######## design 1 ########
Fig. 1: design 1, clock routing
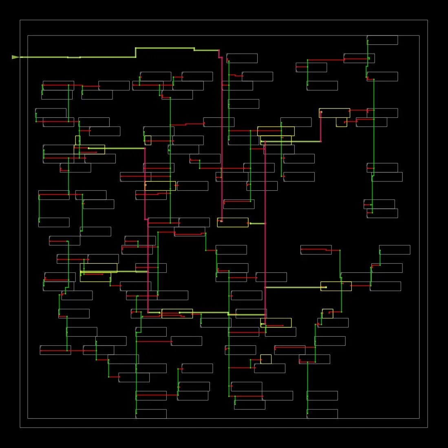

File: config.mk
export PLATFORM = sky130hd
export DESIGN_NAME = tm_controller_flat
export DESIGN_NICKNAME = d
export VERILOG_FILES = /design/src/rtl/tm_controller_if.sv /design/src/rtl/tm_controller.sv /design/src/flat_wrapper.sv
export SDC_FILE = /design/constraint.sdc
export NUM_CORES = 1
export LEC_CHECK = 0
export CORE_MARGIN = 2
export CORE_UTILIZATION = 40
export DETAILED_ROUTE_END_ITERATION = 12
export PLACE_DENSITY = 0.55
export SLEW_MARGIN = 40
export SYNTH_ARGS = -nofsm -noshare
export SYNTH_HDL_FRONTEND = slang
export SYNTH_SLANG_ARGS = --single-unit
export TNS_END_PERCENT = 20
File: constraint.sdc
create_clock -name clk -period 5.9 [get_ports clk]
set_clock_uncertainty 0.1 [all_clocks]
set_input_delay 1.18 -clock clk [delete_from_list [all_inputs] [get_ports clk]]
set_output_delay 1.18 -clock clk [all_outputs]
set_load 0.02 [all_outputs]
File: src/rtl/tm_controller_if.sv
// -----------------------------------------------------------------------------
// tm_controller_if
// Pin bundle between tm_controller and the 8-cell, 2-bit-symbol tape storage.
//   tape_mode : 0 = read (tape registers out from cell[head]), 1 = write
//   tape_head : cell index 0..7
//   tape_in   : symbol written when tape_mode = 1
//   tape_out  : registered symbol returned by the tape
// master = controller side, slave = tape side.
// -----------------------------------------------------------------------------
interface tm_controller_if;
   logic       tape_mode;
   logic [2:0] tape_head;
   logic [1:0] tape_in;
   logic [1:0] tape_out;

   modport master (
      output tape_mode,
      output tape_head,
      output tape_in,
      input  tape_out
   );

   modport slave (
      input  tape_mode,
      input  tape_head,
      input  tape_in,
      output tape_out
   );
endinterface

File: src/rtl/tm_controller.sv
// -----------------------------------------------------------------------------
// tm_controller
// Turing-machine step sequencer for the 8-cell tape. Holds a programmable
// transition table and runs READ -> LOOKUP -> WRITE -> MOVE per step until a
// halt state, an undefined rule, a head-edge fault or the step budget ends the
// run.
//
// Ports
//   clk, reset         : clock, asynchronous active-low reset
//   start, start_head  : run request (ignored while busy) and initial head
//   prog_we/addr/data  : table write; addr = {state, symbol}, symbol 11 == 10;
//                        data = {valid, next_state, write_sym, move}
//   tape               : tm_controller_if.master, tape mode/head/in/out pins
//   busy, done, error  : run status; error 00 ok, 01 undefined rule,
//                        10 head off edge, 11 step limit
//   cur_state, steps   : current machine state, completed step count
//
// Build option: define TM_WRAP_EN to make head moves wrap modulo 8 instead
// of faulting at the tape edges.
//
// state    | meaning
// ---------+--------------------------------------------------------------
// S_IDLE   | after reset, waiting for start
// S_READ   | tape_mode=0, head stable; tape registers cell[head]
// S_LOOKUP | sample tape_out, fetch rule {cur_state, symbol}
// S_WRITE  | tape_mode=1, tape_in=write_sym for exactly one cycle
// S_MOVE   | move head, update cur_state/steps, decide end of run
// S_DONE   | run finished, outputs held, start re-launches
// -----------------------------------------------------------------------------
module tm_controller #(
   parameter int STATE_W     = 2,
   parameter int START_STATE = 0,
   parameter int HALT_STATE  = 3,
   parameter int MAX_STEPS   = 255,
   parameter int STEP_W      = 8
) (
   input  logic                 clk,
   input  logic                 reset,
   input  logic                 start,
   input  logic [2:0]           start_head,
   input  logic                 prog_we,
   input  logic [STATE_W+1:0]   prog_addr,
   input  logic [STATE_W+4:0]   prog_data,
   tm_controller_if.master      tape,
   output logic                 busy,
   output logic                 done,
   output logic [1:0]           error,
   output logic [STATE_W-1:0]   cur_state,
   output logic [STEP_W-1:0]    steps
);

   localparam int N_RULES = (2 ** STATE_W) * 3;
   localparam int IDX_W   = $clog2(N_RULES);

   localparam logic [STATE_W-1:0] START_S = STATE_W'(START_STATE);
   localparam logic [STATE_W-1:0] HALT_S  = STATE_W'(HALT_STATE);
   localparam logic [STEP_W-1:0]  MAX_S   = STEP_W'(MAX_STEPS);

   localparam logic [1:0] ERR_OK    = 2'b00;
   localparam logic [1:0] ERR_UNDEF = 2'b01;
   localparam logic [1:0] ERR_EDGE  = 2'b10;
   localparam logic [1:0] ERR_LIMIT = 2'b11;

   typedef enum logic [2:0] {
      S_IDLE,
      S_READ,
      S_LOOKUP,
      S_WRITE,
      S_MOVE,
      S_DONE
   } state_t;

   // Rule index = state*3 + symbol index, with both blank encodings on 2.
   function automatic logic [IDX_W-1:0] rule_idx(input logic [STATE_W-1:0] st,
                                                 input logic [1:0]         sym);
      return IDX_W'(st) * IDX_W'(3) + (sym[1] ? IDX_W'(2) : IDX_W'(sym));
   endfunction

   logic [STATE_W+4:0] tbl [N_RULES];

   state_t             state_q, state_nxt;
   logic [2:0]         head_q, head_nxt;
   logic [STATE_W-1:0] cur_q, cur_nxt;
   logic [STEP_W-1:0]  steps_q, steps_nxt;
   logic               busy_q, busy_nxt;
   logic               done_q, done_nxt;
   logic [1:0]         err_q, err_nxt;
   logic               mode_q, mode_nxt;
   logic [1:0]         tin_q, tin_nxt;
   logic [STATE_W-1:0] rnext_q, rnext_nxt;
   logic [1:0]         rmove_q, rmove_nxt;

   logic [STATE_W+4:0] lookup_rule;
   logic [2:0]         move_head;
   logic               edge_fault;
   logic [STEP_W-1:0]  steps_inc;

   assign lookup_rule = tbl[rule_idx(cur_q, tape.tape_out)];
   assign steps_inc   = steps_q + STEP_W'(1);

   // Table writes are blocked for the whole run so a step never sees a rule
   // change underneath it.
   always_ff @(posedge clk or negedge reset) begin
      if (!reset) begin
         for (int i = 0; i < N_RULES; i++) tbl[i] <= '0;
      end else if (prog_we && !busy_q) begin
         tbl[rule_idx(prog_addr[STATE_W+1:2], prog_addr[1:0])] <= prog_data;
      end
   end

   always_ff @(posedge clk or negedge reset) begin
      if (!reset) begin
         state_q <= S_IDLE;
         head_q  <= 3'd0;
         cur_q   <= START_S;
         steps_q <= '0;
         busy_q  <= 1'b0;
         done_q  <= 1'b0;
         err_q   <= ERR_OK;
         mode_q  <= 1'b0;
         tin_q   <= 2'b10;
         rnext_q <= '0;
         rmove_q <= 2'b00;
      end else begin
         state_q <= state_nxt;
         head_q  <= head_nxt;
         cur_q   <= cur_nxt;
         steps_q <= steps_nxt;
         busy_q  <= busy_nxt;
         done_q  <= done_nxt;
         err_q   <= err_nxt;
         mode_q  <= mode_nxt;
         tin_q   <= tin_nxt;
         rnext_q <= rnext_nxt;
         rmove_q <= rmove_nxt;
      end
   end

   // Head update for the latched move code.
   always_comb begin
      move_head  = head_q;
      edge_fault = 1'b0;
      case (rmove_q)
         2'b01: begin
`ifdef TM_WRAP_EN
            move_head = head_q + 3'd1;
`else
            if (head_q == 3'd7) edge_fault = 1'b1;
            else                move_head  = head_q + 3'd1;
`endif
         end
         2'b10: begin
`ifdef TM_WRAP_EN
            move_head = head_q - 3'd1;
`else
            if (head_q == 3'd0) edge_fault = 1'b1;
            else                move_head  = head_q - 3'd1;
`endif
         end
         default: move_head = head_q;
      endcase
   end

   always_comb begin
      state_nxt = state_q;
      head_nxt  = head_q;
      cur_nxt   = cur_q;
      steps_nxt = steps_q;
      busy_nxt  = busy_q;
      done_nxt  = done_q;
      err_nxt   = err_q;
      tin_nxt   = tin_q;
      rnext_nxt = rnext_q;
      rmove_nxt = rmove_q;

      case (state_q)
         S_IDLE, S_DONE: begin
            if (start) begin
               head_nxt  = start_head;
               cur_nxt   = START_S;
               steps_nxt = '0;
               err_nxt   = ERR_OK;
               done_nxt  = 1'b0;
               busy_nxt  = 1'b1;
               state_nxt = S_READ;
            end
         end
         S_READ: state_nxt = S_LOOKUP;
         S_LOOKUP: begin
            if (!lookup_rule[STATE_W+4]) begin
               err_nxt   = ERR_UNDEF;
               busy_nxt  = 1'b0;
               done_nxt  = 1'b1;
               state_nxt = S_DONE;
            end else begin
               rnext_nxt = lookup_rule[STATE_W+3:4];
               tin_nxt   = lookup_rule[3:2];
               rmove_nxt = lookup_rule[1:0];
               state_nxt = S_WRITE;
            end
         end
         S_WRITE: state_nxt = S_MOVE;
         S_MOVE: begin
            head_nxt  = move_head;
            cur_nxt   = rnext_q;
            steps_nxt = steps_inc;
            state_nxt = S_DONE;
            busy_nxt  = 1'b0;
            done_nxt  = 1'b1;
            // Halt wins over an edge fault on the same step, which wins over
            // running out of budget.
            if (rnext_q == HALT_S) begin
               err_nxt = ERR_OK;
            end else if (edge_fault) begin
               err_nxt = ERR_EDGE;
            end else if (steps_inc == MAX_S) begin
               err_nxt = ERR_LIMIT;
            end else begin
               state_nxt = S_READ;
               busy_nxt  = 1'b1;
               done_nxt  = 1'b0;
            end
         end
         default: state_nxt = S_IDLE;
      endcase

      // Registered so tape_mode is high exactly for the WRITE cycle.
      mode_nxt = (state_nxt == S_WRITE);
   end

   assign tape.tape_mode = mode_q;
   assign tape.tape_head = head_q;
   assign tape.tape_in   = tin_q;
   assign busy           = busy_q;
   assign done           = done_q;
   assign error          = err_q;
   assign cur_state      = cur_q;
   assign steps          = steps_q;

endmodule

File: src/flat_wrapper.sv
// flat-port wrapper written by rule: the top's interface ports become plain ports
module tm_controller_flat 
#(
   parameter int STATE_W     = 2,
   parameter int START_STATE = 0,
   parameter int HALT_STATE  = 3,
   parameter int MAX_STEPS   = 255,
   parameter int STEP_W      = 8
)
  (clk, reset, start, start_head, prog_we, prog_addr, prog_data, busy, done, error, cur_state, steps, tape_tape_mode, tape_tape_head, tape_tape_in, tape_tape_out);
  tm_controller_if tape_i ();
  input  logic clk;
  input  logic reset;
  input  logic start;
  input  logic [2:0] start_head;
  input  logic prog_we;
  input  logic [STATE_W+1:0] prog_addr;
  input  logic [STATE_W+4:0] prog_data;
  output logic busy;
  output logic done;
  output logic [1:0] error;
  output logic [STATE_W-1:0] cur_state;
  output logic [STEP_W-1:0] steps;
  output wire logic [$bits(tape_i.tape_mode)-1:0] tape_tape_mode;
  output wire logic [$bits(tape_i.tape_head)-1:0] tape_tape_head;
  output wire logic [$bits(tape_i.tape_in)-1:0] tape_tape_in;
  input wire logic [$bits(tape_i.tape_out)-1:0] tape_tape_out;
  assign tape_tape_mode = tape_i.tape_mode;
  assign tape_tape_head = tape_i.tape_head;
  assign tape_tape_in = tape_i.tape_in;
  assign tape_i.tape_out = tape_tape_out;
  tm_controller #(.STATE_W(STATE_W), .START_STATE(START_STATE), .HALT_STATE(HALT_STATE), .MAX_STEPS(MAX_STEPS), .STEP_W(STEP_W)) u_core (.clk(clk), .reset(reset), .start(start), .start_head(start_head), .prog_we(prog_we), .prog_addr(prog_addr), .prog_data(prog_data), .tape(tape_i), .busy(busy), .done(done), .error(error), .cur_state(cur_state), .steps(steps));
endmodule
######## design 2 ########
**src/rtl/clkrst_seq_gen.sv**
```systemverilog
// Clock and reset sequence generator. It produces NUM_CH divided clocks with rise strobes,
// and a PRE/ASSERT/WAIT reset sequencer that drives an active-low downstream reset.
module clkrst_seq_gen #(
   parameter int                  NUM_CH      = 2,
   parameter logic [8*NUM_CH-1:0] DIV_HALF    = {8'd2, 8'd1},
   parameter logic [8*NUM_CH-1:0] PHASE       = {8'd0, 8'd0},
   parameter int                  CNT_W       = 16,
   parameter int                  PRE_CYC     = 10,
   parameter int                  ASSERT_CYC  = 100,
   parameter int                  TIMEOUT_CYC = 65535,
   parameter int                  AUTO_START  = 1
) (
   input  logic              wb_clk_i,
   input  logic              wb_rst_i,
   input  logic              seq_start_i,
   input  logic              init_done_i,
   output logic [NUM_CH-1:0] clk_div_o,
   output logic [NUM_CH-1:0] ch_rise_o,
   output logic              sdram_resetn_o,
   output logic              seq_busy_o,
   output logic              seq_done_o,
   output logic              seq_timeout_o
);

   typedef enum logic [2:0] {
      S_IDLE   = 3'd0,
      S_PRE    = 3'd1,
      S_ASSERT = 3'd2,
      S_WAIT   = 3'd3,
      S_RUN    = 3'd4,
      S_FAIL   = 3'd5
   } state_t;

   // With no PRE window, a (re)start goes straight into ASSERT.
   localparam state_t           L_START    = (PRE_CYC == 0) ? S_ASSERT : S_PRE;
   localparam logic [CNT_W-1:0] L_PRE_LAST = CNT_W'(PRE_CYC - 1);
   localparam logic [CNT_W-1:0] L_AST_LAST = CNT_W'(((ASSERT_CYC == 0) ? 1 : ASSERT_CYC) - 1);
   localparam logic [CNT_W-1:0] L_TO_LAST  = CNT_W'(TIMEOUT_CYC - 1);

   state_t           r_state, w_state_nxt;
   logic [CNT_W-1:0] r_cnt, w_cnt_nxt;
   logic             w_resetn_nxt, w_busy_nxt, w_done_nxt, w_to_nxt;
   logic             r_resetn, r_busy, r_done, r_to;

   // State, counter and registered status outputs.
   always_ff @(posedge wb_clk_i) begin
      if (wb_rst_i) begin
         r_state  <= S_IDLE;
         r_cnt    <= '0;
         r_resetn <= 1'b1;
         r_busy   <= 1'b0;
         r_done   <= 1'b0;
         r_to     <= 1'b0;
      end else begin
         r_state  <= w_state_nxt;
         r_cnt    <= w_cnt_nxt;
         r_resetn <= w_resetn_nxt;
         r_busy   <= w_busy_nxt;
         r_done   <= w_done_nxt;
         r_to     <= w_to_nxt;
      end
   end

   // Next-state and phase counter; init_done_i only matters in WAIT and wins over timeout.
   always_comb begin
      w_state_nxt = r_state;
      case (r_state)
         S_IDLE: begin
            if ((AUTO_START != 0) || seq_start_i) w_state_nxt = L_START;
            else                                  w_state_nxt = S_IDLE;
         end
         S_PRE: begin
            if (r_cnt == L_PRE_LAST) w_state_nxt = S_ASSERT;
            else                     w_state_nxt = S_PRE;
         end
         S_ASSERT: begin
            if (r_cnt == L_AST_LAST) w_state_nxt = S_WAIT;
            else                     w_state_nxt = S_ASSERT;
         end
         S_WAIT: begin
            if (init_done_i)                                   w_state_nxt = S_RUN;
            else if ((TIMEOUT_CYC == 0) || (r_cnt == L_TO_LAST)) w_state_nxt = S_FAIL;
            else                                               w_state_nxt = S_WAIT;
         end
         S_RUN, S_FAIL: begin
            if (seq_start_i) w_state_nxt = L_START;
            else             w_state_nxt = r_state;
         end
         default: w_state_nxt = S_IDLE;
      endcase
      w_cnt_nxt = '0;
      if ((w_state_nxt == r_state) && ((r_state == S_PRE) || (r_state == S_ASSERT) || (r_state == S_WAIT)))
         w_cnt_nxt = r_cnt + CNT_W'(1);
      else
         w_cnt_nxt = '0;
   end

   // Status decode from the next state so the registered outputs line up with the state.
   always_comb begin
      w_resetn_nxt = 1'b1;
      w_busy_nxt   = 1'b0;
      w_done_nxt   = 1'b0;
      w_to_nxt     = 1'b0;
      case (w_state_nxt)
         S_PRE:    w_busy_nxt = 1'b1;
         S_ASSERT: begin
            w_busy_nxt   = 1'b1;
            w_resetn_nxt = 1'b0;
         end
         S_WAIT:   w_busy_nxt = 1'b1;
         S_RUN:    w_done_nxt = 1'b1;
         S_FAIL:   w_to_nxt   = 1'b1;
         default:  w_busy_nxt = 1'b0;
      endcase
   end

   assign sdram_resetn_o = r_resetn;
   assign seq_busy_o     = r_busy;
   assign seq_done_o     = r_done;
   assign seq_timeout_o  = r_to;

   for (genvar gi = 0; gi < NUM_CH; gi++) begin : g_ch
      localparam logic [7:0] L_DIV = DIV_HALF[8*gi +: 8];
      localparam logic [7:0] L_PH  = PHASE[8*gi +: 8];
      if (L_DIV == 8'd0) begin : g_off
         assign clk_div_o[gi] = 1'b0;
         assign ch_rise_o[gi] = 1'b0;
      end else begin : g_on
         logic [7:0] r_cnt_ch;
         logic       r_ph, r_clk, r_rise;
         logic       w_ph_done, w_hit;

         assign w_ph_done = r_ph | (L_PH == 8'd0);
         assign w_hit     = w_ph_done && (({1'b0, r_cnt_ch} + 9'd1) == {1'b0, L_DIV});

         // Count out the start delay once, then toggle every L_DIV cycles.
         always_ff @(posedge wb_clk_i) begin
            if (wb_rst_i) begin
               r_cnt_ch <= 8'd0;
               r_ph     <= 1'b0;
               r_clk    <= 1'b0;
               r_rise   <= 1'b0;
            end else if (!w_ph_done) begin
               r_rise <= 1'b0;
               if (({1'b0, r_cnt_ch} + 9'd1) == {1'b0, L_PH}) begin
                  r_ph     <= 1'b1;
                  r_cnt_ch <= 8'd0;
               end else begin
                  r_cnt_ch <= r_cnt_ch + 8'd1;
               end
            end else if (w_hit) begin
               r_cnt_ch <= 8'd0;
               r_clk    <= ~r_clk;
               r_rise   <= ~r_clk;
            end else begin
               r_cnt_ch <= r_cnt_ch + 8'd1;
               r_rise   <= 1'b0;
            end
         end

         assign clk_div_o[gi] = r_clk;
         assign ch_rise_o[gi] = r_rise;
      end
   end

endmodule
```
**config.mk**
```make
export PLATFORM = sky130hd
export DESIGN_NAME = clkrst_seq_gen
export DESIGN_NICKNAME = d
export VERILOG_FILES = /design/src/rtl/clkrst_seq_gen.sv
export SDC_FILE = /design/constraint.sdc
export NUM_CORES = 1
export LEC_CHECK = 0
export ABC_CLOCK_PERIOD_IN_PS = 1900
export CAP_MARGIN = 20
export CORE_MARGIN = 1.5
export CORE_UTILIZATION = 50
export DETAILED_ROUTE_END_ITERATION = 8
export PLACE_DENSITY_LB_ADDON = 0.25
export SYNTH_ARGS = -nofsm -noshare
export SYNTH_HDL_FRONTEND = slang
export SYNTH_SLANG_ARGS = --single-unit
```
**constraint.sdc**
```tcl
create_clock -name wb_clk_i -period 1.9 [get_ports wb_clk_i]
set_input_delay 0.475 -clock wb_clk_i [delete_from_list [all_inputs] [get_ports wb_clk_i]]
set_output_delay 0.475 -clock wb_clk_i [all_outputs]
set_load 0.01 [all_outputs]
```
######## design 3 ########
<file path="config.mk">
export PLATFORM = sky130hd
export DESIGN_NAME = txt_arb
export DESIGN_NICKNAME = d
export VERILOG_FILES = /design/src/rtl/txt_arb.sv
export SDC_FILE = /design/constraint.sdc
export NUM_CORES = 1
export LEC_CHECK = 0
export CAP_MARGIN = 15
export CORE_MARGIN = 3
export CORE_UTILIZATION = 36
export CTS_BUF_LIST = sky130_fd_sc_hd__clkbuf_16
export DETAILED_ROUTE_END_ITERATION = 10
export PLACE_DENSITY = 0.87
export RECOVER_POWER = 100
export SYNTH_ARGS = -nofsm -noshare
export SYNTH_HDL_FRONTEND = slang
export SYNTH_SLANG_ARGS = --single-unit
</file>
<file path="constraint.sdc">
create_clock -name clk -period 1.66 [get_ports clk]
set_input_delay 0.249 -clock clk [delete_from_list [all_inputs] [get_ports clk]]
set_output_delay 0.249 -clock clk [all_outputs]
set_load 0.03 [all_outputs]
</file>
<file path="src/rtl/txt_arb.sv">
// ---------------------------------------------------------------------------
// txt_arb -- arbiter for the single-port 1 KiB text-page RAM.
//
// Two requesters share the RAM:
//   * video scanout fetch (read-only, normally wins, fully pipelined)
//   * CPU read/write port (at most one outstanding read). A starvation
//     counter lets the CPU override video after MAX_WAIT denied cycles.
//
// Ports
//   clk                  system clock, all logic on posedge
//   res                  asynchronous active-low reset
//   vid_req/vid_adr      video fetch request and byte address
//   vid_gnt              combinational grant (accept = vid_req & vid_gnt)
//   vid_vld/vid_q        one-cycle read-data pulse and held data
//   cpu_req/we/adr/d     CPU access request, direction, address, write data
//   cpu_gnt              combinational grant (accept = cpu_req & cpu_gnt)
//   cpu_ack/cpu_q        one-cycle completion pulse and held read data
//   mem_adr/mem_d/mem_we registered RAM address, write data, write enable
//   mem_q                RAM read data, sampled RD_LAT cycles after the
//                        accept edge that registered mem_adr
// ---------------------------------------------------------------------------
module txt_arb #(
  parameter logic [15:0] BASE     = 16'h0400,
  parameter int          AW       = 10,
  parameter int          RD_LAT   = 1,
  parameter int          MAX_WAIT = 4,
  parameter logic [7:0]  FILL     = 8'hA0
) (
  input  logic          clk,
  input  logic          res,
  input  logic          vid_req,
  input  logic [15:0]   vid_adr,
  output logic          vid_gnt,
  output logic          vid_vld,
  output logic [7:0]    vid_q,
  input  logic          cpu_req,
  input  logic          cpu_we,
  input  logic [15:0]   cpu_adr,
  input  logic [7:0]    cpu_d,
  output logic          cpu_gnt,
  output logic          cpu_ack,
  output logic [7:0]    cpu_q,
  output logic [AW-1:0] mem_adr,
  output logic [7:0]    mem_d,
  output logic          mem_we,
  input  logic [7:0]    mem_q
);

  // Counter is at least one bit wide so MAX_WAIT = 0 still elaborates;
  // with MAX_WAIT = 0 it simply never leaves zero and the CPU always wins.
  localparam int              WW     = (MAX_WAIT < 1) ? 1 : $clog2(MAX_WAIT + 1);
  localparam logic [WW-1:0]   WMAX   = WW'(MAX_WAIT);
  // Window bounds in 17 bits so BASE + 2**AW cannot wrap.
  localparam logic [16:0]     WIN_LO = {1'b0, BASE};
  localparam logic [16:0]     WIN_HI = WIN_LO + (17'd1 << AW);

  logic [WW-1:0]   r_wait_cnt;
  logic            r_cpu_busy;
  logic            r_cpu_ack;
  logic            r_vid_vld;
  logic [7:0]      r_vid_q;
  logic [7:0]      r_cpu_q;
  logic [AW-1:0]   r_mem_adr;
  logic [7:0]      r_mem_d;
  logic            r_mem_we;
  // Read-tag shift pipe: valid, owner (1 = CPU), address was in window.
  logic [RD_LAT-1:0] r_tag_vld;
  logic [RD_LAT-1:0] r_tag_cpu;
  logic [RD_LAT-1:0] r_tag_win;

  logic          w_cpu_elig;
  logic          w_cpu_win;
  logic          w_cpu_acc;
  logic          w_vid_acc;
  logic          w_acc;
  logic          w_acc_rd;
  logic [15:0]   w_acc_adr;
  logic          w_acc_win;
  logic [AW-1:0] w_acc_off;
  logic          w_ret_vld;
  logic          w_ret_cpu;
  logic [7:0]    w_ret_dat;

  // ---------------- arbitration ----------------
  // A CPU read stays blocked while outstanding and during its ack cycle.
  assign w_cpu_elig = cpu_req & ~r_cpu_busy & ~r_cpu_ack;
  assign w_cpu_win  = w_cpu_elig & (~vid_req | (r_wait_cnt == WMAX));

  // Grants are forced low while reset is held so nothing looks accepted.
  assign cpu_gnt   = w_cpu_win & res;
  assign vid_gnt   = vid_req & ~w_cpu_win & res;

  assign w_cpu_acc = cpu_gnt;
  assign w_vid_acc = vid_gnt;
  assign w_acc     = w_cpu_acc | w_vid_acc;
  assign w_acc_rd  = w_vid_acc | (w_cpu_acc & ~cpu_we);

  assign w_acc_adr = w_cpu_acc ? cpu_adr : vid_adr;
  assign w_acc_win = ({1'b0, w_acc_adr} >= WIN_LO) && ({1'b0, w_acc_adr} < WIN_HI);
  assign w_acc_off = AW'(w_acc_adr - BASE);

  // ---------------- starvation counter ----------------
  always_ff @(posedge clk or negedge res) begin
    if (!res) begin
      r_wait_cnt <= '0;
    end else if (w_cpu_elig & ~w_cpu_win) begin
      if (r_wait_cnt != WMAX) r_wait_cnt <= r_wait_cnt + 1'b1;
    end else begin
      r_wait_cnt <= '0;
    end
  end

  // ---------------- RAM request registers ----------------
  // Out-of-window accepts leave the RAM untouched: address holds, no write.
  always_ff @(posedge clk or negedge res) begin
    if (!res) begin
      r_mem_adr <= '0;
      r_mem_d   <= '0;
      r_mem_we  <= 1'b0;
    end else begin
      r_mem_we <= 1'b0;
      if (w_acc & w_acc_win) begin
        r_mem_adr <= w_acc_off;
        if (w_cpu_acc & cpu_we) begin
          r_mem_we <= 1'b1;
          r_mem_d  <= cpu_d;
        end
      end
    end
  end

  // ---------------- read-tag pipe ----------------
  // The tag leaving the last stage lines up with mem_q for that read.
  always_ff @(posedge clk or negedge res) begin
    if (!res) begin
      r_tag_vld <= '0;
      r_tag_cpu <= '0;
      r_tag_win <= '0;
    end else begin
      for (int i = RD_LAT - 1; i > 0; i--) begin
        r_tag_vld[i] <= r_tag_vld[i-1];
        r_tag_cpu[i] <= r_tag_cpu[i-1];
        r_tag_win[i] <= r_tag_win[i-1];
      end
      r_tag_vld[0] <= w_acc_rd;
      r_tag_cpu[0] <= w_cpu_acc;
      r_tag_win[0] <= w_acc_win;
    end
  end

  assign w_ret_vld = r_tag_vld[RD_LAT-1];
  assign w_ret_cpu = r_tag_cpu[RD_LAT-1];
  assign w_ret_dat = r_tag_win[RD_LAT-1] ? mem_q : FILL;

  // ---------------- completion / return data ----------------
  always_ff @(posedge clk or negedge res) begin
    if (!res) begin
      r_vid_vld  <= 1'b0;
      r_vid_q    <= '0;
      r_cpu_ack  <= 1'b0;
      r_cpu_q    <= '0;
      r_cpu_busy <= 1'b0;
    end else begin
      r_vid_vld <= w_ret_vld & ~w_ret_cpu;
      // Writes complete one cycle after accept; reads when their tag returns.
      r_cpu_ack <= (w_ret_vld & w_ret_cpu) | (w_cpu_acc & cpu_we);
      if (w_ret_vld & ~w_ret_cpu) r_vid_q <= w_ret_dat;
      if (w_ret_vld &  w_ret_cpu) r_cpu_q <= w_ret_dat;
      // Busy drops on the same edge that raises the ack, so the ack cycle
      // itself is what keeps a new CPU request out for one more cycle.
      if (w_cpu_acc & ~cpu_we) begin
        r_cpu_busy <= 1'b1;
      end else if (w_ret_vld & w_ret_cpu) begin
        r_cpu_busy <= 1'b0;
      end
    end
  end

  assign vid_vld = r_vid_vld;
  assign vid_q   = r_vid_q;
  assign cpu_ack = r_cpu_ack;
  assign cpu_q   = r_cpu_q;
  assign mem_adr = r_mem_adr;
  assign mem_d   = r_mem_d;
  assign mem_we  = r_mem_we;

endmodule

</file>
Fig. 2: design 3, met3 routing
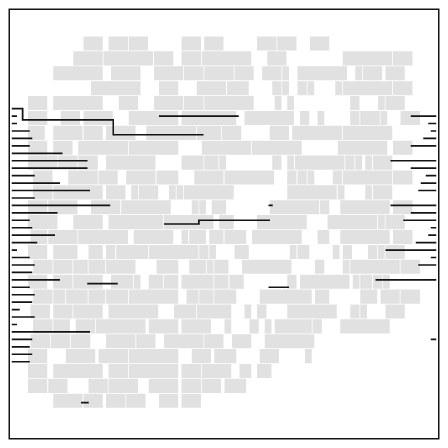
58 nets have wire on it. The longest straight run is 17.7 um.
met3 Track Usage GR: 0.0585
drt total wl: 5090 um
Via Count: 1592

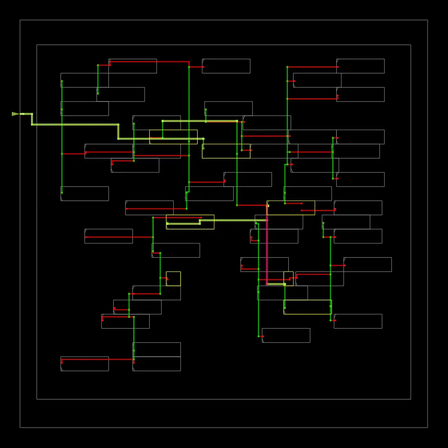
Fig. 3. Clock routing (design 3).
tally of clock buffers in the finished layout: 5
Clk power: 933 uW

==> GITHUB_STEP_SUMMARY, design 3 <==
## Synthesis and layout report

| Metric | Value |
|---|---|
| Setup crit end kind | flop |
| Floorplan utilization | 0.385 |
| Area fraction in xor and xnor cells | 0.00467 |
| Top cell excl fill/tap | clkdlybuf4s50_1 |
| Setup CP Type | reg -> reg |
| # rows | 25 |
| Ys Warns | 0 |
| Seq power | roughly 1200 uW |
| Latency at later pin | between 0.2 and 0.3 ns |
| Global router's overall resource usage | 0.179 |
| R2R Setup Slk | -0.18 ns |
| Fmax | about 0.54 GHz |
| CP Launch Type | flop |
| Top logic family | multiplexers |
| Top class by area | buffers |
| PortBufs | 91 |
| Register share of total power | 0.442 |
| Post-Synth Adder-Cell Area | 0.0133 |
| Number of non-clock buffers in the layout | about 120 |
| Tool Warnings | 30 |
| Final net count | 329 |
| Pint | a little under 2000 uW |
| CTS sink count | approximately 44 |
| Well Taps | about 67 |
| Worst-margin pin slew | between 1 and 1.5 ns |
| Sequential cell area share | 0.324 |
| Post-DR wirelength/cell | ~15 um |
| # IOs | 92 |
| DRT antenna net count | 0 |
| CTS Buffer Depth | 2 |
| CP Capture Point | mem_adr[4]$_DFFE_PN0P_ |
| Setup ws final | -0.178 ns |
| Antenna violations before repair | 0 |
| Placed Area | 3010 um^2 |
| Setup Viol. Count Final | 20 |
| Top Consumer | registers |
| Max-cap viol count | 0 |
| Required @ worst endpoint | 1.82 ns |
| Vias in the first global route | roughly 1800 |
| Failing checks | setup timing |
| Buf+Inv Stages, Crit Path | 3 |
| Multiplexer share | 0.168 |
| P_comb | approximately 540 uW |
| Worst-path fanout max | 4 |
| Overall power | between 2000 and 3000 uW |
| P_leak | around 0.0016 uW |
| Clk Tree Root Cell | clkbuf_16 |
| Fin. max-slew vios | 0 |
| Num CTS Buffers | 5 |
| Status | finished, violations left |
| Layout cells sized above 1 | 0.274 |
## design 3: synth_stat cells
library cell	count	area [um^2]
nand3b_1	1	7.51
mux2_1	1	11.3
nand2b_1	1	6.26
and3_1	1	6.26
nand4b_1	2	17.5
a31o_2	1	8.76
clkbuf_1	2	7.51
nor3_4	1	16.3
xnor2_1	1	8.76
o32ai_4	1	27.5
buf_6	1	11.3
a21o_1	1	7.51
nor4_1	2	12.5
mux2_2	27	304
nand3_1	1	5.00
o21ai_0	19	95.1
inv_1	8	30.0
nand2_1	26	97.6
nor3b_4	1	18.8
nor2b_1	2	12.5
nand3_4	1	17.5
a21bo_2	1	10.0
ha_1	2	25.0
nor2_1	3	11.3
dfrtp_1	44	1100
## design 3: layer usage
metal,part of all wire,global-route usage,vias up
li1,-,-,766
met1,0.41,0.217,758
met2,0.52,0.309,63
met3,0.068,0.0585,5
met4,0.0071,0.0385,0
met5,0,0,-
## design 3: state kept, by name, indices dropped and copies added (netlist names), 3 cells and up
signal / flops
cpu_q: 8
mem_d: 8
r_wait_cnt: 3
vid_q: 8
mem_adr: 10
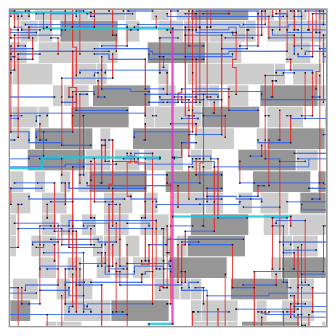
Fig. 4. Close-up of the layout (design 2).
Window x 13 to 53, y 13 to 53 um. Cells in gray, sequential cells in the stronger gray; small squares are vias.
Key: metal 3 = cyan; metal 1 = blue; metal 4 = magenta; metal 2 = red
Sequential cells in the window: 20. Netlist names of flops here include `r_cnt` (8), `g_ch.g_on.r_cnt_ch` (7), `r_state` (2). 111 logic cells have their middle in the window. Most frequent: dfxtp_1 (20), nor2_1 (19), nand3_1 (12).

==> GITHUB_STEP_SUMMARY, design 2 <==
## Synthesis and layout report

| Metric | Value |
|---|---|
| Peak supply drop | around 0.00043 V |
| DRT antenna net count | 0 |
| Core Util, Final | 0.617 |
| Setup crit end kind | flop |
| R2R Setup Slk | between 0.1 and 0.15 ns |
| Area leader share | 0.427 |
| Yosys Instances | about 220 |
| Placer Congestion | ~0.80 |
| Buf+Inv Stages, Crit Path | 0 |
| CP Capture Point | g_ch[0].g_on.r_clk$_SDFFE_PP0N_ |
| Reg2Reg Launch Point | g_ch[0].g_on.r_cnt_ch[0]$_SDFF_PP0_ |
| CTS sink count | 43 |
| Top_reg_cell synth | dfxtp_1 |
| Register area | between 800 and 900 um^2 |
| TritonCTS clock tree | done |
| Hold buffers post-CTS | 0 |
| Unique cell types | 46 |
| Top logic family | simple AND/OR/NAND/NOR gates |
| Worst setup startpoint | g_ch[0].g_on.r_cnt_ch[0]$_SDFF_PP0_ |
| Yosys aoi share | 0.0862 |
| CP Launch Type | flop |
| Status | completed |
==> design 2: power groups by stage <==
stage	Combinational [uW]	Clock [uW]	Sequential [uW]
after CTS	144	755	945
final	146	730	946
after global placement	141	0	965
after global routing	163	787	948
after detailed placement	144	0	967
after floorplan	91.0	0	970
==> design 2: cell usage in the layout, fill, tap and decap left out, types with 2 or more instances in the layout <==
| master | instances |
|---|---|
| nand3b_1 | 2 |
| and2_1 | 2 |
| or3_1 | 3 |
| nor2_1 | 40 |
| nor2b_1 | 3 |
| inv_1 | 8 |
| nor3b_2 | 2 |
| clkdlybuf4s50_1 | 11 |
| ha_1 | 7 |
| nand4_2 | 2 |
| nor3_1 | 2 |
| and3_1 | 3 |
| nor4_1 | 4 |
| o21a_1 | 2 |
| xnor2_1 | 7 |
| buf_4 | 8 |
| a21oi_1 | 6 |
| nand2b_1 | 2 |
| nand2_1 | 7 |
| nand3_1 | 18 |
| nand4_1 | 7 |
| and4_1 | 2 |
| o21ai_0 | 3 |
| o211ai_1 | 2 |
| xor2_1 | 18 |
| dfxtp_1 | 43 |
| clkbuf_8 | 6 |
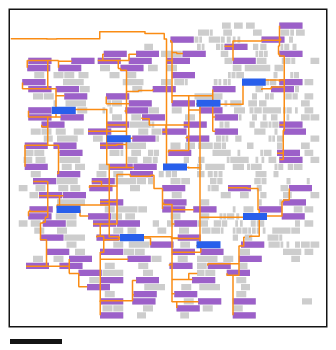
Fig. 5. Clock wires, drivers and flops (design 1).
Bar = 20 um.
Key: clock drivers = blue [count 9]; flip-flops = purple [count 111]; clock wires = orange [length 1340 um]
There are 10 routed clock nets. Position of the flops: all over the die.
Clk pwr share: 0.236
Latency at later pin: 0.36 ns
Clk power: 654 uW

## Picture notes: Fig. 1
Num CTS Buffers: 9
tally of clock buffers in the finished layout: 10
CTS sink count: 111
Flops: 111

==> GITHUB_STEP_SUMMARY, design 1 <==
## Synthesis and layout report

| Metric | Value |
|---|---|
| Status | completed |
| Worst min-delay path class | reg -> reg |
| RSZ-0062 raised after global routing | false |
| Yosys Chip Area | ~5500 um^2 |
| Top Layer Used | met4 |
| Antenna violations before repair | 0 |
| Post-synth regs | around 110 |
| Critical path cell sequence | clkdlybuf4s50_1 -> inv_1 -> fa_1 -> inv_1 -> ha_1 -> fa_1 -> or3b_1 -> o22ai_1 -> a21oi_1 -> nor3_4 -> mux2_2 |
| Dpl hpwl | 8160 um |
| Fraction of registers with async set/reset | 1.00 |
| Setup CP Type | in -> reg |
| Min-Delay Endpoint | u_core.tbl[10]$_DFFE_PN0P_ |
| # rows | 42 |
| WP depth | 11 |
| Placer Congestion | approximately 0.80 |
| Met1 global-route usage | 0.246 |
| Setup crit end kind | flop |
| Max-cap viol count | 0 |
## design 1: metrics by stage
stage          hold slack (ns)  instances   util
4_1_cts                  0.405        630  0.478
3_5_place_dp             0.389        614  0.454
6_report                 0.403        630  0.478
5_1_grt                  0.412        630  0.478
3_3_place_gp             0.382        614  0.453
2_1_floorplan            0.374        420      -
## design 1: cell families after synthesis
family                   Yosys count  synth area share
AND-OR/OR-AND                     51            0.0658
flip-flops                       111             0.502
XOR/XNOR                           5           0.00792
adder cells (fa/ha/maj)           13            0.0362
buffers and inverters             46            0.0355
multiplexers                     120             0.278
AND/OR/NAND/NOR                   74            0.0740
## design 1: cells in the final DEF (no fill, tap or decap), types with 3 or more instances in the layout
cell type,count
a21oi_1,7
ha_1,8
fa_1,5
clkdlybuf4s50_1,38
nor2b_1,10
mux4_2,18
inv_6,3
clkbuf_16,9
o22ai_1,7
nand2b_1,4
and2_1,3
mux2i_1,12
nand4_1,4
buf_4,3
xor2_1,3
nand3_1,5
a31oi_1,4
o21ai_0,14
a22oi_1,3
dfrtp_1,110
nor2_1,9
inv_1,22
nand2_1,25
mux2_2,90

######## design 4 ########
==> src/rtl/serial_word_tx.sv <==
//------------------------------------------------------------------------------
// serial_word_tx
//   Parallel-to-serial front end. Accepts WIDTH-bit words over a valid/ready
//   handshake, holds one word ahead of the shifter and emits each word MSB
//   first, one bit per clock, qualified by sout_valid.
//
//   Optional feature macro: SERIAL_WORD_TX_PARITY_EN
//     When defined, an even-parity bit follows every word's LSB and word_done
//     moves to that parity cycle.
//
// Ports
//   clk         in   rising-edge clock
//   rst         in   asynchronous reset, active low
//   din         in   [WIDTH-1:0] parallel word
//   din_valid   in   din holds a word to transfer
//   din_ready   out  holding buffer can accept a word (combinational)
//   sout        out  serial bit, MSB first
//   sout_valid  out  sout carries a real bit this cycle
//   word_done   out  pulse during the final bit of each word
//
// Revision: 1.0 initial release
//------------------------------------------------------------------------------
`default_nettype none

module serial_word_tx #(
   parameter int WIDTH = 8
) (
   input  logic             clk,
   input  logic             rst,
   input  logic [WIDTH-1:0] din,
   input  logic             din_valid,
   output logic             din_ready,
   output logic             sout,
   output logic             sout_valid,
   output logic             word_done
);

   localparam int            CW       = $clog2(WIDTH + 1);
   localparam logic [CW-1:0] CNT_LOAD = CW'(WIDTH - 1);

`ifdef SERIAL_WORD_TX_PARITY_EN
   typedef enum logic [1:0] {
      ST_IDLE   = 2'd0,
      ST_SHIFT  = 2'd1,
      ST_PARITY = 2'd2
   } state_t;
`else
   typedef enum logic [0:0] {
      ST_IDLE  = 1'b0,
      ST_SHIFT = 1'b1
   } state_t;
`endif

   state_t           state_q, state_d;
   logic [WIDTH-1:0] hold_q, hold_d;
   logic             hold_full_q, hold_full_d;
   logic [WIDTH-1:0] shreg_q, shreg_d;
   logic [CW-1:0]    cnt_q, cnt_d;
   logic             accept;
   logic             reload;
`ifdef SERIAL_WORD_TX_PARITY_EN
   logic             par_q, par_d;
`endif

   // Ready is gated by rst so it reads 0 for the whole time reset is held.
   assign din_ready = rst & ~hold_full_q;
   assign accept    = din_valid & din_ready;

   always_comb begin
      state_d     = state_q;
      hold_d      = hold_q;
      hold_full_d = hold_full_q;
      shreg_d     = shreg_q;
      cnt_d       = cnt_q;
      reload      = 1'b0;
`ifdef SERIAL_WORD_TX_PARITY_EN
      par_d       = par_q;
`endif

      case (state_q)
         ST_IDLE: begin
            if (hold_full_q) begin
               reload = 1'b1;
            end
         end
         ST_SHIFT: begin
            shreg_d = {shreg_q[WIDTH-2:0], 1'b0};
            if (cnt_q == '0) begin
               cnt_d = '0;
`ifdef SERIAL_WORD_TX_PARITY_EN
               state_d = ST_PARITY;
`else
               // Chain straight into the next word when one is waiting.
               if (hold_full_q) begin
                  reload = 1'b1;
               end else begin
                  state_d = ST_IDLE;
               end
`endif
            end else begin
               cnt_d = cnt_q - CW'(1);
            end
         end
`ifdef SERIAL_WORD_TX_PARITY_EN
         ST_PARITY: begin
            if (hold_full_q) begin
               reload = 1'b1;
            end else begin
               state_d = ST_IDLE;
            end
         end
`endif
         default: begin
            state_d = ST_IDLE;
         end
      endcase

      if (reload) begin
         shreg_d     = hold_q;
         cnt_d       = CNT_LOAD;
         hold_full_d = 1'b0;
         state_d     = ST_SHIFT;
`ifdef SERIAL_WORD_TX_PARITY_EN
         par_d       = ^hold_q;
`endif
      end

      // Cannot coincide with a reload: reload requires hold_full, which
      // holds din_ready low.
      if (accept) begin
         hold_d      = din;
         hold_full_d = 1'b1;
      end
   end

   always_ff @(posedge clk or negedge rst) begin
      if (!rst) begin
         state_q     <= ST_IDLE;
         hold_q      <= '0;
         hold_full_q <= 1'b0;
         shreg_q     <= '0;
         cnt_q       <= '0;
      end else begin
         state_q     <= state_d;
         hold_q      <= hold_d;
         hold_full_q <= hold_full_d;
         shreg_q     <= shreg_d;
         cnt_q       <= cnt_d;
      end
   end

`ifdef SERIAL_WORD_TX_PARITY_EN
   always_ff @(posedge clk or negedge rst) begin
      if (!rst) begin
         par_q <= 1'b0;
      end else begin
         par_q <= par_d;
      end
   end

   assign sout       = (state_q == ST_SHIFT)  ? shreg_q[WIDTH-1] :
                       (state_q == ST_PARITY) ? par_q : 1'b0;
   assign sout_valid = (state_q != ST_IDLE);
   assign word_done  = (state_q == ST_PARITY);
`else
   assign sout       = (state_q == ST_SHIFT) & shreg_q[WIDTH-1];
   assign sout_valid = (state_q == ST_SHIFT);
   assign word_done  = (state_q == ST_SHIFT) & (cnt_q == '0);
`endif

endmodule

`default_nettype wire

==> config.mk <==
export PLATFORM = sky130hd
export DESIGN_NAME = serial_word_tx
export DESIGN_NICKNAME = d
export VERILOG_FILES = /design/src/rtl/serial_word_tx.sv
export SDC_FILE = /design/constraint.sdc
export NUM_CORES = 1
export LEC_CHECK = 0
export ABC_CLOCK_PERIOD_IN_PS = 1920
export CORE_MARGIN = 2
export CORE_UTILIZATION = 55
export CTS_BUF_LIST = sky130_fd_sc_hd__clkbuf_2
export DETAILED_ROUTE_END_ITERATION = 10
export PLACE_DENSITY = 0.81
export SYNTH_ARGS = -nofsm -noshare
export SYNTH_HDL_FRONTEND = slang
export SYNTH_SLANG_ARGS = --single-unit
==> constraint.sdc <==
create_clock -name clk -period 1.92 [get_ports clk]
set_input_delay 0.192 -clock clk [delete_from_list [all_inputs] [get_ports clk]]
set_output_delay 0.192 -clock clk [all_outputs]
set_load 0.02 [all_outputs]
######## design 5 ########
<file path="config.mk">
export PLATFORM = sky130hd
export DESIGN_NAME = sevenseg_capture
export DESIGN_NICKNAME = d
export VERILOG_FILES = /design/src/rtl/sevenseg_capture.sv
export SDC_FILE = /design/constraint.sdc
export NUM_CORES = 1
export LEC_CHECK = 0
export ABC_AREA = 1
export CAP_MARGIN = 30
export CORE_MARGIN = 5
export CORE_UTILIZATION = 52
export DETAILED_ROUTE_END_ITERATION = 8
export GPL_TIMING_DRIVEN = 1
export PLACE_DENSITY_LB_ADDON = 0.12
export SYNTH_ARGS = -nofsm -noshare
export SYNTH_HDL_FRONTEND = slang
export SYNTH_SLANG_ARGS = --single-unit
</file>
<file path="constraint.sdc">
create_clock -name clk -period 3 [get_ports clk]
set_input_delay 0.45 -clock clk [delete_from_list [all_inputs] [get_ports clk]]
set_output_delay 0.45 -clock clk [all_outputs]
set_load 0.01 [all_outputs]
</file>
<file path="src/rtl/sevenseg_capture.sv">
`default_nettype none
// +----------------------------------------------------------------------------+
// | Module      : sevenseg_capture                                             |
// | Description : Watches a multiplexed 4-digit 7-segment bus (segments plus   |
// |               active-low anodes). It recovers the hex nibble shown on each |
// |               digit and flags it as stable, blank or an illegal glyph.     |
// |               Optional: define SEVENSEG_CAPTURE_DP_EN to capture the       |
// |               decimal point of each digit into dp_out.                     |
// | Revision    : 1.0 - initial release                                        |
// +----------------------------------------------------------------------------+
module sevenseg_capture #(
    parameter int SETTLE_CYC  = 4,
    parameter int MATCH_N     = 2,
    parameter int TIMEOUT_CYC = 1000
) (
    input  logic        clk,
    input  logic        rst,
    input  logic [6:0]  seg_in,
    input  logic        dp_in,
    input  logic [3:0]  an_in,
    output logic [15:0] value,
    output logic [3:0]  digit_valid,
    output logic [3:0]  digit_blank,
    output logic [3:0]  digit_illegal,
    output logic [3:0]  dp_out,
    output logic        upd,
    output logic        stale
);

    localparam logic [1:0]  c_ST_IDLE     = 2'd0;
    localparam logic [1:0]  c_ST_SETTLE   = 2'd1;
    localparam logic [1:0]  c_ST_SAMPLE   = 2'd2;
    localparam logic [1:0]  c_ST_WAIT_REL = 2'd3;

    localparam logic [1:0]  c_CLS_HEX     = 2'd0;
    localparam logic [1:0]  c_CLS_BLANK   = 2'd1;
    localparam logic [1:0]  c_CLS_ILL     = 2'd2;

    localparam logic [7:0]  c_SETTLE_LAST = 8'(SETTLE_CYC - 1);
    localparam logic [3:0]  c_MATCH       = 4'(MATCH_N);
    localparam logic [15:0] c_TO_LAST     = 16'(TIMEOUT_CYC - 1);
    localparam logic [15:0] c_TO_MAX      = 16'(TIMEOUT_CYC);

    logic [6:0]  r_seg_s1, r_seg_s2;
    logic [3:0]  r_an_s1, r_an_s2;
    logic [1:0]  r_state, w_state_nxt;
    logic [3:0]  r_an_lat;
    logic [1:0]  r_sel;
    logic [7:0]  r_settle;
    logic        w_an_single;
    logic [1:0]  w_an_idx;
    logic [1:0]  w_dec_cls;
    logic [3:0]  w_dec_nib;
    logic        w_dp_samp;
    logic        w_dp_cur;
    logic [1:0]  r_cand_cls [4];
    logic [3:0]  r_cand_nib [4];
    logic        r_cand_dp  [4];
    logic [3:0]  r_match    [4];
    logic        w_is_sample;
    logic        w_same;
    logic [3:0]  w_match_nxt;
    logic [3:0]  w_new_nib;
    logic        w_differs;
    logic        w_commit;
    logic [15:0] r_to_cnt;
    logic        w_to_fire;
    logic [15:0] r_value;
    logic [3:0]  r_valid, r_blank, r_illegal;
    logic        r_upd, r_stale;

    // Two-flop synchronisers for the asynchronous segment and anode lines
    always_ff @(posedge clk) begin
        if (rst) begin
            r_seg_s1 <= 7'h00;
            r_seg_s2 <= 7'h00;
            r_an_s1  <= 4'h0;
            r_an_s2  <= 4'h0;
        end else begin
            r_seg_s1 <= seg_in;
            r_seg_s2 <= r_seg_s1;
            r_an_s1  <= an_in;
            r_an_s2  <= r_an_s1;
        end
    end

`ifdef SEVENSEG_CAPTURE_DP_EN
    logic       r_dp_s1, r_dp_s2;
    logic [3:0] r_dp_out;

    // Decimal-point synchroniser
    always_ff @(posedge clk) begin
        if (rst) begin
            r_dp_s1 <= 1'b0;
            r_dp_s2 <= 1'b0;
        end else begin
            r_dp_s1 <= dp_in;
            r_dp_s2 <= r_dp_s1;
        end
    end

    // Committed decimal point per digit
    always_ff @(posedge clk) begin
        if (rst) begin
            r_dp_out <= 4'h0;
        end else if (w_commit) begin
            r_dp_out[r_sel] <= w_dp_samp;
        end
    end

    assign w_dp_samp = r_dp_s2;
    assign w_dp_cur  = r_dp_out[r_sel];
    assign dp_out    = r_dp_out;
`else
    logic w_dp_unused;
    assign w_dp_unused = dp_in;
    assign w_dp_samp   = 1'b0;
    assign w_dp_cur    = 1'b0;
    assign dp_out      = 4'b0000;
`endif

    // Exactly one low anode is a valid selection; all-high or multi-low is not
    always_comb begin
        w_an_single = 1'b1;
        w_an_idx    = 2'd0;
        case (r_an_s2)
            4'b1110: w_an_idx = 2'd0;
            4'b1101: w_an_idx = 2'd1;
            4'b1011: w_an_idx = 2'd2;
            4'b0111: w_an_idx = 2'd3;
            default: w_an_single = 1'b0;
        endcase
    end

    // Glyph lookup: segment code to class plus nibble
    always_comb begin
        w_dec_cls = c_CLS_HEX;
        w_dec_nib = 4'h0;
        case (r_seg_s2)
            7'h7E: w_dec_nib = 4'h0;
            7'h30: w_dec_nib = 4'h1;
            7'h6D: w_dec_nib = 4'h2;
            7'h79: w_dec_nib = 4'h3;
            7'h33: w_dec_nib = 4'h4;
            7'h5B: w_dec_nib = 4'h5;
            7'h5F: w_dec_nib = 4'h6;
            7'h70: w_dec_nib = 4'h7;
            7'h7F: w_dec_nib = 4'h8;
            7'h73: w_dec_nib = 4'h9;
            7'h77: w_dec_nib = 4'hA;
            7'h1F: w_dec_nib = 4'hB;
            7'h4E: w_dec_nib = 4'hC;
            7'h3D: w_dec_nib = 4'hD;
            7'h4F: w_dec_nib = 4'hE;
            7'h47: w_dec_nib = 4'hF;
            7'h00: w_dec_cls = c_CLS_BLANK;
            default: w_dec_cls = c_CLS_ILL;
        endcase
    end

    // Scan FSM state register
    always_ff @(posedge clk) begin
        if (rst) r_state <= c_ST_IDLE;
        else     r_state <= w_state_nxt;
    end

    // Scan FSM next state: select, settle, sample once, wait for release
    always_comb begin
        w_state_nxt = r_state;
        case (r_state)
            c_ST_IDLE:     if (w_an_single) w_state_nxt = c_ST_SETTLE;
            c_ST_SETTLE: begin
                if (r_an_s2 != r_an_lat)            w_state_nxt = c_ST_IDLE;
                else if (r_settle == c_SETTLE_LAST) w_state_nxt = c_ST_SAMPLE;
            end
            c_ST_SAMPLE:   w_state_nxt = c_ST_WAIT_REL;
            c_ST_WAIT_REL: if (r_an_s2 != r_an_lat) w_state_nxt = c_ST_IDLE;
            default:       w_state_nxt = c_ST_IDLE;
        endcase
    end

    // Latch the selected anode pattern and count settle cycles
    always_ff @(posedge clk) begin
        if (rst) begin
            r_an_lat <= 4'h0;
            r_sel    <= 2'd0;
            r_settle <= 8'd0;
        end else if (r_state == c_ST_IDLE) begin
            if (w_an_single) begin
                r_an_lat <= r_an_s2;
                r_sel    <= w_an_idx;
                r_settle <= 8'd0;
            end
        end else if (r_state == c_ST_SETTLE) begin
            r_settle <= r_settle + 8'd1;
        end
    end

    // Compare the fresh decode with the candidate and the committed state
    always_comb begin
        w_is_sample = (r_state == c_ST_SAMPLE);
        w_same      = ({w_dec_cls, w_dec_nib, w_dp_samp} ==
                       {r_cand_cls[r_sel], r_cand_nib[r_sel], r_cand_dp[r_sel]});
        if (!w_same)                    w_match_nxt = 4'd1;
        else if (r_match[r_sel] >= c_MATCH) w_match_nxt = c_MATCH;
        else                            w_match_nxt = r_match[r_sel] + 4'd1;
        w_new_nib = (w_dec_cls == c_CLS_HEX) ? w_dec_nib : 4'h0;
        w_differs = ({w_dec_cls == c_CLS_HEX, w_dec_cls == c_CLS_BLANK,
                      w_dec_cls == c_CLS_ILL, w_new_nib, w_dp_samp} !=
                     {r_valid[r_sel], r_blank[r_sel], r_illegal[r_sel],
                      r_value[{r_sel, 2'b00} +: 4], w_dp_cur});
        w_commit  = w_is_sample && (w_match_nxt == c_MATCH) && w_differs;
        w_to_fire = !w_is_sample && (r_to_cnt == c_TO_LAST);
    end

    // Per-digit candidate and match counter, updated on every sample
    always_ff @(posedge clk) begin
        if (rst) begin
            for (int k = 0; k < 4; k++) begin
                r_cand_cls[k] <= 2'd0;
                r_cand_nib[k] <= 4'h0;
                r_cand_dp[k]  <= 1'b0;
                r_match[k]    <= 4'd0;
            end
        end else if (w_is_sample) begin
            r_cand_cls[r_sel] <= w_dec_cls;
            r_cand_nib[r_sel] <= w_dec_nib;
            r_cand_dp[r_sel]  <= w_dp_samp;
            r_match[r_sel]    <= w_match_nxt;
        end
    end

    // Saturating scan timeout counter and stale flag; a sample always wins
    always_ff @(posedge clk) begin
        if (rst) begin
            r_to_cnt <= 16'd0;
            r_stale  <= 1'b0;
        end else if (w_is_sample) begin
            r_to_cnt <= 16'd0;
            r_stale  <= 1'b0;
        end else begin
            if (r_to_cnt != c_TO_MAX) r_to_cnt <= r_to_cnt + 16'd1;
            if (w_to_fire)            r_stale  <= 1'b1;
        end
    end

    // Committed outputs and the change pulse
    always_ff @(posedge clk) begin
        if (rst) begin
            r_value   <= 16'h0000;
            r_valid   <= 4'h0;
            r_blank   <= 4'h0;
            r_illegal <= 4'h0;
            r_upd     <= 1'b0;
        end else begin
            r_upd <= w_commit || w_to_fire;
            if (w_commit) begin
                r_value[{r_sel, 2'b00} +: 4] <= w_new_nib;
                r_valid[r_sel]               <= (w_dec_cls == c_CLS_HEX);
                r_blank[r_sel]               <= (w_dec_cls == c_CLS_BLANK);
                r_illegal[r_sel]             <= (w_dec_cls == c_CLS_ILL);
            end else if (w_to_fire) begin
                r_value   <= 16'h0000;
                r_valid   <= 4'h0;
                r_blank   <= 4'h0;
                r_illegal <= 4'h0;
            end
        end
    end

    assign value         = r_value;
    assign digit_valid   = r_valid;
    assign digit_blank   = r_blank;
    assign digit_illegal = r_illegal;
    assign upd           = r_upd;
    assign stale         = r_stale;

endmodule
`default_nettype wire
</file>
######## design 6 ########
## config.mk

```make
export PLATFORM = sky130hd
export DESIGN_NAME = control_unit
export DESIGN_NICKNAME = d
export VERILOG_FILES = /design/src/rtl/k_and_s_pkg.sv /design/src/rtl/control_unit.sv
export SDC_FILE = /design/constraint.sdc
export NUM_CORES = 1
export LEC_CHECK = 0
export CORE_AREA = 2 2 39 41
export DETAILED_ROUTE_END_ITERATION = 12
export DIE_AREA = 0 0 41 43
export DONT_BUFFER_PORTS = 1
export PLACE_DENSITY = 0.5
export SLEW_MARGIN = 20
export SYNTH_ARGS = -nofsm -noshare
export SYNTH_HDL_FRONTEND = slang
export SYNTH_SLANG_ARGS = --single-unit
export TNS_END_PERCENT = 100
```

## constraint.sdc

```tcl
create_clock -name clk -period 1.3 [get_ports clk]
set_input_delay 0.13 -clock clk [delete_from_list [all_inputs] [get_ports clk]]
set_output_delay 0.13 -clock clk [all_outputs]
set_load 0.005 [all_outputs]
```

## src/rtl/k_and_s_pkg.sv

```systemverilog
`default_nettype none
// ============================================================================
//  Module      : k_and_s_pkg
//  Description : Shared types, ALU opcodes and branch evaluation for K&S core.
//  Revision    : 1.0 - initial release
// ============================================================================
package k_and_s_pkg;

    typedef enum logic [4:0] {
        I_NOP    = 5'd0,
        I_LOAD   = 5'd1,
        I_STORE  = 5'd2,
        I_MOVE   = 5'd3,
        I_ADD    = 5'd4,
        I_SUB    = 5'd5,
        I_AND    = 5'd6,
        I_OR     = 5'd7,
        I_BRANCH = 5'd8,
        I_BZERO  = 5'd9,
        I_BNZERO = 5'd10,
        I_BNEG   = 5'd11,
        I_BNNEG  = 5'd12,
        I_BOV    = 5'd13,
        I_BNOV   = 5'd14,
        I_HALT   = 5'd15
    } decoded_instruction_type;

    typedef enum logic [2:0] {
        FETCH       = 3'd0,
        DECODE      = 3'd1,
        EXEC_LOAD   = 3'd2,
        EXEC_STORE  = 3'd3,
        EXEC_ALU    = 3'd4,
        EXEC_BRANCH = 3'd5,
        HALT        = 3'd6
    } ctrl_state_type;

    localparam logic [1:0] ALU_ADD = 2'b00;
    localparam logic [1:0] ALU_SUB = 2'b01;
    localparam logic [1:0] ALU_AND = 2'b10;
    localparam logic [1:0] ALU_OR  = 2'b11;

    // Non-branch encodings report not-taken.
    function automatic logic branch_taken(
        input decoded_instruction_type instr,
        input logic                    zero,
        input logic                    neg,
        input logic                    uov
    );
        logic taken;
        taken = 1'b0;
        case (instr)
            I_BRANCH: taken = 1'b1;
            I_BZERO:  taken = zero;
            I_BNZERO: taken = ~zero;
            I_BNEG:   taken = neg;
            I_BNNEG:  taken = ~neg;
            I_BOV:    taken = uov;
            I_BNOV:   taken = ~uov;
            default:  taken = 1'b0;
        endcase
        return taken;
    endfunction

endpackage
`default_nettype wire

```

## src/rtl/control_unit.sv

```systemverilog
`default_nettype none
// ============================================================================
//  Module      : control_unit
//  Description : Fetch/decode/execute Moore FSM driving the K&S datapath.
//  Revision    : 1.0 - initial release
// ============================================================================
module control_unit
    import k_and_s_pkg::*;
#(
    parameter int MEM_RD_WAIT = 1
) (
    input  logic                    clk,
    input  logic                    rst_n,
    input  decoded_instruction_type decoded_instruction,
    input  logic                    zero_op,
    input  logic                    neg_op,
    input  logic                    unsigned_overflow,
    output logic                    branch,
    output logic                    pc_enable,
    output logic                    ir_enable,
    output logic                    addr_sel,
    output logic                    c_sel,
    output logic [1:0]              operation,
    output logic                    write_reg_enable,
    output logic                    flags_reg_enable,
    output logic                    ram_write_enable,
    output logic                    halted
);

    localparam int              CNT_W    = (MEM_RD_WAIT > 0) ? $clog2(MEM_RD_WAIT + 1) : 1;
    localparam logic [CNT_W-1:0] CNT_LAST = CNT_W'(MEM_RD_WAIT);
    localparam logic [CNT_W-1:0] CNT_ONE  = CNT_W'(1);

    ctrl_state_type   state;
    ctrl_state_type   decode_next;
    logic [CNT_W-1:0] wait_cnt;
    logic             wait_done;

    assign wait_done = (wait_cnt == CNT_LAST);

    always_comb begin
        decode_next = FETCH;
        case (decoded_instruction)
            I_LOAD:  decode_next = EXEC_LOAD;
            I_STORE: decode_next = EXEC_STORE;
            I_ADD, I_SUB, I_AND, I_OR, I_MOVE:
                decode_next = EXEC_ALU;
            I_BRANCH, I_BZERO, I_BNZERO, I_BNEG, I_BNNEG, I_BOV, I_BNOV: begin
                if (branch_taken(decoded_instruction, zero_op, neg_op, unsigned_overflow))
                    decode_next = EXEC_BRANCH;
            end
            I_HALT:  decode_next = HALT;
            default: decode_next = FETCH;
        endcase
    end

    always_ff @(posedge clk or negedge rst_n) begin
        if (!rst_n) begin
            state    <= FETCH;
            wait_cnt <= '0;
        end else begin
            case (state)
                FETCH: begin
                    if (wait_done) begin
                        state    <= DECODE;
                        wait_cnt <= '0;
                    end else begin
                        wait_cnt <= wait_cnt + CNT_ONE;
                    end
                end
                DECODE: begin
                    state    <= decode_next;
                    wait_cnt <= '0;
                end
                EXEC_LOAD: begin
                    if (wait_done) begin
                        state    <= FETCH;
                        wait_cnt <= '0;
                    end else begin
                        wait_cnt <= wait_cnt + CNT_ONE;
                    end
                end
                HALT: begin
                    state    <= HALT;
                    wait_cnt <= '0;
                end
                default: begin
                    state    <= FETCH;
                    wait_cnt <= '0;
                end
            endcase
        end
    end

    // Gated by rst_n so every strobe drops in the same cycle reset asserts.
    always_comb begin
        branch           = 1'b0;
        pc_enable        = 1'b0;
        ir_enable        = 1'b0;
        addr_sel         = 1'b0;
        c_sel            = 1'b0;
        operation        = ALU_ADD;
        write_reg_enable = 1'b0;
        flags_reg_enable = 1'b0;
        ram_write_enable = 1'b0;
        halted           = 1'b0;
        if (rst_n) begin
            c_sel = 1'b1;
            case (state)
                FETCH: begin
                    ir_enable = wait_done;
                end
                DECODE: begin
                    pc_enable = 1'b1;
                end
                EXEC_LOAD: begin
                    addr_sel         = 1'b1;
                    c_sel            = 1'b0;
                    write_reg_enable = wait_done;
                end
                EXEC_STORE: begin
                    addr_sel         = 1'b1;
                    ram_write_enable = 1'b1;
                end
                EXEC_ALU: begin
                    write_reg_enable = 1'b1;
                    flags_reg_enable = (decoded_instruction != I_MOVE);
                    case (decoded_instruction)
                        I_SUB:   operation = ALU_SUB;
                        I_AND:   operation = ALU_AND;
                        // MOVE relies on the datapath presenting a == b, so OR passes it through.
                        I_OR,
                        I_MOVE:  operation = ALU_OR;
                        default: operation = ALU_ADD;
                    endcase
                end
                EXEC_BRANCH: begin
                    pc_enable = 1'b1;
                    branch    = 1'b1;
                end
                HALT: begin
                    halted = 1'b1;
                end
                default: begin
                    c_sel = 1'b1;
                end
            endcase
        end
    end

endmodule
`default_nettype wire

```

######## design 7 ########
--- config.mk ---
export PLATFORM = sky130hd
export DESIGN_NAME = fifo_stream_drain_flat
export DESIGN_NICKNAME = d
export VERILOG_FILES = /design/src/rtl/fifo_stream_drain_if.sv /design/src/rtl/fifo_stream_drain.sv /design/src/flat_wrapper.sv
export SDC_FILE = /design/constraint.sdc
export NUM_CORES = 1
export LEC_CHECK = 0
export CAP_MARGIN = 20
export CORE_MARGIN = 4
export CORE_UTILIZATION = 30
export CTS_BUF_LIST = sky130_fd_sc_hd__clkbuf_4 sky130_fd_sc_hd__clkbuf_8 sky130_fd_sc_hd__clkbuf_16
export CTS_CLUSTER_SIZE = 14
export DETAILED_ROUTE_END_ITERATION = 6
export PLACE_DENSITY = 0.53
export SLEW_MARGIN = 10
export SYNTH_ARGS = -nofsm -noshare
export SYNTH_HDL_FRONTEND = slang
export SYNTH_SLANG_ARGS = --single-unit
--- constraint.sdc ---
create_clock -name clk -period 3.3 [get_ports clk]
set_clock_uncertainty 0.2 [all_clocks]
set_input_delay 0.99 -clock clk [delete_from_list [all_inputs] [get_ports clk]]
set_output_delay 0.99 -clock clk [all_outputs]
set_load 0.02 [all_outputs]
--- src/rtl/fifo_stream_drain_if.sv ---
// Bundle between the FIFO read port, the drain adapter and the downstream stream consumer.
// slave = adapter side, master = FIFO/consumer side.
interface fifo_stream_drain_if #(
    parameter int WIDTH = 8
);
    logic             en;
    logic             fifo_empty;
    logic [WIDTH-1:0] fifo_dout;
    logic             fifo_rd_en;
    logic             m_valid;
    logic             m_ready;
    logic [WIDTH-1:0] m_data;
    logic             m_last;
    logic [31:0]      beat_cnt;

    modport slave (
        input  en, fifo_empty, fifo_dout, m_ready,
        output fifo_rd_en, m_valid, m_data, m_last, beat_cnt
    );

    modport master (
        output en, fifo_empty, fifo_dout, m_ready,
        input  fifo_rd_en, m_valid, m_data, m_last, beat_cnt
    );
endinterface

--- src/rtl/fifo_stream_drain.sv ---
// Read-side adapter for a synchronous FIFO: hides the 1-cycle read latency behind a 3-entry skid buffer.
// Define FIFO_DRAIN_LAST_EN to build the PKT_LEN-beat m_last framing counter.
module fifo_stream_drain #(
    parameter int WIDTH   = 8,
    parameter int PKT_LEN = 16
) (
    input logic                clk,
    input logic                rst_n,
    fifo_stream_drain_if.slave bus
);

    generate
        if (PKT_LEN < 1) begin : g_pkt_len_invalid
            $error("fifo_stream_drain: PKT_LEN must be >= 1");
        end
    endgenerate

    logic             rst_ok_q, rst_ok_d;
    logic [1:0]       occ_q, occ_d;
    logic             pend_q, pend_d;
    logic [1:0]       head_q, head_d;
    logic [1:0]       tail_q, tail_d;
    logic [WIDTH-1:0] ent_q [0:2];
    logic [WIDTH-1:0] ent_d [0:2];
    logic [31:0]      beat_cnt_q, beat_cnt_d;

    logic rd_en, push, pop;

    function automatic logic [1:0] ptr_inc(input logic [1:0] p);
        return (p == 2'd2) ? 2'd0 : p + 2'd1;
    endfunction

    // Reads are issued only from registered occupancy so m_ready never reaches fifo_rd_en;
    // rst_ok_q keeps the strobe low until the first edge after reset release.
    assign rd_en = rst_ok_q & bus.en & ~bus.fifo_empty &
                   (({1'b0, occ_q} + {2'b00, pend_q}) < 3'd3);
    assign push  = pend_q;
    assign pop   = (occ_q != 2'd0) & bus.m_ready;

    always_comb begin
        rst_ok_d   = 1'b1;
        pend_d     = rd_en;
        occ_d      = occ_q;
        head_d     = head_q;
        tail_d     = tail_q;
        ent_d      = ent_q;
        beat_cnt_d = beat_cnt_q;
        if (push) begin
            ent_d[tail_q] = bus.fifo_dout;
            tail_d        = ptr_inc(tail_q);
        end
        if (pop) begin
            head_d     = ptr_inc(head_q);
            beat_cnt_d = beat_cnt_q + 32'd1;
        end
        case ({push, pop})
            2'b10:   occ_d = occ_q + 2'd1;
            2'b01:   occ_d = occ_q - 2'd1;
            default: occ_d = occ_q;
        endcase
    end

    always_ff @(posedge clk or negedge rst_n) begin
        if (!rst_n) begin
            rst_ok_q   <= 1'b0;
            occ_q      <= 2'd0;
            pend_q     <= 1'b0;
            head_q     <= 2'd0;
            tail_q     <= 2'd0;
            ent_q[0]   <= '0;
            ent_q[1]   <= '0;
            ent_q[2]   <= '0;
            beat_cnt_q <= 32'd0;
        end else begin
            rst_ok_q   <= rst_ok_d;
            occ_q      <= occ_d;
            pend_q     <= pend_d;
            head_q     <= head_d;
            tail_q     <= tail_d;
            ent_q      <= ent_d;
            beat_cnt_q <= beat_cnt_d;
        end
    end

    assign bus.fifo_rd_en = rd_en;
    assign bus.m_valid    = (occ_q != 2'd0);
    assign bus.m_data     = ent_q[head_q];
    assign bus.beat_cnt   = beat_cnt_q;

`ifdef FIFO_DRAIN_LAST_EN
    localparam int PW = (PKT_LEN > 1) ? $clog2(PKT_LEN) : 1;
    localparam logic [PW-1:0] PKT_MAX = PW'(PKT_LEN - 1);

    logic [PW-1:0] pkt_q, pkt_d;

    always_comb begin
        pkt_d = pkt_q;
        if (pop) pkt_d = (pkt_q == PKT_MAX) ? '0 : pkt_q + PW'(1);
    end

    always_ff @(posedge clk or negedge rst_n) begin
        if (!rst_n) pkt_q <= '0;
        else        pkt_q <= pkt_d;
    end

    assign bus.m_last = (occ_q != 2'd0) & (pkt_q == PKT_MAX);
`else
    assign bus.m_last = 1'b0;
`endif

endmodule

--- src/flat_wrapper.sv ---
// flat-port wrapper written by rule: the top's interface ports become plain ports
module fifo_stream_drain_flat 
#(
    parameter int WIDTH   = 8,
    parameter int PKT_LEN = 16
)
  (clk, rst_n, bus_en, bus_fifo_empty, bus_fifo_dout, bus_m_ready, bus_fifo_rd_en, bus_m_valid, bus_m_data, bus_m_last, bus_beat_cnt);
  fifo_stream_drain_if #(.WIDTH(WIDTH)) bus_i ();
  input logic clk;
  input logic rst_n;
  input wire logic [$bits(bus_i.en)-1:0] bus_en;
  input wire logic [$bits(bus_i.fifo_empty)-1:0] bus_fifo_empty;
  input wire logic [$bits(bus_i.fifo_dout)-1:0] bus_fifo_dout;
  input wire logic [$bits(bus_i.m_ready)-1:0] bus_m_ready;
  output wire logic [$bits(bus_i.fifo_rd_en)-1:0] bus_fifo_rd_en;
  output wire logic [$bits(bus_i.m_valid)-1:0] bus_m_valid;
  output wire logic [$bits(bus_i.m_data)-1:0] bus_m_data;
  output wire logic [$bits(bus_i.m_last)-1:0] bus_m_last;
  output wire logic [$bits(bus_i.beat_cnt)-1:0] bus_beat_cnt;
  assign bus_i.en = bus_en;
  assign bus_i.fifo_empty = bus_fifo_empty;
  assign bus_i.fifo_dout = bus_fifo_dout;
  assign bus_i.m_ready = bus_m_ready;
  assign bus_fifo_rd_en = bus_i.fifo_rd_en;
  assign bus_m_valid = bus_i.m_valid;
  assign bus_m_data = bus_i.m_data;
  assign bus_m_last = bus_i.m_last;
  assign bus_beat_cnt = bus_i.beat_cnt;
  fifo_stream_drain #(.WIDTH(WIDTH), .PKT_LEN(PKT_LEN)) u_core (.clk(clk), .rst_n(rst_n), .bus(bus_i));
endmodule

==> layout pictures side by side <==
Met3 routing.
Plate I
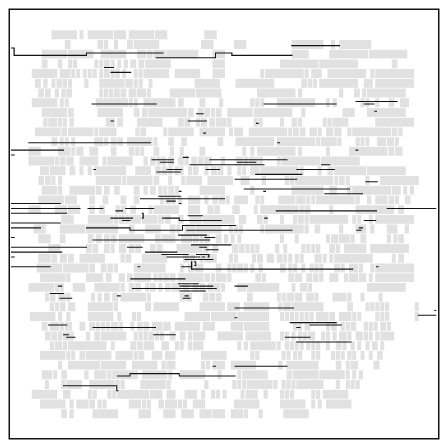
Plate II
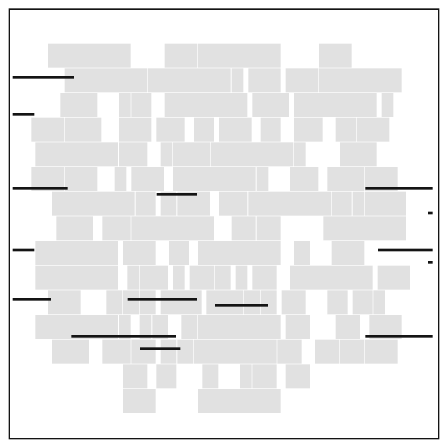
Plate III
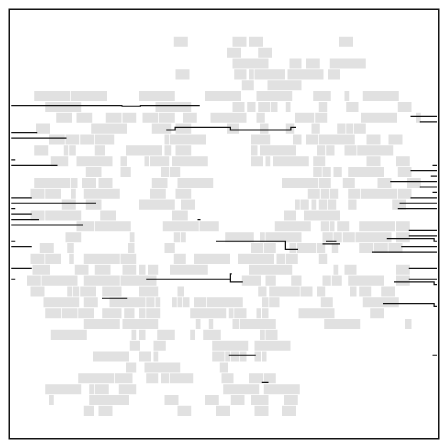
Plate IV
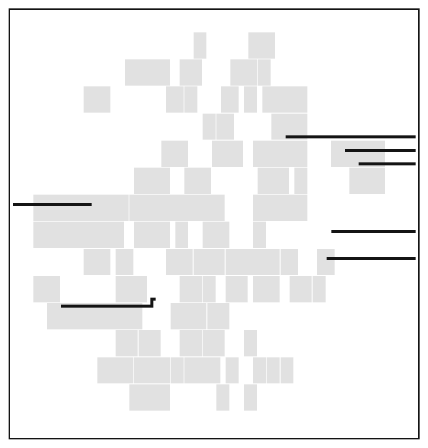
Design 7 is Plate III.
Design 5 is Plate I.
Design 6 is Plate IV.
Design 4 is Plate II.

Key to Plate IV:
7 nets have wire on it. The longest straight run is 12.8 um.

Fig. 6: design 5, wire density map
Bar = 20 um. 24 x 24 tiles, from white (low) to dark blue (high), scaled to the fullest tile. Values are wire area over tile area, all layers added.
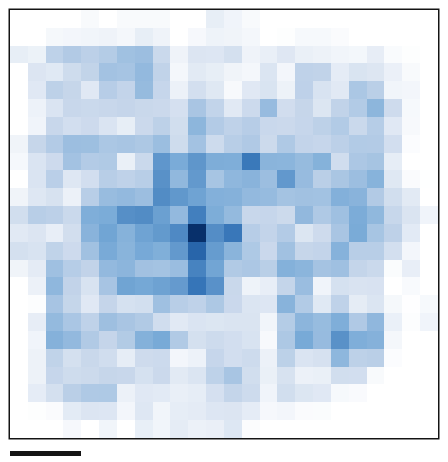
The fullest tile reaches 0.82. 17% of the tiles are nearly empty. The densest ninth of the die: middle. 5.9% of the tiles are over half the peak. The mean over all tiles is 0.18.
global router's overall resource usage: 0.226
drt total wl: 15500 um

==> GITHUB_STEP_SUMMARY, design 5 <==
## Synthesis and layout report

| Metric | Value |
|---|---|
| Clk Tree Root Cell | clkbuf_16 |
| Latency at later pin | 0.42 ns |
| Top-count cell post-synth | nand2_1 |
| Register area | 2920 um^2 |
| TritonCTS clock tree | done |
| Vias in the first global route | about 5500 |
| Top_reg_cell synth | dfxtp_1 |
| Cell count after synthesis | between 800 and 900 |
| First-pass GRT wire length | 25800 um |
| Status | completed |
| Via-to-Cell Ratio | ~5.4 |
| Synth top cells by count | nand2_1, nor2_1, inv_1 |
| Via Count | roughly 5700 |
| Placer Congestion | ~0.83 |
| Area fraction in xor and xnor cells | 0.0126 |
| CP Launch Type | flop |
| Top logic family | simple AND/OR/NAND/NOR gates |
| Num CTS Buffers | 17 |
| Layout cells sized above 1 | 0.0868 |
| Fin. max-slew vios | 0 |
| CP max stage cell | nor2_4 |
| Post-synth EDFFs | roughly 40 |
==> design 5: what timing repair did <==
item / 4_1_cts / 5_1_grt
gates resized: 0 / 10
setup endpoints to repair: 0 / 29
hold buffers: 0 / 0
==> design 5: metrics by stage <==
step / worst slack (ns) / utilization / hold slack (ns) / instances / cell area (um^2)
global route: 0.0153 / 0.628 / 0.415 / 1057 / 7480
finish: 0.320 / 0.628 / 0.400 / 1057 / 7480
floorplan: 0.612 / - / 0.388 / 853 / 6290
detailed placement: 0.198 / 0.574 / 0.393 / 1024 / 6840
global placement: 0.217 / 0.574 / 0.394 / 1024 / 6840
CTS: 0.182 / 0.625 / 0.400 / 1056 / 7440
==> design 5: power by group <==
group	internal (uW)	switching, uW
combinational	66.1	127
sequential	1800	20.9
clock	1350	698
total	3220	845
==> design 5: per-layer routing <==
layer  vias to the layer above  part of all wire  GRT usage
li1                       2855                 -          -
met1                      2620              0.43      0.280
met2                       201              0.48      0.369
met3                        41             0.070     0.0650
met4                         0             0.025     0.0931
met5                         -                 0          0
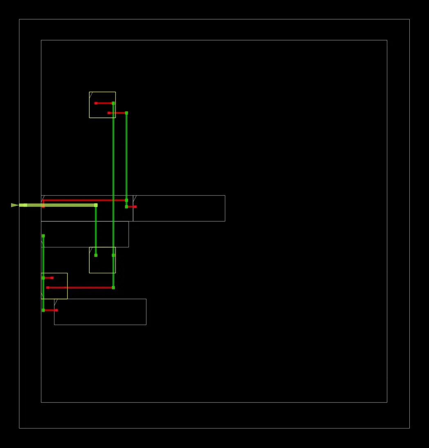
Fig. 7. Clock routing (design 6).
Latency at later pin: 0.23 ns
CTS sink count: 4
Flops: 4
Clk power: 153 uW
Final Skew: 0.00635 ns

==> GITHUB_STEP_SUMMARY, design 6 <==
## Synthesis and layout report

| Metric | Value |
|---|---|
| Hold buffers post-CTS | 1 |
| Cell area after synthesis | 475 um^2 |
| Antenna Cells | 0 |
| WP data arrival | approximately 1.1 ns |
| Floorplan utilization | 0.344 |
| DRT antenna net count | 0 |
| Antenna violations before repair | 0 |
| Setup CP Type | reg -> out |
| Synth Net Count | a little over 70 |
| RSZ-0062 raised after global routing | true |
| Fill count | between 150 and 200 |
| Status | completed |
| P_leak | ~0.00023 uW |
| Largest net degree at the start of global routing | 12 |
| Final hold viol count | 0 |
| Critical path cell sequence | nor2_4 -> nand3_2 -> nor3b_2 |
| Ys Warns | 0 |
| Synth Seq Share | 0.211 |
| TritonCTS clock tree | done |
| CP max stage cell | dfrtp_2 |
| Max-cap viol count | 0 |
| Setup Viol. Count Final | 0 |
| Top cell excl fill/tap | nor2_1 |
[design 6: power groups by stage]
stage	clock [uW]	combinational [uW]	sequential, uW
floorplan	0	233	196
global placement	0	253	216
detailed placement	0	251	215
CTS	160	280	221
global route	162	360	234
finish	153	323	230
[design 6: logic make-up (layout without fill, tap and decap cells)]
group | after synthesis | after routing | share of synthesized area
buffers and inverters | 7 | 11 | 0.0737
and+or+nand+nor | 36 | 36 | 0.421
muxes | 3 | 3 | 0.0737
AOI/OAI and AO/OA | 12 | 12 | 0.221
DFF | 4 | 4 | 0.211
[design 6: state kept, by name, summed over array words and instances (netlist names)]
signal    flops
wait_cnt      1
state         3
[design 6: path summary, 6_finish.rpt]
check,startpoint,endpoint,slack (ns),cells after the start
setup / recovery,state[0]$_DFFE_PN0P_,operation[1],0.04,3
hold / removal,decoded_instruction[4],state[2]$_DFFE_PN0P_,0.1,2
setup reg to reg,state[0]$_DFFE_PN0P_,state[0]$_DFFE_PN0P_,0.06,5
hold reg to reg,wait_cnt$_DFF_PN0_,wait_cnt$_DFF_PN0_,0.47,1
max in group asynchronous,rst_n,state[1]$_DFFE_PN0P_,0.94,1
min in group asynchronous,rst_n,state[2]$_DFFE_PN0P_,0.17,1
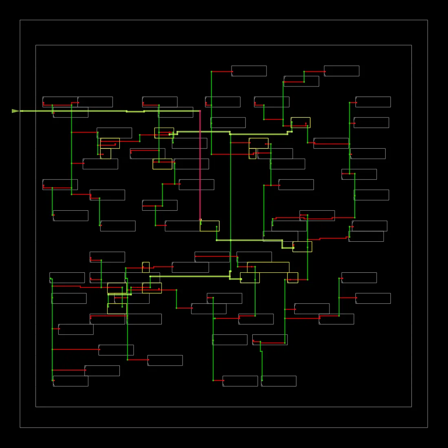
Fig. 8. Clock routing (design 7).
CTS sink count: 64
Latency at later pin: 0.34 ns
Flops: 64
tally of clock buffers in the finished layout: 13
Num CTS Buffers: 9

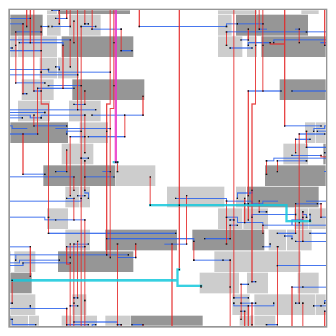
Fig. 9. Close-up of the layout (design 7).
Window x 34 to 74, y 34 to 74 um. Cells in gray, sequential cells in the stronger gray; small squares are vias.
Key: metal 4 = magenta; metal 1 = blue; metal 3 = cyan; metal 2 = red
Sequential cells in the window: 13. 59 logic cells have their middle in the window. Netlist names of flops here include `u_core.bus.beat_cnt` (7), `u_core.ent_q` (4), `u_core.head_q` (2). Most frequent: dfrtp_1 (12), nand2_1 (7).

==> GITHUB_STEP_SUMMARY, design 7 <==
## Synthesis and layout report

| Metric | Value |
|---|---|
| Status | completed |
| Setup crit end kind | output port |
| Register area | 1600 um^2 |
| Floorplan utilization | 0.314 |
| Period utilization | 0.966 |
| R2R Setup Slk | ~1.3 ns |
| Largest net degree at the start of global routing | ~40 |
| Yosys aoi share | 0.0309 |
| Seq power | 1180 uW |
| Worst setup startpoint | bus_en |
| CP max stage cell | clkdlybuf4s50_1 |
| Post-CTS Setup Repair Bufs | 0 |
| Fin. max-slew vios | 0 |
| Buf+Inv Stages, Crit Path | 2 |
| Tool Warnings | 26 |
| Die y size | 107 um |
| Placer Congestion | roughly 0.74 |
| P_leak | roughly 0.0018 uW |
| WP depth | 4 |
| Die W | roughly 110 um |
| Dpl hpwl | between 4000 and 5000 um |
| Post-DR wirelength/cell | 14.2 um |
| WP data arrival | around 2 ns |
| Well Taps | 129 |
| Remaining global-route overflow | 0 |
| Top Consumer | registers |
| Hold WS | 0.274 ns |
| Dpl cells | 428 |
| Max-cap viol count | 0 |
| Yosys Instances | ~240 |
| Overall power | a little under 3000 uW |
| Non-clock buffers, area share | 0.158 |
| PortBufs | ~54 |
| Switching pwr | roughly 940 uW |
| Post-synth regs | about 64 |
| Worst-margin pin slew | between 0.7 and 0.8 ns |
| Combinational Area | 1320 um^2 |
| Largest delay share family, worst path | buffers and inverters |
| Area leader, netlist | dfrtp_1 |
| Synth-to-Final Area Change | 32.9% |
| P_comb | ~1000 uW |
| Die area | 11500 um^2 |
| Slew HR | 0.475 |
| Fin cells | approximately 440 |
-- design 7: flip-flops by register name, summed over array words and instances (netlist names) --
signal	cells
u_core.ent_q	24
u_core.rst_ok_q	1
u_core.tail_q	2
u_core.bus.beat_cnt	32
u_core.occ_q	2
u_core.pend_q	1
u_core.head_q	2
-- design 7: synthesized netlist by cell type --
library cell  instances
nor4b_4               1
and4_1                3
mux2i_1               8
dfrtp_1              64
o21ai_4               1
nor4_4                2
buf_1                 2
nand3_1               8
nor2_1                4
mux2_2               24
a2111oi_0             1
nand2_1              23
nor4_1                1
xnor2_1              24
xor2_1               10
and3_1                7
nor3_2                1
buf_6                 1
nor3_1                4
nand4_1              16
or2_2                 1
and3_2                2
conb_1                2
nand4_2               1
buf_4                 1
o21ai_0              10
clkbuf_1              3
or3_1                 2
a21o_1                1
ha_1                  4
nor4_2                1
and2_1                4
nor2b_1               1
inv_1                 4
a21o_2                1
-- design 7: layer usage --
metal	global-route usage	wire, um	share of wire
met4	0.0356	28	0.0045
met1	0.141	2870	0.46
met2	0.192	2990	0.48
met5	0	0	0
met3	0.0462	399	0.063
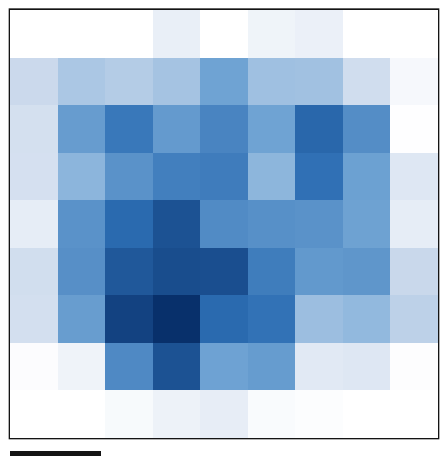
Fig. 10. Wire density map (design 4).
Bar = 10 um. 9 x 9 tiles, from white (low) to dark blue (high), scaled to the fullest tile. Values are wire area over tile area, all layers added.
The mean over all tiles is 0.14. The fullest tile reaches 0.37. The densest ninth of the die: middle. The emptiest ninth of the die: bottom right. 44% of the tiles are over half the peak. 17% of the tiles are nearly empty.
Via Count: 787
drt total wl: 2000 um

==> GITHUB_STEP_SUMMARY, design 4 <==
## Synthesis and layout report

| Metric | Value |
|---|---|
| R2R Setup Slk | roughly 0.40 ns |
| Busiest grt layer | met2 |
| Final Skew | roughly 0.0047 ns |
| Wire length on met2 | 995 um |
| DRT antenna net count | 0 |
| Final net count | 125 |
| Synth-to-Final Area Change | 23.5% |
| Unique cell types | 23 |
| Most numerous logic cells after layout | dfrtp_1, clkdlybuf4s50_1, buf_4 |
| Remaining global-route overflow | 0 |
| Core Util, Final | 0.726 |
| Final hold viol count | 0 |
| Met3 wire len | 73 um |
| Die W | 47.2 um |
| Wl on met1 | between 800 and 900 um |
| Reg2Reg Capture Point | shreg_q[2]$_DFFE_PN0P_ |
| Floorplan utilization | 0.588 |
| CTS sink count | 22 |
| Die y size | ~47 um |
| Dpl ws | between 0.1 and 0.15 ns |
| Worst min-delay path class | in -> async |
| Vias in the first global route | 791 |
| First-pass GRT wire length | between 3000 and 4000 um |
| Post-synth EDFFs | 0 |
| Status | completed |
| Largest net degree at the start of global routing | 23 |
| DRT Pass-1 Iters | 4 |
| CP Launch Type | flop |
| Dpl hpwl | 1410 um |
| TritonCTS clock tree | done |
| Via-to-Cell Ratio | 5.70 |
| Met1 global-route usage | 0.273 |
| PortBufs | 14 |
| Synth Net Count | between 100 and 150 |
| # IOs | 15 |
| P_leak | 0.000567 uW |
| Tool Warnings | 26 |
-- design 4: repair_timing --
action | 4_1_cts | 5_1_grt
buffers inserted | 0 | 0
pin swaps | 0 | 0
resized | 1 | 3
setup endpoints to repair | 1 | 2
-- design 4: sequential cells by signal (all words and copies together) (netlist names) --
| signal | cells |
|---|---|
| hold_q | 8 |
| shreg_q | 8 |
| cnt_q | 4 |
| hold_full_q | 1 |
| sout_valid | 1 |
-- design 4: logic make-up after synthesis --
logic type	share of synthesized area
buffers and inverters	0.0281
AOI/OAI and AO/OA	0.152
muxes	0.177
DFF	0.537
xor gates and xnor gates	0.00854
and+or+nand+nor	0.0976
-- design 4: final cells by class --
class / count / area (um^2)
Clock inverter: 1 / 3.75
Sequential cell: 22 / 551
Multi-Input combinational cell: 61 / 447
Tap cell: 25 / 31.3
Inverter: 2 / 7.51
Clock buffer: 3 / 15.0
Timing Repair Buffer: 24 / 213
Fill cell: 138 / 478
-- design 4: where the power goes --
group | internal (uW) | switching [uW]
registers | 661 | 119
clock network | 45.3 | 136
logic | 470 | 465

######## design 8 ########
Fig. 11: design 8, clock routing
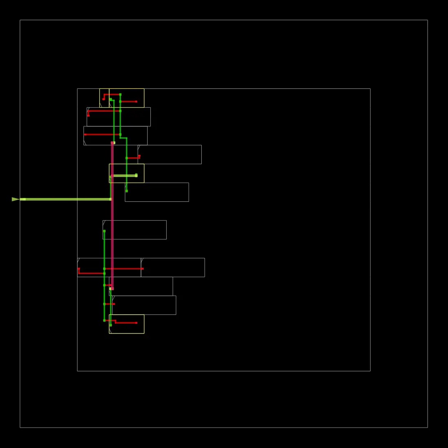

===== config.mk =====
export PLATFORM = sky130hd
export DESIGN_NAME = intr_controller_flat
export DESIGN_NICKNAME = d
export VERILOG_FILES = /design/src/rtl/intr_controller_if.sv /design/src/rtl/intr_controller.sv /design/src/flat_wrapper.sv
export SDC_FILE = /design/constraint.sdc
export NUM_CORES = 1
export LEC_CHECK = 0
export ABC_AREA = 1
export CAP_MARGIN = 20
export CORE_MARGIN = 8
export CORE_UTILIZATION = 39
export CTS_BUF_LIST = sky130_fd_sc_hd__clkbuf_8
export CTS_CLUSTER_SIZE = 25
export DETAILED_ROUTE_END_ITERATION = 10
export PLACE_DENSITY = 0.87
export SYNTH_ARGS = -nofsm -noshare
export SYNTH_HDL_FRONTEND = slang
export SYNTH_SLANG_ARGS = --single-unit

===== constraint.sdc =====
create_clock -name clk -period 4 [get_ports clk]
set_clock_uncertainty 0.1 [all_clocks]
set_input_delay 0.8 -clock clk [delete_from_list [all_inputs] [get_ports clk]]
set_output_delay 0.8 -clock clk [all_outputs]
set_load 0.02 [all_outputs]

===== src/rtl/intr_controller_if.sv =====
// Signal bundle between the CPU side and the interrupt controller.
// The controller connects through the slave modport.
interface intr_controller_if #(
   parameter int unsigned WIDTH = 32,
   parameter int unsigned NCH   = 3
);
   logic [NCH-1:0]   irq_in;
   logic [NCH-1:0]   mask_in;
   logic             int_ack;
   logic             int_eret;
   logic             IntR;
   logic [2:0]       IntNo;
   logic [WIDTH-1:0] IntAddr;
   logic [NCH-1:0]   in_service;

   modport master (
      output irq_in, mask_in, int_ack, int_eret,
      input  IntR, IntNo, IntAddr, in_service
   );

   modport slave (
      input  irq_in, mask_in, int_ack, int_eret,
      output IntR, IntNo, IntAddr, in_service
   );
endinterface


===== src/rtl/intr_controller.sv =====
// Fixed-priority nested interrupt controller: edge-latched pending requests,
// higher channel index wins, nesting only by strictly higher priority.
module intr_controller #(
   parameter int unsigned WIDTH      = 32,
   parameter int unsigned NCH        = 3,
   parameter logic [31:0] VEC_BASE   = 32'h30ac,
   parameter logic [31:0] VEC_STRIDE = 32'ha4
) (
   input logic               clk,
   input logic               rst_n,
   intr_controller_if.slave  bus
);
   logic [NCH-1:0]   irq_d;
   logic [NCH-1:0]   pending;
   logic [NCH-1:0]   in_service;
   logic [NCH-1:0]   rise;
   logic [NCH-1:0]   ack_set;
   logic [NCH-1:0]   eret_clr;
   logic             cand_valid;
   logic [2:0]       cand_idx;
   logic             top_valid;
   logic [2:0]       top_idx;
   logic             fire;
   logic [WIDTH-1:0] addr;

   assign rise = bus.irq_in & ~irq_d;

   // Ascending scan: the last hit is the highest index.
   always_comb begin
      cand_valid = 1'b0;
      cand_idx   = '0;
      top_valid  = 1'b0;
      top_idx    = '0;
      for (int unsigned i = 0; i < NCH; i++) begin
         if (pending[i] && !bus.mask_in[i]) begin
            cand_valid = 1'b1;
            cand_idx   = 3'(i);
         end
         if (in_service[i]) begin
            top_valid = 1'b1;
            top_idx   = 3'(i);
         end
      end
   end

   always_comb begin
      fire     = cand_valid && (!top_valid || (cand_idx > top_idx));
      addr     = WIDTH'(VEC_BASE) + WIDTH'(cand_idx) * WIDTH'(VEC_STRIDE);
      ack_set  = (bus.int_ack && fire)   ? (NCH'(1) << cand_idx) : '0;
      eret_clr = (bus.int_eret && top_valid) ? (NCH'(1) << top_idx) : '0;
   end

   assign bus.IntR       = fire;
   assign bus.IntNo      = fire ? (cand_idx + 3'd1) : 3'd0;
   assign bus.IntAddr    = fire ? addr : '0;
   assign bus.in_service = in_service;

   // A fresh edge on the acked channel re-arms pending in the same cycle.
   always_ff @(posedge clk or negedge rst_n) begin
      if (!rst_n) begin
         irq_d      <= '0;
         pending    <= '0;
         in_service <= '0;
      end else begin
         irq_d      <= bus.irq_in;
         pending    <= (pending & ~ack_set) | rise;
         in_service <= (in_service | ack_set) & ~eret_clr;
      end
   end
endmodule

===== src/flat_wrapper.sv =====
// flat-port wrapper written by rule: the top's interface ports become plain ports
module intr_controller_flat 
#(
   parameter int unsigned WIDTH      = 32,
   parameter int unsigned NCH        = 3,
   parameter logic [31:0] VEC_BASE   = 32'h30ac,
   parameter logic [31:0] VEC_STRIDE = 32'ha4
)
  (clk, rst_n, bus_irq_in, bus_mask_in, bus_int_ack, bus_int_eret, bus_IntR, bus_IntNo, bus_IntAddr, bus_in_service);
  intr_controller_if #(.WIDTH(WIDTH), .NCH(NCH)) bus_i ();
  input logic clk;
  input logic rst_n;
  input wire logic [$bits(bus_i.irq_in)-1:0] bus_irq_in;
  input wire logic [$bits(bus_i.mask_in)-1:0] bus_mask_in;
  input wire logic [$bits(bus_i.int_ack)-1:0] bus_int_ack;
  input wire logic [$bits(bus_i.int_eret)-1:0] bus_int_eret;
  output wire logic [$bits(bus_i.IntR)-1:0] bus_IntR;
  output wire logic [$bits(bus_i.IntNo)-1:0] bus_IntNo;
  output wire logic [$bits(bus_i.IntAddr)-1:0] bus_IntAddr;
  output wire logic [$bits(bus_i.in_service)-1:0] bus_in_service;
  assign bus_i.irq_in = bus_irq_in;
  assign bus_i.mask_in = bus_mask_in;
  assign bus_i.int_ack = bus_int_ack;
  assign bus_i.int_eret = bus_int_eret;
  assign bus_IntR = bus_i.IntR;
  assign bus_IntNo = bus_i.IntNo;
  assign bus_IntAddr = bus_i.IntAddr;
  assign bus_in_service = bus_i.in_service;
  intr_controller #(.WIDTH(WIDTH), .NCH(NCH), .VEC_BASE(VEC_BASE), .VEC_STRIDE(VEC_STRIDE)) u_core (.clk(clk), .rst_n(rst_n), .bus(bus_i));
endmodule

######## design 9 ########
==> src/rtl/alu_arb_pkg.sv <==
// Shared types and constants for the two-requester ALU arbiter.
// Op codes mirror the external ALU's encoding.
package alu_arb_pkg;

  localparam int NUM_REQ = 2;

  localparam logic [1:0] OP_ADD = 2'b00;
  localparam logic [1:0] OP_SUB = 2'b01;
  localparam logic [1:0] OP_AND = 2'b10;
  localparam logic [1:0] OP_OR  = 2'b11;

  typedef enum logic {
    IDLE = 1'b0,
    RESP = 1'b1
  } state_t;

endpackage

==> src/rtl/alu_arb_rr_pick.sv <==
// Two-input grant picker: round-robin by default,
// fixed priority (req 0 wins) with ALU_ARB_FIXED_PRIO_EN.
module alu_arb_rr_pick
  import alu_arb_pkg::*;
(
  input  logic               en,
  input  logic [NUM_REQ-1:0] req,
`ifndef ALU_ARB_FIXED_PRIO_EN
  input  logic               rr,
`endif
  output logic [NUM_REQ-1:0] grant
);

  // one-hot grant; a lone request wins outright
  always_comb begin
    grant = '0;
    if (en) begin
      if (req == 2'b11) begin
`ifdef ALU_ARB_FIXED_PRIO_EN
        grant = 2'b01;
`else
        grant = rr ? 2'b10 : 2'b01;
`endif
      end else begin
        grant = req;
      end
    end
  end

endmodule

==> src/rtl/alu_arbiter.sv <==
// Arbitrates two requesters onto one external combinational ALU
// and registers the result. Option: ALU_ARB_FIXED_PRIO_EN.
module alu_arbiter
  import alu_arb_pkg::*;
#(
  parameter int WIDTH = 4
) (
  input  logic               clk,
  input  logic               rst_n,
  input  logic [NUM_REQ-1:0] req_valid,
  output logic [NUM_REQ-1:0] req_ready,
  input  logic [WIDTH-1:0]   req_a0,
  input  logic [WIDTH-1:0]   req_b0,
  input  logic [WIDTH-1:0]   req_a1,
  input  logic [WIDTH-1:0]   req_b1,
  input  logic [1:0]         req_op0,
  input  logic [1:0]         req_op1,
  output logic [WIDTH-1:0]   alu_a,
  output logic [WIDTH-1:0]   alu_b,
  output logic [1:0]         alu_op,
  input  logic [WIDTH-1:0]   alu_result,
  output logic               rsp_valid,
  output logic               rsp_id,
  output logic [WIDTH-1:0]   rsp_data,
  input  logic               rsp_ready
);

  state_t             state_q;
  state_t             state_d;
  logic [NUM_REQ-1:0] grant;
  logic               can_accept;
  logic               hs;
  logic               gid;

  assign can_accept = (state_q == IDLE) | rsp_ready;
  assign hs         = |grant;
  assign gid        = grant[1];
  assign req_ready  = grant;
  assign rsp_valid  = (state_q == RESP);

`ifdef ALU_ARB_FIXED_PRIO_EN
  alu_arb_rr_pick u_pick (
    .en    (can_accept & rst_n),
    .req   (req_valid),
    .grant (grant)
  );
`else
  logic rr_q;

  alu_arb_rr_pick u_pick (
    .en    (can_accept & rst_n),
    .req   (req_valid),
    .rr    (rr_q),
    .grant (grant)
  );

  // priority flips away from whoever just got served
  always_ff @(posedge clk or negedge rst_n) begin
    if (!rst_n) begin
      rr_q <= 1'b0;
    end else if (hs) begin
      rr_q <= ~gid;
    end
  end
`endif

  // steer the granted requester onto the shared ALU
  always_comb begin
    alu_a  = '0;
    alu_b  = '0;
    alu_op = '0;
    unique case (1'b1)
      grant[0]: begin
        alu_a  = req_a0;
        alu_b  = req_b0;
        alu_op = req_op0;
      end
      grant[1]: begin
        alu_a  = req_a1;
        alu_b  = req_b1;
        alu_op = req_op1;
      end
      default: ;
    endcase
  end

  // state register
  always_ff @(posedge clk or negedge rst_n) begin
    if (!rst_n) begin
      state_q <= IDLE;
    end else begin
      state_q <= state_d;
    end
  end

  // next state: a new accept always lands in RESP
  always_comb begin
    state_d = state_q;
    unique case (state_q)
      IDLE: if (hs) state_d = RESP;
      RESP: begin
        if (hs) begin
          state_d = RESP;
        end else if (rsp_ready) begin
          state_d = IDLE;
        end
      end
      default: state_d = IDLE;
    endcase
  end

  // capture the ALU result on accept, hold otherwise
  always_ff @(posedge clk or negedge rst_n) begin
    if (!rst_n) begin
      rsp_id   <= 1'b0;
      rsp_data <= '0;
    end else if (hs) begin
      rsp_id   <= gid;
      rsp_data <= alu_result;
    end
  end

endmodule
==> config.mk <==
export PLATFORM = sky130hd
export DESIGN_NAME = alu_arbiter
export DESIGN_NICKNAME = d
export VERILOG_FILES = /design/src/rtl/alu_arb_pkg.sv /design/src/rtl/alu_arb_rr_pick.sv /design/src/rtl/alu_arbiter.sv
export SDC_FILE = /design/constraint.sdc
export NUM_CORES = 1
export LEC_CHECK = 0
export CELL_PAD_IN_SITES_DETAIL_PLACEMENT = 1
export CELL_PAD_IN_SITES_GLOBAL_PLACEMENT = 2
export CORE_UTILIZATION = 13
export CTS_BUF_LIST = sky130_fd_sc_hd__clkbuf_8
export CTS_CLUSTER_DIAMETER = 200
export DETAILED_ROUTE_END_ITERATION = 10
export MAX_ROUTING_LAYER = met4
export PLACE_DENSITY = 0.89
export SYNTH_ARGS = -nofsm -noshare
export SYNTH_HDL_FRONTEND = slang
export SYNTH_SLANG_ARGS = --single-unit
==> constraint.sdc <==
create_clock -name clk -period 1.3 [get_ports clk]
set_input_delay 0.26 -clock clk [delete_from_list [all_inputs] [get_ports clk]]
set_output_delay 0.26 -clock clk [all_outputs]
set_load 0.005 [all_outputs]
Fig. 12: design 9, clock routing
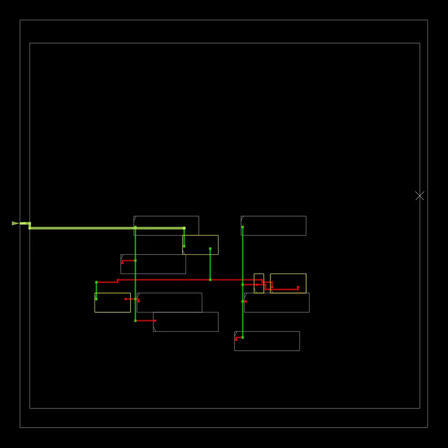
tally of clock buffers in the finished layout: 3
CTS sink count: 7
Latency at later pin: 0.22 ns
Final Skew: 0.00301 ns

==> GITHUB_STEP_SUMMARY, design 9 <==
## Synthesis and layout report

| Metric | Value |
|---|---|
| Ys Warns | 0 |
| Dpl cells | 118 |
| Cell area after synthesis | slightly above 400 um^2 |
| CP Launch Type | flop |
| Status | finished, violations left |
| Die area | 3330 um^2 |
| Required @ worst endpoint | between 1 and 1.5 ns |
| Placer Congestion | 0.658 |
| Top cells by area | dfrtp_1, a22o_1, mux2_2 |
| Core Util, Final | 0.373 |
| Final hold viol count | 0 |
| Cell count after synthesis | 34 |
| Synth-to-Final Area Change | 164% |
| Tool Warnings | 28 |
| Yosys Instances | 34 |
| Max reg flops | 4 |
| Vias in the first global route | 564 |
| Non-clock buffers, area share | 0.540 |
| Setup Viol. Count Final | 12 |
| Post_cts resized | 65 |
| Crit path largest cell delay | between 0.3 and 0.4 ns |
| Grt met2 use | 0.206 |
| # DRC | 1 |
| Via-to-Cell Ratio | around 4.2 |
| Core Region | approximately 2900 um^2 |
| Multiplexer share | 0.112 |
| Sequential cell area share | 0.165 |
| Failing checks | DRC, setup timing |
| Dpl ws | -0.856 ns |
| Register area | 175 um^2 |
| Hold buffers post-CTS | 0 |
| Yosys Chip Area | around 400 um^2 |
| Clk Tree Root Cell | clkbuf_8 |
| And+or+nand+nor area frac | 0.0745 |
| Period utilization | 1.28 |
| TritonCTS clock tree | done |
| Synth Net Count | between 60 and 70 |
| Setup ws final | -0.366 ns |
| Met3 Track Usage GR | 0.0558 |
| Post-route cell area | 1060 um^2 |
| Clock Network Area Fraction | 0.0424 |
| CP Capture Point | alu_a[3] |
| Antenna violations before repair | 0 |
| # IOs | around 47 |
| Met1 global-route usage | 0.107 |
design 9: cell usage in the layout, fill, tap and decap left out:
| cell type | count |
|---|---|
| clkdlybuf4s50_1 | 24 |
| buf_2 | 11 |
| a22o_1 | 10 |
| buf_4 | 10 |
| dlygate4sd2_1 | 9 |
| dfrtp_1 | 7 |
| mux2_4 | 4 |
| buf_6 | 4 |
| inv_1 | 3 |
| clkbuf_8 | 3 |
| nand2_1 | 2 |
| buf_12 | 2 |
| nand2b_4 | 1 |
| o2111a_2 | 1 |
| and4_4 | 1 |
| o211ai_1 | 1 |
| a31oi_1 | 1 |
| a41oi_1 | 1 |
| o21bai_1 | 1 |
| clkbuf_16 | 1 |
| buf_8 | 1 |
design 9: where the power goes:
| group | total (uW) | switching, uW | leakage [uW] | internal (uW) |
|---|---|---|---|---|
| Sequential | 288 | 25.5 | 0.0000811 | 263 |
| Combinational | 400 | 129 | 0.000415 | 271 |
| Clock | 288 | 84.7 | 0.0000269 | 203 |
| Total | 976 | 240 | 0.000523 | 737 |
design 9: per-layer routing:
metal / wire [um] / vias to the layer above
met5: 0 / -
met4: 0 / 0
met3: 108 / 0
met2: 1050 / 13
met1: 658 / 267
li1: - / 267
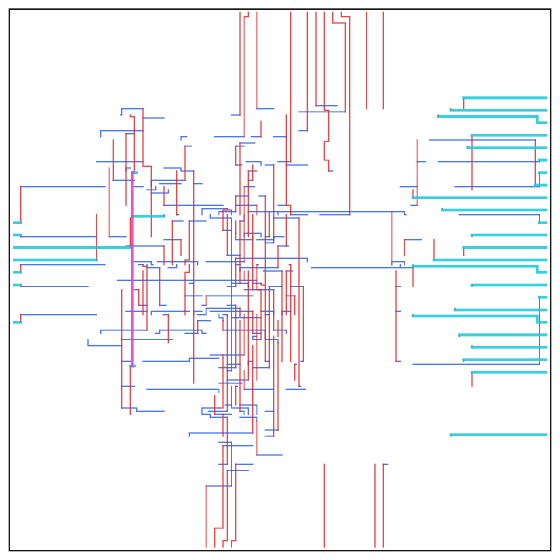
Fig. 13. Routed metal, one color a layer (design 8).
Key: metal 2 = red [wire length 738 um]; metal 3 = cyan [wire length 229 um]; metal 4 = magenta [wire length 21.1 um]; metal 1 = blue [wire length 476 um]
global router's overall resource usage: 0.0826
Via Count: 568
drt total wl: 1460 um
post-DR wirelength/cell: 10.2 um

## Picture notes: Fig. 11
Flops: 9
CTS sink count: 9
Clk power: 99.3 uW
Num CTS Buffers: 3
Latency at later pin: 0.23 ns

==> GITHUB_STEP_SUMMARY, design 8 <==
## Synthesis and layout report

| Metric | Value |
|---|---|
| Initial DRC Count | 2 |
| CP max stage cell | clkdlybuf4s50_1 |
| Fmax | between 0.2 and 0.3 GHz |
| Mapped Avg Cell Area | 7.39 um^2 |
| Pint | around 430 uW |
| WP depth | 13 |
| Remaining global-route overflow | 0 |
| Reg2reg path depth | 11 |
| Unique cell types | 14 |
| Status | completed |
| # rows | 15 |
| Layout cells sized above 1 | 0.0763 |
| DRT antenna net count | 0 |
| P_comb | approximately 610 uW |
| Min-Delay Endpoint | u_core.pending[0]$_DFF_PN0_ |
| Multiplexer share | 0 |
| Worst-path fanout max | 5 |
| Floorplan utilization | 0.415 |
| Clk pin slew, worst setup/hold paths | around 0.040 ns |
| Yosys Chip Area | between 700 and 800 um^2 |
-- design 8: final cells by class --
| class | instances | area (um^2) | share of cell area |
|---|---|---|---|
| well taps | 25 | 31.3 | 0.0341 |
| flip-flops and latches | 9 | 225 | 0.246 |
| inverters | 16 | 60.1 | 0.0655 |
| clock inverters | 1 | 3.75 | 0.00409 |
| multi-input cells | 64 | 285 | 0.311 |
| clock buffers | 3 | 41.3 | 0.0450 |
| repair buffers | 25 | 270 | 0.295 |
-- design 8: layer usage --
| layer | up-vias | share of wire | global-route usage |
|---|---|---|---|
| met2 | 34 | 0.50 | 0.164 |
| met1 | 249 | 0.33 | 0.0626 |
| met5 | - | 0 | 0 |
| met4 | 0 | 0.014 | 0.0546 |
| li1 | 282 | - | - |
| met3 | 3 | 0.16 | 0.0326 |
-- design 8: synth_stat cells --
master	number
nand2_2	3
ha_1	2
dfrtp_1	9
a21oi_1	2
nor3_1	1
nand2_1	19
nand4_1	3
inv_1	16
nor2_1	5
nor2_2	2
o21ai_1	1
nand3_1	2
buf_4	31
conb_1	1
-- design 8: sequential cells by signal, indices dropped and copies added, names as in the netlist --
| name | cells |
|---|---|
| u_core.bus.in_service | 3 |
| u_core.irq_d | 3 |
| u_core.pending | 3 |

######## design 10 ########
Fig. 14: design 10, clock wires, drivers and flops
Bar = 20 um.
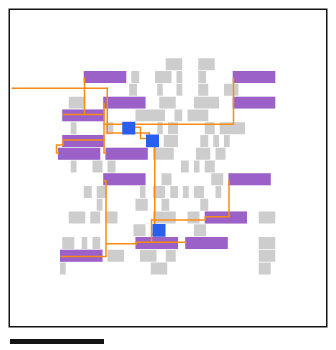

===== config.mk =====
export PLATFORM = sky130hd
export DESIGN_NAME = shadow_capture_ctrl
export DESIGN_NICKNAME = d
export VERILOG_FILES = /design/src/rtl/shadow_capture_pkg.sv /design/src/rtl/shadow_capture_wdog.sv /design/src/rtl/shadow_capture_ctrl.sv
export SDC_FILE = /design/constraint.sdc
export NUM_CORES = 1
export LEC_CHECK = 0
export CAP_MARGIN = 10
export CELL_PAD_IN_SITES_DETAIL_PLACEMENT = 1
export CELL_PAD_IN_SITES_GLOBAL_PLACEMENT = 2
export CORE_MARGIN = 10
export CORE_UTILIZATION = 32
export DETAILED_ROUTE_END_ITERATION = 8
export GPL_TIMING_DRIVEN = 0
export PLACE_DENSITY_LB_ADDON = 0.15
export SLEW_MARGIN = 20
export SYNTH_ARGS = -nofsm -noshare
export SYNTH_HDL_FRONTEND = slang
export SYNTH_HIERARCHICAL = 1
export SYNTH_SLANG_ARGS = --single-unit

===== constraint.sdc =====
create_clock -name clk -period 3.67 [get_ports clk]
set_input_delay 0.734 -clock clk [delete_from_list [all_inputs] [get_ports clk]]
set_output_delay 0.734 -clock clk [all_outputs]
set_load 0.01 [all_outputs]

===== src/rtl/shadow_capture_pkg.sv =====
// Shared constants for the shadow-capture chain controller: state encoding,
// default geometry and a width helper.
package shadow_capture_pkg;

   localparam int unsigned DEF_WIDTH     = 1;
   localparam int unsigned DEF_CHAIN_LEN = 16;

   localparam logic [2:0] ST_IDLE     = 3'd0;
   localparam logic [2:0] ST_CAPTURE  = 3'd1;
   localparam logic [2:0] ST_WAIT_RDY = 3'd2;
   localparam logic [2:0] ST_DUMP     = 3'd3;
   localparam logic [2:0] ST_DONE     = 3'd4;

   // Ceiling log2, never below 1 so it can size a counter directly.
   function automatic int unsigned clog2(input int unsigned v);
      int unsigned r = 0;
      for (int unsigned i = 0; i < 32; i++) begin
         if ((64'd1 << i) < 64'(v)) r = i + 1;
      end
      return (r == 0) ? 1 : r;
   endfunction

endpackage


===== src/rtl/shadow_capture_wdog.sv =====
// WAIT_RDY watchdog: cleared by load_i, counts while en_i, and flags expiry
// combinationally in the TIMEOUT-th enabled cycle.
module shadow_capture_wdog
   import shadow_capture_pkg::*;
#(
   parameter int unsigned TIMEOUT = 255
) (
   input  logic clk,
   input  logic rst_n,
   input  logic load_i,
   input  logic en_i,
   output logic expired_c_o
);

   localparam int unsigned   TW     = clog2(TIMEOUT + 1);
   localparam logic [TW-1:0] T_LAST = TW'(TIMEOUT - 1);

   logic [TW-1:0] cnt_q, cnt_d;

   assign expired_c_o = en_i && (cnt_q == T_LAST);

   // Next count: reload on load, saturate once expired.
   always_comb begin
      cnt_d = cnt_q;
      if (load_i) begin
         cnt_d = '0;
      end else if (en_i && !expired_c_o) begin
         cnt_d = cnt_q + TW'(1);
      end
   end

   // Counter register.
   always_ff @(posedge clk or negedge rst_n) begin
      if (!rst_n) cnt_q <= '0;
      else        cnt_q <= cnt_d;
   end

endmodule


===== src/rtl/shadow_capture_ctrl.sv =====
// Shadow-capture chain controller: strobes c_en, waits for all cells to
// report captured, then drains the chain tail word-by-word to the host.
// Optional WAIT_RDY watchdog enabled by defining SHADOW_CAPTURE_TIMEOUT_EN.
module shadow_capture_ctrl
   import shadow_capture_pkg::*;
#(
   parameter int unsigned WIDTH     = DEF_WIDTH,
   parameter int unsigned CHAIN_LEN = DEF_CHAIN_LEN,
   parameter int unsigned CNT_W     = clog2(CHAIN_LEN + 1),
   parameter int unsigned TIMEOUT   = 255
) (
   input  logic             clk,
   input  logic             rst_n,
   input  logic             trig,
   output logic             busy,
   output logic             c_en,
   output logic             d_en,
   input  logic             q_ready_all,
   input  logic [WIDTH-1:0] chain_q,
   output logic [WIDTH-1:0] dout,
   output logic             dout_valid,
   input  logic             dout_ready,
   output logic             dout_last,
   output logic             done,
   output logic             err
);

   localparam logic [CNT_W-1:0] CNT_LAST = CNT_W'(CHAIN_LEN - 1);

   // Reject geometries the counter cannot represent.
   if (((64'd1 << CNT_W) <= 64'(CHAIN_LEN)) || (CHAIN_LEN == 0) || (TIMEOUT == 0)) begin : g_bad_cfg
      $error("shadow_capture_ctrl: invalid CHAIN_LEN/CNT_W/TIMEOUT");
   end

   logic [2:0]       state_q, state_d;
   logic [CNT_W-1:0] cnt_q, cnt_d;
   logic             wait_first_q, wait_first_d;
   logic             busy_q, busy_d;
   logic             c_en_q, c_en_d;
   logic             dout_valid_q, dout_valid_d;
   logic             dout_last_q, dout_last_d;
   logic             done_q, done_d;
   logic             err_q, err_d;
   logic             accept_c;
   logic             wdog_exp_c;

`ifdef SHADOW_CAPTURE_TIMEOUT_EN
   shadow_capture_wdog #(
      .TIMEOUT (TIMEOUT)
   ) u_wdog (
      .clk         (clk),
      .rst_n       (rst_n),
      .load_i      (state_q == ST_CAPTURE),
      .en_i        (state_q == ST_WAIT_RDY),
      .expired_c_o (wdog_exp_c)
   );
`else
   assign wdog_exp_c = 1'b0;
`endif

   assign accept_c   = dout_valid_q & dout_ready;
   assign d_en       = accept_c;
   assign dout       = chain_q;
   assign busy       = busy_q;
   assign c_en       = c_en_q;
   assign dout_valid = dout_valid_q;
   assign dout_last  = dout_last_q;
   assign done       = done_q;
   assign err        = err_q;

   // Next-state, counter and registered-output decode.
   always_comb begin
      state_d      = state_q;
      cnt_d        = cnt_q;
      err_d        = err_q;
      wait_first_d = 1'b0;
      case (state_q)
         ST_IDLE: begin
            if (trig) begin
               state_d = ST_CAPTURE;
               err_d   = 1'b0;
            end
         end
         ST_CAPTURE: begin
            state_d      = ST_WAIT_RDY;
            wait_first_d = 1'b1;
         end
         ST_WAIT_RDY: begin
            // q_ready_all may still be stale in the first WAIT_RDY cycle.
            if (!wait_first_q && q_ready_all) begin
               state_d = ST_DUMP;
               cnt_d   = '0;
            end else if (wdog_exp_c) begin
               state_d = ST_IDLE;
               err_d   = 1'b1;
            end
         end
         ST_DUMP: begin
            if (accept_c) begin
               if (cnt_q == CNT_LAST) state_d = ST_DONE;
               else                   cnt_d   = cnt_q + CNT_W'(1);
            end
         end
         ST_DONE: state_d = ST_IDLE;
         default: state_d = ST_IDLE;
      endcase
      busy_d       = (state_d != ST_IDLE);
      c_en_d       = (state_d == ST_CAPTURE);
      dout_valid_d = (state_d == ST_DUMP);
      dout_last_d  = (state_d == ST_DUMP) && (cnt_d == CNT_LAST);
      done_d       = (state_d == ST_DONE);
   end

   // State and output registers.
   always_ff @(posedge clk or negedge rst_n) begin
      if (!rst_n) begin
         state_q      <= ST_IDLE;
         cnt_q        <= '0;
         wait_first_q <= 1'b0;
         busy_q       <= 1'b0;
         c_en_q       <= 1'b0;
         dout_valid_q <= 1'b0;
         dout_last_q  <= 1'b0;
         done_q       <= 1'b0;
         err_q        <= 1'b0;
      end else begin
         state_q      <= state_d;
         cnt_q        <= cnt_d;
         wait_first_q <= wait_first_d;
         busy_q       <= busy_d;
         c_en_q       <= c_en_d;
         dout_valid_q <= dout_valid_d;
         dout_last_q  <= dout_last_d;
         done_q       <= done_d;
         err_q        <= err_d;
      end
   end

endmodule


######## design 11 ########
===== src/rtl/fe12_mul_pack_s.sv =====
// -----------------------------------------------------------------------------
// fe12_mul_pack_s
//
// Operand packer in front of the streaming Fp12 multiplier. It collects one
// 12-beat Fp12 operand a (one Fp coefficient per beat) into a local buffer,
// then pairs each beat of operand b with the matching buffered a coefficient.
// The result is a single {b, a} stream delivered through a one-register
// output stage. The datapath only routes coefficients; it performs no
// arithmetic and no reduction.
//
// Ports
//   i_clk, i_rst      : clock (rising edge), asynchronous active-low reset
//   a_*_i / a_rdy_o   : operand a stream sink (dat, val, sop, eop, ctl)
//   b_*_i / b_rdy_o   : operand b stream sink (dat, val, eop, err)
//   mul_*_o/mul_rdy_i : paired stream source; dat = {b, a}, mod is always 0
// -----------------------------------------------------------------------------
module fe12_mul_pack_s #(
    parameter int FE_BITS  = 384,
    parameter int CTL_BITS = 32,
    parameter int NUM_ELEM = 12,
    parameter int MOD_BITS = $clog2(2 * FE_BITS / 8)
) (
    input  logic                 i_clk,
    input  logic                 i_rst,
    // operand a stream
    input  logic [FE_BITS-1:0]   a_dat_i,
    input  logic                 a_val_i,
    input  logic                 a_sop_i,
    input  logic                 a_eop_i,
    input  logic [CTL_BITS-1:0]  a_ctl_i,
    output logic                 a_rdy_o,
    // operand b stream
    input  logic [FE_BITS-1:0]   b_dat_i,
    input  logic                 b_val_i,
    input  logic                 b_eop_i,
    input  logic                 b_err_i,
    output logic                 b_rdy_o,
    // paired output stream
    output logic [2*FE_BITS-1:0] mul_dat_o,
    output logic                 mul_val_o,
    output logic                 mul_sop_o,
    output logic                 mul_eop_o,
    output logic                 mul_err_o,
    output logic [CTL_BITS-1:0]  mul_ctl_o,
    output logic [MOD_BITS-1:0]  mul_mod_o,
    input  logic                 mul_rdy_i
);

    localparam logic [3:0] LAST_IDX = 4'(NUM_ELEM - 1);
    localparam logic [3:0] NUM_IDX  = 4'(NUM_ELEM);

    typedef enum logic {
        LOAD_A,
        PAIR
    } state_e;

    state_e                state_q, state_d;
    logic [3:0]            a_cnt_q, a_cnt_d;
    logic [3:0]            p_cnt_q, p_cnt_d;
    logic [CTL_BITS-1:0]   ctl_q, ctl_d;
    logic                  len_err_q, len_err_d;
    // One bit per buffer entry: set when the entry was written by the
    // current a packet, so stale coefficients from older packets read as 0.
    logic [NUM_ELEM-1:0]   wr_mask_q, wr_mask_d;
    // Holds ready low until the first clock edge after reset release.
    logic                  run_q;

    logic [2*FE_BITS-1:0]  out_dat_q, out_dat_d;
    logic                  out_val_q, out_val_d;
    logic                  out_sop_q, out_sop_d;
    logic                  out_eop_q, out_eop_d;
    logic                  out_err_q, out_err_d;
    logic [CTL_BITS-1:0]   out_ctl_q, out_ctl_d;

    logic [FE_BITS-1:0]    a_buf [NUM_ELEM];
    logic                  a_wr_en;
    logic [3:0]            a_wr_idx;
    logic [FE_BITS-1:0]    a_sel;
    logic                  a_fire;
    logic                  b_fire;

    // NOTE: every signal driven here gets a default first, so no path leaves
    // a value unassigned and no latch is inferred.
    always_comb begin
        state_d   = state_q;
        a_cnt_d   = a_cnt_q;
        p_cnt_d   = p_cnt_q;
        ctl_d     = ctl_q;
        len_err_d = len_err_q;
        wr_mask_d = wr_mask_q;
        out_dat_d = out_dat_q;
        out_val_d = out_val_q;
        out_sop_d = out_sop_q;
        out_eop_d = out_eop_q;
        out_err_d = out_err_q;
        out_ctl_d = out_ctl_q;
        a_wr_en   = 1'b0;
        // A sop beat always lands in entry 0, restarting the packet.
        a_wr_idx  = a_sop_i ? 4'd0 : a_cnt_q;
        a_sel     = '0;

        a_rdy_o = run_q && (state_q == LOAD_A);
        b_rdy_o = run_q && (state_q == PAIR) && (!out_val_q || mul_rdy_i);
        a_fire  = a_val_i && a_rdy_o;
        b_fire  = b_val_i && b_rdy_o;

        if (p_cnt_q < NUM_IDX) begin
            if (wr_mask_q[p_cnt_q]) begin
                a_sel = a_buf[p_cnt_q];
            end
        end

        // Output register empties on a handshake unless refilled below.
        if (mul_rdy_i) begin
            out_val_d = 1'b0;
        end

        case (state_q)
            LOAD_A: begin
                if (a_fire) begin
                    a_wr_en = 1'b1;
                    a_cnt_d = a_wr_idx + 4'd1;
                    if (a_sop_i) begin
                        ctl_d     = a_ctl_i;
                        wr_mask_d = '0;
                    end
                    wr_mask_d[a_wr_idx] = 1'b1;
                    // Early eop and missing eop on the last slot are both
                    // length errors.
                    if (a_eop_i != (a_wr_idx == LAST_IDX)) begin
                        len_err_d = 1'b1;
                    end
                    if (a_eop_i || (a_wr_idx == LAST_IDX)) begin
                        state_d = PAIR;
                        p_cnt_d = 4'd0;
                    end
                end
            end
            PAIR: begin
                if (b_fire) begin
                    out_val_d = 1'b1;
                    out_dat_d = {b_dat_i, a_sel};
                    out_sop_d = (p_cnt_q == 4'd0);
                    out_eop_d = b_eop_i;
                    out_err_d = len_err_q || b_err_i ||
                                (b_eop_i && (p_cnt_q != LAST_IDX)) ||
                                (p_cnt_q >= NUM_IDX);
                    out_ctl_d = ctl_q;
                    p_cnt_d   = (p_cnt_q == 4'hF) ? p_cnt_q : p_cnt_q + 4'd1;
                    if (b_eop_i) begin
                        len_err_d = 1'b0;
                        a_cnt_d   = 4'd0;
                        wr_mask_d = '0;
                        state_d   = LOAD_A;
                    end
                end
            end
            default: state_d = LOAD_A;
        endcase
    end

    // NOTE: state updates use non-blocking assignments so every register
    // samples its next value from the same pre-edge snapshot.
    always_ff @(posedge i_clk or negedge i_rst) begin
        if (!i_rst) begin
            state_q   <= LOAD_A;
            a_cnt_q   <= '0;
            p_cnt_q   <= '0;
            ctl_q     <= '0;
            len_err_q <= 1'b0;
            wr_mask_q <= '0;
            run_q     <= 1'b0;
            out_dat_q <= '0;
            out_val_q <= 1'b0;
            out_sop_q <= 1'b0;
            out_eop_q <= 1'b0;
            out_err_q <= 1'b0;
            out_ctl_q <= '0;
        end else begin
            state_q   <= state_d;
            a_cnt_q   <= a_cnt_d;
            p_cnt_q   <= p_cnt_d;
            ctl_q     <= ctl_d;
            len_err_q <= len_err_d;
            wr_mask_q <= wr_mask_d;
            run_q     <= 1'b1;
            out_dat_q <= out_dat_d;
            out_val_q <= out_val_d;
            out_sop_q <= out_sop_d;
            out_eop_q <= out_eop_d;
            out_err_q <= out_err_d;
            out_ctl_q <= out_ctl_d;
        end
    end

    // NOTE: the coefficient buffer has no reset; wr_mask_q already marks
    // which entries are meaningful, and leaving storage unreset keeps it a
    // plain RAM-style array.
    always_ff @(posedge i_clk) begin
        if (a_wr_en) begin
            a_buf[a_wr_idx] <= a_dat_i;
        end
    end

    assign mul_dat_o = out_dat_q;
    assign mul_val_o = out_val_q;
    assign mul_sop_o = out_sop_q;
    assign mul_eop_o = out_eop_q;
    assign mul_err_o = out_err_q;
    assign mul_ctl_o = out_ctl_q;
    assign mul_mod_o = '0;

endmodule

===== config.mk =====
export PLATFORM = sky130hd
export DESIGN_NAME = fe12_mul_pack_s
export DESIGN_NICKNAME = d
export VERILOG_FILES = /design/src/rtl/fe12_mul_pack_s.sv
export SDC_FILE = /design/constraint.sdc
export NUM_CORES = 2
export LEC_CHECK = 0
export CAP_MARGIN = 20
export CORE_UTILIZATION = 35
export CTS_BUF_LIST = sky130_fd_sc_hd__clkbuf_2 sky130_fd_sc_hd__clkbuf_4 sky130_fd_sc_hd__clkbuf_8
export DETAILED_ROUTE_END_ITERATION = 12
export RECOVER_POWER = 100
export SYNTH_ARGS = -nofsm -noshare
export SYNTH_HDL_FRONTEND = slang
export SYNTH_MEMORY_MAX_BITS = 65536
export SYNTH_SLANG_ARGS = --single-unit

===== constraint.sdc =====
create_clock -name i_clk -period 13.11 [get_ports i_clk]
set_clock_uncertainty 0.05 [all_clocks]
set_input_delay 2.622 -clock i_clk [delete_from_list [all_inputs] [get_ports i_clk]]
set_output_delay 2.622 -clock i_clk [all_outputs]
set_load 0.01 [all_outputs]

######## design 12 ########
### src/rtl/sar_pkg.sv
// Shared definitions for the SAR conversion back end: resolution, tag width,
// serializer state encoding and the frame-width helper.
package sar_pkg;

    localparam int SAR_BITS  = 10;
    localparam int SER_TAG_W = 2;

    typedef enum logic [1:0] {
        IDLE  = 2'd0,
        SHIFT = 2'd1,
        GAP   = 2'd2
    } ser_state_e;

    // Bits per serial frame: rolling tag followed by the conversion word.
    function automatic int frame_w(input int tag_w, input int data_w);
        return tag_w + data_w;
    endfunction

endpackage

### src/rtl/sar_result_serializer_if.sv
// Bundles the conversion input, control and serial output signals of the
// result serializer. master = the environment, slave = the serializer.
interface sar_ser_if #(
    parameter int DATA_W = 10,
    parameter int DEPTH  = 4
) ();

    logic                       eoc;
    logic [DATA_W-1:0]          sar;
    logic                       ser_en;
    logic                       ovf_clr;
    logic                       sdo;
    logic                       sclk;
    logic                       fs;
    logic                       busy;
    logic                       overflow;
    logic [$clog2(DEPTH+1)-1:0] level;

    modport master (
        output eoc, sar, ser_en, ovf_clr,
        input  sdo, sclk, fs, busy, overflow, level
    );

    modport slave (
        input  eoc, sar, ser_en, ovf_clr,
        output sdo, sclk, fs, busy, overflow, level
    );

endinterface

### src/rtl/sar_result_fifo.sv
// Small synchronous FIFO holding tagged conversion words. A write into a full
// FIFO is accepted only when a pop happens in the same cycle.
module sar_result_fifo
    import sar_pkg::*;
#(
    parameter int WIDTH = 12,
    parameter int DEPTH = 4
) (
    input  logic                       clk,
    input  logic                       rst,
    input  logic                       wr_en,
    input  logic [WIDTH-1:0]           wr_data,
    input  logic                       rd_en,
    output logic [WIDTH-1:0]           rd_data,
    output logic                       full,
    output logic                       empty,
    output logic [$clog2(DEPTH+1)-1:0] level
);

    localparam int PTR_W = $clog2(DEPTH);
    localparam int LVL_W = $clog2(DEPTH + 1);

    logic [WIDTH-1:0] mem [DEPTH];
    logic [PTR_W-1:0] wr_ptr;
    logic [PTR_W-1:0] rd_ptr;
    logic             wr_ok;
    logic             rd_ok;

    assign full    = (level == LVL_W'(DEPTH));
    assign empty   = (level == '0);
    assign rd_ok   = rd_en & ~empty;
    assign wr_ok   = wr_en & (~full | rd_ok);
    assign rd_data = mem[rd_ptr];

    // Storage write port.
    // NOTE: the array has no reset; pointers and level are reset, so stale words can never be read.
    always_ff @(posedge clk) begin
        if (wr_ok) begin
            mem[wr_ptr] <= wr_data;
        end
    end

    // Pointer and occupancy bookkeeping; pointers wrap naturally at DEPTH.
    // NOTE: all state here uses non-blocking assignments so every register samples pre-edge values.
    always_ff @(posedge clk) begin
        if (rst) begin
            wr_ptr <= '0;
            rd_ptr <= '0;
            level  <= '0;
        end else begin
            if (wr_ok) wr_ptr <= wr_ptr + PTR_W'(1);
            if (rd_ok) rd_ptr <= rd_ptr + PTR_W'(1);
            level <= level + LVL_W'(wr_ok) - LVL_W'(rd_ok);
        end
    end

endmodule

### src/rtl/sar_result_serializer.sv
// Captures finished SAR conversions into a FIFO and ships them as framed
// serial data (tag then data, MSB first) with sclk and frame sync.
module sar_result_serializer
    import sar_pkg::*;
#(
    parameter int DATA_W  = SAR_BITS,
    parameter int DEPTH   = 4,
    parameter int CLK_DIV = 2,
    parameter int TAG_W   = SER_TAG_W
) (
    input  logic      clk,
    input  logic      rst,
    sar_ser_if.slave  bus
);

    localparam int FW    = frame_w(TAG_W, DATA_W);
    localparam int DIV_W = (2 * CLK_DIV > 1) ? $clog2(2 * CLK_DIV) : 1;
    localparam int BIT_W = $clog2(FW);

    ser_state_e       state;
    logic             eoc_q;
    logic [TAG_W-1:0] tag;
    logic             overflow;
    logic [FW-1:0]    sreg;
    logic             sdo;
    logic             sclk;
    logic             fs;
    logic [DIV_W-1:0] div_cnt;
    logic [BIT_W-1:0] bit_cnt;

    logic             cap;
    logic             pop;
    logic             drop;
    logic             fifo_full;
    logic             fifo_empty;
    logic [FW-1:0]    fifo_out;

    assign cap  = bus.eoc & ~eoc_q;
    assign pop  = (state == IDLE) & bus.ser_en & ~fifo_empty;
    assign drop = cap & fifo_full & ~pop;

    sar_result_fifo #(
        .WIDTH (FW),
        .DEPTH (DEPTH)
    ) u_fifo (
        .clk     (clk),
        .rst     (rst),
        .wr_en   (cap),
        .wr_data ({tag, bus.sar}),
        .rd_en   (pop),
        .rd_data (fifo_out),
        .full    (fifo_full),
        .empty   (fifo_empty),
        .level   (bus.level)
    );

    // eoc edge detect and rolling tag; the tag advances even for dropped samples.
    always_ff @(posedge clk) begin
        if (rst) begin
            eoc_q <= 1'b0;
            tag   <= '0;
        end else begin
            eoc_q <= bus.eoc;
            if (cap) tag <= tag + TAG_W'(1);
        end
    end

    // Sticky overflow; a new drop wins over a simultaneous clear.
    always_ff @(posedge clk) begin
        if (rst) begin
            overflow <= 1'b0;
        end else if (drop) begin
            overflow <= 1'b1;
        end else if (bus.ovf_clr) begin
            overflow <= 1'b0;
        end
    end

    // Frame FSM: load on pop, shift on sclk falling toggles, then a one-bit-period gap.
    always_ff @(posedge clk) begin
        if (rst) begin
            state   <= IDLE;
            sreg    <= '0;
            sdo     <= 1'b0;
            sclk    <= 1'b0;
            fs      <= 1'b0;
            div_cnt <= '0;
            bit_cnt <= '0;
        end else begin
            case (state)
                IDLE: begin
                    sclk <= 1'b0;
                    fs   <= 1'b0;
                    sdo  <= 1'b0;
                    if (pop) begin
                        sreg    <= fifo_out << 1;
                        sdo     <= fifo_out[FW-1];
                        fs      <= 1'b1;
                        div_cnt <= '0;
                        bit_cnt <= '0;
                        state   <= SHIFT;
                    end
                end
                SHIFT: begin
                    if (div_cnt == DIV_W'(CLK_DIV - 1)) begin
                        div_cnt <= '0;
                        sclk    <= ~sclk;
                        if (sclk) begin
                            if (bit_cnt == BIT_W'(FW - 1)) begin
                                fs    <= 1'b0;
                                sdo   <= 1'b0;
                                state <= GAP;
                            end else begin
                                bit_cnt <= bit_cnt + BIT_W'(1);
                                sdo     <= sreg[FW-1];
                                sreg    <= sreg << 1;
                            end
                        end
                    end else begin
                        div_cnt <= div_cnt + DIV_W'(1);
                    end
                end
                GAP: begin
                    if (div_cnt == DIV_W'(2 * CLK_DIV - 1)) begin
                        div_cnt <= '0;
                        state   <= IDLE;
                    end else begin
                        div_cnt <= div_cnt + DIV_W'(1);
                    end
                end
                default: state <= IDLE;
            endcase
        end
    end

    assign bus.sdo      = sdo;
    assign bus.sclk     = sclk;
    assign bus.fs       = fs;
    assign bus.busy     = (state != IDLE);
    assign bus.overflow = overflow;

endmodule
### src/flat_wrapper.sv
// flat-port wrapper written by rule: the top's interface ports become plain ports
module sar_result_serializer_flat import sar_pkg::*;
#(
    parameter int DATA_W  = SAR_BITS,
    parameter int DEPTH   = 4,
    parameter int CLK_DIV = 2,
    parameter int TAG_W   = SER_TAG_W
)
  (clk, rst, bus_eoc, bus_sar, bus_ser_en, bus_ovf_clr, bus_sdo, bus_sclk, bus_fs, bus_busy, bus_overflow, bus_level);
  sar_ser_if #(.DATA_W(DATA_W), .DEPTH(DEPTH)) bus_i ();
  input  logic clk;
  input  logic rst;
  input wire logic [$bits(bus_i.eoc)-1:0] bus_eoc;
  input wire logic [$bits(bus_i.sar)-1:0] bus_sar;
  input wire logic [$bits(bus_i.ser_en)-1:0] bus_ser_en;
  input wire logic [$bits(bus_i.ovf_clr)-1:0] bus_ovf_clr;
  output wire logic [$bits(bus_i.sdo)-1:0] bus_sdo;
  output wire logic [$bits(bus_i.sclk)-1:0] bus_sclk;
  output wire logic [$bits(bus_i.fs)-1:0] bus_fs;
  output wire logic [$bits(bus_i.busy)-1:0] bus_busy;
  output wire logic [$bits(bus_i.overflow)-1:0] bus_overflow;
  output wire logic [$bits(bus_i.level)-1:0] bus_level;
  assign bus_i.eoc = bus_eoc;
  assign bus_i.sar = bus_sar;
  assign bus_i.ser_en = bus_ser_en;
  assign bus_i.ovf_clr = bus_ovf_clr;
  assign bus_sdo = bus_i.sdo;
  assign bus_sclk = bus_i.sclk;
  assign bus_fs = bus_i.fs;
  assign bus_busy = bus_i.busy;
  assign bus_overflow = bus_i.overflow;
  assign bus_level = bus_i.level;
  sar_result_serializer #(.DATA_W(DATA_W), .DEPTH(DEPTH), .CLK_DIV(CLK_DIV), .TAG_W(TAG_W)) u_core (.clk(clk), .rst(rst), .bus(bus_i));
endmodule
### config.mk
export PLATFORM = sky130hd
export DESIGN_NAME = sar_result_serializer_flat
export DESIGN_NICKNAME = d
export VERILOG_FILES = /design/src/rtl/sar_pkg.sv /design/src/rtl/sar_result_serializer_if.sv /design/src/rtl/sar_result_fifo.sv /design/src/rtl/sar_result_serializer.sv /design/src/flat_wrapper.sv
export SDC_FILE = /design/constraint.sdc
export NUM_CORES = 1
export LEC_CHECK = 0
export CAP_MARGIN = 10
export CORE_ASPECT_RATIO = 0.6
export CORE_MARGIN = 2
export CORE_UTILIZATION = 30
export CTS_BUF_LIST = sky130_fd_sc_hd__clkbuf_8
export CTS_CLUSTER_DIAMETER = 200
export DETAILED_ROUTE_END_ITERATION = 10
export GPL_ROUTABILITY_DRIVEN = 0
export GPL_TIMING_DRIVEN = 0
export PLACE_DENSITY = 0.54
export SKIP_CTS_REPAIR_TIMING = 1
export SYNTH_ARGS = -nofsm -noshare
export SYNTH_HDL_FRONTEND = slang
export SYNTH_HIERARCHICAL = 1
export SYNTH_SLANG_ARGS = --single-unit
### constraint.sdc
create_clock -name clk -period 5.62 [get_ports clk]
set_input_delay 0.843 -clock clk [delete_from_list [all_inputs] [get_ports clk]]
set_output_delay 0.843 -clock clk [all_outputs]
set_load 0.03 [all_outputs]
######## design 13 ########
**src/rtl/i2s_rx_sync.sv**
```systemverilog
// I2S receiver: synchronizes sck/ws/sd into clk, assembles left/right words
// and presents complete stereo frames on l/r with a valid/ready handshake.
module i2s_rx_sync #(
  parameter int b    = 16,
  parameter int mode = 0
) (
  input  logic         clk,
  input  logic         rst_n,
  input  logic         sck,
  input  logic         ws,
  input  logic         sd,
  output logic [b-1:0] l,
  output logic [b-1:0] r,
  output logic         valid,
  input  logic         ready,
  output logic         ovf
);

  // Handshake: a frame on l/r is transferred in every clk where valid && ready;
  // valid and l/r never change while valid=1 and ready=0.

  localparam logic [b-1:0] msb_bit = ~({b{1'b1}} >> 1);

  logic sck_s1_q, sck_s2_q, sck_prev_q;
  logic ws_s1_q, ws_s2_q;
  logic sd_s1_q, sd_s2_q;

  logic         ws_prev_q, ws_prev_d;
  logic         seen_q, seen_d;
  logic [5:0]   cnt_q, cnt_d;
  logic [b-1:0] word_q, word_d;
  logic [b-1:0] left_q, left_d;
  logic         lpend_q, lpend_d;
  logic [b-1:0] l_q, l_d;
  logic [b-1:0] r_q, r_d;
  logic         valid_q, valid_d;
  logic         ovf_q, ovf_d;

  logic         sck_rise;
  logic         ws_edge;
  logic [b-1:0] word_app;
  logic [5:0]   cnt_inc;
  logic [b-1:0] commit_word;
  logic         commit_left;
  logic         commit_right;

  assign sck_rise = sck_s2_q & ~sck_prev_q;
  assign ws_edge  = ws_s2_q ^ ws_prev_q;

  // Bits past position 0 shift out of msb_bit and are silently discarded.
  assign word_app = sd_s2_q ? (word_q | (msb_bit >> cnt_q)) : word_q;
  assign cnt_inc  = (cnt_q == 6'd63) ? cnt_q : cnt_q + 6'd1;

  always_comb begin
    ws_prev_d    = ws_prev_q;
    seen_d       = seen_q;
    cnt_d        = cnt_q;
    word_d       = word_q;
    left_d       = left_q;
    lpend_d      = lpend_q;
    l_d          = l_q;
    r_d          = r_q;
    valid_d      = valid_q;
    ovf_d        = ovf_q;
    commit_word  = word_q;
    commit_left  = 1'b0;
    commit_right = 1'b0;

    if (valid_q && ready) begin
      valid_d = 1'b0;
    end

    if (sck_rise) begin
      ws_prev_d = ws_s2_q;
      if (!ws_edge) begin
        word_d = word_app;
        cnt_d  = cnt_inc;
      end else begin
        seen_d = 1'b1;
        // Philips: the bit sampled on the WS edge is still the old word's LSB.
        if (mode == 0) begin
          commit_word = word_app;
          word_d      = '0;
          cnt_d       = 6'd0;
        end else begin
          commit_word = word_q;
          word_d      = sd_s2_q ? msb_bit : '0;
          cnt_d       = 6'd1;
        end
        commit_left  = seen_q & ~ws_prev_q;
        commit_right = seen_q & ws_prev_q;
      end
    end

    if (commit_left) begin
      left_d  = commit_word;
      lpend_d = 1'b1;
    end

    // A right word without a pending left word is an orphan and is dropped.
    if (commit_right && lpend_q) begin
      lpend_d = 1'b0;
      if (!valid_q || ready) begin
        l_d     = left_q;
        r_d     = commit_word;
        valid_d = 1'b1;
      end else begin
        ovf_d = 1'b1;
      end
    end
  end

  always_ff @(posedge clk or negedge rst_n) begin
    if (!rst_n) begin
      sck_s1_q   <= 1'b0;
      sck_s2_q   <= 1'b0;
      sck_prev_q <= 1'b0;
      ws_s1_q    <= 1'b0;
      ws_s2_q    <= 1'b0;
      sd_s1_q    <= 1'b0;
      sd_s2_q    <= 1'b0;
      ws_prev_q  <= 1'b0;
      seen_q     <= 1'b0;
      cnt_q      <= 6'd0;
      word_q     <= '0;
      left_q     <= '0;
      lpend_q    <= 1'b0;
      l_q        <= '0;
      r_q        <= '0;
      valid_q    <= 1'b0;
      ovf_q      <= 1'b0;
    end else begin
      sck_s1_q   <= sck;
      sck_s2_q   <= sck_s1_q;
      sck_prev_q <= sck_s2_q;
      ws_s1_q    <= ws;
      ws_s2_q    <= ws_s1_q;
      sd_s1_q    <= sd;
      sd_s2_q    <= sd_s1_q;
      ws_prev_q  <= ws_prev_d;
      seen_q     <= seen_d;
      cnt_q      <= cnt_d;
      word_q     <= word_d;
      left_q     <= left_d;
      lpend_q    <= lpend_d;
      l_q        <= l_d;
      r_q        <= r_d;
      valid_q    <= valid_d;
      ovf_q      <= ovf_d;
    end
  end

  assign l     = l_q;
  assign r     = r_q;
  assign valid = valid_q;
  assign ovf   = ovf_q;

endmodule

```
**config.mk**
```make
export PLATFORM = sky130hd
export DESIGN_NAME = i2s_rx_sync
export DESIGN_NICKNAME = d
export VERILOG_FILES = /design/src/rtl/i2s_rx_sync.sv
export SDC_FILE = /design/constraint.sdc
export NUM_CORES = 1
export LEC_CHECK = 0
export CAP_MARGIN = 20
export CORE_AREA = 2 2 84 86
export CTS_CLUSTER_SIZE = 14
export DETAILED_ROUTE_END_ITERATION = 8
export DIE_AREA = 0 0 86 88
export PLACE_DENSITY = 0.71
export SLEW_MARGIN = 15
export SYNTH_ARGS = -nofsm -noshare
export SYNTH_HDL_FRONTEND = slang
export SYNTH_SLANG_ARGS = --single-unit
```
**constraint.sdc**
```tcl
create_clock -name clk -period 2.2 [get_ports clk]
set_clock_uncertainty 0.05 [all_clocks]
set_input_delay 0.33 -clock clk [delete_from_list [all_inputs] [get_ports clk]]
set_output_delay 0.33 -clock clk [all_outputs]
set_load 0.03 [all_outputs]
```

==> notes/layouts.md <==
Pictures saved along the way, in no particular order.

Met3 routing.
picture 1
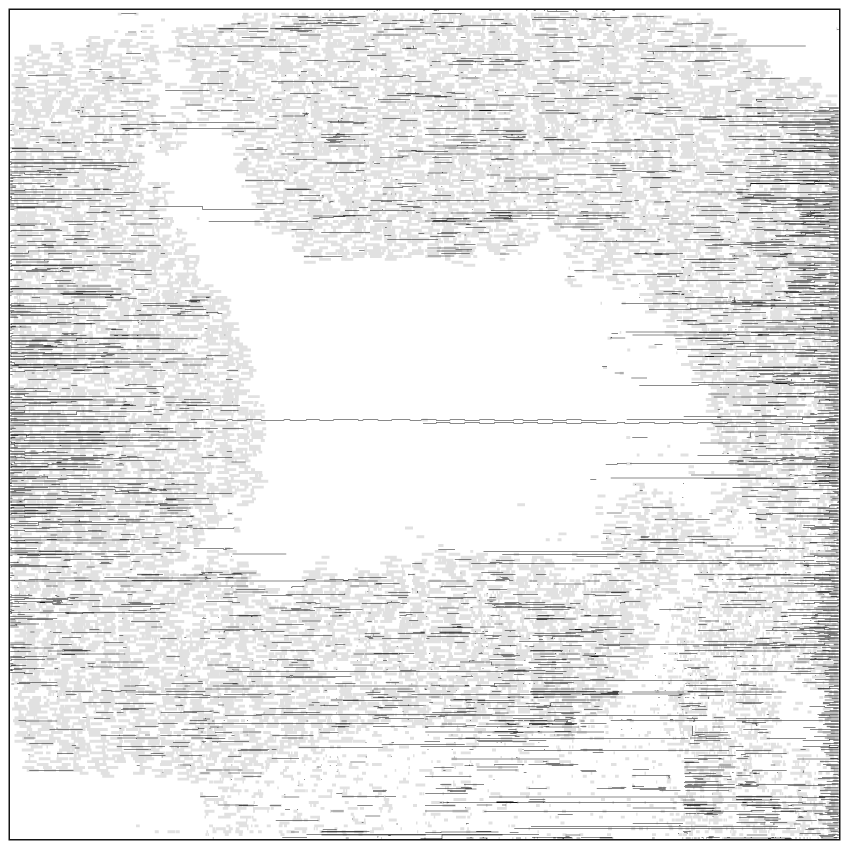
picture 2
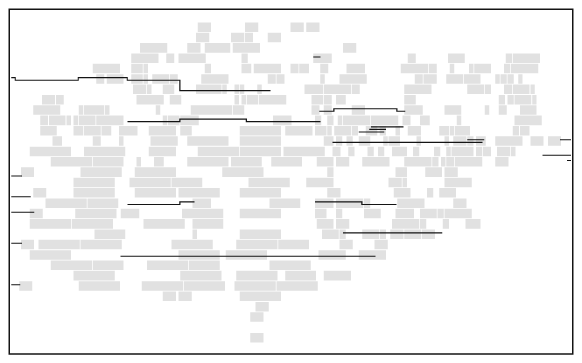
picture 3
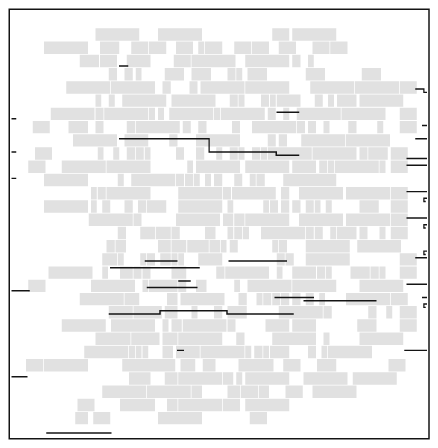
picture 4
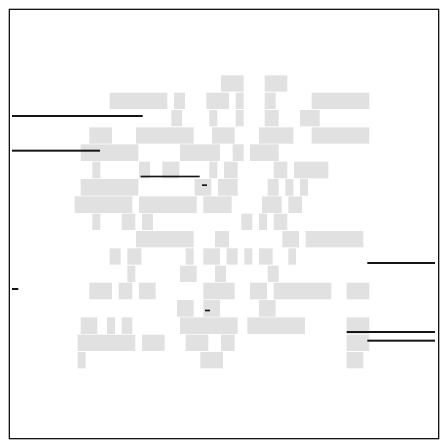
picture 1: design 11
picture 4: design 10
picture 3: design 13
picture 2: design 12

Fig. 15: design 12, close-up of the layout
Window x 54 to 94, y 25 to 65 um. Cells in gray, sequential cells in the stronger gray; small squares are vias.
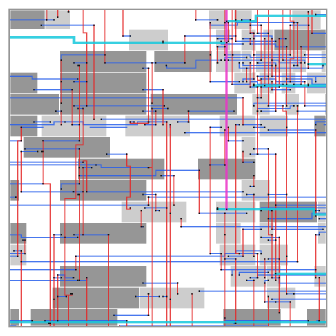
Key: metal 3 = cyan; metal 4 = magenta; metal 2 = red; metal 1 = blue
Most frequent: edfxtp_1 (12), a21oi_1 (6), dfxtp_1 (5). 52 logic cells have their middle in the window. Netlist names of flops here include `u_core/u_fifo/mem` (12), `u_core/sreg` (3), `u_core/bit_cnt` (2). Sequential cells in the window: 17.

==> GITHUB_STEP_SUMMARY, design 12 <==
## Synthesis and layout report

| Metric | Value |
|---|---|
| Synth Net Count | 295 |
| Worst setup startpoint | bus_ser_en |
| Fin. max-slew vios | 0 |
| Top_reg_cell synth | edfxtp_1 |
| CTS Buffer Depth | 2 |
| Crit path time final | approximately 3 ns |
| Vias in the first global route | slightly above 2000 |
| Logic pwr share | 0.341 |
| Synth-to-Final Area Change | 16.2% |
| Sw Share | 0.352 |
| Comb/total area | 0.334 |
| Fraction of registers with async set/reset | 0 |
| Fmax | 0.343 GHz |
| Non-clock buffers, area share | 0.0699 |
| Largest net degree at the start of global routing | 16 |
| Layout cells sized above 1 | 0.195 |
| P_leak | around 0.0014 uW |
| Mapped Avg Cell Area | about 14 um^2 |
| Met3 wire len | around 370 um |
| Top Layer Used | met4 |
| Top Consumer | registers |
| Via Count | ~2100 |
| # rows | 31 |
| Area leader, netlist | edfxtp_1 |
| Grt met2 use | 0.156 |
| Met1 global-route usage | 0.169 |
| PortBufs | 22 |
| Well Taps | approximately 170 |
| Max reg flops | about 48 |
| Area leader share | 0.388 |
| Largest regs | u_core/u_fifo/mem (48), u_core/sreg (11), u_core/bit_cnt (4) |
| Status | completed |
| Global router's overall resource usage | 0.113 |
| Floorplan utilization | 0.308 |
| Worst min-delay path class | reg -> reg |
| H-tree Lvls | 3 |
| Fin Setup TNS | 0 ns |
| Core Util, Final | 0.358 |
| Wire length on met2 | between 2000 and 3000 um |
| Tally of clock buffers in the finished layout | 9 |
| Hold WS | approximately 0.47 ns |
design 12: placed cells by master, fill, tap and decap left out, types with 2 or more instances in the layout:
| cell | netlist | final |
|---|---|---|
| nor2_1 | 11 | 11 |
| ha_1 | 14 | 14 |
| inv_6 | 0 | 2 |
| o211ai_1 | 3 | 3 |
| clkinv_1 | 0 | 2 |
| clkinv_4 | 0 | 3 |
| nand2b_1 | 10 | 10 |
| clkbuf_8 | 2 | 11 |
| a211oi_2 | 11 | 11 |
| mux4_2 | 12 | 12 |
| and2_2 | 3 | 3 |
| o21ai_0 | 6 | 6 |
| nand2_1 | 11 | 11 |
| inv_1 | 11 | 11 |
| nand3_1 | 5 | 5 |
| mux2i_1 | 14 | 14 |
| a21oi_1 | 20 | 20 |
| nor2b_1 | 5 | 5 |
| clkbuf_1 | 2 | 2 |
| clkdlybuf4s50_1 | 0 | 22 |
| xnor2_1 | 3 | 3 |
| edfxtp_1 | 48 | 48 |
| and2b_1 | 2 | 2 |
| nand3b_1 | 2 | 2 |
| buf_6 | 2 | 2 |
| buf_4 | 2 | 2 |
| dfxtp_1 | 35 | 35 |
| xor2_1 | 3 | 3 |
| nand4_1 | 2 | 2 |
| a31oi_1 | 2 | 2 |
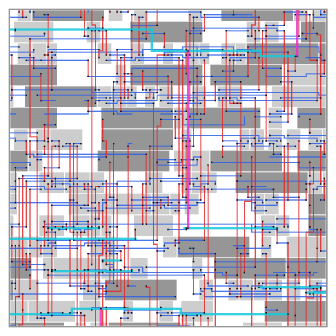
Fig. 16. Close-up of the layout (design 13).
Window x 23 to 63, y 24 to 64 um. Cells in gray, sequential cells in the stronger gray; small squares are vias.
Key: metal 2 = red; metal 1 = blue; metal 4 = magenta; metal 3 = cyan
Most frequent: a21oi_1 (40), dfrtp_1 (20), nor2_1 (19). Sequential cells in the window: 20. 116 logic cells have their middle in the window. Netlist names of flops here include `word_q` (15), `cnt_q` (3).

==> GITHUB_STEP_SUMMARY, design 13 <==
## Synthesis and layout report

| Metric | Value |
|---|---|
| Status | completed |
| Flops | roughly 82 |
| Sequential cell area share | 0.525 |
| Fraction of registers with async set/reset | 1.00 |
| Top Consumer | registers |
| # IOs | around 40 |
| Worst-path fanout max | 9 |
| Latency at later pin | 0.35 ns |
| Setup ws final | roughly 0.29 ns |
| Comb gates | around 190 |
| CP Capture Point | cnt_q[5]$_DFFE_PN0P_ |
| Switching pwr | 1900 uW |
| Post-synth regs | 82 |
| Post-Synth Adder-Cell Area | 0.00390 |
| Reg2Reg Capture Point | cnt_q[5]$_DFFE_PN0P_ |
| Dpl ws | between 0.2 and 0.25 ns |
| Top logic family | simple AND/OR/NAND/NOR gates |
| Tally of clock buffers in the finished layout | 10 |
| Clk power | between 1000 and 1500 uW |
| Reg2reg path depth | 5 |
| Yosys aoi share | 0.129 |
| Antenna violations before repair | 0 |
| Critical path cell sequence | ha_1 -> and4_4 -> a211o_1 -> or3_1 -> a21oi_1 |
| Top class by area | sequential cells |
| Global router's overall resource usage | 0.174 |
| Yosys Instances | about 280 |
| Dpl hpwl | between 3000 and 4000 um |
| Register area | approximately 2100 um^2 |
| R2R Setup Slk | between 0.2 and 0.3 ns |
| Logic pwr share | 0.356 |
| Sw Share | 0.355 |
-- design 13: through the flow --
stage / cells / hold WS [ns] / total power [uW] / area (um^2) / util
after CTS: 408 / 0.305 / 5410 / 3910 / 0.588
after floorplan: 284 / -0.0156 / 3430 / 3210 / -
after global routing: 408 / 0.310 / 5690 / 3910 / 0.588
final: 408 / 0.302 / 5360 / 3910 / 0.588
after detailed placement: 392 / 0.266 / 4230 / 3680 / 0.554
after global placement: 392 / 0.257 / 4170 / 3680 / 0.554
-- design 13: what timing repair did --
action                     4_1_cts  5_1_grt
setup endpoints to repair        0        0
buffers inserted                 0        0
hold buffers                     1        0
hold endpoints to repair        34        0
-- design 13: per-layer routing --
metal  up-vias  wire length (um)  part of all wire
li1       1065                 -                 -
met5         -                 0                 0
met2        41              2730              0.46
met4         0                88             0.015
met3        10               217             0.037
met1      1072              2870              0.49
-- design 13: sequential cells by signal, indices dropped and copies added (netlist names), 6 cells and up --
| signal | cells |
|---|---|
| r | 16 |
| left_q | 16 |
| word_q | 16 |
| l | 16 |
| cnt_q | 6 |
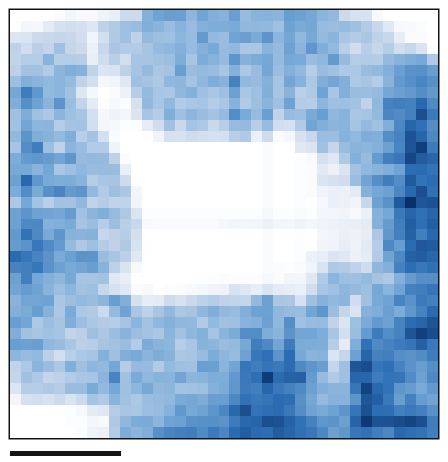
Fig. 17. Wire density map (design 11).
Bar = 200 um. 39 x 39 tiles, from white (low) to dark blue (high), scaled to the fullest tile. Values are wire area over tile area, all layers added.
14% of the tiles are nearly empty. The emptiest ninth of the die: middle. The densest ninth of the die: bottom right. The mean over all tiles is 0.21. The fullest tile reaches 0.57.
drt total wl: 746000 um
post-DR wirelength/cell: 34.7 um
global router's overall resource usage: 0.242

==> GITHUB_STEP_SUMMARY, design 11 <==
## Synthesis and layout report

| Metric | Value |
|---|---|
| Synth top cells by count | edfxtp_1, nand2_1, mux4_2 |
| Failing checks | capacitance limit, slew limit |
| P_comb | 14100 uW |
| Die y size | just under 800 um |
| Fin. max-slew vios | between 2000 and 2500 |
| Max-cap viol count | 58 |
| Yosys aoi share | 0.0443 |
| Slew HR | -3.07 |
| Sequential cell area share | 0.635 |
| Well Taps | slightly below 8000 |
| Initial DRC Count | 11200 |
| Comb/total area | 0.177 |
| Met3 wire len | around 65000 um |
| Crit path time final | a little over 10 ns |
| Buf+Inv Stages, Crit Path | 4 |
| Largest net degree at the start of global routing | 197 |
| Top logic family | multiplexers |
| Layout cells sized above 1 | 0.211 |
| Setup CP Type | in -> reg |
| Reg2Reg Capture Point | a_buf[6][50]$_DFFE_PP_ |
| Required @ worst endpoint | 14.16 ns |
| Nonclk inv count | 9 |
| CTS sink count | 5467 |
| Comb gates | between 4000 and 5000 |
| Crit path largest cell delay | just over 4 ns |
| Worst setup startpoint | mul_rdy_i |
| Latency at later pin | 1.25 ns |
| Setup crit end kind | flop |
| # DRC | 0 |
| Remaining global-route overflow | 0 |
| Top class by area | sequential cells |
| Power Density | slightly above 200 nW/um^2 |
| Wl on met1 | roughly 310000 um |
| H-tree Lvls | 6 |
| Status | finished, violations left |
| CTS Buffer Depth | 4 |
| Non-clock buffers, area share | 0.0726 |
| Fmax | just under 0.1 GHz |
| TritonCTS clock tree | done |
| Clk Tree Root Cell | clkbuf_8 |
| Area leader, netlist | edfxtp_1 |
| Vias in the first global route | ~110k |
| Grt met2 use | 0.370 |
==> design 11: registers in the layout (all words and copies together) (netlist names) <==
signal / cells
a_buf: 4608
state_q: 1
ctl_q: 32
wr_mask_q: 12
run_q: 1
mul_eop_o: 1
p_cnt_q: 4
a_cnt_q: 4
len_err_q: 1
mul_val_o: 1
mul_ctl_o: 32
mul_sop_o: 1
mul_dat_o: 768
mul_err_o: 1
==> design 11: layout by cell type, fill, tap and decap left out, types with 5 or more instances in the layout <==
cell,instances
clkbuf_1,44
mux4_2,958
a22o_1,5
inv_16,10
a32oi_1,384
inv_12,13
bufinv_16,30
edfxtp_1,4608
nand2_1,1830
a21o_1,10
clkbuf_4,354
and2_0,11
ha_1,7
clkinv_2,92
buf_12,60
buf_4,99
conb_1,8
clkbuf_8,977
inv_8,10
clkinvlp_4,11
mux2i_1,395
nor2_1,6
clkinv_1,131
a22oi_1,384
mux2_2,221
dfrtp_1,855
o21ai_0,202
clkinv_8,10
dlygate4sd3_1,1193
diode_2,93
nand3_1,5
clkdlybuf4s50_1,420
clkinv_16,5
a221oi_1,196
inv_1,8
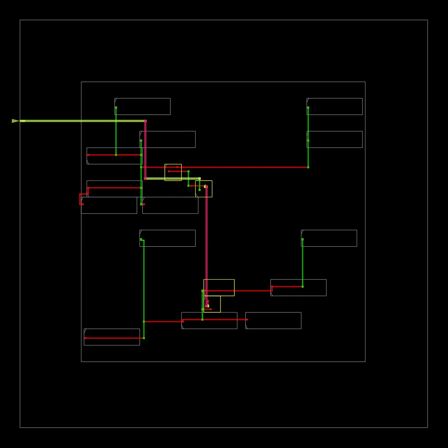
Fig. 18. Clock routing (design 10).
Flops: 14
Latency at later pin: 0.28 ns
CTS sink count: 14

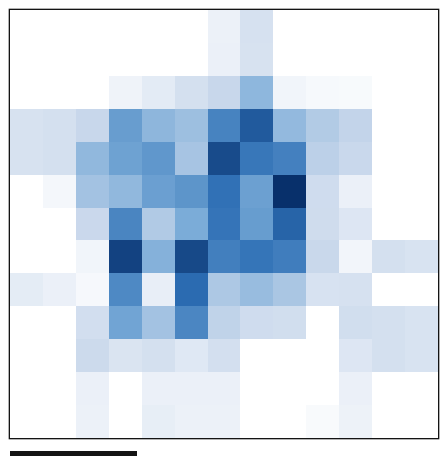
Fig. 19. Wire density map (design 10).
Bar = 20 um. 13 x 13 tiles, from white (low) to dark blue (high), scaled to the fullest tile. Values are wire area over tile area, all layers added.
The mean over all tiles is 0.059. 15% of the tiles are over half the peak. The densest ninth of the die: middle.
drt total wl: 1720 um
post-DR wirelength/cell: 15.1 um
Via Count: 561
global router's overall resource usage: 0.0857

Notes on Fig. 14 above:
Key: flip-flops = purple [count 14]; clock drivers = blue [count 3]; clock wires = orange [length 224 um]
There are 4 routed clock nets.
Clk pwr share: 0.209
Clk power: 113 uW

==> GITHUB_STEP_SUMMARY, design 10 <==
## Synthesis and layout report

| Metric | Value |
|---|---|
| Status | completed |
| Reg2Reg Launch Point | cnt_q[0]$_DFF_PN0_ |
| WP data arrival | roughly 2 ns |
| P_comb | 208 uW |
| Antenna Cells | 0 |
| CP Launch Type | primary input |
| Min-Delay Endpoint | cnt_q[4]$_DFF_PN0_ |
| Required @ worst endpoint | roughly 2.9 ns |
| Logic pwr share | 0.384 |
| Nonclk inv count | 2 |
| Reg2reg path depth | 5 |
| PortBufs | 11 |
| Vias in the first global route | 641 |
| Fin cells | 114 |
| Peak supply drop | 0.000240 V |
| Die y size | just under 70 um |
| Core Util, Final | 0.414 |
| Dpl hpwl | roughly 1300 um |
| Layout cells sized above 1 | 0.140 |
design 10: layer usage:
metal  vias to the layer above  share of wire  GRT usage
met5                         -              0          0
met4                         0          0.017     0.0462
met3                         4          0.045     0.0298
met2                         8           0.49      0.140
met1                       272           0.45     0.0965
li1                        277              -          -
design 10: state kept, by name, summed over array words and instances, names as in the netlist:
name / cells
dout_last: 1
dout_valid: 1
c_en: 1
wait_first_q: 1
done: 1
busy: 1
state_q: 3
cnt_q: 5
design 10: through the flow:
step	power, uW	cell area [um^2]	hold WS, ns
2_1_floorplan	367	717	0.438
3_3_place_gp	428	862	0.535
4_1_cts	550	898	0.557
6_report	540	898	0.543
5_1_grt	586	898	0.579
3_5_place_dp	433	862	0.537
design 10: worst max path at each step:
| stage | to | depth (start not counted) | start |
|---|---|---|---|
| floorplan | d_en | 2 | dout_ready |
| finish | d_en | 4 | dout_ready |
| global route | d_en | 4 | dout_ready |
| CTS | d_en | 4 | dout_ready |
| global placement | d_en | 4 | dout_ready |
| detailed placement | d_en | 4 | dout_ready |
design 10: critical path, stage by stage:
cell and delay [ns]:
clkdlybuf4s50_1 0.50, nand2_1 0.10, clkinv_1 0.11, clkdlybuf4s50_1 0.55

######## design 14 ########
Fig. 20: design 14, close-up of the layout
Window x 37 to 77, y 37 to 77 um. Cells in gray, sequential cells in the stronger gray; small squares are vias.
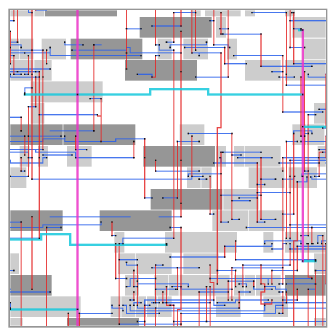

[config.mk]
export PLATFORM = sky130hd
export DESIGN_NAME = count_display_scanner
export DESIGN_NICKNAME = d
export VERILOG_FILES = /design/src/rtl/count_display_pkg.sv /design/src/rtl/count_input_filter.sv /design/src/rtl/count_display_scanner.sv
export SDC_FILE = /design/constraint.sdc
export NUM_CORES = 1
export LEC_CHECK = 0
export CAP_MARGIN = 25
export CORE_MARGIN = 2
export CORE_UTILIZATION = 25
export DETAILED_ROUTE_END_ITERATION = 16
export PLACE_DENSITY = 0.41
export SLEW_MARGIN = 20
export SYNTH_ARGS = -nofsm -noshare
export SYNTH_HDL_FRONTEND = slang
export SYNTH_SLANG_ARGS = --single-unit
[constraint.sdc]
create_clock -name clk -period 2.9 [get_ports clk]
set_input_delay 0.58 -clock clk [delete_from_list [all_inputs] [get_ports clk]]
set_output_delay 0.58 -clock clk [all_outputs]
set_load 0.02 [all_outputs]
[src/rtl/count_display_pkg.sv]
// Shared constants, types and helpers for the count display scanner.
package count_display_pkg;

  localparam int unsigned NUM_DIGITS = 4;
  localparam logic [6:0]  SEG_BLANK  = 7'h7F;

  typedef logic [1:0] digit_idx_t;

  // Active-low 7-segment font, bit order {g,f,e,d,c,b,a}.
  function automatic logic [6:0] hex_to_seg(input logic [3:0] value);
    logic [6:0] s;
    case (value)
      4'h0:    s = 7'b1000000;
      4'h1:    s = 7'b1111001;
      4'h2:    s = 7'b0100100;
      4'h3:    s = 7'b0110000;
      4'h4:    s = 7'b0011001;
      4'h5:    s = 7'b0010010;
      4'h6:    s = 7'b0000010;
      4'h7:    s = 7'b1111000;
      4'h8:    s = 7'b0000000;
      4'h9:    s = 7'b0010000;
      4'hA:    s = 7'b0001000;
      4'hB:    s = 7'b0000011;
      4'hC:    s = 7'b1000110;
      4'hD:    s = 7'b0100001;
      4'hE:    s = 7'b0000110;
      default: s = 7'b0001110;
    endcase
    return s;
  endfunction

  // Three-digit BCD increment {hundreds,tens,ones}; 999 rolls over to 000.
  function automatic logic [11:0] bcd_inc(input logic [11:0] value);
    logic [11:0] r;
    logic        carry;
    r     = value;
    carry = 1'b1;
    for (int unsigned d = 0; d < 3; d++) begin
      if (carry) begin
        if (r[d*4 +: 4] == 4'd9) begin
          r[d*4 +: 4] = 4'd0;
        end else begin
          r[d*4 +: 4] = r[d*4 +: 4] + 4'd1;
          carry       = 1'b0;
        end
      end
    end
    return r;
  endfunction

endpackage

[src/rtl/count_input_filter.sv]
// Synchronizes the asynchronous 4-bit counter value and accepts it only
// after it has been seen unchanged for STABLE_CYCLES consecutive samples.
module count_input_filter #(
  parameter int unsigned SYNC_STAGES   = 2,
  parameter int unsigned STABLE_CYCLES = 4
) (
  input  logic       clk,
  input  logic       reset_n,
  input  logic [3:0] q_in,
  output logic [3:0] q_stable,
  output logic       q_valid,
  output logic       accept_wrap
);

  localparam int unsigned     CNT_W   = (STABLE_CYCLES > 1) ? $clog2(STABLE_CYCLES) : 1;
  localparam logic [CNT_W-1:0] CNT_MAX = CNT_W'(STABLE_CYCLES - 1);

  logic [3:0]       sync_pipe [SYNC_STAGES];
  logic [3:0]       sync_q;
  logic [3:0]       cand;
  logic [CNT_W-1:0] cnt;
  logic             accept;

  assign sync_q = sync_pipe[SYNC_STAGES-1];
  assign accept = (cnt == CNT_MAX) && (cand != q_stable);

  // Combinational so the wrap counter can update on the same edge as q_stable.
  assign accept_wrap = accept && (q_stable == 4'hF) && (cand == 4'h0);

  // Multi-stage synchronizer, one shift chain per bit.
  always_ff @(posedge clk or negedge reset_n) begin
    if (!reset_n) begin
      for (int unsigned i = 0; i < SYNC_STAGES; i++) sync_pipe[i] <= '0;
    end else begin
      sync_pipe[0] <= q_in;
      for (int unsigned i = 1; i < SYNC_STAGES; i++) sync_pipe[i] <= sync_pipe[i-1];
    end
  end

  // Stability filter: restart on any change, saturate once stable long enough.
  always_ff @(posedge clk or negedge reset_n) begin
    if (!reset_n) begin
      cand <= '0;
      cnt  <= '0;
    end else if (sync_q != cand) begin
      cand <= sync_q;
      cnt  <= '0;
    end else if (cnt != CNT_MAX) begin
      cnt  <= cnt + 1'b1;
    end
  end

  // Accept a newly stable value with a single-cycle valid pulse.
  always_ff @(posedge clk or negedge reset_n) begin
    if (!reset_n) begin
      q_stable <= '0;
      q_valid  <= 1'b0;
    end else begin
      q_valid <= accept;
      if (accept) q_stable <= cand;
    end
  end

endmodule

[src/rtl/count_display_scanner.sv]
// Filters the divided-clock counter value, counts F->0 wraps in BCD and
// scans the result onto a 4-digit common-anode 7-segment display.
module count_display_scanner #(
  parameter int unsigned SYNC_STAGES   = 2,
  parameter int unsigned STABLE_CYCLES = 4,
  parameter int unsigned REFRESH_DIV   = 100000
) (
  input  logic        clk,
  input  logic        reset_n,
  input  logic [3:0]  q_in,
  input  logic        clear,
  output logic [3:0]  q_stable,
  output logic        q_valid,
  output logic [11:0] wrap_bcd,
  output logic [3:0]  an,
  output logic [6:0]  seg,
  output logic        dp
);

  import count_display_pkg::*;

  localparam int unsigned     PRE_W   = $clog2(REFRESH_DIV);
  localparam logic [PRE_W-1:0] PRE_MAX = PRE_W'(REFRESH_DIV - 1);

  logic             accept_wrap;
  logic [PRE_W-1:0] pre;
  digit_idx_t       idx;
  logic [3:0]       digit;
  logic             blank;

  count_input_filter #(
    .SYNC_STAGES   (SYNC_STAGES),
    .STABLE_CYCLES (STABLE_CYCLES)
  ) u_filter (
    .clk         (clk),
    .reset_n     (reset_n),
    .q_in        (q_in),
    .q_stable    (q_stable),
    .q_valid     (q_valid),
    .accept_wrap (accept_wrap)
  );

  // BCD wrap counter; clear takes priority over a simultaneous wrap.
  always_ff @(posedge clk or negedge reset_n) begin
    if (!reset_n) begin
      wrap_bcd <= '0;
    end else if (clear) begin
      wrap_bcd <= '0;
    end else if (accept_wrap) begin
      wrap_bcd <= bcd_inc(wrap_bcd);
    end
  end

  // Refresh prescaler and digit index advance.
  always_ff @(posedge clk or negedge reset_n) begin
    if (!reset_n) begin
      pre <= '0;
      idx <= '0;
    end else if (pre == PRE_MAX) begin
      pre <= '0;
      idx <= idx + 2'd1;
    end else begin
      pre <= pre + 1'b1;
    end
  end

  // Digit selection and leading-zero blanking for the current slot.
  always_comb begin
    digit = q_stable;
    case (idx)
      2'd0:    digit = q_stable;
      2'd1:    digit = wrap_bcd[3:0];
      2'd2:    digit = wrap_bcd[7:4];
      default: digit = wrap_bcd[11:8];
    endcase
    blank = ((idx == 2'd3) && (wrap_bcd[11:8] == 4'd0)) ||
            ((idx == 2'd2) && (wrap_bcd[11:4] == 8'd0));
  end

  // Registered display drive.
  always_ff @(posedge clk or negedge reset_n) begin
    if (!reset_n) begin
      an  <= '1;
      seg <= SEG_BLANK;
      dp  <= 1'b1;
    end else begin
      an  <= blank ? '1 : ~(NUM_DIGITS'(1) << idx);
      seg <= blank ? SEG_BLANK : hex_to_seg(digit);
      dp  <= (idx != 2'd1);
    end
  end

endmodule

######## design 15 ########
===== src/rtl/llsc_reservation_ctrl_pkg.sv =====
`default_nettype none
// ============================================================================
// Module  : llsc_reservation_ctrl_pkg
// Brief   : Shared encodings, defaults and helpers for the LL/SC controller
// Revision: 1.0 - initial release
// ============================================================================
package llsc_reservation_ctrl_pkg;

  typedef enum logic [1:0] {
    OP_NONE = 2'b00,
    OP_LL   = 2'b01,
    OP_SC   = 2'b10,
    OP_ST   = 2'b11
  } mem_op_e;

  typedef enum logic [0:0] {
    ST_IDLE   = 1'b0,
    ST_LINKED = 1'b1
  } llsc_state_e;

  localparam int DEF_LINE_BITS = 2;
  localparam int DEF_TIMEOUT   = 1024;
  localparam int DEF_CNT_W     = 16;

  // Mask keeping only the address bits that take part in a reservation match.
  function automatic logic [31:0] line_mask(input int lb);
    return 32'hFFFF_FFFF << lb;
  endfunction

endpackage
`default_nettype wire


===== src/rtl/llsc_reservation_ctrl_if.sv =====
`default_nettype none
// ============================================================================
// Module  : llsc_reservation_ctrl_if
// Brief   : MEM-stage, snoop and LLbit-register signals of the LL/SC control
// Revision: 1.0 - initial release
// ============================================================================
interface llsc_reservation_ctrl_if;
  import llsc_reservation_ctrl_pkg::*;

  // MEM stage and system events into the controller
  logic        i_mem_valid;
  mem_op_e     i_mem_op;
  logic [31:0] i_mem_addr;
  logic        i_stall;
  logic        i_excpt_in;
  logic        i_eret;
  logic        i_snoop_valid;
  logic [31:0] i_snoop_addr;

  // Reservation state, SC result and LLbit register controls
  logic        o_linked;
  logic [31:0] o_link_addr;
  logic        o_sc_done;
  logic        o_sc_success;
  logic        o_llbit_we;
  logic        o_llbit_wdata;
  logic        o_llbit_clr;

  modport master (
    output i_mem_valid, i_mem_op, i_mem_addr, i_stall, i_excpt_in, i_eret,
           i_snoop_valid, i_snoop_addr,
    input  o_linked, o_link_addr, o_sc_done, o_sc_success, o_llbit_we,
           o_llbit_wdata, o_llbit_clr
  );

  modport slave (
    input  i_mem_valid, i_mem_op, i_mem_addr, i_stall, i_excpt_in, i_eret,
           i_snoop_valid, i_snoop_addr,
    output o_linked, o_link_addr, o_sc_done, o_sc_success, o_llbit_we,
           o_llbit_wdata, o_llbit_clr
  );

endinterface
`default_nettype wire


===== src/rtl/llsc_reservation_ctrl_addr_match.sv =====
`default_nettype none
// ============================================================================
// Module  : llsc_addr_match
// Brief   : Combinational reservation tag compare, low LINE_BITS ignored
// Revision: 1.0 - initial release
// ============================================================================
module llsc_addr_match
  import llsc_reservation_ctrl_pkg::*;
#(
  parameter int LINE_BITS = DEF_LINE_BITS
) (
  input  logic [31:0] i_addr_a,
  input  logic [31:0] i_addr_b,
  output logic        o_match
);

  localparam logic [31:0] c_tag_mask = line_mask(LINE_BITS);

  assign o_match = (((i_addr_a ^ i_addr_b) & c_tag_mask) == 32'd0);

endmodule
`default_nettype wire


===== src/rtl/llsc_reservation_ctrl.sv =====
`default_nettype none
// ============================================================================
// Module  : llsc_reservation_ctrl
// Brief   : LL/SC reservation tracker driving the architectural LLbit register
// Revision: 1.0 - initial release
// ============================================================================
module llsc_reservation_ctrl
  import llsc_reservation_ctrl_pkg::*;
#(
  parameter int LINE_BITS = DEF_LINE_BITS,
  parameter int TIMEOUT   = DEF_TIMEOUT,
  parameter int CNT_W     = DEF_CNT_W
) (
  input logic                    clk,
  input logic                    rst,
  llsc_reservation_ctrl_if.slave bus
);

  localparam logic [31:0]      c_tag_mask = line_mask(LINE_BITS);
  localparam logic [CNT_W-1:0] c_cnt_last = CNT_W'((TIMEOUT == 0) ? 0 : TIMEOUT - 1);
  localparam logic [CNT_W-1:0] c_cnt_max  = {CNT_W{1'b1}};

  llsc_state_e      r_state;
  logic [31:0]      r_link_addr;
  logic [CNT_W-1:0] r_cnt;
  logic             r_sc_done;
  logic             r_sc_success;
  logic             r_llbit_we;
  logic             r_llbit_wdata;
  logic             r_llbit_clr;

  llsc_state_e      w_nxt_state;
  logic [31:0]      w_nxt_link_addr;
  logic [CNT_W-1:0] w_nxt_cnt;
  logic             w_nxt_sc_done;
  logic             w_nxt_sc_success;

  logic        w_accept, w_is_ll, w_is_sc, w_is_st;
  logic        w_linked, w_expired, w_flush;
  logic        w_mem_match, w_snoop_match, w_snoop_hit;
  logic [31:0] w_snoop_ref;

  assign w_accept = bus.i_mem_valid && !bus.i_stall;
  assign w_is_ll  = w_accept && (bus.i_mem_op == OP_LL);
  assign w_is_sc  = w_accept && (bus.i_mem_op == OP_SC);
  assign w_is_st  = w_accept && (bus.i_mem_op == OP_ST);
  assign w_linked = (r_state == ST_LINKED);
  assign w_flush  = bus.i_excpt_in || bus.i_eret;
  assign w_expired = (TIMEOUT != 0) && (r_cnt == c_cnt_last);

  // A snoop racing an LL must be checked against the address being linked,
  // otherwise against the address already held.
  assign w_snoop_ref = w_is_ll ? bus.i_mem_addr : r_link_addr;
  assign w_snoop_hit = bus.i_snoop_valid && w_snoop_match;

  llsc_addr_match #(.LINE_BITS(LINE_BITS)) u_mem_match (
    .i_addr_a (bus.i_mem_addr),
    .i_addr_b (r_link_addr),
    .o_match  (w_mem_match)
  );

  llsc_addr_match #(.LINE_BITS(LINE_BITS)) u_snoop_match (
    .i_addr_a (bus.i_snoop_addr),
    .i_addr_b (w_snoop_ref),
    .o_match  (w_snoop_match)
  );

  // Next-state and next-output decode, highest-priority event first.
  always_comb begin
    w_nxt_state      = r_state;
    w_nxt_link_addr  = r_link_addr;
    w_nxt_cnt        = (r_cnt == c_cnt_max) ? r_cnt : r_cnt + CNT_W'(1);
    w_nxt_sc_done    = 1'b0;
    w_nxt_sc_success = 1'b0;

    if (w_flush) begin
      w_nxt_state   = ST_IDLE;
      w_nxt_sc_done = w_is_sc;
    end else if (w_is_sc) begin
      w_nxt_state      = ST_IDLE;
      w_nxt_sc_done    = 1'b1;
      w_nxt_sc_success = w_linked && w_mem_match && !w_snoop_hit && !w_expired;
    end else if (w_is_ll) begin
      if (w_snoop_hit) begin
        w_nxt_state = ST_IDLE;
      end else begin
        w_nxt_state     = ST_LINKED;
        w_nxt_link_addr = bus.i_mem_addr & c_tag_mask;
        w_nxt_cnt       = '0;
      end
    end else if (w_linked && (w_snoop_hit || (w_is_st && w_mem_match))) begin
      w_nxt_state = ST_IDLE;
    end else if (w_linked && w_expired) begin
      w_nxt_state = ST_IDLE;
    end

    // The counter only runs while a reservation is held.
    if (w_nxt_state == ST_IDLE) begin
      w_nxt_cnt = '0;
    end
  end

  // State and output registers; the LLbit strobe fires only on a change of linked.
  always_ff @(posedge clk or posedge rst) begin
    if (rst) begin
      r_state       <= ST_IDLE;
      r_link_addr   <= 32'd0;
      r_cnt         <= '0;
      r_sc_done     <= 1'b0;
      r_sc_success  <= 1'b0;
      r_llbit_we    <= 1'b0;
      r_llbit_wdata <= 1'b0;
      r_llbit_clr   <= 1'b0;
    end else begin
      r_state       <= w_nxt_state;
      r_link_addr   <= w_nxt_link_addr;
      r_cnt         <= w_nxt_cnt;
      r_sc_done     <= w_nxt_sc_done;
      r_sc_success  <= w_nxt_sc_success;
      r_llbit_we    <= (w_nxt_state != r_state);
      r_llbit_wdata <= (w_nxt_state != r_state) && (w_nxt_state == ST_LINKED);
      r_llbit_clr   <= w_flush;
    end
  end

  assign bus.o_linked      = w_linked;
  assign bus.o_link_addr   = r_link_addr;
  assign bus.o_sc_done     = r_sc_done;
  assign bus.o_sc_success  = r_sc_success;
  assign bus.o_llbit_we    = r_llbit_we;
  assign bus.o_llbit_wdata = r_llbit_wdata;
  assign bus.o_llbit_clr   = r_llbit_clr;

endmodule
`default_nettype wire

===== src/flat_wrapper.sv =====
// flat-port wrapper written by rule: the top's interface ports become plain ports
module llsc_reservation_ctrl_flat import llsc_reservation_ctrl_pkg::*;
#(
  parameter int LINE_BITS = DEF_LINE_BITS,
  parameter int TIMEOUT   = DEF_TIMEOUT,
  parameter int CNT_W     = DEF_CNT_W
)
  (clk, rst, bus_i_mem_valid, bus_i_mem_op, bus_i_mem_addr, bus_i_stall, bus_i_excpt_in, bus_i_eret, bus_i_snoop_valid, bus_i_snoop_addr, bus_o_linked, bus_o_link_addr, bus_o_sc_done, bus_o_sc_success, bus_o_llbit_we, bus_o_llbit_wdata, bus_o_llbit_clr);
  llsc_reservation_ctrl_if bus_i ();
  input logic clk;
  input logic rst;
  input wire logic [$bits(bus_i.i_mem_valid)-1:0] bus_i_mem_valid;
  input wire logic [$bits(bus_i.i_mem_op)-1:0] bus_i_mem_op;
  input wire logic [$bits(bus_i.i_mem_addr)-1:0] bus_i_mem_addr;
  input wire logic [$bits(bus_i.i_stall)-1:0] bus_i_stall;
  input wire logic [$bits(bus_i.i_excpt_in)-1:0] bus_i_excpt_in;
  input wire logic [$bits(bus_i.i_eret)-1:0] bus_i_eret;
  input wire logic [$bits(bus_i.i_snoop_valid)-1:0] bus_i_snoop_valid;
  input wire logic [$bits(bus_i.i_snoop_addr)-1:0] bus_i_snoop_addr;
  output wire logic [$bits(bus_i.o_linked)-1:0] bus_o_linked;
  output wire logic [$bits(bus_i.o_link_addr)-1:0] bus_o_link_addr;
  output wire logic [$bits(bus_i.o_sc_done)-1:0] bus_o_sc_done;
  output wire logic [$bits(bus_i.o_sc_success)-1:0] bus_o_sc_success;
  output wire logic [$bits(bus_i.o_llbit_we)-1:0] bus_o_llbit_we;
  output wire logic [$bits(bus_i.o_llbit_wdata)-1:0] bus_o_llbit_wdata;
  output wire logic [$bits(bus_i.o_llbit_clr)-1:0] bus_o_llbit_clr;
  assign bus_i.i_mem_valid = bus_i_mem_valid;
  assign bus_i.i_mem_op = bus_i_mem_op;
  assign bus_i.i_mem_addr = bus_i_mem_addr;
  assign bus_i.i_stall = bus_i_stall;
  assign bus_i.i_excpt_in = bus_i_excpt_in;
  assign bus_i.i_eret = bus_i_eret;
  assign bus_i.i_snoop_valid = bus_i_snoop_valid;
  assign bus_i.i_snoop_addr = bus_i_snoop_addr;
  assign bus_o_linked = bus_i.o_linked;
  assign bus_o_link_addr = bus_i.o_link_addr;
  assign bus_o_sc_done = bus_i.o_sc_done;
  assign bus_o_sc_success = bus_i.o_sc_success;
  assign bus_o_llbit_we = bus_i.o_llbit_we;
  assign bus_o_llbit_wdata = bus_i.o_llbit_wdata;
  assign bus_o_llbit_clr = bus_i.o_llbit_clr;
  llsc_reservation_ctrl #(.LINE_BITS(LINE_BITS), .TIMEOUT(TIMEOUT), .CNT_W(CNT_W)) u_core (.clk(clk), .rst(rst), .bus(bus_i));
endmodule

===== config.mk =====
export PLATFORM = sky130hd
export DESIGN_NAME = llsc_reservation_ctrl_flat
export DESIGN_NICKNAME = d
export VERILOG_FILES = /design/src/rtl/llsc_reservation_ctrl_pkg.sv /design/src/rtl/llsc_reservation_ctrl_if.sv /design/src/rtl/llsc_reservation_ctrl_addr_match.sv /design/src/rtl/llsc_reservation_ctrl.sv /design/src/flat_wrapper.sv
export SDC_FILE = /design/constraint.sdc
export NUM_CORES = 1
export LEC_CHECK = 0
export ABC_CLOCK_PERIOD_IN_PS = 6260
export CAP_MARGIN = 10
export CELL_PAD_IN_SITES_DETAIL_PLACEMENT = 1
export CELL_PAD_IN_SITES_GLOBAL_PLACEMENT = 2
export CORE_ASPECT_RATIO = 1.5
export CORE_MARGIN = 4
export CORE_UTILIZATION = 31
export CTS_CLUSTER_DIAMETER = 100
export CTS_CLUSTER_SIZE = 10
export DETAILED_ROUTE_END_ITERATION = 16
export PLACE_DENSITY_LB_ADDON = 0.1
export SETUP_SLACK_MARGIN = 0.5
export SYNTH_ARGS = -nofsm -noshare
export SYNTH_HDL_FRONTEND = slang
export SYNTH_SLANG_ARGS = --single-unit

===== constraint.sdc =====
create_clock -name clk -period 6.26 [get_ports clk]
set_input_delay 0.626 -clock clk [delete_from_list [all_inputs] [get_ports clk]]
set_output_delay 0.626 -clock clk [all_outputs]
set_load 0.05 [all_outputs]

Fig. 21: design 14, wire density map
Bar = 20 um. 23 x 23 tiles, from white (low) to dark blue (high), scaled to the fullest tile. Values are wire area over tile area, all layers added.
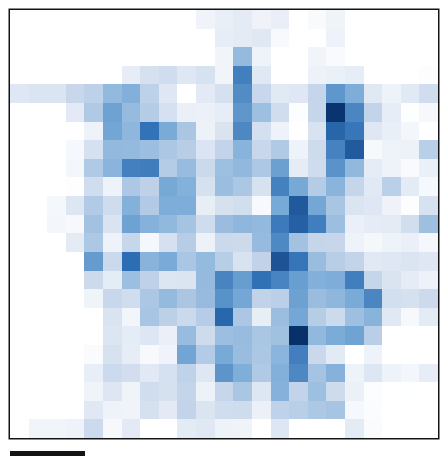
The densest ninth of the die: middle. The mean over all tiles is 0.074. The fullest tile reaches 0.37. The emptiest ninth of the die: bottom left.
drt total wl: 6220 um
post-DR wirelength/cell: 13.2 um
Via Count: 2133

## Picture notes: Fig. 20
Key: metal 3 = cyan; metal 4 = magenta; metal 2 = red; metal 1 = blue
Sequential cells in the window: 11. 66 logic cells have their middle in the window. Netlist names of flops here include `pre` (4), `wrap_bcd` (4), `idx` (2). Most frequent: dfrtp_1 (11), ha_1 (8).

==> GITHUB_STEP_SUMMARY, design 14 <==
## Synthesis and layout report

| Metric | Value |
|---|---|
| Fmax | 0.422 GHz |
| Die W | around 110 um |
| Nonclk inv count | 19 |
| Largest regs | pre (17), wrap_bcd (12), seg (7) |
| Post-CTS Setup Repair Bufs | 0 |
| Number of non-clock buffers in the layout | 36 |
| Clock Network Area Fraction | 0.0823 |
| Largest net degree at the start of global routing | 33 |
| Clk pin slew, worst setup/hold paths | 0.05 ns |
| Largest delay share family, worst path | adder cells |
| Antenna violations before repair | 0 |
| Tool Warnings | about 40 |
| Fill count | approximately 1200 |
| Buf+Inv Stages, Crit Path | 2 |
| # DRC | 0 |
| Met3 Track Usage GR | 0.0307 |
| Cell count after synthesis | roughly 280 |
| Vias in the first global route | between 2000 and 2500 |
| Synth-to-Final Area Change | 26.7% |
| Status | completed |
| Area leader share | 0.412 |
| H-tree Lvls | 3 |
| Max reg flops | 17 |
| Period utilization | 0.817 |
| Non-clock buffers, area share | 0.0950 |
| PortBufs | 35 |
| Post-synth EDFFs | 0 |
| Well Taps | about 150 |
| Fraction of registers with async set/reset | 1.00 |
| CP Capture Point | seg[1]$_DFF_PN1_ |
| Die area | around 13000 um^2 |
| Crit path time final | around 2.4 ns |
| Required @ worst endpoint | between 3 and 4 ns |
| Mapped Avg Cell Area | ~11 um^2 |
| Latency at later pin | 0.33 ns |
| Yosys aoi share | 0.103 |
| Tally of clock buffers in the finished layout | 10 |
| First-pass GRT wire length | ~11000 um |
| Dpl ws | 0.549 ns |
| Remaining global-route overflow | 0 |
| Flops | approximately 61 |
| Hold buffers post-CTS | 0 |
| Layout cells sized above 1 | 0.114 |
| Dpl hpwl | 4540 um |
-- design 14: layout by cell type (no fill, tap or decap), drive strengths merged, types with 3 or more instances in the layout --
cell           count
nor3               5
clkbuf            10
o21ai              9
and4               4
dfstp             11
dfrtp             50
or3                5
xnor2             12
xor2               8
mux2i              6
and3               3
a222oi             3
nor2              22
inv               19
clkdlybuf4s50     34
nand3             10
nor2b              4
clkinv             4
o221ai             4
nand4              6
ha                21
nand2b             6
a21oi             18
nand2             22
-- design 14: stage by stage --
step | std cells | total power [uW] | utilization
floorplan | 283 | 914 | -
global placement | 456 | 953 | 0.296
detailed placement | 456 | 953 | 0.296
CTS | 472 | 2110 | 0.323
global route | 472 | 2150 | 0.323
finish | 472 | 2070 | 0.323
-- design 14: power by group --
group | leakage (uW) | total, uW | internal (uW) | switching (uW)
registers | 0.000770 | 875 | 867 | 8.19
logic | 0.000686 | 61.1 | 25.3 | 35.8
clock network | 0.000156 | 1140 | 751 | 385
total | 0.00161 | 2070 | 1640 | 429
-- design 14: metal layers --
metal  share of wire  vias to the layer above  wire length (um)
met2            0.47                       26              2950
li1                -                     1063                 -
met5               0                        -                 0
met4           0.022                        0               134
met3           0.031                       10               194
met1            0.47                     1034              2940
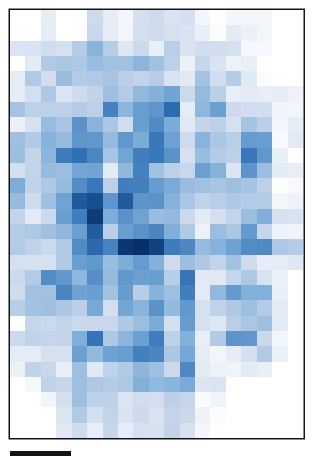
Fig. 22. Wire density map (design 15).
Bar = 20 um. 19 x 28 tiles, from white (low) to dark blue (high), scaled to the fullest tile. Values are wire area over tile area, all layers added.
The densest ninth of the die: middle. The fullest tile reaches 0.48. 12% of the tiles are nearly empty. The emptiest ninth of the die: bottom right. The mean over all tiles is 0.14. 18% of the tiles are over half the peak.
global router's overall resource usage: 0.185
Via Count: 3113
post-DR wirelength/cell: 20.0 um

==> GITHUB_STEP_SUMMARY, design 15 <==
## Synthesis and layout report

| Metric | Value |
|---|---|
| Status | completed |
| Peak supply drop | approximately 0.00012 V |
| Multiplexer share | 0.133 |
| Top-count cell post-synth | dfrtp_1 |
| Die y size | approximately 140 um |
| Max-cap viol count | 0 |
| Comb gates | ~260 |
| # rows | 47 |
| Initial DRC Count | between 60 and 70 |
| Yosys aoi share | 0.114 |
| CP Launch Type | primary input |
| Placer Congestion | ~0.80 |
| Remaining global-route overflow | 0 |
| Die W | 96.0 um |
| H-tree Lvls | 2 |
| Fin. max-slew vios | 0 |
| First-pass GRT wire length | 19000 um |
| Core Util, Final | 0.439 |
| PortBufs | between 100 and 150 |
| Core Region | 11200 um^2 |
| R2R Setup Slk | around 3.5 ns |
==> design 15: state kept, by name, indices dropped and copies added (netlist names) <==
signal and count:
u_core.bus.o_llbit_wdata 1, u_core.bus.o_llbit_clr 1, u_core.bus.o_sc_done 1, u_core.bus.o_sc_success 1
u_core.bus.o_llbit_we 1, u_core.r_cnt 16, u_core.bus.o_link_addr 30, u_core.bus.o_linked 1
==> design 15: worst max-delay path, cell delays in order <==
cell and delay (ns):
clkdlybuf4s50_1 0.57, and4bb_1 0.79, mux2i_1 0.30, xor2_1 0.25, o2111ai_1 0.24, nor4_4 0.29
a21o_2 0.43, nor2_1 0.13, ha_1 0.29, inv_1 0.03
==> design 15: through the flow <==
step	instance area (um^2)	total power [uW]	hold slack (ns)	worst slack [ns]	std cells
global route	4900	1290	0.598	2.25	608
CTS	4900	1250	0.564	2.41	608
detailed placement	4740	926	0.549	2.11	600
global placement	4740	923	0.548	2.16	600
finish	4900	1240	0.560	2.48	608
floorplan	3600	727	0.525	3.60	359
==> design 15: kinds of logic after synthesis <==
kind of cell | count (synthesis)
other | 1
muxes | 35
adders and majority gates | 2
and+or+nand+nor | 114
buffers and inverters | 45
DFF | 52
AOI/OAI and AO/OA | 52
xor gates and xnor gates | 57

## Gallery

Clock routing.
image #1
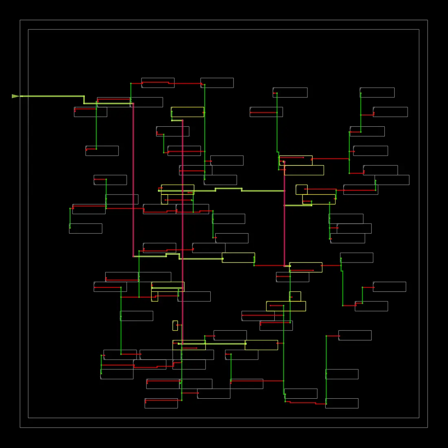
image #2
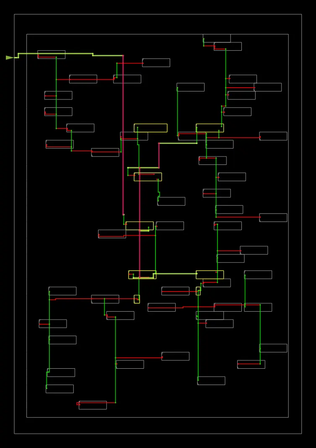
Image #2 is design 15.
Image #1 is design 14.
- most clock buffers: image #1


######## design 16 ########
Fig. 23: design 16, clock routing
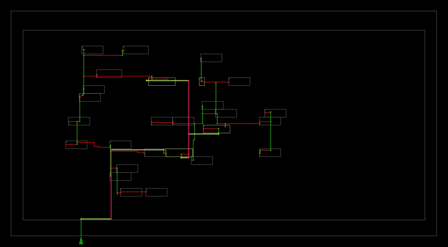

**src/rtl/ysyx_23060025_mem_arbiter.sv**
```systemverilog
// Round-robin arbiter sharing one downstream memory port between the icache
// refill port (read bursts) and the LSU port (single beats), with beat and stall checks.
module ysyx_23060025_mem_arbiter #(
  parameter int ADDR_LEN       = 32,
  parameter int DATA_LEN       = 32,
  parameter int TIMEOUT_CYCLES = 1024
) (
  input  logic                clock,
  input  logic                reset,
  input  logic [ADDR_LEN-1:0] i_paddr,
  input  logic                i_psel,
  input  logic [7:0]          i_plen,
  input  logic [2:0]          i_psize,
  output logic [DATA_LEN-1:0] i_prdata,
  output logic                i_pvalid,
  output logic                i_plast,
  input  logic [ADDR_LEN-1:0] d_paddr,
  input  logic                d_psel,
  input  logic                d_pwrite,
  input  logic [2:0]          d_psize,
  input  logic [DATA_LEN-1:0] d_pwdata,
  input  logic [3:0]          d_pwstrb,
  output logic [DATA_LEN-1:0] d_prdata,
  output logic                d_pvalid,
  output logic [ADDR_LEN-1:0] m_paddr,
  output logic                m_psel,
  output logic                m_pwrite,
  output logic [7:0]          m_plen,
  output logic [2:0]          m_psize,
  output logic [DATA_LEN-1:0] m_pwdata,
  output logic [3:0]          m_pwstrb,
  input  logic [DATA_LEN-1:0] m_prdata,
  input  logic                m_pvalid,
  input  logic                m_plast,
  output logic [1:0]          grant_o,
  output logic                err_o
);

  localparam int WD_W = $clog2(TIMEOUT_CYCLES + 1);
  localparam logic [WD_W-1:0] WD_LAST = WD_W'(TIMEOUT_CYCLES - 1);

  // Encoding doubles as the debug grant code.
  typedef enum logic [1:0] {
    ST_IDLE  = 2'b00,
    ST_GNT_I = 2'b01,
    ST_GNT_D = 2'b10
  } state_e;

  state_e          state_q, state_d;
  logic            last_gnt_q, last_gnt_d;   // 0: icache, 1: LSU
  logic [7:0]      beat_q, beat_d;
  logic [WD_W-1:0] wd_q, wd_d;
  logic            err_q, err_d;

  always_comb begin
    state_d    = state_q;
    last_gnt_d = last_gnt_q;
    beat_d     = beat_q;
    wd_d       = wd_q;
    err_d      = err_q;
    case (state_q)
      ST_IDLE: begin
        if (m_pvalid) err_d = 1'b1;
        if (i_psel && d_psel) begin
          state_d = last_gnt_q ? ST_GNT_I : ST_GNT_D;
        end else if (i_psel) begin
          state_d = ST_GNT_I;
        end else if (d_psel) begin
          state_d = ST_GNT_D;
        end
        if (state_d != ST_IDLE) begin
          last_gnt_d = (state_d == ST_GNT_D);
          beat_d     = 8'd0;
          wd_d       = '0;
        end
      end
      ST_GNT_I: begin
        if (m_pvalid) begin
          beat_d = beat_q + 8'd1;
          wd_d   = '0;
          if (m_plast && (beat_q != i_plen)) err_d = 1'b1;
          if (!m_plast && (beat_q == i_plen)) err_d = 1'b1;
          if (m_plast) state_d = ST_IDLE;
        end else if (wd_q == WD_LAST) begin
          err_d = 1'b1;
        end else begin
          wd_d = wd_q + 1'b1;
        end
      end
      ST_GNT_D: begin
        // A single-beat access completes on any m_pvalid; m_plast is irrelevant.
        if (m_pvalid) begin
          wd_d    = '0;
          state_d = ST_IDLE;
        end else if (wd_q == WD_LAST) begin
          err_d = 1'b1;
        end else begin
          wd_d = wd_q + 1'b1;
        end
      end
      default: state_d = ST_IDLE;
    endcase
  end

  always_ff @(posedge clock) begin
    if (reset) begin
      state_q    <= ST_IDLE;
      last_gnt_q <= 1'b0;
      beat_q     <= 8'd0;
      wd_q       <= '0;
      err_q      <= 1'b0;
    end else begin
      state_q    <= state_d;
      last_gnt_q <= last_gnt_d;
      beat_q     <= beat_d;
      wd_q       <= wd_d;
      err_q      <= err_d;
    end
  end

  always_comb begin
    m_paddr  = '0;
    m_pwrite = 1'b0;
    m_plen   = 8'd0;
    m_psize  = 3'd0;
    m_pwdata = '0;
    m_pwstrb = 4'd0;
    i_prdata = '0;
    i_pvalid = 1'b0;
    i_plast  = 1'b0;
    d_prdata = '0;
    d_pvalid = 1'b0;
    case (state_q)
      ST_GNT_I: begin
        m_paddr  = i_paddr;
        m_plen   = i_plen;
        m_psize  = i_psize;
        i_prdata = m_prdata;
        i_pvalid = m_pvalid;
        i_plast  = m_plast;
      end
      ST_GNT_D: begin
        m_paddr  = d_paddr;
        m_pwrite = d_pwrite;
        m_psize  = d_psize;
        m_pwdata = d_pwdata;
        m_pwstrb = d_pwstrb;
        d_prdata = m_prdata;
        d_pvalid = m_pvalid;
      end
      default: ;
    endcase
  end

  assign m_psel  = (state_q != ST_IDLE);
  assign grant_o = state_q;
  assign err_o   = err_q;

endmodule

```
**config.mk**
```make
export PLATFORM = sky130hd
export DESIGN_NAME = ysyx_23060025_mem_arbiter
export DESIGN_NICKNAME = d
export VERILOG_FILES = /design/src/rtl/ysyx_23060025_mem_arbiter.sv
export SDC_FILE = /design/constraint.sdc
export NUM_CORES = 1
export LEC_CHECK = 0
export ABC_AREA = 1
export CAP_MARGIN = 20
export CORE_ASPECT_RATIO = 0.5
export CORE_MARGIN = 4
export CORE_UTILIZATION = 29
export CTS_CLUSTER_DIAMETER = 40
export DETAILED_ROUTE_END_ITERATION = 7
export PLACE_DENSITY = 0.83
export SETUP_SLACK_MARGIN = 0.5
export SLEW_MARGIN = 15
export SYNTH_ARGS = -nofsm -noshare
export SYNTH_HDL_FRONTEND = slang
export SYNTH_SLANG_ARGS = --single-unit
```
**constraint.sdc**
```tcl
create_clock -name clock -period 2.1 [get_ports clock]
set_clock_uncertainty 0.05 [all_clocks]
set_input_delay 0.21 -clock clock [delete_from_list [all_inputs] [get_ports clock]]
set_output_delay 0.21 -clock clock [all_outputs]
set_load 0.02 [all_outputs]
```
######## design 17 ########
File: src/rtl/pm_pkg.sv
`default_nettype none
// ============================================================================
//  Module      : pm_pkg
//  Description : Shared helpers for the rate meter: saturating increment,
//                counter-width calculation and the expected inter-frame gap
//                of a pacer configured with SIZE/FREQUENCY/BANDWIDTH.
//  Revision    : 1.0 - initial release
// ============================================================================
package pm_pkg;

    // Increment value by one, saturating at the all-ones value of a
    // width-bit field. Callers cast the result back to their own width.
    function automatic logic [63:0] sat_inc(input logic [63:0] value, input int width);
        logic [63:0] max_val;
        max_val = (width >= 64) ? '1 : ((64'd1 << width) - 64'd1);
        return (value >= max_val) ? max_val : value + 64'd1;
    endfunction

    // Bits needed to hold 0..n-1 (minimum 1).
    function automatic int unsigned cnt_width(input longint unsigned n);
        int unsigned w;
        w = 1;
        for (int i = 1; i < 64; i++) begin
            if ((64'd1 << w) < n) w = w + 1;
        end
        return w;
    endfunction

    // Whole clk cycles per frame for SIZE bytes at BANDWIDTH kbit/s with
    // clk at FREQUENCY kHz. The fractional part is dropped, so a pacer with
    // a fractional period shows gaps of this value and this value + 1.
    function automatic int unsigned EXPECTED_GAP(input longint unsigned SIZE,
                                                 input longint unsigned FREQUENCY,
                                                 input longint unsigned BANDWIDTH);
        return 32'((SIZE * 64'd8 * FREQUENCY) / BANDWIDTH);
    endfunction

endpackage
`default_nettype wire

File: src/rtl/pm_gap_tracker.sv
`default_nettype none
// ============================================================================
//  Module      : pm_gap_tracker
//  Description : Inter-pulse gap tracker. Counts cycles since the last pulse
//                and keeps per-window min/max gap accumulators.
//  Ports       : clk, rst         - clock, async active-high reset
//                i_clear          - hold everything at reset values
//                i_pulse          - qualified frame-start pulse
//                i_win_close      - window boundary: restart min/max
//                o_min_next/o_max_next - accumulators including this cycle's gap
//  Revision    : 1.0 - initial release
// ============================================================================
module pm_gap_tracker
    import pm_pkg::*;
#(
    parameter int GAP_WIDTH = 16
) (
    input  logic                 clk,
    input  logic                 rst,
    input  logic                 i_clear,
    input  logic                 i_pulse,
    input  logic                 i_win_close,
    output logic [GAP_WIDTH-1:0] o_min_next,
    output logic [GAP_WIDTH-1:0] o_max_next
);

    localparam logic [GAP_WIDTH-1:0] c_ALL_ONES = '1;

    logic [GAP_WIDTH-1:0] r_gcnt;
    logic                 r_have_prev;
    logic [GAP_WIDTH-1:0] r_min;
    logic [GAP_WIDTH-1:0] r_max;

    // gcnt+1 saturating: both the next gap counter value and the gap
    // length if a pulse lands this cycle.
    logic [GAP_WIDTH-1:0] w_gcnt_inc;
    logic                 w_gap_hit;

    assign w_gcnt_inc = GAP_WIDTH'(sat_inc(64'(r_gcnt), GAP_WIDTH));
    assign w_gap_hit  = i_pulse & r_have_prev;

    always_comb begin
        o_min_next = r_min;
        o_max_next = r_max;
        if (w_gap_hit) begin
            if (w_gcnt_inc < r_min) o_min_next = w_gcnt_inc;
            if (w_gcnt_inc > r_max) o_max_next = w_gcnt_inc;
        end
    end

    always_ff @(posedge clk or posedge rst) begin
        if (rst) begin
            r_gcnt      <= '0;
            r_have_prev <= 1'b0;
            r_min       <= c_ALL_ONES;
            r_max       <= '0;
        end else if (i_clear) begin
            r_gcnt      <= '0;
            r_have_prev <= 1'b0;
            r_min       <= c_ALL_ONES;
            r_max       <= '0;
        end else begin
            if (i_pulse) begin
                r_gcnt      <= '0;
                r_have_prev <= 1'b1;
            end else begin
                r_gcnt <= w_gcnt_inc;
            end
            // Gap tracking spans windows; only the extremes restart.
            if (i_win_close) begin
                r_min <= c_ALL_ONES;
                r_max <= '0;
            end else begin
                r_min <= o_min_next;
                r_max <= o_max_next;
            end
        end
    end

endmodule
`default_nettype wire

File: src/rtl/pm_rate_meter.sv
`default_nettype none
// ============================================================================
//  Module      : pm_rate_meter
//  Description : Frame-rate meter. Counts frame-start pulses and min/max
//                inter-pulse gap over a fixed window of clk cycles and
//                presents each window's result on a valid/ready stats port.
//  Ports       : clk, rst        - clock, async active-high reset
//                enable          - measure when high; low clears accumulators
//                pulse_in        - one-cycle frame-start pulse
//                stat_count/stat_min_gap/stat_max_gap/stat_overrun - snapshot
//                stat_valid/stat_ready - snapshot handshake
//  Revision    : 1.0 - initial release
// ============================================================================
module pm_rate_meter
    import pm_pkg::*;
#(
    parameter int WINDOW_CYCLES = 350000,
    parameter int COUNT_WIDTH   = 32,
    parameter int GAP_WIDTH     = 16
) (
    input  logic                   clk,
    input  logic                   rst,
    input  logic                   enable,
    input  logic                   pulse_in,
    output logic [COUNT_WIDTH-1:0] stat_count,
    output logic [GAP_WIDTH-1:0]   stat_min_gap,
    output logic [GAP_WIDTH-1:0]   stat_max_gap,
    output logic                   stat_overrun,
    output logic                   stat_valid,
    input  logic                   stat_ready
);

    localparam int unsigned             c_WCNT_W    = cnt_width(64'(WINDOW_CYCLES));
    localparam logic [c_WCNT_W-1:0]     c_WCNT_LAST = c_WCNT_W'(WINDOW_CYCLES - 1);

    logic [c_WCNT_W-1:0]    r_wcnt;
    logic [COUNT_WIDTH-1:0] r_count;

    logic                   w_pulse;
    logic                   w_boundary;
    logic                   w_xfer;
    logic [COUNT_WIDTH-1:0] w_count_next;
    logic [GAP_WIDTH-1:0]   w_min_next;
    logic [GAP_WIDTH-1:0]   w_max_next;

    assign w_pulse      = enable & pulse_in;
    assign w_boundary   = enable & (r_wcnt == c_WCNT_LAST);
    assign w_xfer       = stat_valid & stat_ready;
    assign w_count_next = w_pulse ? COUNT_WIDTH'(sat_inc(64'(r_count), COUNT_WIDTH)) : r_count;

    pm_gap_tracker #(
        .GAP_WIDTH (GAP_WIDTH)
    ) u_gap_tracker (
        .clk         (clk),
        .rst         (rst),
        .i_clear     (~enable),
        .i_pulse     (w_pulse),
        .i_win_close (w_boundary),
        .o_min_next  (w_min_next),
        .o_max_next  (w_max_next)
    );

    // Window position and pulse count; both held at zero while disabled so
    // that enable rising starts a fresh, full-length window.
    always_ff @(posedge clk or posedge rst) begin
        if (rst) begin
            r_wcnt  <= '0;
            r_count <= '0;
        end else if (!enable) begin
            r_wcnt  <= '0;
            r_count <= '0;
        end else if (w_boundary) begin
            r_wcnt  <= '0;
            r_count <= '0;
        end else begin
            r_wcnt  <= r_wcnt + c_WCNT_W'(1);
            r_count <= w_count_next;
        end
    end

    // Snapshot register and handshake. Runs regardless of enable so a
    // pending result stays collectable while measurement is paused.
    always_ff @(posedge clk or posedge rst) begin
        if (rst) begin
            stat_count   <= '0;
            stat_min_gap <= '0;
            stat_max_gap <= '0;
            stat_overrun <= 1'b0;
            stat_valid   <= 1'b0;
        end else if (w_boundary) begin
            stat_count   <= w_count_next;
            stat_min_gap <= w_min_next;
            stat_max_gap <= w_max_next;
            // Only an unread snapshot that is not leaving this edge is lost.
            stat_overrun <= stat_valid & ~stat_ready;
            stat_valid   <= 1'b1;
        end else if (w_xfer) begin
            stat_valid   <= 1'b0;
        end
    end

endmodule
`default_nettype wire
File: config.mk
export PLATFORM = sky130hd
export DESIGN_NAME = pm_rate_meter
export DESIGN_NICKNAME = d
export VERILOG_FILES = /design/src/rtl/pm_pkg.sv /design/src/rtl/pm_gap_tracker.sv /design/src/rtl/pm_rate_meter.sv
export SDC_FILE = /design/constraint.sdc
export NUM_CORES = 1
export LEC_CHECK = 0
export ABC_AREA = 1
export CORE_ASPECT_RATIO = 1.4
export CORE_MARGIN = 5
export CORE_UTILIZATION = 50
export DETAILED_ROUTE_END_ITERATION = 10
export PLACE_DENSITY_LB_ADDON = 0.15
export SLEW_MARGIN = 20
export SYNTH_ARGS = -nofsm -noshare
export SYNTH_HDL_FRONTEND = slang
export SYNTH_SLANG_ARGS = --single-unit
File: constraint.sdc
create_clock -name clk -period 7.6 [get_ports clk]
set_input_delay 1.52 -clock clk [delete_from_list [all_inputs] [get_ports clk]]
set_output_delay 1.52 -clock clk [all_outputs]
set_load 0.01 [all_outputs]

==> gallery <==
Wire density map.
(a)
Bar = 50 um. 29 x 15 tiles, from white (low) to dark blue (high), scaled to the fullest tile. Values are wire area over tile area, all layers added.
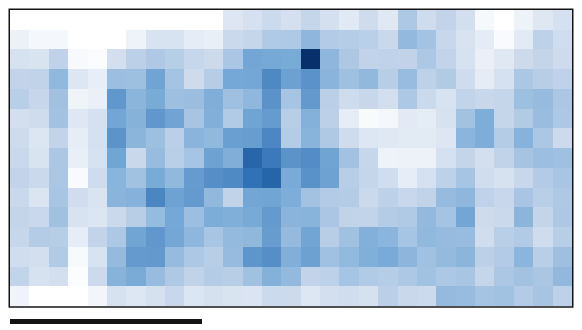
(b)
Bar = 20 um. 24 x 33 tiles, from white (low) to dark blue (high), scaled to the fullest tile. Values are wire area over tile area, all layers added.
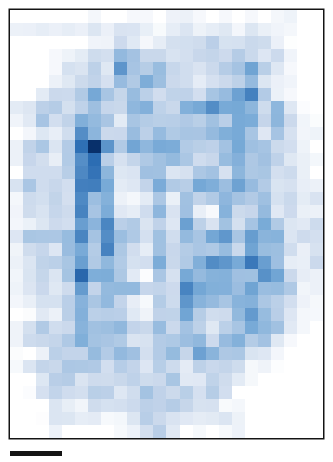
| from | picture |
|---|---|
| design 16 | (a) |
| design 17 | (b) |
The one with the largest die is (b).

Fig. 24: design 17, clock routing
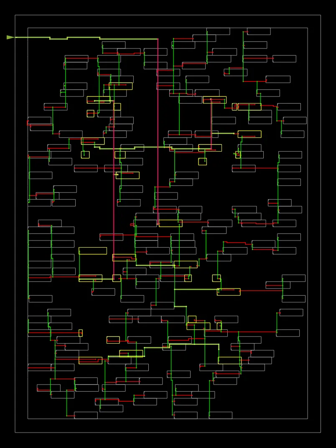
Final Skew: 0.0136 ns
Clk power: 829 uW
Flops: 166

==> GITHUB_STEP_SUMMARY, design 17 <==
## Synthesis and layout report

| Metric | Value |
|---|---|
| Status | completed |
| Met1 global-route usage | 0.236 |
| Most numerous logic cells after layout | nand2_1, dfrtp_1, nor2_1 |
| Core Util, Final | 0.583 |
| Overall power | ~1900 uW |
| Crit path time final | roughly 4.2 ns |
| Hold buffers post-CTS | 0 |
| Met3 wire len | ~640 um |
| Crit path largest cell delay | roughly 0.63 ns |
| Fmax | 0.241 GHz |
| Fraction of registers with async set/reset | 1.00 |
| Latency at later pin | between 0.4 and 0.5 ns |
| Setup crit end kind | flop |
| H-tree Lvls | 4 |
| Placer Congestion | about 0.9 |
| CP max stage cell | nand2_1 |
| Clk pwr share | 0.435 |
| # DRC | 0 |
| Dpl hpwl | around 14000 um |
| Top_reg_cell synth | dfrtp_1 |
| Reg2Reg Launch Point | u_gap_tracker.r_gcnt[0]$_DFF_PP0_ |
| RSZ-0062 raised after global routing | false |
| Top Layer Used | met4 |
| Top-count cell post-synth | nand2_1 |
| Top cell excl fill/tap | nand2_1 |
| Fin cells | 1366 |
| CP Capture Point | stat_max_gap[0]$_DFFE_PP0P_ |
| Tool Warnings | 28 |
| TritonCTS clock tree | done |
| Met3 Track Usage GR | 0.0419 |
| CP most frequent cell | nand2_1 |
| Antenna Cells | 0 |
| Synth top cells by count | nand2_1, dfrtp_1, nor2_1 |
## design 17: area by class of cell
class / instances / area (um^2) / area share
Tap cell: 236 / 295 / 0.0295
Multi-Input combinational cell: 737 / 3800 / 0.379
Timing Repair Buffer: 72 / 716 / 0.0714
Clock buffer: 19 / 443 / 0.0442
Clock inverter: 13 / 123 / 0.0122
Sequential cell: 166 / 4170 / 0.417
Inverter: 123 / 469 / 0.0468
## design 17: worst max-delay path: cells and delay by family (launching register included)
family,cells,cell delay [ns]
flops,1,0.41
buf+inv,4,0.60
simple gates,6,1.61
compound gates,6,0.83
fa+ha+maj,2,0.55
## design 17: state kept, by name, summed over array words and instances, names as in the netlist
name                       cells
u_gap_tracker.r_min           16
r_count                       32
stat_count                    32
u_gap_tracker.r_max           16
stat_max_gap                  16
r_wcnt                        19
stat_valid                     1
u_gap_tracker.r_have_prev      1
stat_min_gap                  16
stat_overrun                   1
u_gap_tracker.r_gcnt          16
## design 17: cells by family (layout without fill, tap and decap cells)
logic type	after synthesis	after routing	share of synthesized area
xor gates and xnor gates	26	26	0.0263
adders and majority gates	34	34	0.0492
and+or+nand+nor	560	560	0.295
AOI/OAI and AO/OA	117	117	0.0695
buffers and inverters	154	227	0.0774
DFF	166	166	0.483
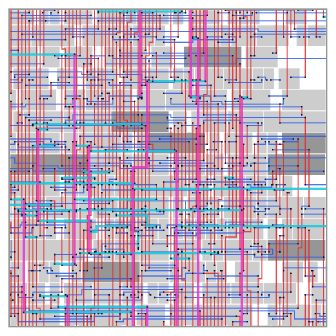
Fig. 25. Close-up of the layout (design 16).
Window x 53 to 93, y 19 to 59 um. Cells in gray, sequential cells in the stronger gray; small squares are vias.
Key: metal 2 = red; metal 4 = magenta; metal 3 = cyan; metal 1 = blue
Netlist names of flops here include `beat_q` (8). Sequential cells in the window: 8. 182 logic cells have their middle in the window. Most frequent: nand2_1 (46), inv_1 (24), clkdlybuf4s50_1 (22).

## Picture notes: Fig. 23
tally of clock buffers in the finished layout: 3
CTS sink count: 23

==> GITHUB_STEP_SUMMARY, design 16 <==
## Synthesis and layout report

| Metric | Value |
|---|---|
| Yosys Chip Area | roughly 2800 um^2 |
| Comb/total area | 0.299 |
| Nonclk inv count | between 150 and 200 |
| Max-cap viol count | 0 |
| Period utilization | 0.905 |
| Largest delay share family, worst path | AND-OR/OR-AND gates |
| Power Density | around 1200 nW/um^2 |
| Cell count after synthesis | around 560 |
| Top Layer Used | met4 |
| Placed Area | approximately 6200 um^2 |
| Status | completed |
| Cell area after synthesis | 2790 um^2 |
| H-tree Lvls | 1 |
| Clk pwr share | 0.050 |
| Clock Network Area Fraction | 0.0110 |
| Setup crit end kind | flop |
| RSZ-0062 raised after global routing | true |
| Flops | 23 |
| # DRC | 0 |
| Top_reg_cell synth | dfxtp_1 |
| Worst min-delay path class | reg -> reg |
| Largest net degree at the start of global routing | 48 |
| Fin cells | approximately 1000 |
| Min-Delay Endpoint | last_gnt_q$_SDFFE_PP0P_ |
| Synth Seq Share | 0.165 |
| PortBufs | approximately 300 |
| Register share of total power | 0.061 |
| Reg2Reg Capture Point | beat_q[5]$_SDFFE_PP0P_ |
| Post-route cell area | roughly 7300 um^2 |
| Top cells by area | nand2_1, inv_1, dfxtp_1 |
| Clk pin slew, worst setup/hold paths | around 0.07 ns |
| Layout cells sized above 1 | 0.392 |
| Worst-path fanout max | 6 |
==> design 16: metal layers <==
metal,track usage,up-vias
met3,0.0396,48
met2,0.470,277
met4,0.0507,0
li1,-,2354
met5,0,-
met1,0.252,2323
==> design 16: kinds of logic (layout without fill, tap and decap cells) <==
logic type	after synthesis	count (layout)	share of synthesized area
DFF	23	23	0.165
and+or+nand+nor	288	289	0.426
xor gates and xnor gates	6	6	0.0189
adders and majority gates	6	6	0.0269
buffers and inverters	171	524	0.234
AOI/OAI and AO/OA	67	67	0.129
==> design 16: power by group through the flow <==
stage,Sequential (uW),Combinational (uW),Clock [uW]
final,550,7970,446
after global routing,557,8310,454
after CTS,545,5260,437
after detailed placement,545,5120,0
after global placement,542,5040,0
after floorplan,579,2860,0
==> design 16: worst register-to-register path: cells and delay by family, from the launching register on <==
kind | cells | cell delay [ns]
buffers and inverters | 5 | 0.51
flip-flops | 1 | 0.36
AND-OR/OR-AND | 3 | 0.61
adder cells (fa/ha/maj) | 1 | 0.17
AND/OR/NAND/NOR | 1 | 0.08
==> design 16: state kept, by name (all words and copies together), names as in the netlist <==
register,cells
wd_q,11
beat_q,8
grant_o,2
err_o,1
last_gnt_q,1

######## design 18 ########
Fig. 26: design 18, met3 routing
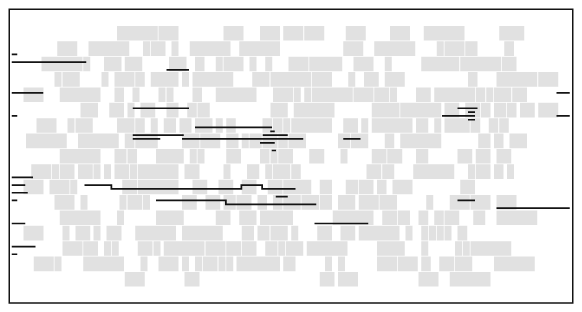

==> src/rtl/control_sequencer_pkg.sv <==
// -----------------------------------------------------------------------------
// control_pkg
// Shared types and constants for the RV32I control sequencer:
//   fop_t        - ALU operation code driven on alu_op
//   inst_type_t  - instruction class produced by the decoder
//   OPC_*        - base opcode values (instruction[6:0])
//   BR_*         - branch_type encodings
//   seq_state_t  - sequencer FSM states
//   ctrl_t       - bundle of datapath control outputs
//   alu_fop()    - maps funct3 plus the alternate bit to an ALU operation
// -----------------------------------------------------------------------------
package control_pkg;

  typedef enum logic [3:0] {
    FOP_ADD  = 4'd0,
    FOP_SUB  = 4'd1,
    FOP_AND  = 4'd2,
    FOP_OR   = 4'd3,
    FOP_XOR  = 4'd4,
    FOP_SLL  = 4'd5,
    FOP_SRL  = 4'd6,
    FOP_SRA  = 4'd7,
    FOP_IMM  = 4'd8,
    FOP_SLT  = 4'd9,
    FOP_SLTU = 4'd10
  } fop_t;

  typedef enum logic [3:0] {
    IT_R,
    IT_I_ALU,
    IT_LOAD,
    IT_STORE,
    IT_BRANCH,
    IT_JAL,
    IT_JALR,
    IT_LUI,
    IT_AUIPC,
    IT_ILLEGAL
  } inst_type_t;

  localparam logic [6:0] OPC_LOAD   = 7'b0000011;
  localparam logic [6:0] OPC_STORE  = 7'b0100011;
  localparam logic [6:0] OPC_OP     = 7'b0110011;
  localparam logic [6:0] OPC_OP_IMM = 7'b0010011;
  localparam logic [6:0] OPC_BRANCH = 7'b1100011;
  localparam logic [6:0] OPC_JAL    = 7'b1101111;
  localparam logic [6:0] OPC_JALR   = 7'b1100111;
  localparam logic [6:0] OPC_LUI    = 7'b0110111;
  localparam logic [6:0] OPC_AUIPC  = 7'b0010111;

  localparam logic [2:0] BR_NONE = 3'd0;
  localparam logic [2:0] BR_BEQ  = 3'd1;
  localparam logic [2:0] BR_BNE  = 3'd2;
  localparam logic [2:0] BR_BLT  = 3'd3;
  localparam logic [2:0] BR_BGE  = 3'd4;
  localparam logic [2:0] BR_BLTU = 3'd5;
  localparam logic [2:0] BR_BGEU = 3'd6;
  localparam logic [2:0] BR_JUMP = 3'd7;

  typedef enum logic [2:0] {
    S_IDLE,
    S_DECODE,
    S_EXEC,
    S_MEM_WAIT,
    S_WB
  } seq_state_t;

  typedef struct packed {
    fop_t       alu_op;
    logic [2:0] branch_type;
    logic       reg_write_en;
    logic       alu_mux_en;
    logic       store_byte;
    logic       load_byte;
    logic       mem_to_reg;
    logic       pc_absolute_jump_vec;
    logic       read_next_pc;
    logic       write_mem;
    logic       read_mem;
  } ctrl_t;

  localparam ctrl_t CTRL_NONE = ctrl_t'(16'h0000);

  // alt selects SUB over ADD and SRA over SRL.
  function automatic fop_t alu_fop(input logic [2:0] funct3, input logic alt);
    case (funct3)
      3'b000:  return alt ? FOP_SUB : FOP_ADD;
      3'b001:  return FOP_SLL;
      3'b010:  return FOP_SLT;
      3'b011:  return FOP_SLTU;
      3'b100:  return FOP_XOR;
      3'b101:  return alt ? FOP_SRA : FOP_SRL;
      3'b110:  return FOP_OR;
      default: return FOP_AND;
    endcase
  endfunction

endpackage

==> src/rtl/control_sequencer_if.sv <==
// -----------------------------------------------------------------------------
// control_sequencer_if
// Bundles the instruction handshake, memory acknowledge and all datapath
// control outputs of the sequencer.
//   slave  modport: the sequencer (consumes inst_valid/instruction/mem_ack,
//                   drives inst_ready, controls and status pulses)
//   master modport: fetch/datapath side (the mirror image)
// -----------------------------------------------------------------------------
interface control_sequencer_if;
  import control_pkg::*;

  logic        inst_valid;
  logic        inst_ready;
  logic [31:0] instruction;
  logic        mem_ack;
  fop_t        alu_op;
  logic [2:0]  branch_type;
  logic        reg_write_en;
  logic        alu_mux_en;
  logic        store_byte;
  logic        load_byte;
  logic        mem_to_reg;
  logic        pc_absolute_jump_vec;
  logic        read_next_pc;
  logic        write_mem;
  logic        read_mem;
  logic        done;
  logic        illegal_inst;
  logic        mem_fault;

  modport slave (
    input  inst_valid, instruction, mem_ack,
    output inst_ready, alu_op, branch_type, reg_write_en, alu_mux_en,
           store_byte, load_byte, mem_to_reg, pc_absolute_jump_vec,
           read_next_pc, write_mem, read_mem, done, illegal_inst, mem_fault
  );

  modport master (
    output inst_valid, instruction, mem_ack,
    input  inst_ready, alu_op, branch_type, reg_write_en, alu_mux_en,
           store_byte, load_byte, mem_to_reg, pc_absolute_jump_vec,
           read_next_pc, write_mem, read_mem, done, illegal_inst, mem_fault
  );

endinterface

==> src/rtl/control_sequencer_decoder.sv <==
// -----------------------------------------------------------------------------
// control_decoder
// Purely combinational RV32I decoder. Classifies the instruction and produces
// the control bundle used in EXEC (ALU/branch/jump) or MEM_WAIT (load/store).
// Ports:
//   instruction [31:0] in  - latched instruction word
//   ctrl               out - control bundle (all zero when illegal)
//   itype              out - instruction class
//   illegal            out - undecodable instruction
// Parameter EN_SLT: 0 makes SLT/SLTU/SLTI/SLTIU illegal.
// -----------------------------------------------------------------------------
module control_decoder
  import control_pkg::*;
#(
  parameter int EN_SLT = 1
) (
  input  logic [31:0] instruction,
  output ctrl_t       ctrl,
  output inst_type_t  itype,
  output logic        illegal
);

  logic [6:0] opcode;
  logic [2:0] funct3;
  logic       f7b5;
  logic       slt_blocked;
  logic       unused_fields;

  assign opcode        = instruction[6:0];
  assign funct3        = instruction[14:12];
  assign f7b5          = instruction[30];
  assign slt_blocked   = (EN_SLT == 0) && ((funct3 == 3'b010) || (funct3 == 3'b011));
  // Register and immediate fields are the datapath's business.
  assign unused_fields = ^{instruction[31], instruction[29:15], instruction[11:7]};

  always_comb begin
    // NOTE: defaults first, so every path assigns every output and no latch is inferred.
    ctrl  = CTRL_NONE;
    itype = IT_ILLEGAL;
    case (opcode)
      OPC_OP: begin
        ctrl.alu_op       = alu_fop(funct3, f7b5);
        ctrl.reg_write_en = 1'b1;
        if (!slt_blocked) itype = IT_R;
      end
      OPC_OP_IMM: begin
        // Bit 30 is immediate data except for SRLI/SRAI.
        ctrl.alu_op       = alu_fop(funct3, f7b5 && (funct3 == 3'b101));
        ctrl.alu_mux_en   = 1'b1;
        ctrl.reg_write_en = 1'b1;
        if (!slt_blocked) itype = IT_I_ALU;
      end
      OPC_BRANCH: begin
        ctrl.alu_op = FOP_SUB;
        itype       = IT_BRANCH;
        case (funct3)
          3'b000:  ctrl.branch_type = BR_BEQ;
          3'b001:  ctrl.branch_type = BR_BNE;
          3'b100:  ctrl.branch_type = BR_BLT;
          3'b101:  ctrl.branch_type = BR_BGE;
          3'b110:  ctrl.branch_type = BR_BLTU;
          3'b111:  ctrl.branch_type = BR_BGEU;
          default: begin
            ctrl.branch_type = BR_NONE;
            itype            = IT_ILLEGAL;
          end
        endcase
      end
      OPC_JAL: begin
        ctrl.branch_type  = BR_JUMP;
        ctrl.read_next_pc = 1'b1;
        ctrl.reg_write_en = 1'b1;
        itype             = IT_JAL;
      end
      OPC_JALR: begin
        ctrl.branch_type          = BR_JUMP;
        ctrl.read_next_pc         = 1'b1;
        ctrl.reg_write_en         = 1'b1;
        ctrl.pc_absolute_jump_vec = 1'b1;
        ctrl.alu_mux_en           = 1'b1;
        itype                     = IT_JALR;
      end
      OPC_LUI: begin
        ctrl.alu_op       = FOP_IMM;
        ctrl.alu_mux_en   = 1'b1;
        ctrl.reg_write_en = 1'b1;
        itype             = IT_LUI;
      end
      OPC_AUIPC: begin
        ctrl.alu_op       = FOP_ADD;
        ctrl.alu_mux_en   = 1'b1;
        ctrl.reg_write_en = 1'b1;
        itype             = IT_AUIPC;
      end
      OPC_LOAD, OPC_STORE: begin
        // Address = rs1 + immediate for both directions.
        ctrl.alu_op     = FOP_ADD;
        ctrl.alu_mux_en = 1'b1;
        if (opcode == OPC_LOAD) begin
          ctrl.read_mem  = 1'b1;
          ctrl.load_byte = (funct3 == 3'b000);
        end else begin
          ctrl.write_mem  = 1'b1;
          ctrl.store_byte = (funct3 == 3'b000);
        end
        // Only byte and word accesses are supported.
        if ((funct3 == 3'b000) || (funct3 == 3'b010)) begin
          if (opcode == OPC_LOAD) itype = IT_LOAD;
          else                    itype = IT_STORE;
        end
      end
      default: ;
    endcase
    if (itype == IT_ILLEGAL) ctrl = CTRL_NONE;
  end

  assign illegal = (itype == IT_ILLEGAL);

endmodule

==> src/rtl/control_sequencer.sv <==
// -----------------------------------------------------------------------------
// control_sequencer
// Multi-cycle RV32I control sequencer: accepts an instruction over a
// valid/ready handshake and steps it through DECODE, EXEC, MEM_WAIT and WB,
// driving registered datapath controls.
// Ports:
//   clk   in - system clock, rising edge
//   nrst  in - synchronous active-low reset
//   bus      - control_sequencer_if.slave: inst_valid/inst_ready/instruction,
//              mem_ack, datapath controls, done/illegal_inst/mem_fault pulses
// Parameters:
//   MEM_TIMEOUT - MEM_WAIT cycles without mem_ack before mem_fault (>= 1)
//   EN_SLT      - 0 makes the set-less-than family illegal
// -----------------------------------------------------------------------------
module control_sequencer
  import control_pkg::*;
#(
  parameter int MEM_TIMEOUT = 15,
  parameter int EN_SLT      = 1
) (
  input logic                clk,
  input logic                nrst,
  control_sequencer_if.slave bus
);

  localparam int              CNT_W     = $clog2(MEM_TIMEOUT + 1);
  localparam logic [CNT_W-1:0] CNT_LIMIT = CNT_W'(MEM_TIMEOUT);

  seq_state_t       state_q;
  logic [31:0]      inst_q;
  logic [CNT_W-1:0] cnt_q;
  logic [CNT_W-1:0] cnt_inc;
  ctrl_t            ctrl_q;
  ctrl_t            wb_ctrl;
  logic             inst_ready_q;
  logic             done_q;
  logic             illegal_q;
  logic             fault_q;
  logic             store_ack;

  ctrl_t            dec_ctrl;
  inst_type_t       dec_type;
  logic             dec_illegal;

  control_decoder #(.EN_SLT(EN_SLT)) u_decoder (
    .instruction (inst_q),
    .ctrl        (dec_ctrl),
    .itype       (dec_type),
    .illegal     (dec_illegal)
  );

  assign cnt_inc = cnt_q + CNT_W'(1);

  always_comb begin
    wb_ctrl              = CTRL_NONE;
    wb_ctrl.mem_to_reg   = 1'b1;
    wb_ctrl.reg_write_en = 1'b1;
    wb_ctrl.load_byte    = ctrl_q.load_byte;
  end

  always_ff @(posedge clk) begin
    // NOTE: non-blocking assignments for all state so every register sees pre-edge values.
    if (!nrst) begin
      state_q      <= S_IDLE;
      inst_q       <= '0;
      cnt_q        <= '0;
      ctrl_q       <= CTRL_NONE;
      inst_ready_q <= 1'b1;
      done_q       <= 1'b0;
      illegal_q    <= 1'b0;
      fault_q      <= 1'b0;
    end else begin
      done_q    <= 1'b0;
      illegal_q <= 1'b0;
      fault_q   <= 1'b0;
      case (state_q)
        S_IDLE: begin
          if (bus.inst_valid && inst_ready_q) begin
            inst_q       <= bus.instruction;
            inst_ready_q <= 1'b0;
            state_q      <= S_DECODE;
          end
        end
        S_DECODE: begin
          cnt_q <= '0;
          if (dec_illegal) begin
            illegal_q    <= 1'b1;
            inst_ready_q <= 1'b1;
            state_q      <= S_IDLE;
          end else if ((dec_type == IT_LOAD) || (dec_type == IT_STORE)) begin
            ctrl_q  <= dec_ctrl;
            state_q <= S_MEM_WAIT;
          end else begin
            ctrl_q  <= dec_ctrl;
            done_q  <= 1'b1;
            state_q <= S_EXEC;
          end
        end
        S_EXEC, S_WB: begin
          ctrl_q       <= CTRL_NONE;
          inst_ready_q <= 1'b1;
          state_q      <= S_IDLE;
        end
        S_MEM_WAIT: begin
          // An acknowledge in the last allowed cycle wins over the timeout.
          if (bus.mem_ack) begin
            if (dec_type == IT_LOAD) begin
              ctrl_q  <= wb_ctrl;
              done_q  <= 1'b1;
              state_q <= S_WB;
            end else begin
              ctrl_q       <= CTRL_NONE;
              inst_ready_q <= 1'b1;
              state_q      <= S_IDLE;
            end
          end else if (cnt_inc == CNT_LIMIT) begin
            ctrl_q       <= CTRL_NONE;
            fault_q      <= 1'b1;
            inst_ready_q <= 1'b1;
            state_q      <= S_IDLE;
          end else begin
            cnt_q <= cnt_inc;
          end
        end
        default: begin
          ctrl_q       <= CTRL_NONE;
          inst_ready_q <= 1'b1;
          state_q      <= S_IDLE;
        end
      endcase
    end
  end

  // A store retires in the cycle its acknowledge arrives, two cycles after
  // accept; this is the only done source not taken straight from a register.
  assign store_ack = (state_q == S_MEM_WAIT) && (dec_type == IT_STORE) && bus.mem_ack;

  assign bus.inst_ready           = inst_ready_q;
  assign bus.alu_op               = ctrl_q.alu_op;
  assign bus.branch_type          = ctrl_q.branch_type;
  assign bus.reg_write_en         = ctrl_q.reg_write_en;
  assign bus.alu_mux_en           = ctrl_q.alu_mux_en;
  assign bus.store_byte           = ctrl_q.store_byte;
  assign bus.load_byte            = ctrl_q.load_byte;
  assign bus.mem_to_reg           = ctrl_q.mem_to_reg;
  assign bus.pc_absolute_jump_vec = ctrl_q.pc_absolute_jump_vec;
  assign bus.read_next_pc         = ctrl_q.read_next_pc;
  assign bus.write_mem            = ctrl_q.write_mem;
  assign bus.read_mem             = ctrl_q.read_mem;
  assign bus.done                 = done_q | store_ack;
  assign bus.illegal_inst         = illegal_q;
  assign bus.mem_fault            = fault_q;

endmodule

==> src/flat_wrapper.sv <==
// flat-port wrapper written by rule: the top's interface ports become plain ports
module control_sequencer_flat import control_pkg::*;
#(
  parameter int MEM_TIMEOUT = 15,
  parameter int EN_SLT      = 1
)
  (clk, nrst, bus_inst_valid, bus_instruction, bus_mem_ack, bus_inst_ready, bus_alu_op, bus_branch_type, bus_reg_write_en, bus_alu_mux_en, bus_store_byte, bus_load_byte, bus_mem_to_reg, bus_pc_absolute_jump_vec, bus_read_next_pc, bus_write_mem, bus_read_mem, bus_done, bus_illegal_inst, bus_mem_fault);
  control_sequencer_if bus_i ();
  input logic clk;
  input logic nrst;
  input wire logic [$bits(bus_i.inst_valid)-1:0] bus_inst_valid;
  input wire logic [$bits(bus_i.instruction)-1:0] bus_instruction;
  input wire logic [$bits(bus_i.mem_ack)-1:0] bus_mem_ack;
  output wire logic [$bits(bus_i.inst_ready)-1:0] bus_inst_ready;
  output wire logic [$bits(bus_i.alu_op)-1:0] bus_alu_op;
  output wire logic [$bits(bus_i.branch_type)-1:0] bus_branch_type;
  output wire logic [$bits(bus_i.reg_write_en)-1:0] bus_reg_write_en;
  output wire logic [$bits(bus_i.alu_mux_en)-1:0] bus_alu_mux_en;
  output wire logic [$bits(bus_i.store_byte)-1:0] bus_store_byte;
  output wire logic [$bits(bus_i.load_byte)-1:0] bus_load_byte;
  output wire logic [$bits(bus_i.mem_to_reg)-1:0] bus_mem_to_reg;
  output wire logic [$bits(bus_i.pc_absolute_jump_vec)-1:0] bus_pc_absolute_jump_vec;
  output wire logic [$bits(bus_i.read_next_pc)-1:0] bus_read_next_pc;
  output wire logic [$bits(bus_i.write_mem)-1:0] bus_write_mem;
  output wire logic [$bits(bus_i.read_mem)-1:0] bus_read_mem;
  output wire logic [$bits(bus_i.done)-1:0] bus_done;
  output wire logic [$bits(bus_i.illegal_inst)-1:0] bus_illegal_inst;
  output wire logic [$bits(bus_i.mem_fault)-1:0] bus_mem_fault;
  assign bus_i.inst_valid = bus_inst_valid;
  assign bus_i.instruction = bus_instruction;
  assign bus_i.mem_ack = bus_mem_ack;
  assign bus_inst_ready = bus_i.inst_ready;
  assign bus_alu_op = bus_i.alu_op;
  assign bus_branch_type = bus_i.branch_type;
  assign bus_reg_write_en = bus_i.reg_write_en;
  assign bus_alu_mux_en = bus_i.alu_mux_en;
  assign bus_store_byte = bus_i.store_byte;
  assign bus_load_byte = bus_i.load_byte;
  assign bus_mem_to_reg = bus_i.mem_to_reg;
  assign bus_pc_absolute_jump_vec = bus_i.pc_absolute_jump_vec;
  assign bus_read_next_pc = bus_i.read_next_pc;
  assign bus_write_mem = bus_i.write_mem;
  assign bus_read_mem = bus_i.read_mem;
  assign bus_done = bus_i.done;
  assign bus_illegal_inst = bus_i.illegal_inst;
  assign bus_mem_fault = bus_i.mem_fault;
  control_sequencer #(.MEM_TIMEOUT(MEM_TIMEOUT), .EN_SLT(EN_SLT)) u_core (.clk(clk), .nrst(nrst), .bus(bus_i));
endmodule
==> config.mk <==
export PLATFORM = sky130hd
export DESIGN_NAME = control_sequencer_flat
export DESIGN_NICKNAME = d
export VERILOG_FILES = /design/src/rtl/control_sequencer_pkg.sv /design/src/rtl/control_sequencer_if.sv /design/src/rtl/control_sequencer_decoder.sv /design/src/rtl/control_sequencer.sv /design/src/flat_wrapper.sv
export SDC_FILE = /design/constraint.sdc
export NUM_CORES = 1
export LEC_CHECK = 0
export CORE_ASPECT_RATIO = 0.5
export CORE_MARGIN = 2
export CORE_UTILIZATION = 45
export DETAILED_ROUTE_END_ITERATION = 7
export HOLD_SLACK_MARGIN = 0.03
export PLACE_DENSITY_LB_ADDON = 0.08
export SYNTH_ARGS = -nofsm -noshare
export SYNTH_HDL_FRONTEND = slang
export SYNTH_SLANG_ARGS = --single-unit
==> constraint.sdc <==
create_clock -name clk -period 2.3 [get_ports clk]
set_input_delay 0.46 -clock clk [delete_from_list [all_inputs] [get_ports clk]]
set_output_delay 0.46 -clock clk [all_outputs]
set_load 0.03 [all_outputs]
######## design 19 ########
[src/rtl/programmable_line_buffer.sv]
// Programmable line buffer: a cascade of pNoTaps delay taps. Each tap delays
// its input by D enabled shifts, where D is latched (and clamped) only at
// reset or clear. Each tap stage is a circular buffer with a shared pointer.
//
// Handshake: there is no backpressure. Every cycle with enable=1 (and no
// reset/clear) accepts exactly one sample from shift_in; all outputs are
// updated on that edge and held on every other cycle.
module programmable_line_buffer #(
  parameter int pNoTaps      = 3,
  parameter int pMaxDelay    = 16,
  parameter int pPtrLength   = 5,
  parameter int pDataLength  = 16,
  parameter int pCountLength = 6
) (
  input  logic                             clk,
  input  logic                             reset_n,
  input  logic                             clear,
  input  logic                             enable,
  input  logic [pPtrLength-1:0]            delay_len,
  input  logic [pDataLength-1:0]           shift_in,
  output logic [pDataLength*pNoTaps-1:0]   taps,
  output logic [pNoTaps-1:0]               tap_valid,
  output logic                             full,
  output logic [pCountLength-1:0]          fill_count
);

  localparam int AW = (pMaxDelay > 1) ? $clog2(pMaxDelay) : 1;
  localparam int CW1 = pCountLength + 1;
  localparam logic [pPtrLength-1:0]   PTR_MAX = pPtrLength'(pMaxDelay);
  localparam logic [pCountLength-1:0] CNT_MAX = pCountLength'(pNoTaps * pMaxDelay);

  logic [pPtrLength-1:0]   r_delay;
  logic [pPtrLength-1:0]   r_ptr;
  logic [pCountLength-1:0] r_count;
  logic [pNoTaps-1:0]      r_valid;
  logic [pDataLength-1:0]  r_raw [pNoTaps];
  logic [pDataLength-1:0]  r_mem [pNoTaps][pMaxDelay];

  logic [pPtrLength-1:0]   w_delay_clamped;
  logic [pPtrLength-1:0]   w_rd_ptr;
  logic [AW-1:0]           w_wr_idx;
  logic [AW-1:0]           w_rd_idx;
  logic [pCountLength-1:0] w_count_next;
  logic [pNoTaps-1:0]      w_valid_next;
  logic [pDataLength-1:0]  w_stage_in  [pNoTaps];
  logic [pDataLength-1:0]  w_stage_out [pNoTaps];
  logic                    w_flush;
  logic                    w_shift;

  assign w_flush = !reset_n || clear;
  assign w_shift = !w_flush && enable;

  // Clamp the requested delay into 1..pMaxDelay before it is latched.
  always_comb begin
    w_delay_clamped = delay_len;
    if (delay_len == '0) begin
      w_delay_clamped = pPtrLength'(1);
    end else if (delay_len > PTR_MAX) begin
      w_delay_clamped = PTR_MAX;
    end
  end

  // The read slot is the one after the write slot: it holds the sample
  // written D-1 shifts ago, which together with the output register gives
  // a total delay of D-1 relative to the accepting edge (tap0 = x(n+1-D)).
  always_comb begin
    w_rd_ptr = (r_ptr == r_delay - pPtrLength'(1)) ? '0 : r_ptr + pPtrLength'(1);
    w_wr_idx = r_ptr[AW-1:0];
    w_rd_idx = w_rd_ptr[AW-1:0];
  end

  // Next fill count saturates; tap i becomes valid once n >= (i+1)*D.
  always_comb begin
    w_count_next = (r_count == CNT_MAX) ? r_count : r_count + pCountLength'(1);
    w_valid_next = '0;
    for (int i = 0; i < pNoTaps; i++) begin
      w_valid_next[i] = ({1'b0, w_count_next} >= (CW1'(i + 1) * CW1'(r_delay)));
    end
  end

  // Stage inputs chain tap to tap; D=1 bypasses storage since read==write slot.
  always_comb begin
    for (int i = 0; i < pNoTaps; i++) begin
      w_stage_in[i]  = '0;
      w_stage_out[i] = '0;
    end
    for (int i = 0; i < pNoTaps; i++) begin
      w_stage_in[i]  = (i == 0) ? shift_in : r_raw[(i == 0) ? 0 : i - 1];
      w_stage_out[i] = (r_delay == pPtrLength'(1)) ? w_stage_in[i] : r_mem[i][w_rd_idx];
    end
  end

  // Control and tap registers: flush latches D and zeroes state; shift advances.
  always_ff @(posedge clk) begin
    if (w_flush) begin
      r_delay <= w_delay_clamped;
      r_ptr   <= '0;
      r_count <= '0;
      r_valid <= '0;
      for (int i = 0; i < pNoTaps; i++) begin
        r_raw[i] <= '0;
      end
    end else if (enable) begin
      r_ptr   <= w_rd_ptr;
      r_count <= w_count_next;
      r_valid <= w_valid_next;
      for (int i = 0; i < pNoTaps; i++) begin
        r_raw[i] <= w_stage_out[i];
      end
    end
  end

  // Storage is never erased; stale contents are masked by the valid flags.
  always_ff @(posedge clk) begin
    if (w_shift) begin
      for (int i = 0; i < pNoTaps; i++) begin
        r_mem[i][w_wr_idx] <= w_stage_in[i];
      end
    end
  end

  genvar g;
  generate
    for (g = 0; g < pNoTaps; g++) begin : g_taps
      assign taps[pDataLength*g +: pDataLength] = r_valid[g] ? r_raw[g] : '0;
    end
  endgenerate

  assign tap_valid  = r_valid;
  assign full       = &r_valid;
  assign fill_count = r_count;

endmodule

[config.mk]
export PLATFORM = sky130hd
export DESIGN_NAME = programmable_line_buffer
export DESIGN_NICKNAME = d
export VERILOG_FILES = /design/src/rtl/programmable_line_buffer.sv
export SDC_FILE = /design/constraint.sdc
export NUM_CORES = 1
export LEC_CHECK = 0
export CORE_UTILIZATION = 40
export DETAILED_ROUTE_END_ITERATION = 12
export GPL_ROUTABILITY_DRIVEN = 0
export GPL_TIMING_DRIVEN = 0
export MAX_ROUTING_LAYER = met4
export SYNTH_ARGS = -nofsm -noshare
export SYNTH_HDL_FRONTEND = slang
export SYNTH_SLANG_ARGS = --single-unit
[constraint.sdc]
create_clock -name clk -period 6.78 [get_ports clk]
set_clock_uncertainty 0.05 [all_clocks]
set_input_delay 1.017 -clock clk [delete_from_list [all_inputs] [get_ports clk]]
set_output_delay 1.017 -clock clk [all_outputs]
set_load 0.005 [all_outputs]
Fig. 27: design 18, wire density map
Bar = 20 um. 20 x 10 tiles, from white (low) to dark blue (high), scaled to the fullest tile. Values are wire area over tile area, all layers added.
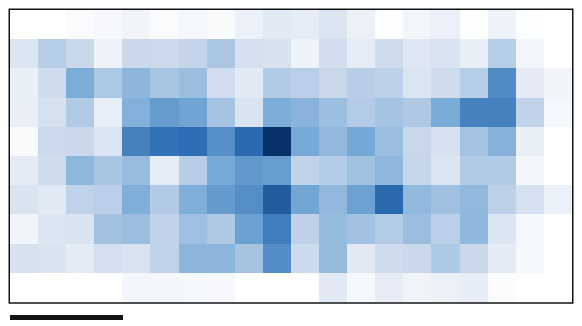
The mean over all tiles is 0.15. 11% of the tiles are nearly empty. 13% of the tiles are over half the peak. The fullest tile reaches 0.56. The densest ninth of the die: middle.
Via Count: 1935
post-DR wirelength/cell: 13.8 um
global router's overall resource usage: 0.201
drt total wl: 4850 um

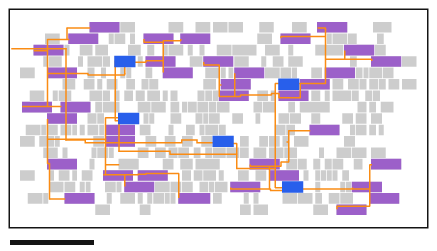
Fig. 28. Clock wires, drivers and flops (design 18).
Bar = 20 um.
Key: clock wires = orange [length 520 um]; clock drivers = blue [count 5]; flip-flops = purple [count 38]
Position of the flops: all over the die.
Latency at later pin: 0.29 ns
Final Skew: 0.00181 ns
Clk pwr share: 0.347
Clk power: 476 uW

Notes on Fig. 26 above:
30 nets have wire on it. The wires run mostly horizontal. The layer holds 4.4% of the routed length.
met3 Track Usage GR: 0.0538

==> GITHUB_STEP_SUMMARY, design 18 <==
## Synthesis and layout report

| Metric | Value |
|---|---|
| # rows | 17 |
| Synth Seq Share | 0.371 |
| Top Consumer | registers |
| Fill count | 405 |
| PortBufs | 34 |
| DRT Pass-1 Iters | 4 |
| Yosys Instances | around 250 |
| Setup Viol. Count Final | 0 |
| Dpl hpwl | around 3600 um |
| Worst setup startpoint | u_core.inst_q[0]$_SDFFE_PN0P_ |
| Die W | 99.4 um |
| # DRC | 0 |
| Post-synth regs | 38 |
| First-pass GRT wire length | just over 8000 um |
| Vias in the first global route | between 1500 and 2000 |
| Mapped Avg Cell Area | around 8 um^2 |
| Logic pwr share | 0.144 |
| Seq power | around 700 uW |
| Status | completed |
| Fin. max-slew vios | 0 |
| Area leader, netlist | dfxtp_1 |
| And+or+nand+nor area frac | 0.303 |
| Synth Net Count | between 200 and 300 |
| Largest net degree at the start of global routing | 30 |
| Post-CTS Setup Repair Bufs | 0 |
| CTS Buffer Depth | 2 |
| H-tree Lvls | 2 |
| Multiplexer share | 0.0244 |
| Ys Warns | 0 |
| Synth top cells by count | nand2_1, dfxtp_1, a21boi_0 |
| Dpl ws | roughly 0.052 ns |
| Sw Share | 0.263 |
| Hold WS | approximately 0.46 ns |
| Top_reg_cell synth | dfxtp_1 |
| Unique cell types | about 54 |
| Post-synth EDFFs | 0 |
[design 18: layer usage]
metal	GRT usage	part of all wire	up-vias
met5	0	0	-
met4	0.0753	0.0052	0
met3	0.0538	0.044	4
met2	0.302	0.43	50
met1	0.279	0.52	903
li1	-	-	978
[design 18: critical path, delay by kind of cell, from the launching register on]
kind | cells | cell delay (ns)
AOI/OAI and AO/OA | 1 | 0.18
buffers and inverters | 1 | 0.15
DFF | 1 | 0.39
and+or+nand+nor | 2 | 0.70
[design 18: stage by stage]
step | std cells | power, uW | utilization
after floorplan | 251 | 834 | -
after global placement | 344 | 904 | 0.576
after detailed placement | 344 | 908 | 0.576
after CTS | 352 | 1380 | 0.597
after global routing | 352 | 1430 | 0.599
final | 352 | 1370 | 0.599
[design 18: area by class of cell]
| class | count | area (um^2) | share of cell area |
|---|---|---|---|
| Multi-Input combinational cell | 194 | 1200 | 0.457 |
| Sequential cell | 38 | 762 | 0.290 |
| Timing Repair Buffer | 53 | 493 | 0.188 |
| Clock buffer | 7 | 86.3 | 0.0329 |
| Tap cell | 57 | 71.3 | 0.0272 |
| Inverter | 2 | 7.51 | 0.00286 |
| Clock inverter | 1 | 5.00 | 0.00191 |
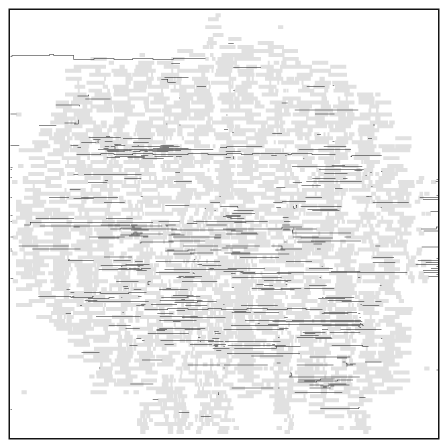
Fig. 29. Met3 routing (design 19).
The wires run mostly horizontal. The longest straight run is 89.2 um. The layer holds 6.7% of the routed length. 250 nets have wire on it. The layer carries 5980 um of wire.
met3 Track Usage GR: 0.0313
Via Count: 19700
drt total wl: 89700 um

==> GITHUB_STEP_SUMMARY, design 19 <==
## Synthesis and layout report

| Metric | Value |
|---|---|
| CP most frequent cell | clkbuf_1 |
| Placed Area | 37100 um^2 |
| Max-cap viol count | 0 |
| Register area | about 25000 um^2 |
| Hold WS | 0.460 ns |
| Setup CP Type | reg -> reg |
| Hold Path Origin | r_ptr[4]$_SDFFE_PP0P_ |
| Post-route cell area | 39700 um^2 |
| Pint | roughly 8400 uW |
| Post-CTS Setup Repair Bufs | 0 |
| Post-DR wirelength/cell | 26.0 um |
| Clk pin slew, worst setup/hold paths | roughly 0.06 ns |
| Reg2reg path depth | 13 |
| Vias in the first global route | between 20000 and 25000 |
| Global router's overall resource usage | 0.215 |
| Most numerous logic cells after layout | edfxtp_1, nand2_1, mux2i_1 |
| Status | completed |
| Mapped Avg Cell Area | between 15 and 20 um^2 |
| Die y size | roughly 290 um |
| Initial DRC Count | roughly 2200 |
| R2R Setup Slk | 1.19 ns |
| Cell area after synthesis | approximately 34000 um^2 |
| Area leader, netlist | edfxtp_1 |
| Core Util, Final | 0.474 |
| Worst-margin pin slew | 1.02 ns |
| Fin. max-slew vios | 0 |
| Yosys Chip Area | between 30000 and 40000 um^2 |
| # DRC | 0 |
| Synth top cells by count | edfxtp_1, nand2_1, mux2i_1 |
| Period utilization | 0.825 |
| Reg2Reg Launch Point | r_ptr[0]$_SDFFE_PP0P_ |
==> design 19: stage by stage <==
stage / power (uW) / std cells
5_1_grt: 11000 / 3454
3_3_place_gp: 6350 / 3250
4_1_cts: 10800 / 3454
6_report: 10700 / 3454
2_1_floorplan: 6130 / 2034
3_5_place_dp: 6360 / 3296
==> design 19: layer usage <==
layer / vias to the layer above / routed length (um) / track usage
met5: - / 0 / -
met4: 0 / 2190 / 0.0572
met3: 143 / 5980 / 0.0313
met2: 777 / 44300 / 0.350
met1: 10200 / 37200 / 0.283
li1: 8630 / - / -
==> design 19: logic make-up after synthesis <==
logic type | synth area share
simple gates | 0.0535
buf+inv | 0.0196
xor+xnor | 0.00620
compound gates | 0.0831
fa+ha+maj | 0.0131
flops | 0.735
mux | 0.0897
==> design 19: cell type report <==
type	count	share of cell area
Buffer	141	0.0151
Clock buffer	107	0.0562
Clock inverter	51	0.0107
Inverter	17	0.00161
Multi-Input combinational cell	1041	0.213
Sequential cell	835	0.628
Tap cell	1134	0.0357
Timing Repair Buffer	128	0.0400
==> design 19: registers in the layout, summed over array words and instances, names as in the netlist <==
signal and flops:
r_ptr 5, r_mem 768, r_raw 48, r_delay 5, fill_count 6, tap_valid 3

## Gallery

Clock routing.
panel A
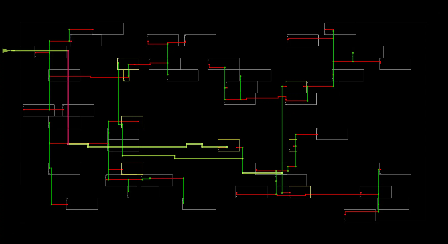
panel B
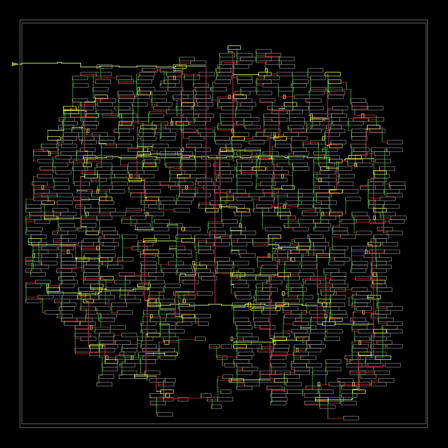
For design 18, see panel A.
For design 19, see panel B.
Of these, most clock buffers: panel B
Of these, most sequential cells: panel B


######## design 20 ########
Fig. 30: design 20, close-up of the layout
Window x 15 to 55, y 15 to 55 um. Cells in gray, sequential cells in the stronger gray; small squares are vias.
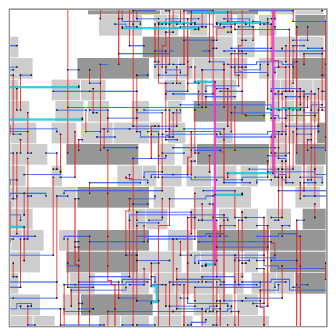

[src/rtl/pipe_hazard_ctrl.sv]
// pipe_hazard_ctrl
//   Sequencing controller for the 5-stage pipeline. Produces the register
//   enables, flushes and the MEM/WB bubble for load-use hazards, taken
//   branches and multi-cycle data-memory accesses. Owns the data-memory
//   request, force-completes hung accesses after TIMEOUT wait cycles, and
//   keeps a saturating count of stalled cycles.
//
// Ports
//   clk             in   pipeline clock, rising edge
//   reset           in   asynchronous active-high reset
//   idex_memRead    in   instruction in EX is a load
//   idex_rt[4:0]    in   destination register of the load in EX
//   ifid_rs[4:0]    in   source register rs of the instruction in ID
//   ifid_rt[4:0]    in   source register rt of the instruction in ID
//   branch_taken    in   taken branch/jump resolved in EX
//   exmem_memAccess in   instruction in MEM is a load or store
//   mem_ready       in   data memory completes the access this cycle
//   mem_req         out  data-memory request
//   pc_en           out  PC load enable
//   ifid_en         out  IF/ID load enable
//   exmem_en        out  EX/MEM load enable
//   ifid_flush      out  IF/ID loads a NOP on the next edge
//   idex_flush      out  ID/EX loads zero control on the next edge
//   memwb_bubble    out  MEM/WB loads zero control bits
//   mem_error       out  sticky: an access timed out
//   stall_count     out  saturating stalled-cycle counter
module pipe_hazard_ctrl #(
    parameter int TIMEOUT = 16
) (
    input  logic        clk,
    input  logic        reset,
    input  logic        idex_memRead,
    input  logic [4:0]  idex_rt,
    input  logic [4:0]  ifid_rs,
    input  logic [4:0]  ifid_rt,
    input  logic        branch_taken,
    input  logic        exmem_memAccess,
    input  logic        mem_ready,
    output logic        mem_req,
    output logic        pc_en,
    output logic        ifid_en,
    output logic        exmem_en,
    output logic        ifid_flush,
    output logic        idex_flush,
    output logic        memwb_bubble,
    output logic        mem_error,
    output logic [15:0] stall_count
);

    typedef enum logic {RUN, MEM_WAIT} state_t;

    state_t      state;
    state_t      state_nxt;
    logic [7:0]  wait_cnt;
    logic        timeout_hit;
    logic        mem_stall;
    logic        lu;

    function automatic logic [15:0] sat_inc(input logic [15:0] v);
        return (v == 16'hFFFF) ? v : v + 16'd1;
    endfunction

    // The last permitted wait cycle completes the access like a ready cycle.
    assign timeout_hit = (state == MEM_WAIT) && (wait_cnt == 8'(TIMEOUT - 1));
    assign mem_stall   = exmem_memAccess & ~mem_ready & ~timeout_hit;
    assign lu          = idex_memRead & (idex_rt != 5'd0) &
                         ((idex_rt == ifid_rs) | (idex_rt == ifid_rt));
    assign mem_req     = exmem_memAccess;

    always_ff @(posedge clk or posedge reset) begin
        if (reset) state <= RUN;
        else       state <= state_nxt;
    end

    always_comb begin
        state_nxt = state;
        case (state)
            RUN:      if (mem_stall)               state_nxt = MEM_WAIT;
            MEM_WAIT: if (mem_ready | timeout_hit) state_nxt = RUN;
        endcase
    end

    always_comb begin
        pc_en        = 1'b1;
        ifid_en      = 1'b1;
        exmem_en     = 1'b1;
        ifid_flush   = 1'b0;
        idex_flush   = 1'b0;
        memwb_bubble = 1'b0;
        if (mem_stall) begin
            // EX is frozen, so branch and load-use handling wait.
            pc_en        = 1'b0;
            ifid_en      = 1'b0;
            exmem_en     = 1'b0;
            memwb_bubble = 1'b1;
        end else if (branch_taken) begin
            // ID instruction is killed, so a pending load-use is moot.
            ifid_flush = 1'b1;
            idex_flush = 1'b1;
        end else if (lu) begin
            pc_en      = 1'b0;
            ifid_en    = 1'b0;
            idex_flush = 1'b1;
        end
    end

    // Counts from zero on each entry into MEM_WAIT.
    always_ff @(posedge clk or posedge reset) begin
        if (reset)
            wait_cnt <= 8'd0;
        else if (state == RUN)
            wait_cnt <= 8'd0;
        else if (state_nxt == MEM_WAIT)
            wait_cnt <= wait_cnt + 8'd1;
    end

    // A ready on the timeout cycle is a normal completion, not an error.
    always_ff @(posedge clk or posedge reset) begin
        if (reset)
            mem_error <= 1'b0;
        else if (timeout_hit & ~mem_ready)
            mem_error <= 1'b1;
    end

    always_ff @(posedge clk or posedge reset) begin
        if (reset)
            stall_count <= 16'd0;
        else if (mem_stall | (lu & ~branch_taken))
            stall_count <= sat_inc(stall_count);
    end

endmodule

[config.mk]
export PLATFORM = sky130hd
export DESIGN_NAME = pipe_hazard_ctrl
export DESIGN_NICKNAME = d
export VERILOG_FILES = /design/src/rtl/pipe_hazard_ctrl.sv
export SDC_FILE = /design/constraint.sdc
export NUM_CORES = 1
export LEC_CHECK = 0
export CORE_MARGIN = 5
export CORE_UTILIZATION = 40
export CTS_CLUSTER_DIAMETER = 150
export DETAILED_ROUTE_END_ITERATION = 10
export PLACE_DENSITY = 0.79
export SETUP_SLACK_MARGIN = 0.1
export SYNTH_ARGS = -nofsm -noshare
export SYNTH_HDL_FRONTEND = slang
export SYNTH_SLANG_ARGS = --single-unit
[constraint.sdc]
create_clock -name clk -period 2.25 [get_ports clk]
set_input_delay 0.45 -clock clk [delete_from_list [all_inputs] [get_ports clk]]
set_output_delay 0.45 -clock clk [all_outputs]
set_load 0.05 [all_outputs]
######## design 21 ########
===== src/rtl/vend_pkg.sv =====
// rtl/vend_pkg.sv - shared types and constants for the vending panel arbiter
// Purpose: FSM state encoding, panel identifiers and the coin value encoding
// used by vend_panel_arbiter and vend_credit_acc.
package vend_pkg;

  typedef enum logic [1:0] {
    IDLE     = 2'd0,
    WAIT_ACK = 2'd1,
    REFUND   = 2'd2
  } state_t;

  localparam logic PANEL_A = 1'b0;
  localparam logic PANEL_B = 1'b1;

  // A coin pulse carries its value in credit units; zero means no coin.
  typedef enum logic [1:0] {
    COIN_NONE  = 2'd0,
    COIN_ONE   = 2'd1,
    COIN_TWO   = 2'd2,
    COIN_THREE = 2'd3
  } coin_t;

endpackage


===== src/rtl/vend_credit_acc.sv =====
// rtl/vend_credit_acc.sv - per-panel credit balance, coin reject and cancel flag
// Purpose: accumulates coin pulses into a saturating-checked balance, flags
// coins that would overflow MAX_CREDIT, and holds the pending-cancel flag.
// Ports:
//   clk, rst     clock, asynchronous active-high reset
//   coin         coin value this cycle (0 = none)
//   cancel       refund request pulse, sets pend
//   clr          zero the balance this edge (the same-cycle coin is folded
//                into credit_eff so the owner captures it before the clear)
//   pend_clr     clear pend (a same-cycle cancel wins)
//   credit       registered balance
//   credit_eff   balance including this cycle's coin if it fits
//   pend         pending cancel flag
//   coin_rej     registered reject pulse for an overflowing coin
module vend_credit_acc
  import vend_pkg::*;
#(
  parameter int MAX_CREDIT = 7,
  parameter int CW         = 3
) (
  input  logic          clk,
  input  logic          rst,
  input  logic [1:0]    coin,
  input  logic          cancel,
  input  logic          clr,
  input  logic          pend_clr,
  output logic [CW-1:0] credit,
  output logic [CW-1:0] credit_eff,
  output logic          pend,
  output logic          coin_rej
);

  logic [CW:0] sum;
  logic        fits;

  // One extra bit so the overflow check itself cannot wrap.
  assign sum        = {1'b0, credit} + (CW+1)'(coin);
  assign fits       = (sum <= (CW+1)'(MAX_CREDIT));
  assign credit_eff = fits ? sum[CW-1:0] : credit;

  always_ff @(posedge clk or posedge rst) begin
    if (rst) begin
      credit   <= '0;
      pend     <= 1'b0;
      coin_rej <= 1'b0;
    end else begin
      credit   <= clr ? '0 : credit_eff;
      coin_rej <= (coin != COIN_NONE) && !fits;
      pend     <= cancel | (pend & ~pend_clr);
    end
  end

endmodule


===== src/rtl/vend_panel_arbiter.sv =====
// rtl/vend_panel_arbiter.sv - two-panel dispenser arbiter with credit and refunds
// Purpose: grants the shared dispenser round-robin to panels holding enough
// credit, runs the req/ack handshake with a timeout, and returns change or
// full refunds on one shared coin-return port.
// Ports:
//   clk, rst                 clock, asynchronous active-high reset
//   coin_a, coin_b           coin value pulses (0 = none, 1..3 units)
//   cancel_a, cancel_b       refund request pulses
//   coin_rej_a, coin_rej_b   registered coin reject pulses
//   disp_req, disp_owner     dispense request and the panel being served
//   disp_ack                 dispenser done pulse
//   vend_done                pulse on an accepted ack
//   ret_valid, ret_owner,
//   ret_amount               one-cycle coin-return transfer
//   fault                    pulse on timeout abort
module vend_panel_arbiter
  import vend_pkg::*;
#(
  parameter int PRICE      = 3,
  parameter int MAX_CREDIT = 7,
  parameter int CW         = 3,
  parameter int TIMEOUT    = 15
) (
  input  logic          clk,
  input  logic          rst,
  input  logic [1:0]    coin_a,
  input  logic [1:0]    coin_b,
  input  logic          cancel_a,
  input  logic          cancel_b,
  output logic          coin_rej_a,
  output logic          coin_rej_b,
  output logic          disp_req,
  output logic          disp_owner,
  input  logic          disp_ack,
  output logic          vend_done,
  output logic          ret_valid,
  output logic          ret_owner,
  output logic [CW-1:0] ret_amount,
  output logic          fault
);

  localparam int TW = (TIMEOUT > 1) ? $clog2(TIMEOUT + 1) : 1;

  state_t        state, state_nxt;
  logic          owner, rr;
  logic [TW-1:0] tcnt;

  logic [CW-1:0] credit_a, credit_b, eff_a, eff_b, eff_own;
  logic          pend_a, pend_b, elig_a, elig_b;

  logic          clr_a, clr_b, pclr_a, pclr_b;
  logic          load_ret, ret_own_nxt;
  logic [CW-1:0] ret_amt_nxt;
  logic          grant, grant_own, rr_nxt;
  logic          vend_nxt, fault_nxt;

  logic          ret_own_r, vend_r, fault_r;
  logic [CW-1:0] ret_amt_r;

  vend_credit_acc #(.MAX_CREDIT(MAX_CREDIT), .CW(CW)) u_acc_a (
    .clk        (clk),
    .rst        (rst),
    .coin       (coin_a),
    .cancel     (cancel_a),
    .clr        (clr_a),
    .pend_clr   (pclr_a),
    .credit     (credit_a),
    .credit_eff (eff_a),
    .pend       (pend_a),
    .coin_rej   (coin_rej_a)
  );

  vend_credit_acc #(.MAX_CREDIT(MAX_CREDIT), .CW(CW)) u_acc_b (
    .clk        (clk),
    .rst        (rst),
    .coin       (coin_b),
    .cancel     (cancel_b),
    .clr        (clr_b),
    .pend_clr   (pclr_b),
    .credit     (credit_b),
    .credit_eff (eff_b),
    .pend       (pend_b),
    .coin_rej   (coin_rej_b)
  );

  assign elig_a  = (credit_a >= CW'(PRICE)) && !pend_a;
  assign elig_b  = (credit_b >= CW'(PRICE)) && !pend_b;
  assign eff_own = (owner == PANEL_B) ? eff_b : eff_a;

  always_comb begin
    state_nxt   = state;
    clr_a       = 1'b0;
    clr_b       = 1'b0;
    pclr_a      = 1'b0;
    pclr_b      = 1'b0;
    load_ret    = 1'b0;
    ret_own_nxt = owner;
    ret_amt_nxt = '0;
    grant       = 1'b0;
    grant_own   = PANEL_A;
    rr_nxt      = rr;
    vend_nxt    = 1'b0;
    fault_nxt   = 1'b0;

    case (state)
      IDLE: begin
        // Cancels outrank vends; a cancel with nothing to return is simply dropped.
        if (pend_a) begin
          pclr_a = 1'b1;
          if (eff_a != '0) begin
            clr_a       = 1'b1;
            load_ret    = 1'b1;
            ret_own_nxt = PANEL_A;
            ret_amt_nxt = eff_a;
            state_nxt   = REFUND;
          end
        end else if (pend_b) begin
          pclr_b = 1'b1;
          if (eff_b != '0) begin
            clr_b       = 1'b1;
            load_ret    = 1'b1;
            ret_own_nxt = PANEL_B;
            ret_amt_nxt = eff_b;
            state_nxt   = REFUND;
          end
        end else if (elig_a && elig_b) begin
          // The pointer only moves on a tie, so a lone grant keeps the turn order.
          grant     = 1'b1;
          grant_own = rr;
          rr_nxt    = ~rr;
          state_nxt = WAIT_ACK;
        end else if (elig_a) begin
          grant     = 1'b1;
          grant_own = PANEL_A;
          state_nxt = WAIT_ACK;
        end else if (elig_b) begin
          grant     = 1'b1;
          grant_own = PANEL_B;
          state_nxt = WAIT_ACK;
        end
      end

      WAIT_ACK: begin
        // An ack on the final timeout cycle still counts as a vend.
        if (disp_ack) begin
          vend_nxt    = 1'b1;
          clr_a       = (owner == PANEL_A);
          clr_b       = (owner == PANEL_B);
          load_ret    = 1'b1;
          ret_amt_nxt = eff_own - CW'(PRICE);
          state_nxt   = (ret_amt_nxt != '0) ? REFUND : IDLE;
        end else if (tcnt == TW'(TIMEOUT - 1)) begin
          fault_nxt   = 1'b1;
          clr_a       = (owner == PANEL_A);
          clr_b       = (owner == PANEL_B);
          load_ret    = 1'b1;
          ret_amt_nxt = eff_own;
          state_nxt   = REFUND;
        end
      end

      REFUND:  state_nxt = IDLE;
      default: state_nxt = IDLE;
    endcase
  end

  always_ff @(posedge clk or posedge rst) begin
    if (rst) begin
      state     <= IDLE;
      owner     <= PANEL_A;
      rr        <= PANEL_A;
      tcnt      <= '0;
      ret_own_r <= 1'b0;
      ret_amt_r <= '0;
      vend_r    <= 1'b0;
      fault_r   <= 1'b0;
    end else begin
      state   <= state_nxt;
      rr      <= rr_nxt;
      vend_r  <= vend_nxt;
      fault_r <= fault_nxt;
      if (grant) begin
        owner <= grant_own;
        tcnt  <= '0;
      end else if (state == WAIT_ACK) begin
        tcnt <= tcnt + TW'(1);
      end
      if (load_ret) begin
        ret_own_r <= ret_own_nxt;
        ret_amt_r <= ret_amt_nxt;
      end
    end
  end

  assign disp_req   = (state == WAIT_ACK);
  assign disp_owner = disp_req & owner;
  assign ret_valid  = (state == REFUND);
  assign ret_owner  = ret_valid & ret_own_r;
  assign ret_amount = ret_valid ? ret_amt_r : '0;
  assign vend_done  = vend_r;
  assign fault      = fault_r;

endmodule


===== config.mk =====
export PLATFORM = sky130hd
export DESIGN_NAME = vend_panel_arbiter
export DESIGN_NICKNAME = d
export VERILOG_FILES = /design/src/rtl/vend_pkg.sv /design/src/rtl/vend_credit_acc.sv /design/src/rtl/vend_panel_arbiter.sv
export SDC_FILE = /design/constraint.sdc
export NUM_CORES = 1
export LEC_CHECK = 0
export CORE_ASPECT_RATIO = 1.5
export CORE_UTILIZATION = 45
export DETAILED_ROUTE_END_ITERATION = 7
export PLACE_DENSITY = 0.65
export SLEW_MARGIN = 0
export SYNTH_ARGS = -nofsm -noshare
export SYNTH_HDL_FRONTEND = slang
export SYNTH_HIERARCHICAL = 1
export SYNTH_SLANG_ARGS = --single-unit

===== constraint.sdc =====
create_clock -name clk -period 3.7 [get_ports clk]
set_clock_uncertainty 0.15 [all_clocks]
set_input_delay 0.925 -clock clk [delete_from_list [all_inputs] [get_ports clk]]
set_output_delay 0.925 -clock clk [all_outputs]
set_load 0.005 [all_outputs]

Fig. 31: design 20, clock routing
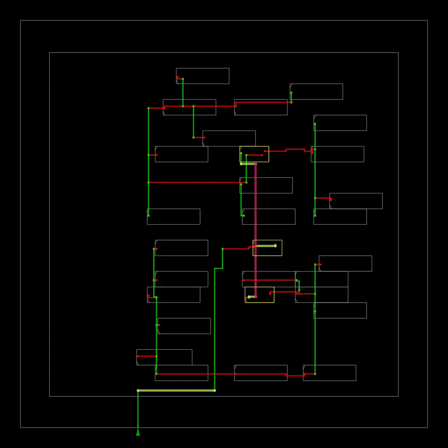
Clk power: 252 uW
Flops: 26

About Fig. 30:
Key: metal 1 = blue; metal 3 = cyan; metal 4 = magenta; metal 2 = red
Most frequent: xnor2_1 (12), dfrtp_1 (12), nand3_1 (11). 108 logic cells have their middle in the window. Netlist names of flops here include `stall_count` (7), `wait_cnt` (5). Sequential cells in the window: 12.

==> GITHUB_STEP_SUMMARY, design 20 <==
## Synthesis and layout report

| Metric | Value |
|---|---|
| Seq power | about 600 uW |
| Status | completed |
| Top Consumer | registers |
| Fin Setup TNS | 0 ns |
| Comb gates | between 100 and 150 |
| Required @ worst endpoint | about 1.8 ns |
| Worst-margin pin slew | approximately 0.51 ns |
| DRT Pass-1 Iters | 4 |
| Via Count | approximately 1200 |
| WP depth | 7 |
| Top-count cell post-synth | dfrtp_1 |
| Final net count | 225 |
| Clk Tree Root Cell | clkbuf_8 |
| Busiest grt layer | met2 |
| # IOs | 45 |
| Fin cells | approximately 250 |
| Yosys Chip Area | about 1500 um^2 |
| # rows | 22 |
| Crit path time final | ~2.2 ns |
| Worst-path fanout max | 2 |
| Max-cap viol count | 0 |
| Synth Seq Share | 0.439 |
| Slew HR | 0.656 |
| Sequential cell area share | 0.308 |
| Buf+Inv Stages, Crit Path | 3 |
| Tally of clock buffers in the finished layout | 3 |
| Met3 Track Usage GR | 0.0398 |
| Initial DRC Count | approximately 45 |
| Hold Path Cell Cnt | 1 |
| Mapped Avg Cell Area | 10.2 um^2 |
| CTS Buffer Depth | 2 |
| Most numerous logic cells after layout | dfrtp_1, clkdlybuf4s50_1, xnor2_1 |
| Vias in the first global route | 1323 |
| P_comb | around 560 uW |
| Clock Network Area Fraction | 0.0195 |
| Power Density | roughly 670 nW/um^2 |
| First-pass GRT wire length | 5510 um |
| DRT antenna net count | 0 |
| Core Util, Final | 0.583 |
| CTS sink count | 26 |
| Critical path cell sequence | clkdlybuf4s15_1 -> xor2_1 -> nor3_2 -> a22oi_2 -> o31ai_4 -> clkinvlp_4 -> buf_8 |
| Cell count after synthesis | around 150 |
design 20: logic make-up (layout without fill, tap and decap cells):
| logic type | after synthesis | after routing | synth area share |
|---|---|---|---|
| DFF | 26 | 26 | 0.439 |
| and+or+nand+nor | 69 | 69 | 0.263 |
| adders and majority gates | 2 | 2 | 0.0169 |
| muxes | 4 | 4 | 0.0295 |
| xor gates and xnor gates | 28 | 28 | 0.165 |
| AOI/OAI and AO/OA | 10 | 10 | 0.0574 |
| buffers and inverters | 7 | 61 | 0.0287 |
design 20: worst reg2reg max path: cells and delay by family, from the launching register on:
family | cells | cell delay (ns)
flops | 1 | 0.44
mux | 1 | 0.31
simple gates | 5 | 1.05
design 20: sequential cells by signal (all words and copies together) (netlist names):
name and flops:
mem_error 1, state 1, stall_count 16, wait_cnt 8
design 20: how the worst max path moves through the flow:
| stage | endpoint | slack, ns |
|---|---|---|
| 3_5_place_dp | idex_flush | -0.38 |
| 3_3_place_gp | idex_flush | -0.35 |
| 6_report | pc_en | 0.07 |
| 4_1_cts | pc_en | 0.07 |
| 2_1_floorplan | pc_en | -0.14 |
| 5_1_grt | pc_en | -0.0008 |
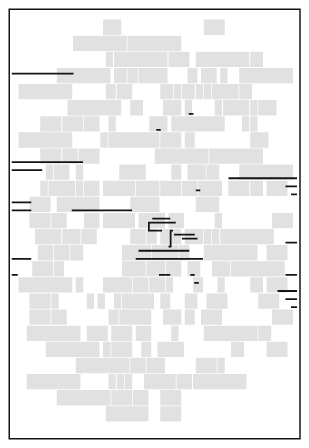
Fig. 32. Met3 routing (design 21).
The wires run mostly horizontal. The longest straight run is 11.7 um.
Via Count: 1148
drt total wl: 3080 um
met3 Track Usage GR: 0.0252

==> GITHUB_STEP_SUMMARY, design 21 <==
## Synthesis and layout report

| Metric | Value |
|---|---|
| Status | completed |
| Num CTS Buffers | 3 |
| Core Util, Final | 0.583 |
| Fraction of registers with async set/reset | 1.00 |
| Seq power | between 400 and 500 uW |
| Antenna Cells | 0 |
| Vias in the first global route | roughly 1200 |
| First-pass GRT wire length | around 5300 um |
| DRT antenna net count | 0 |
| CP max stage cell | clkdlybuf4s50_1 |
| P_comb | about 820 uW |
| Wl on met1 | 1280 um |
| RSZ-0062 raised after global routing | false |
| Buf+Inv Stages, Crit Path | 1 |
| Floorplan utilization | 0.469 |
| Clk pwr share | 0.121 |
[design 21: area by class of cell]
type	instances	area, um^2	area share
clock buffer	4	55.1	0.0299
inverter	14	55.1	0.0299
multi-input combinational	100	810	0.439
tap	40	50.0	0.0272
sequential	24	601	0.326
timing repair buffer	30	273	0.148
[design 21: synthesized netlist by cell type, types with 2 or more instances]
| cell type | n | share of area |
|---|---|---|
| dfrtp_1 | 24 | 0.41 |
| fa_1 | 2 | 0.027 |
| a21oi_1 | 3 | 0.010 |
| o211a_1 | 2 | 0.014 |
| o21a_1 | 5 | 0.025 |
| nor2_1 | 5 | 0.013 |
| mux2_4 | 4 | 0.041 |
| nand3_1 | 5 | 0.017 |
| and2_1 | 4 | 0.017 |
| o21ai_0 | 2 | 0.0068 |
| ha_1 | 8 | 0.068 |
| mux2_2 | 3 | 0.023 |
| nor2b_1 | 3 | 0.013 |
| a21oi_2 | 2 | 0.012 |
| nand2_1 | 14 | 0.035 |
| nor3_1 | 3 | 0.010 |
| inv_1 | 12 | 0.030 |
| xor2_1 | 2 | 0.012 |
| nand2b_1 | 2 | 0.0084 |
| buf_6 | 2 | 0.015 |
| mux2i_1 | 6 | 0.041 |
| a21o_1 | 3 | 0.015 |


## Gallery

Clock routing.
shot_01.png
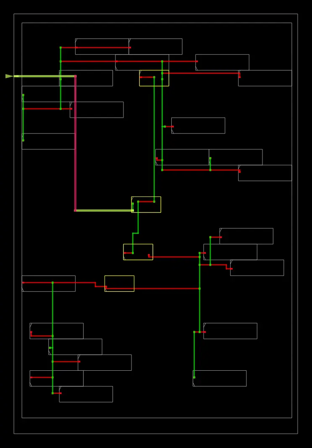
shot_02.png
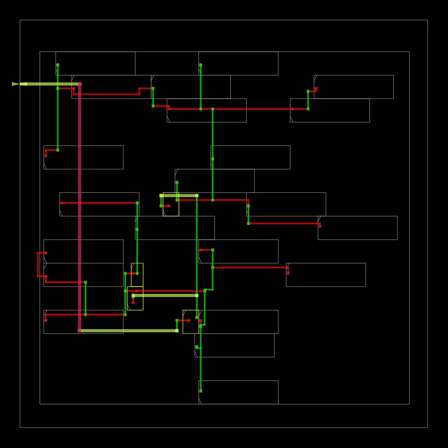
shot_03.png
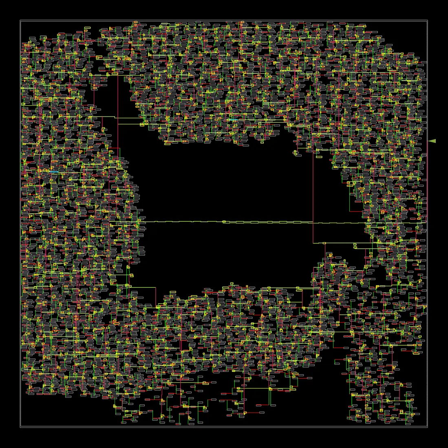
shot_04.png
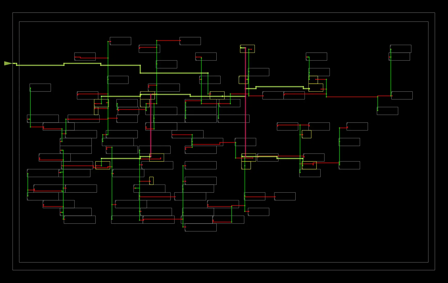
shot_05.png
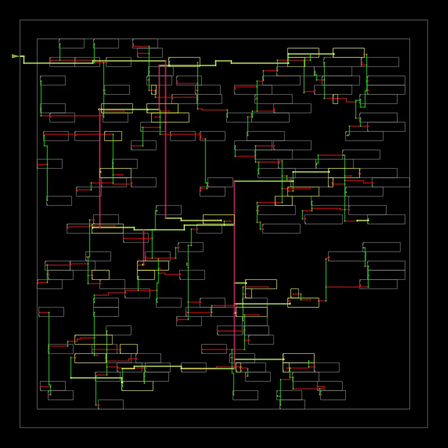
shot_06.png
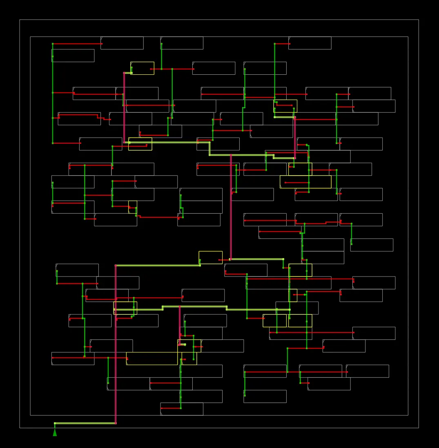
- most sequential cells: shot_03.png
- most clock buffers: shot_03.png
design 12: shot_04.png
design 4: shot_02.png
design 21: shot_01.png
design 11: shot_03.png
design 13: shot_06.png
design 5: shot_05.png


==> notes/layouts.md <==
Pictures saved along the way, in no particular order.

Met3 routing.
Plate I
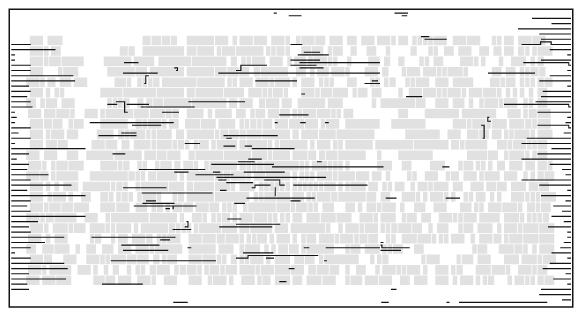
Plate II
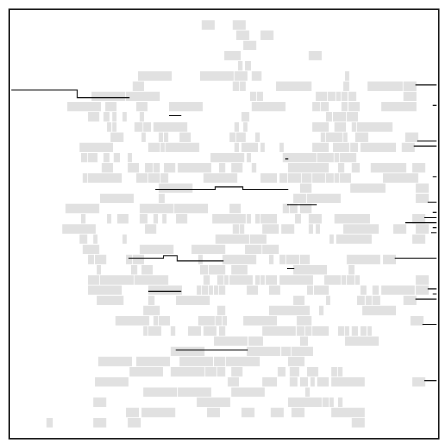
Plate III
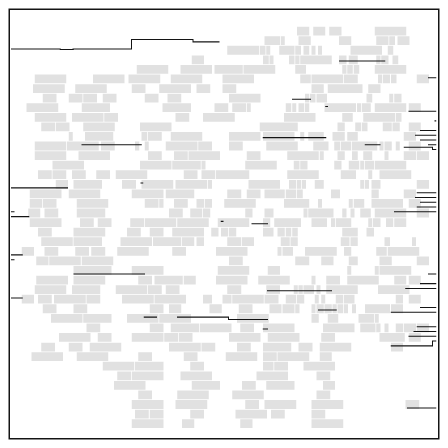
Plate IV
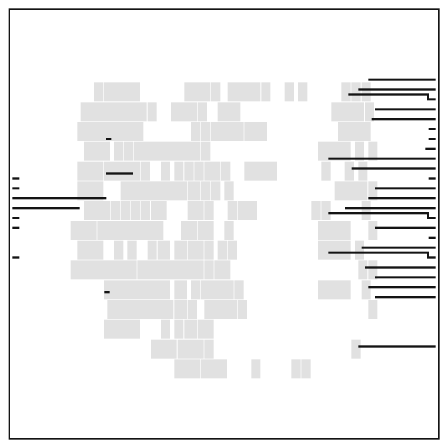
Plate V
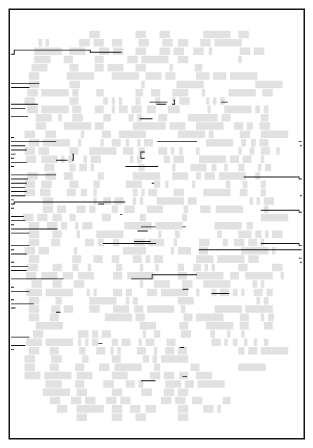
Plate VI
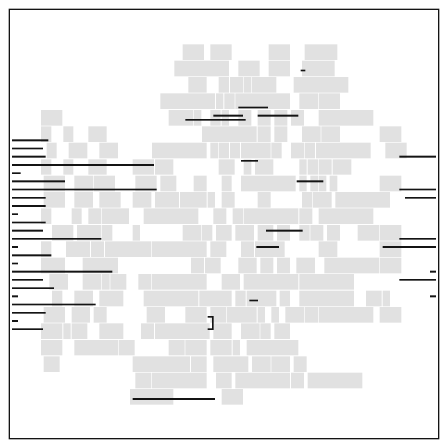
Plate IV is design 8.
Plate I is design 16.
Plate III is design 1.
Plate VI is design 20.
Plate V is design 15.
Plate II is design 14.

No activity file was given, so power comes from the tool's default toggle rates.
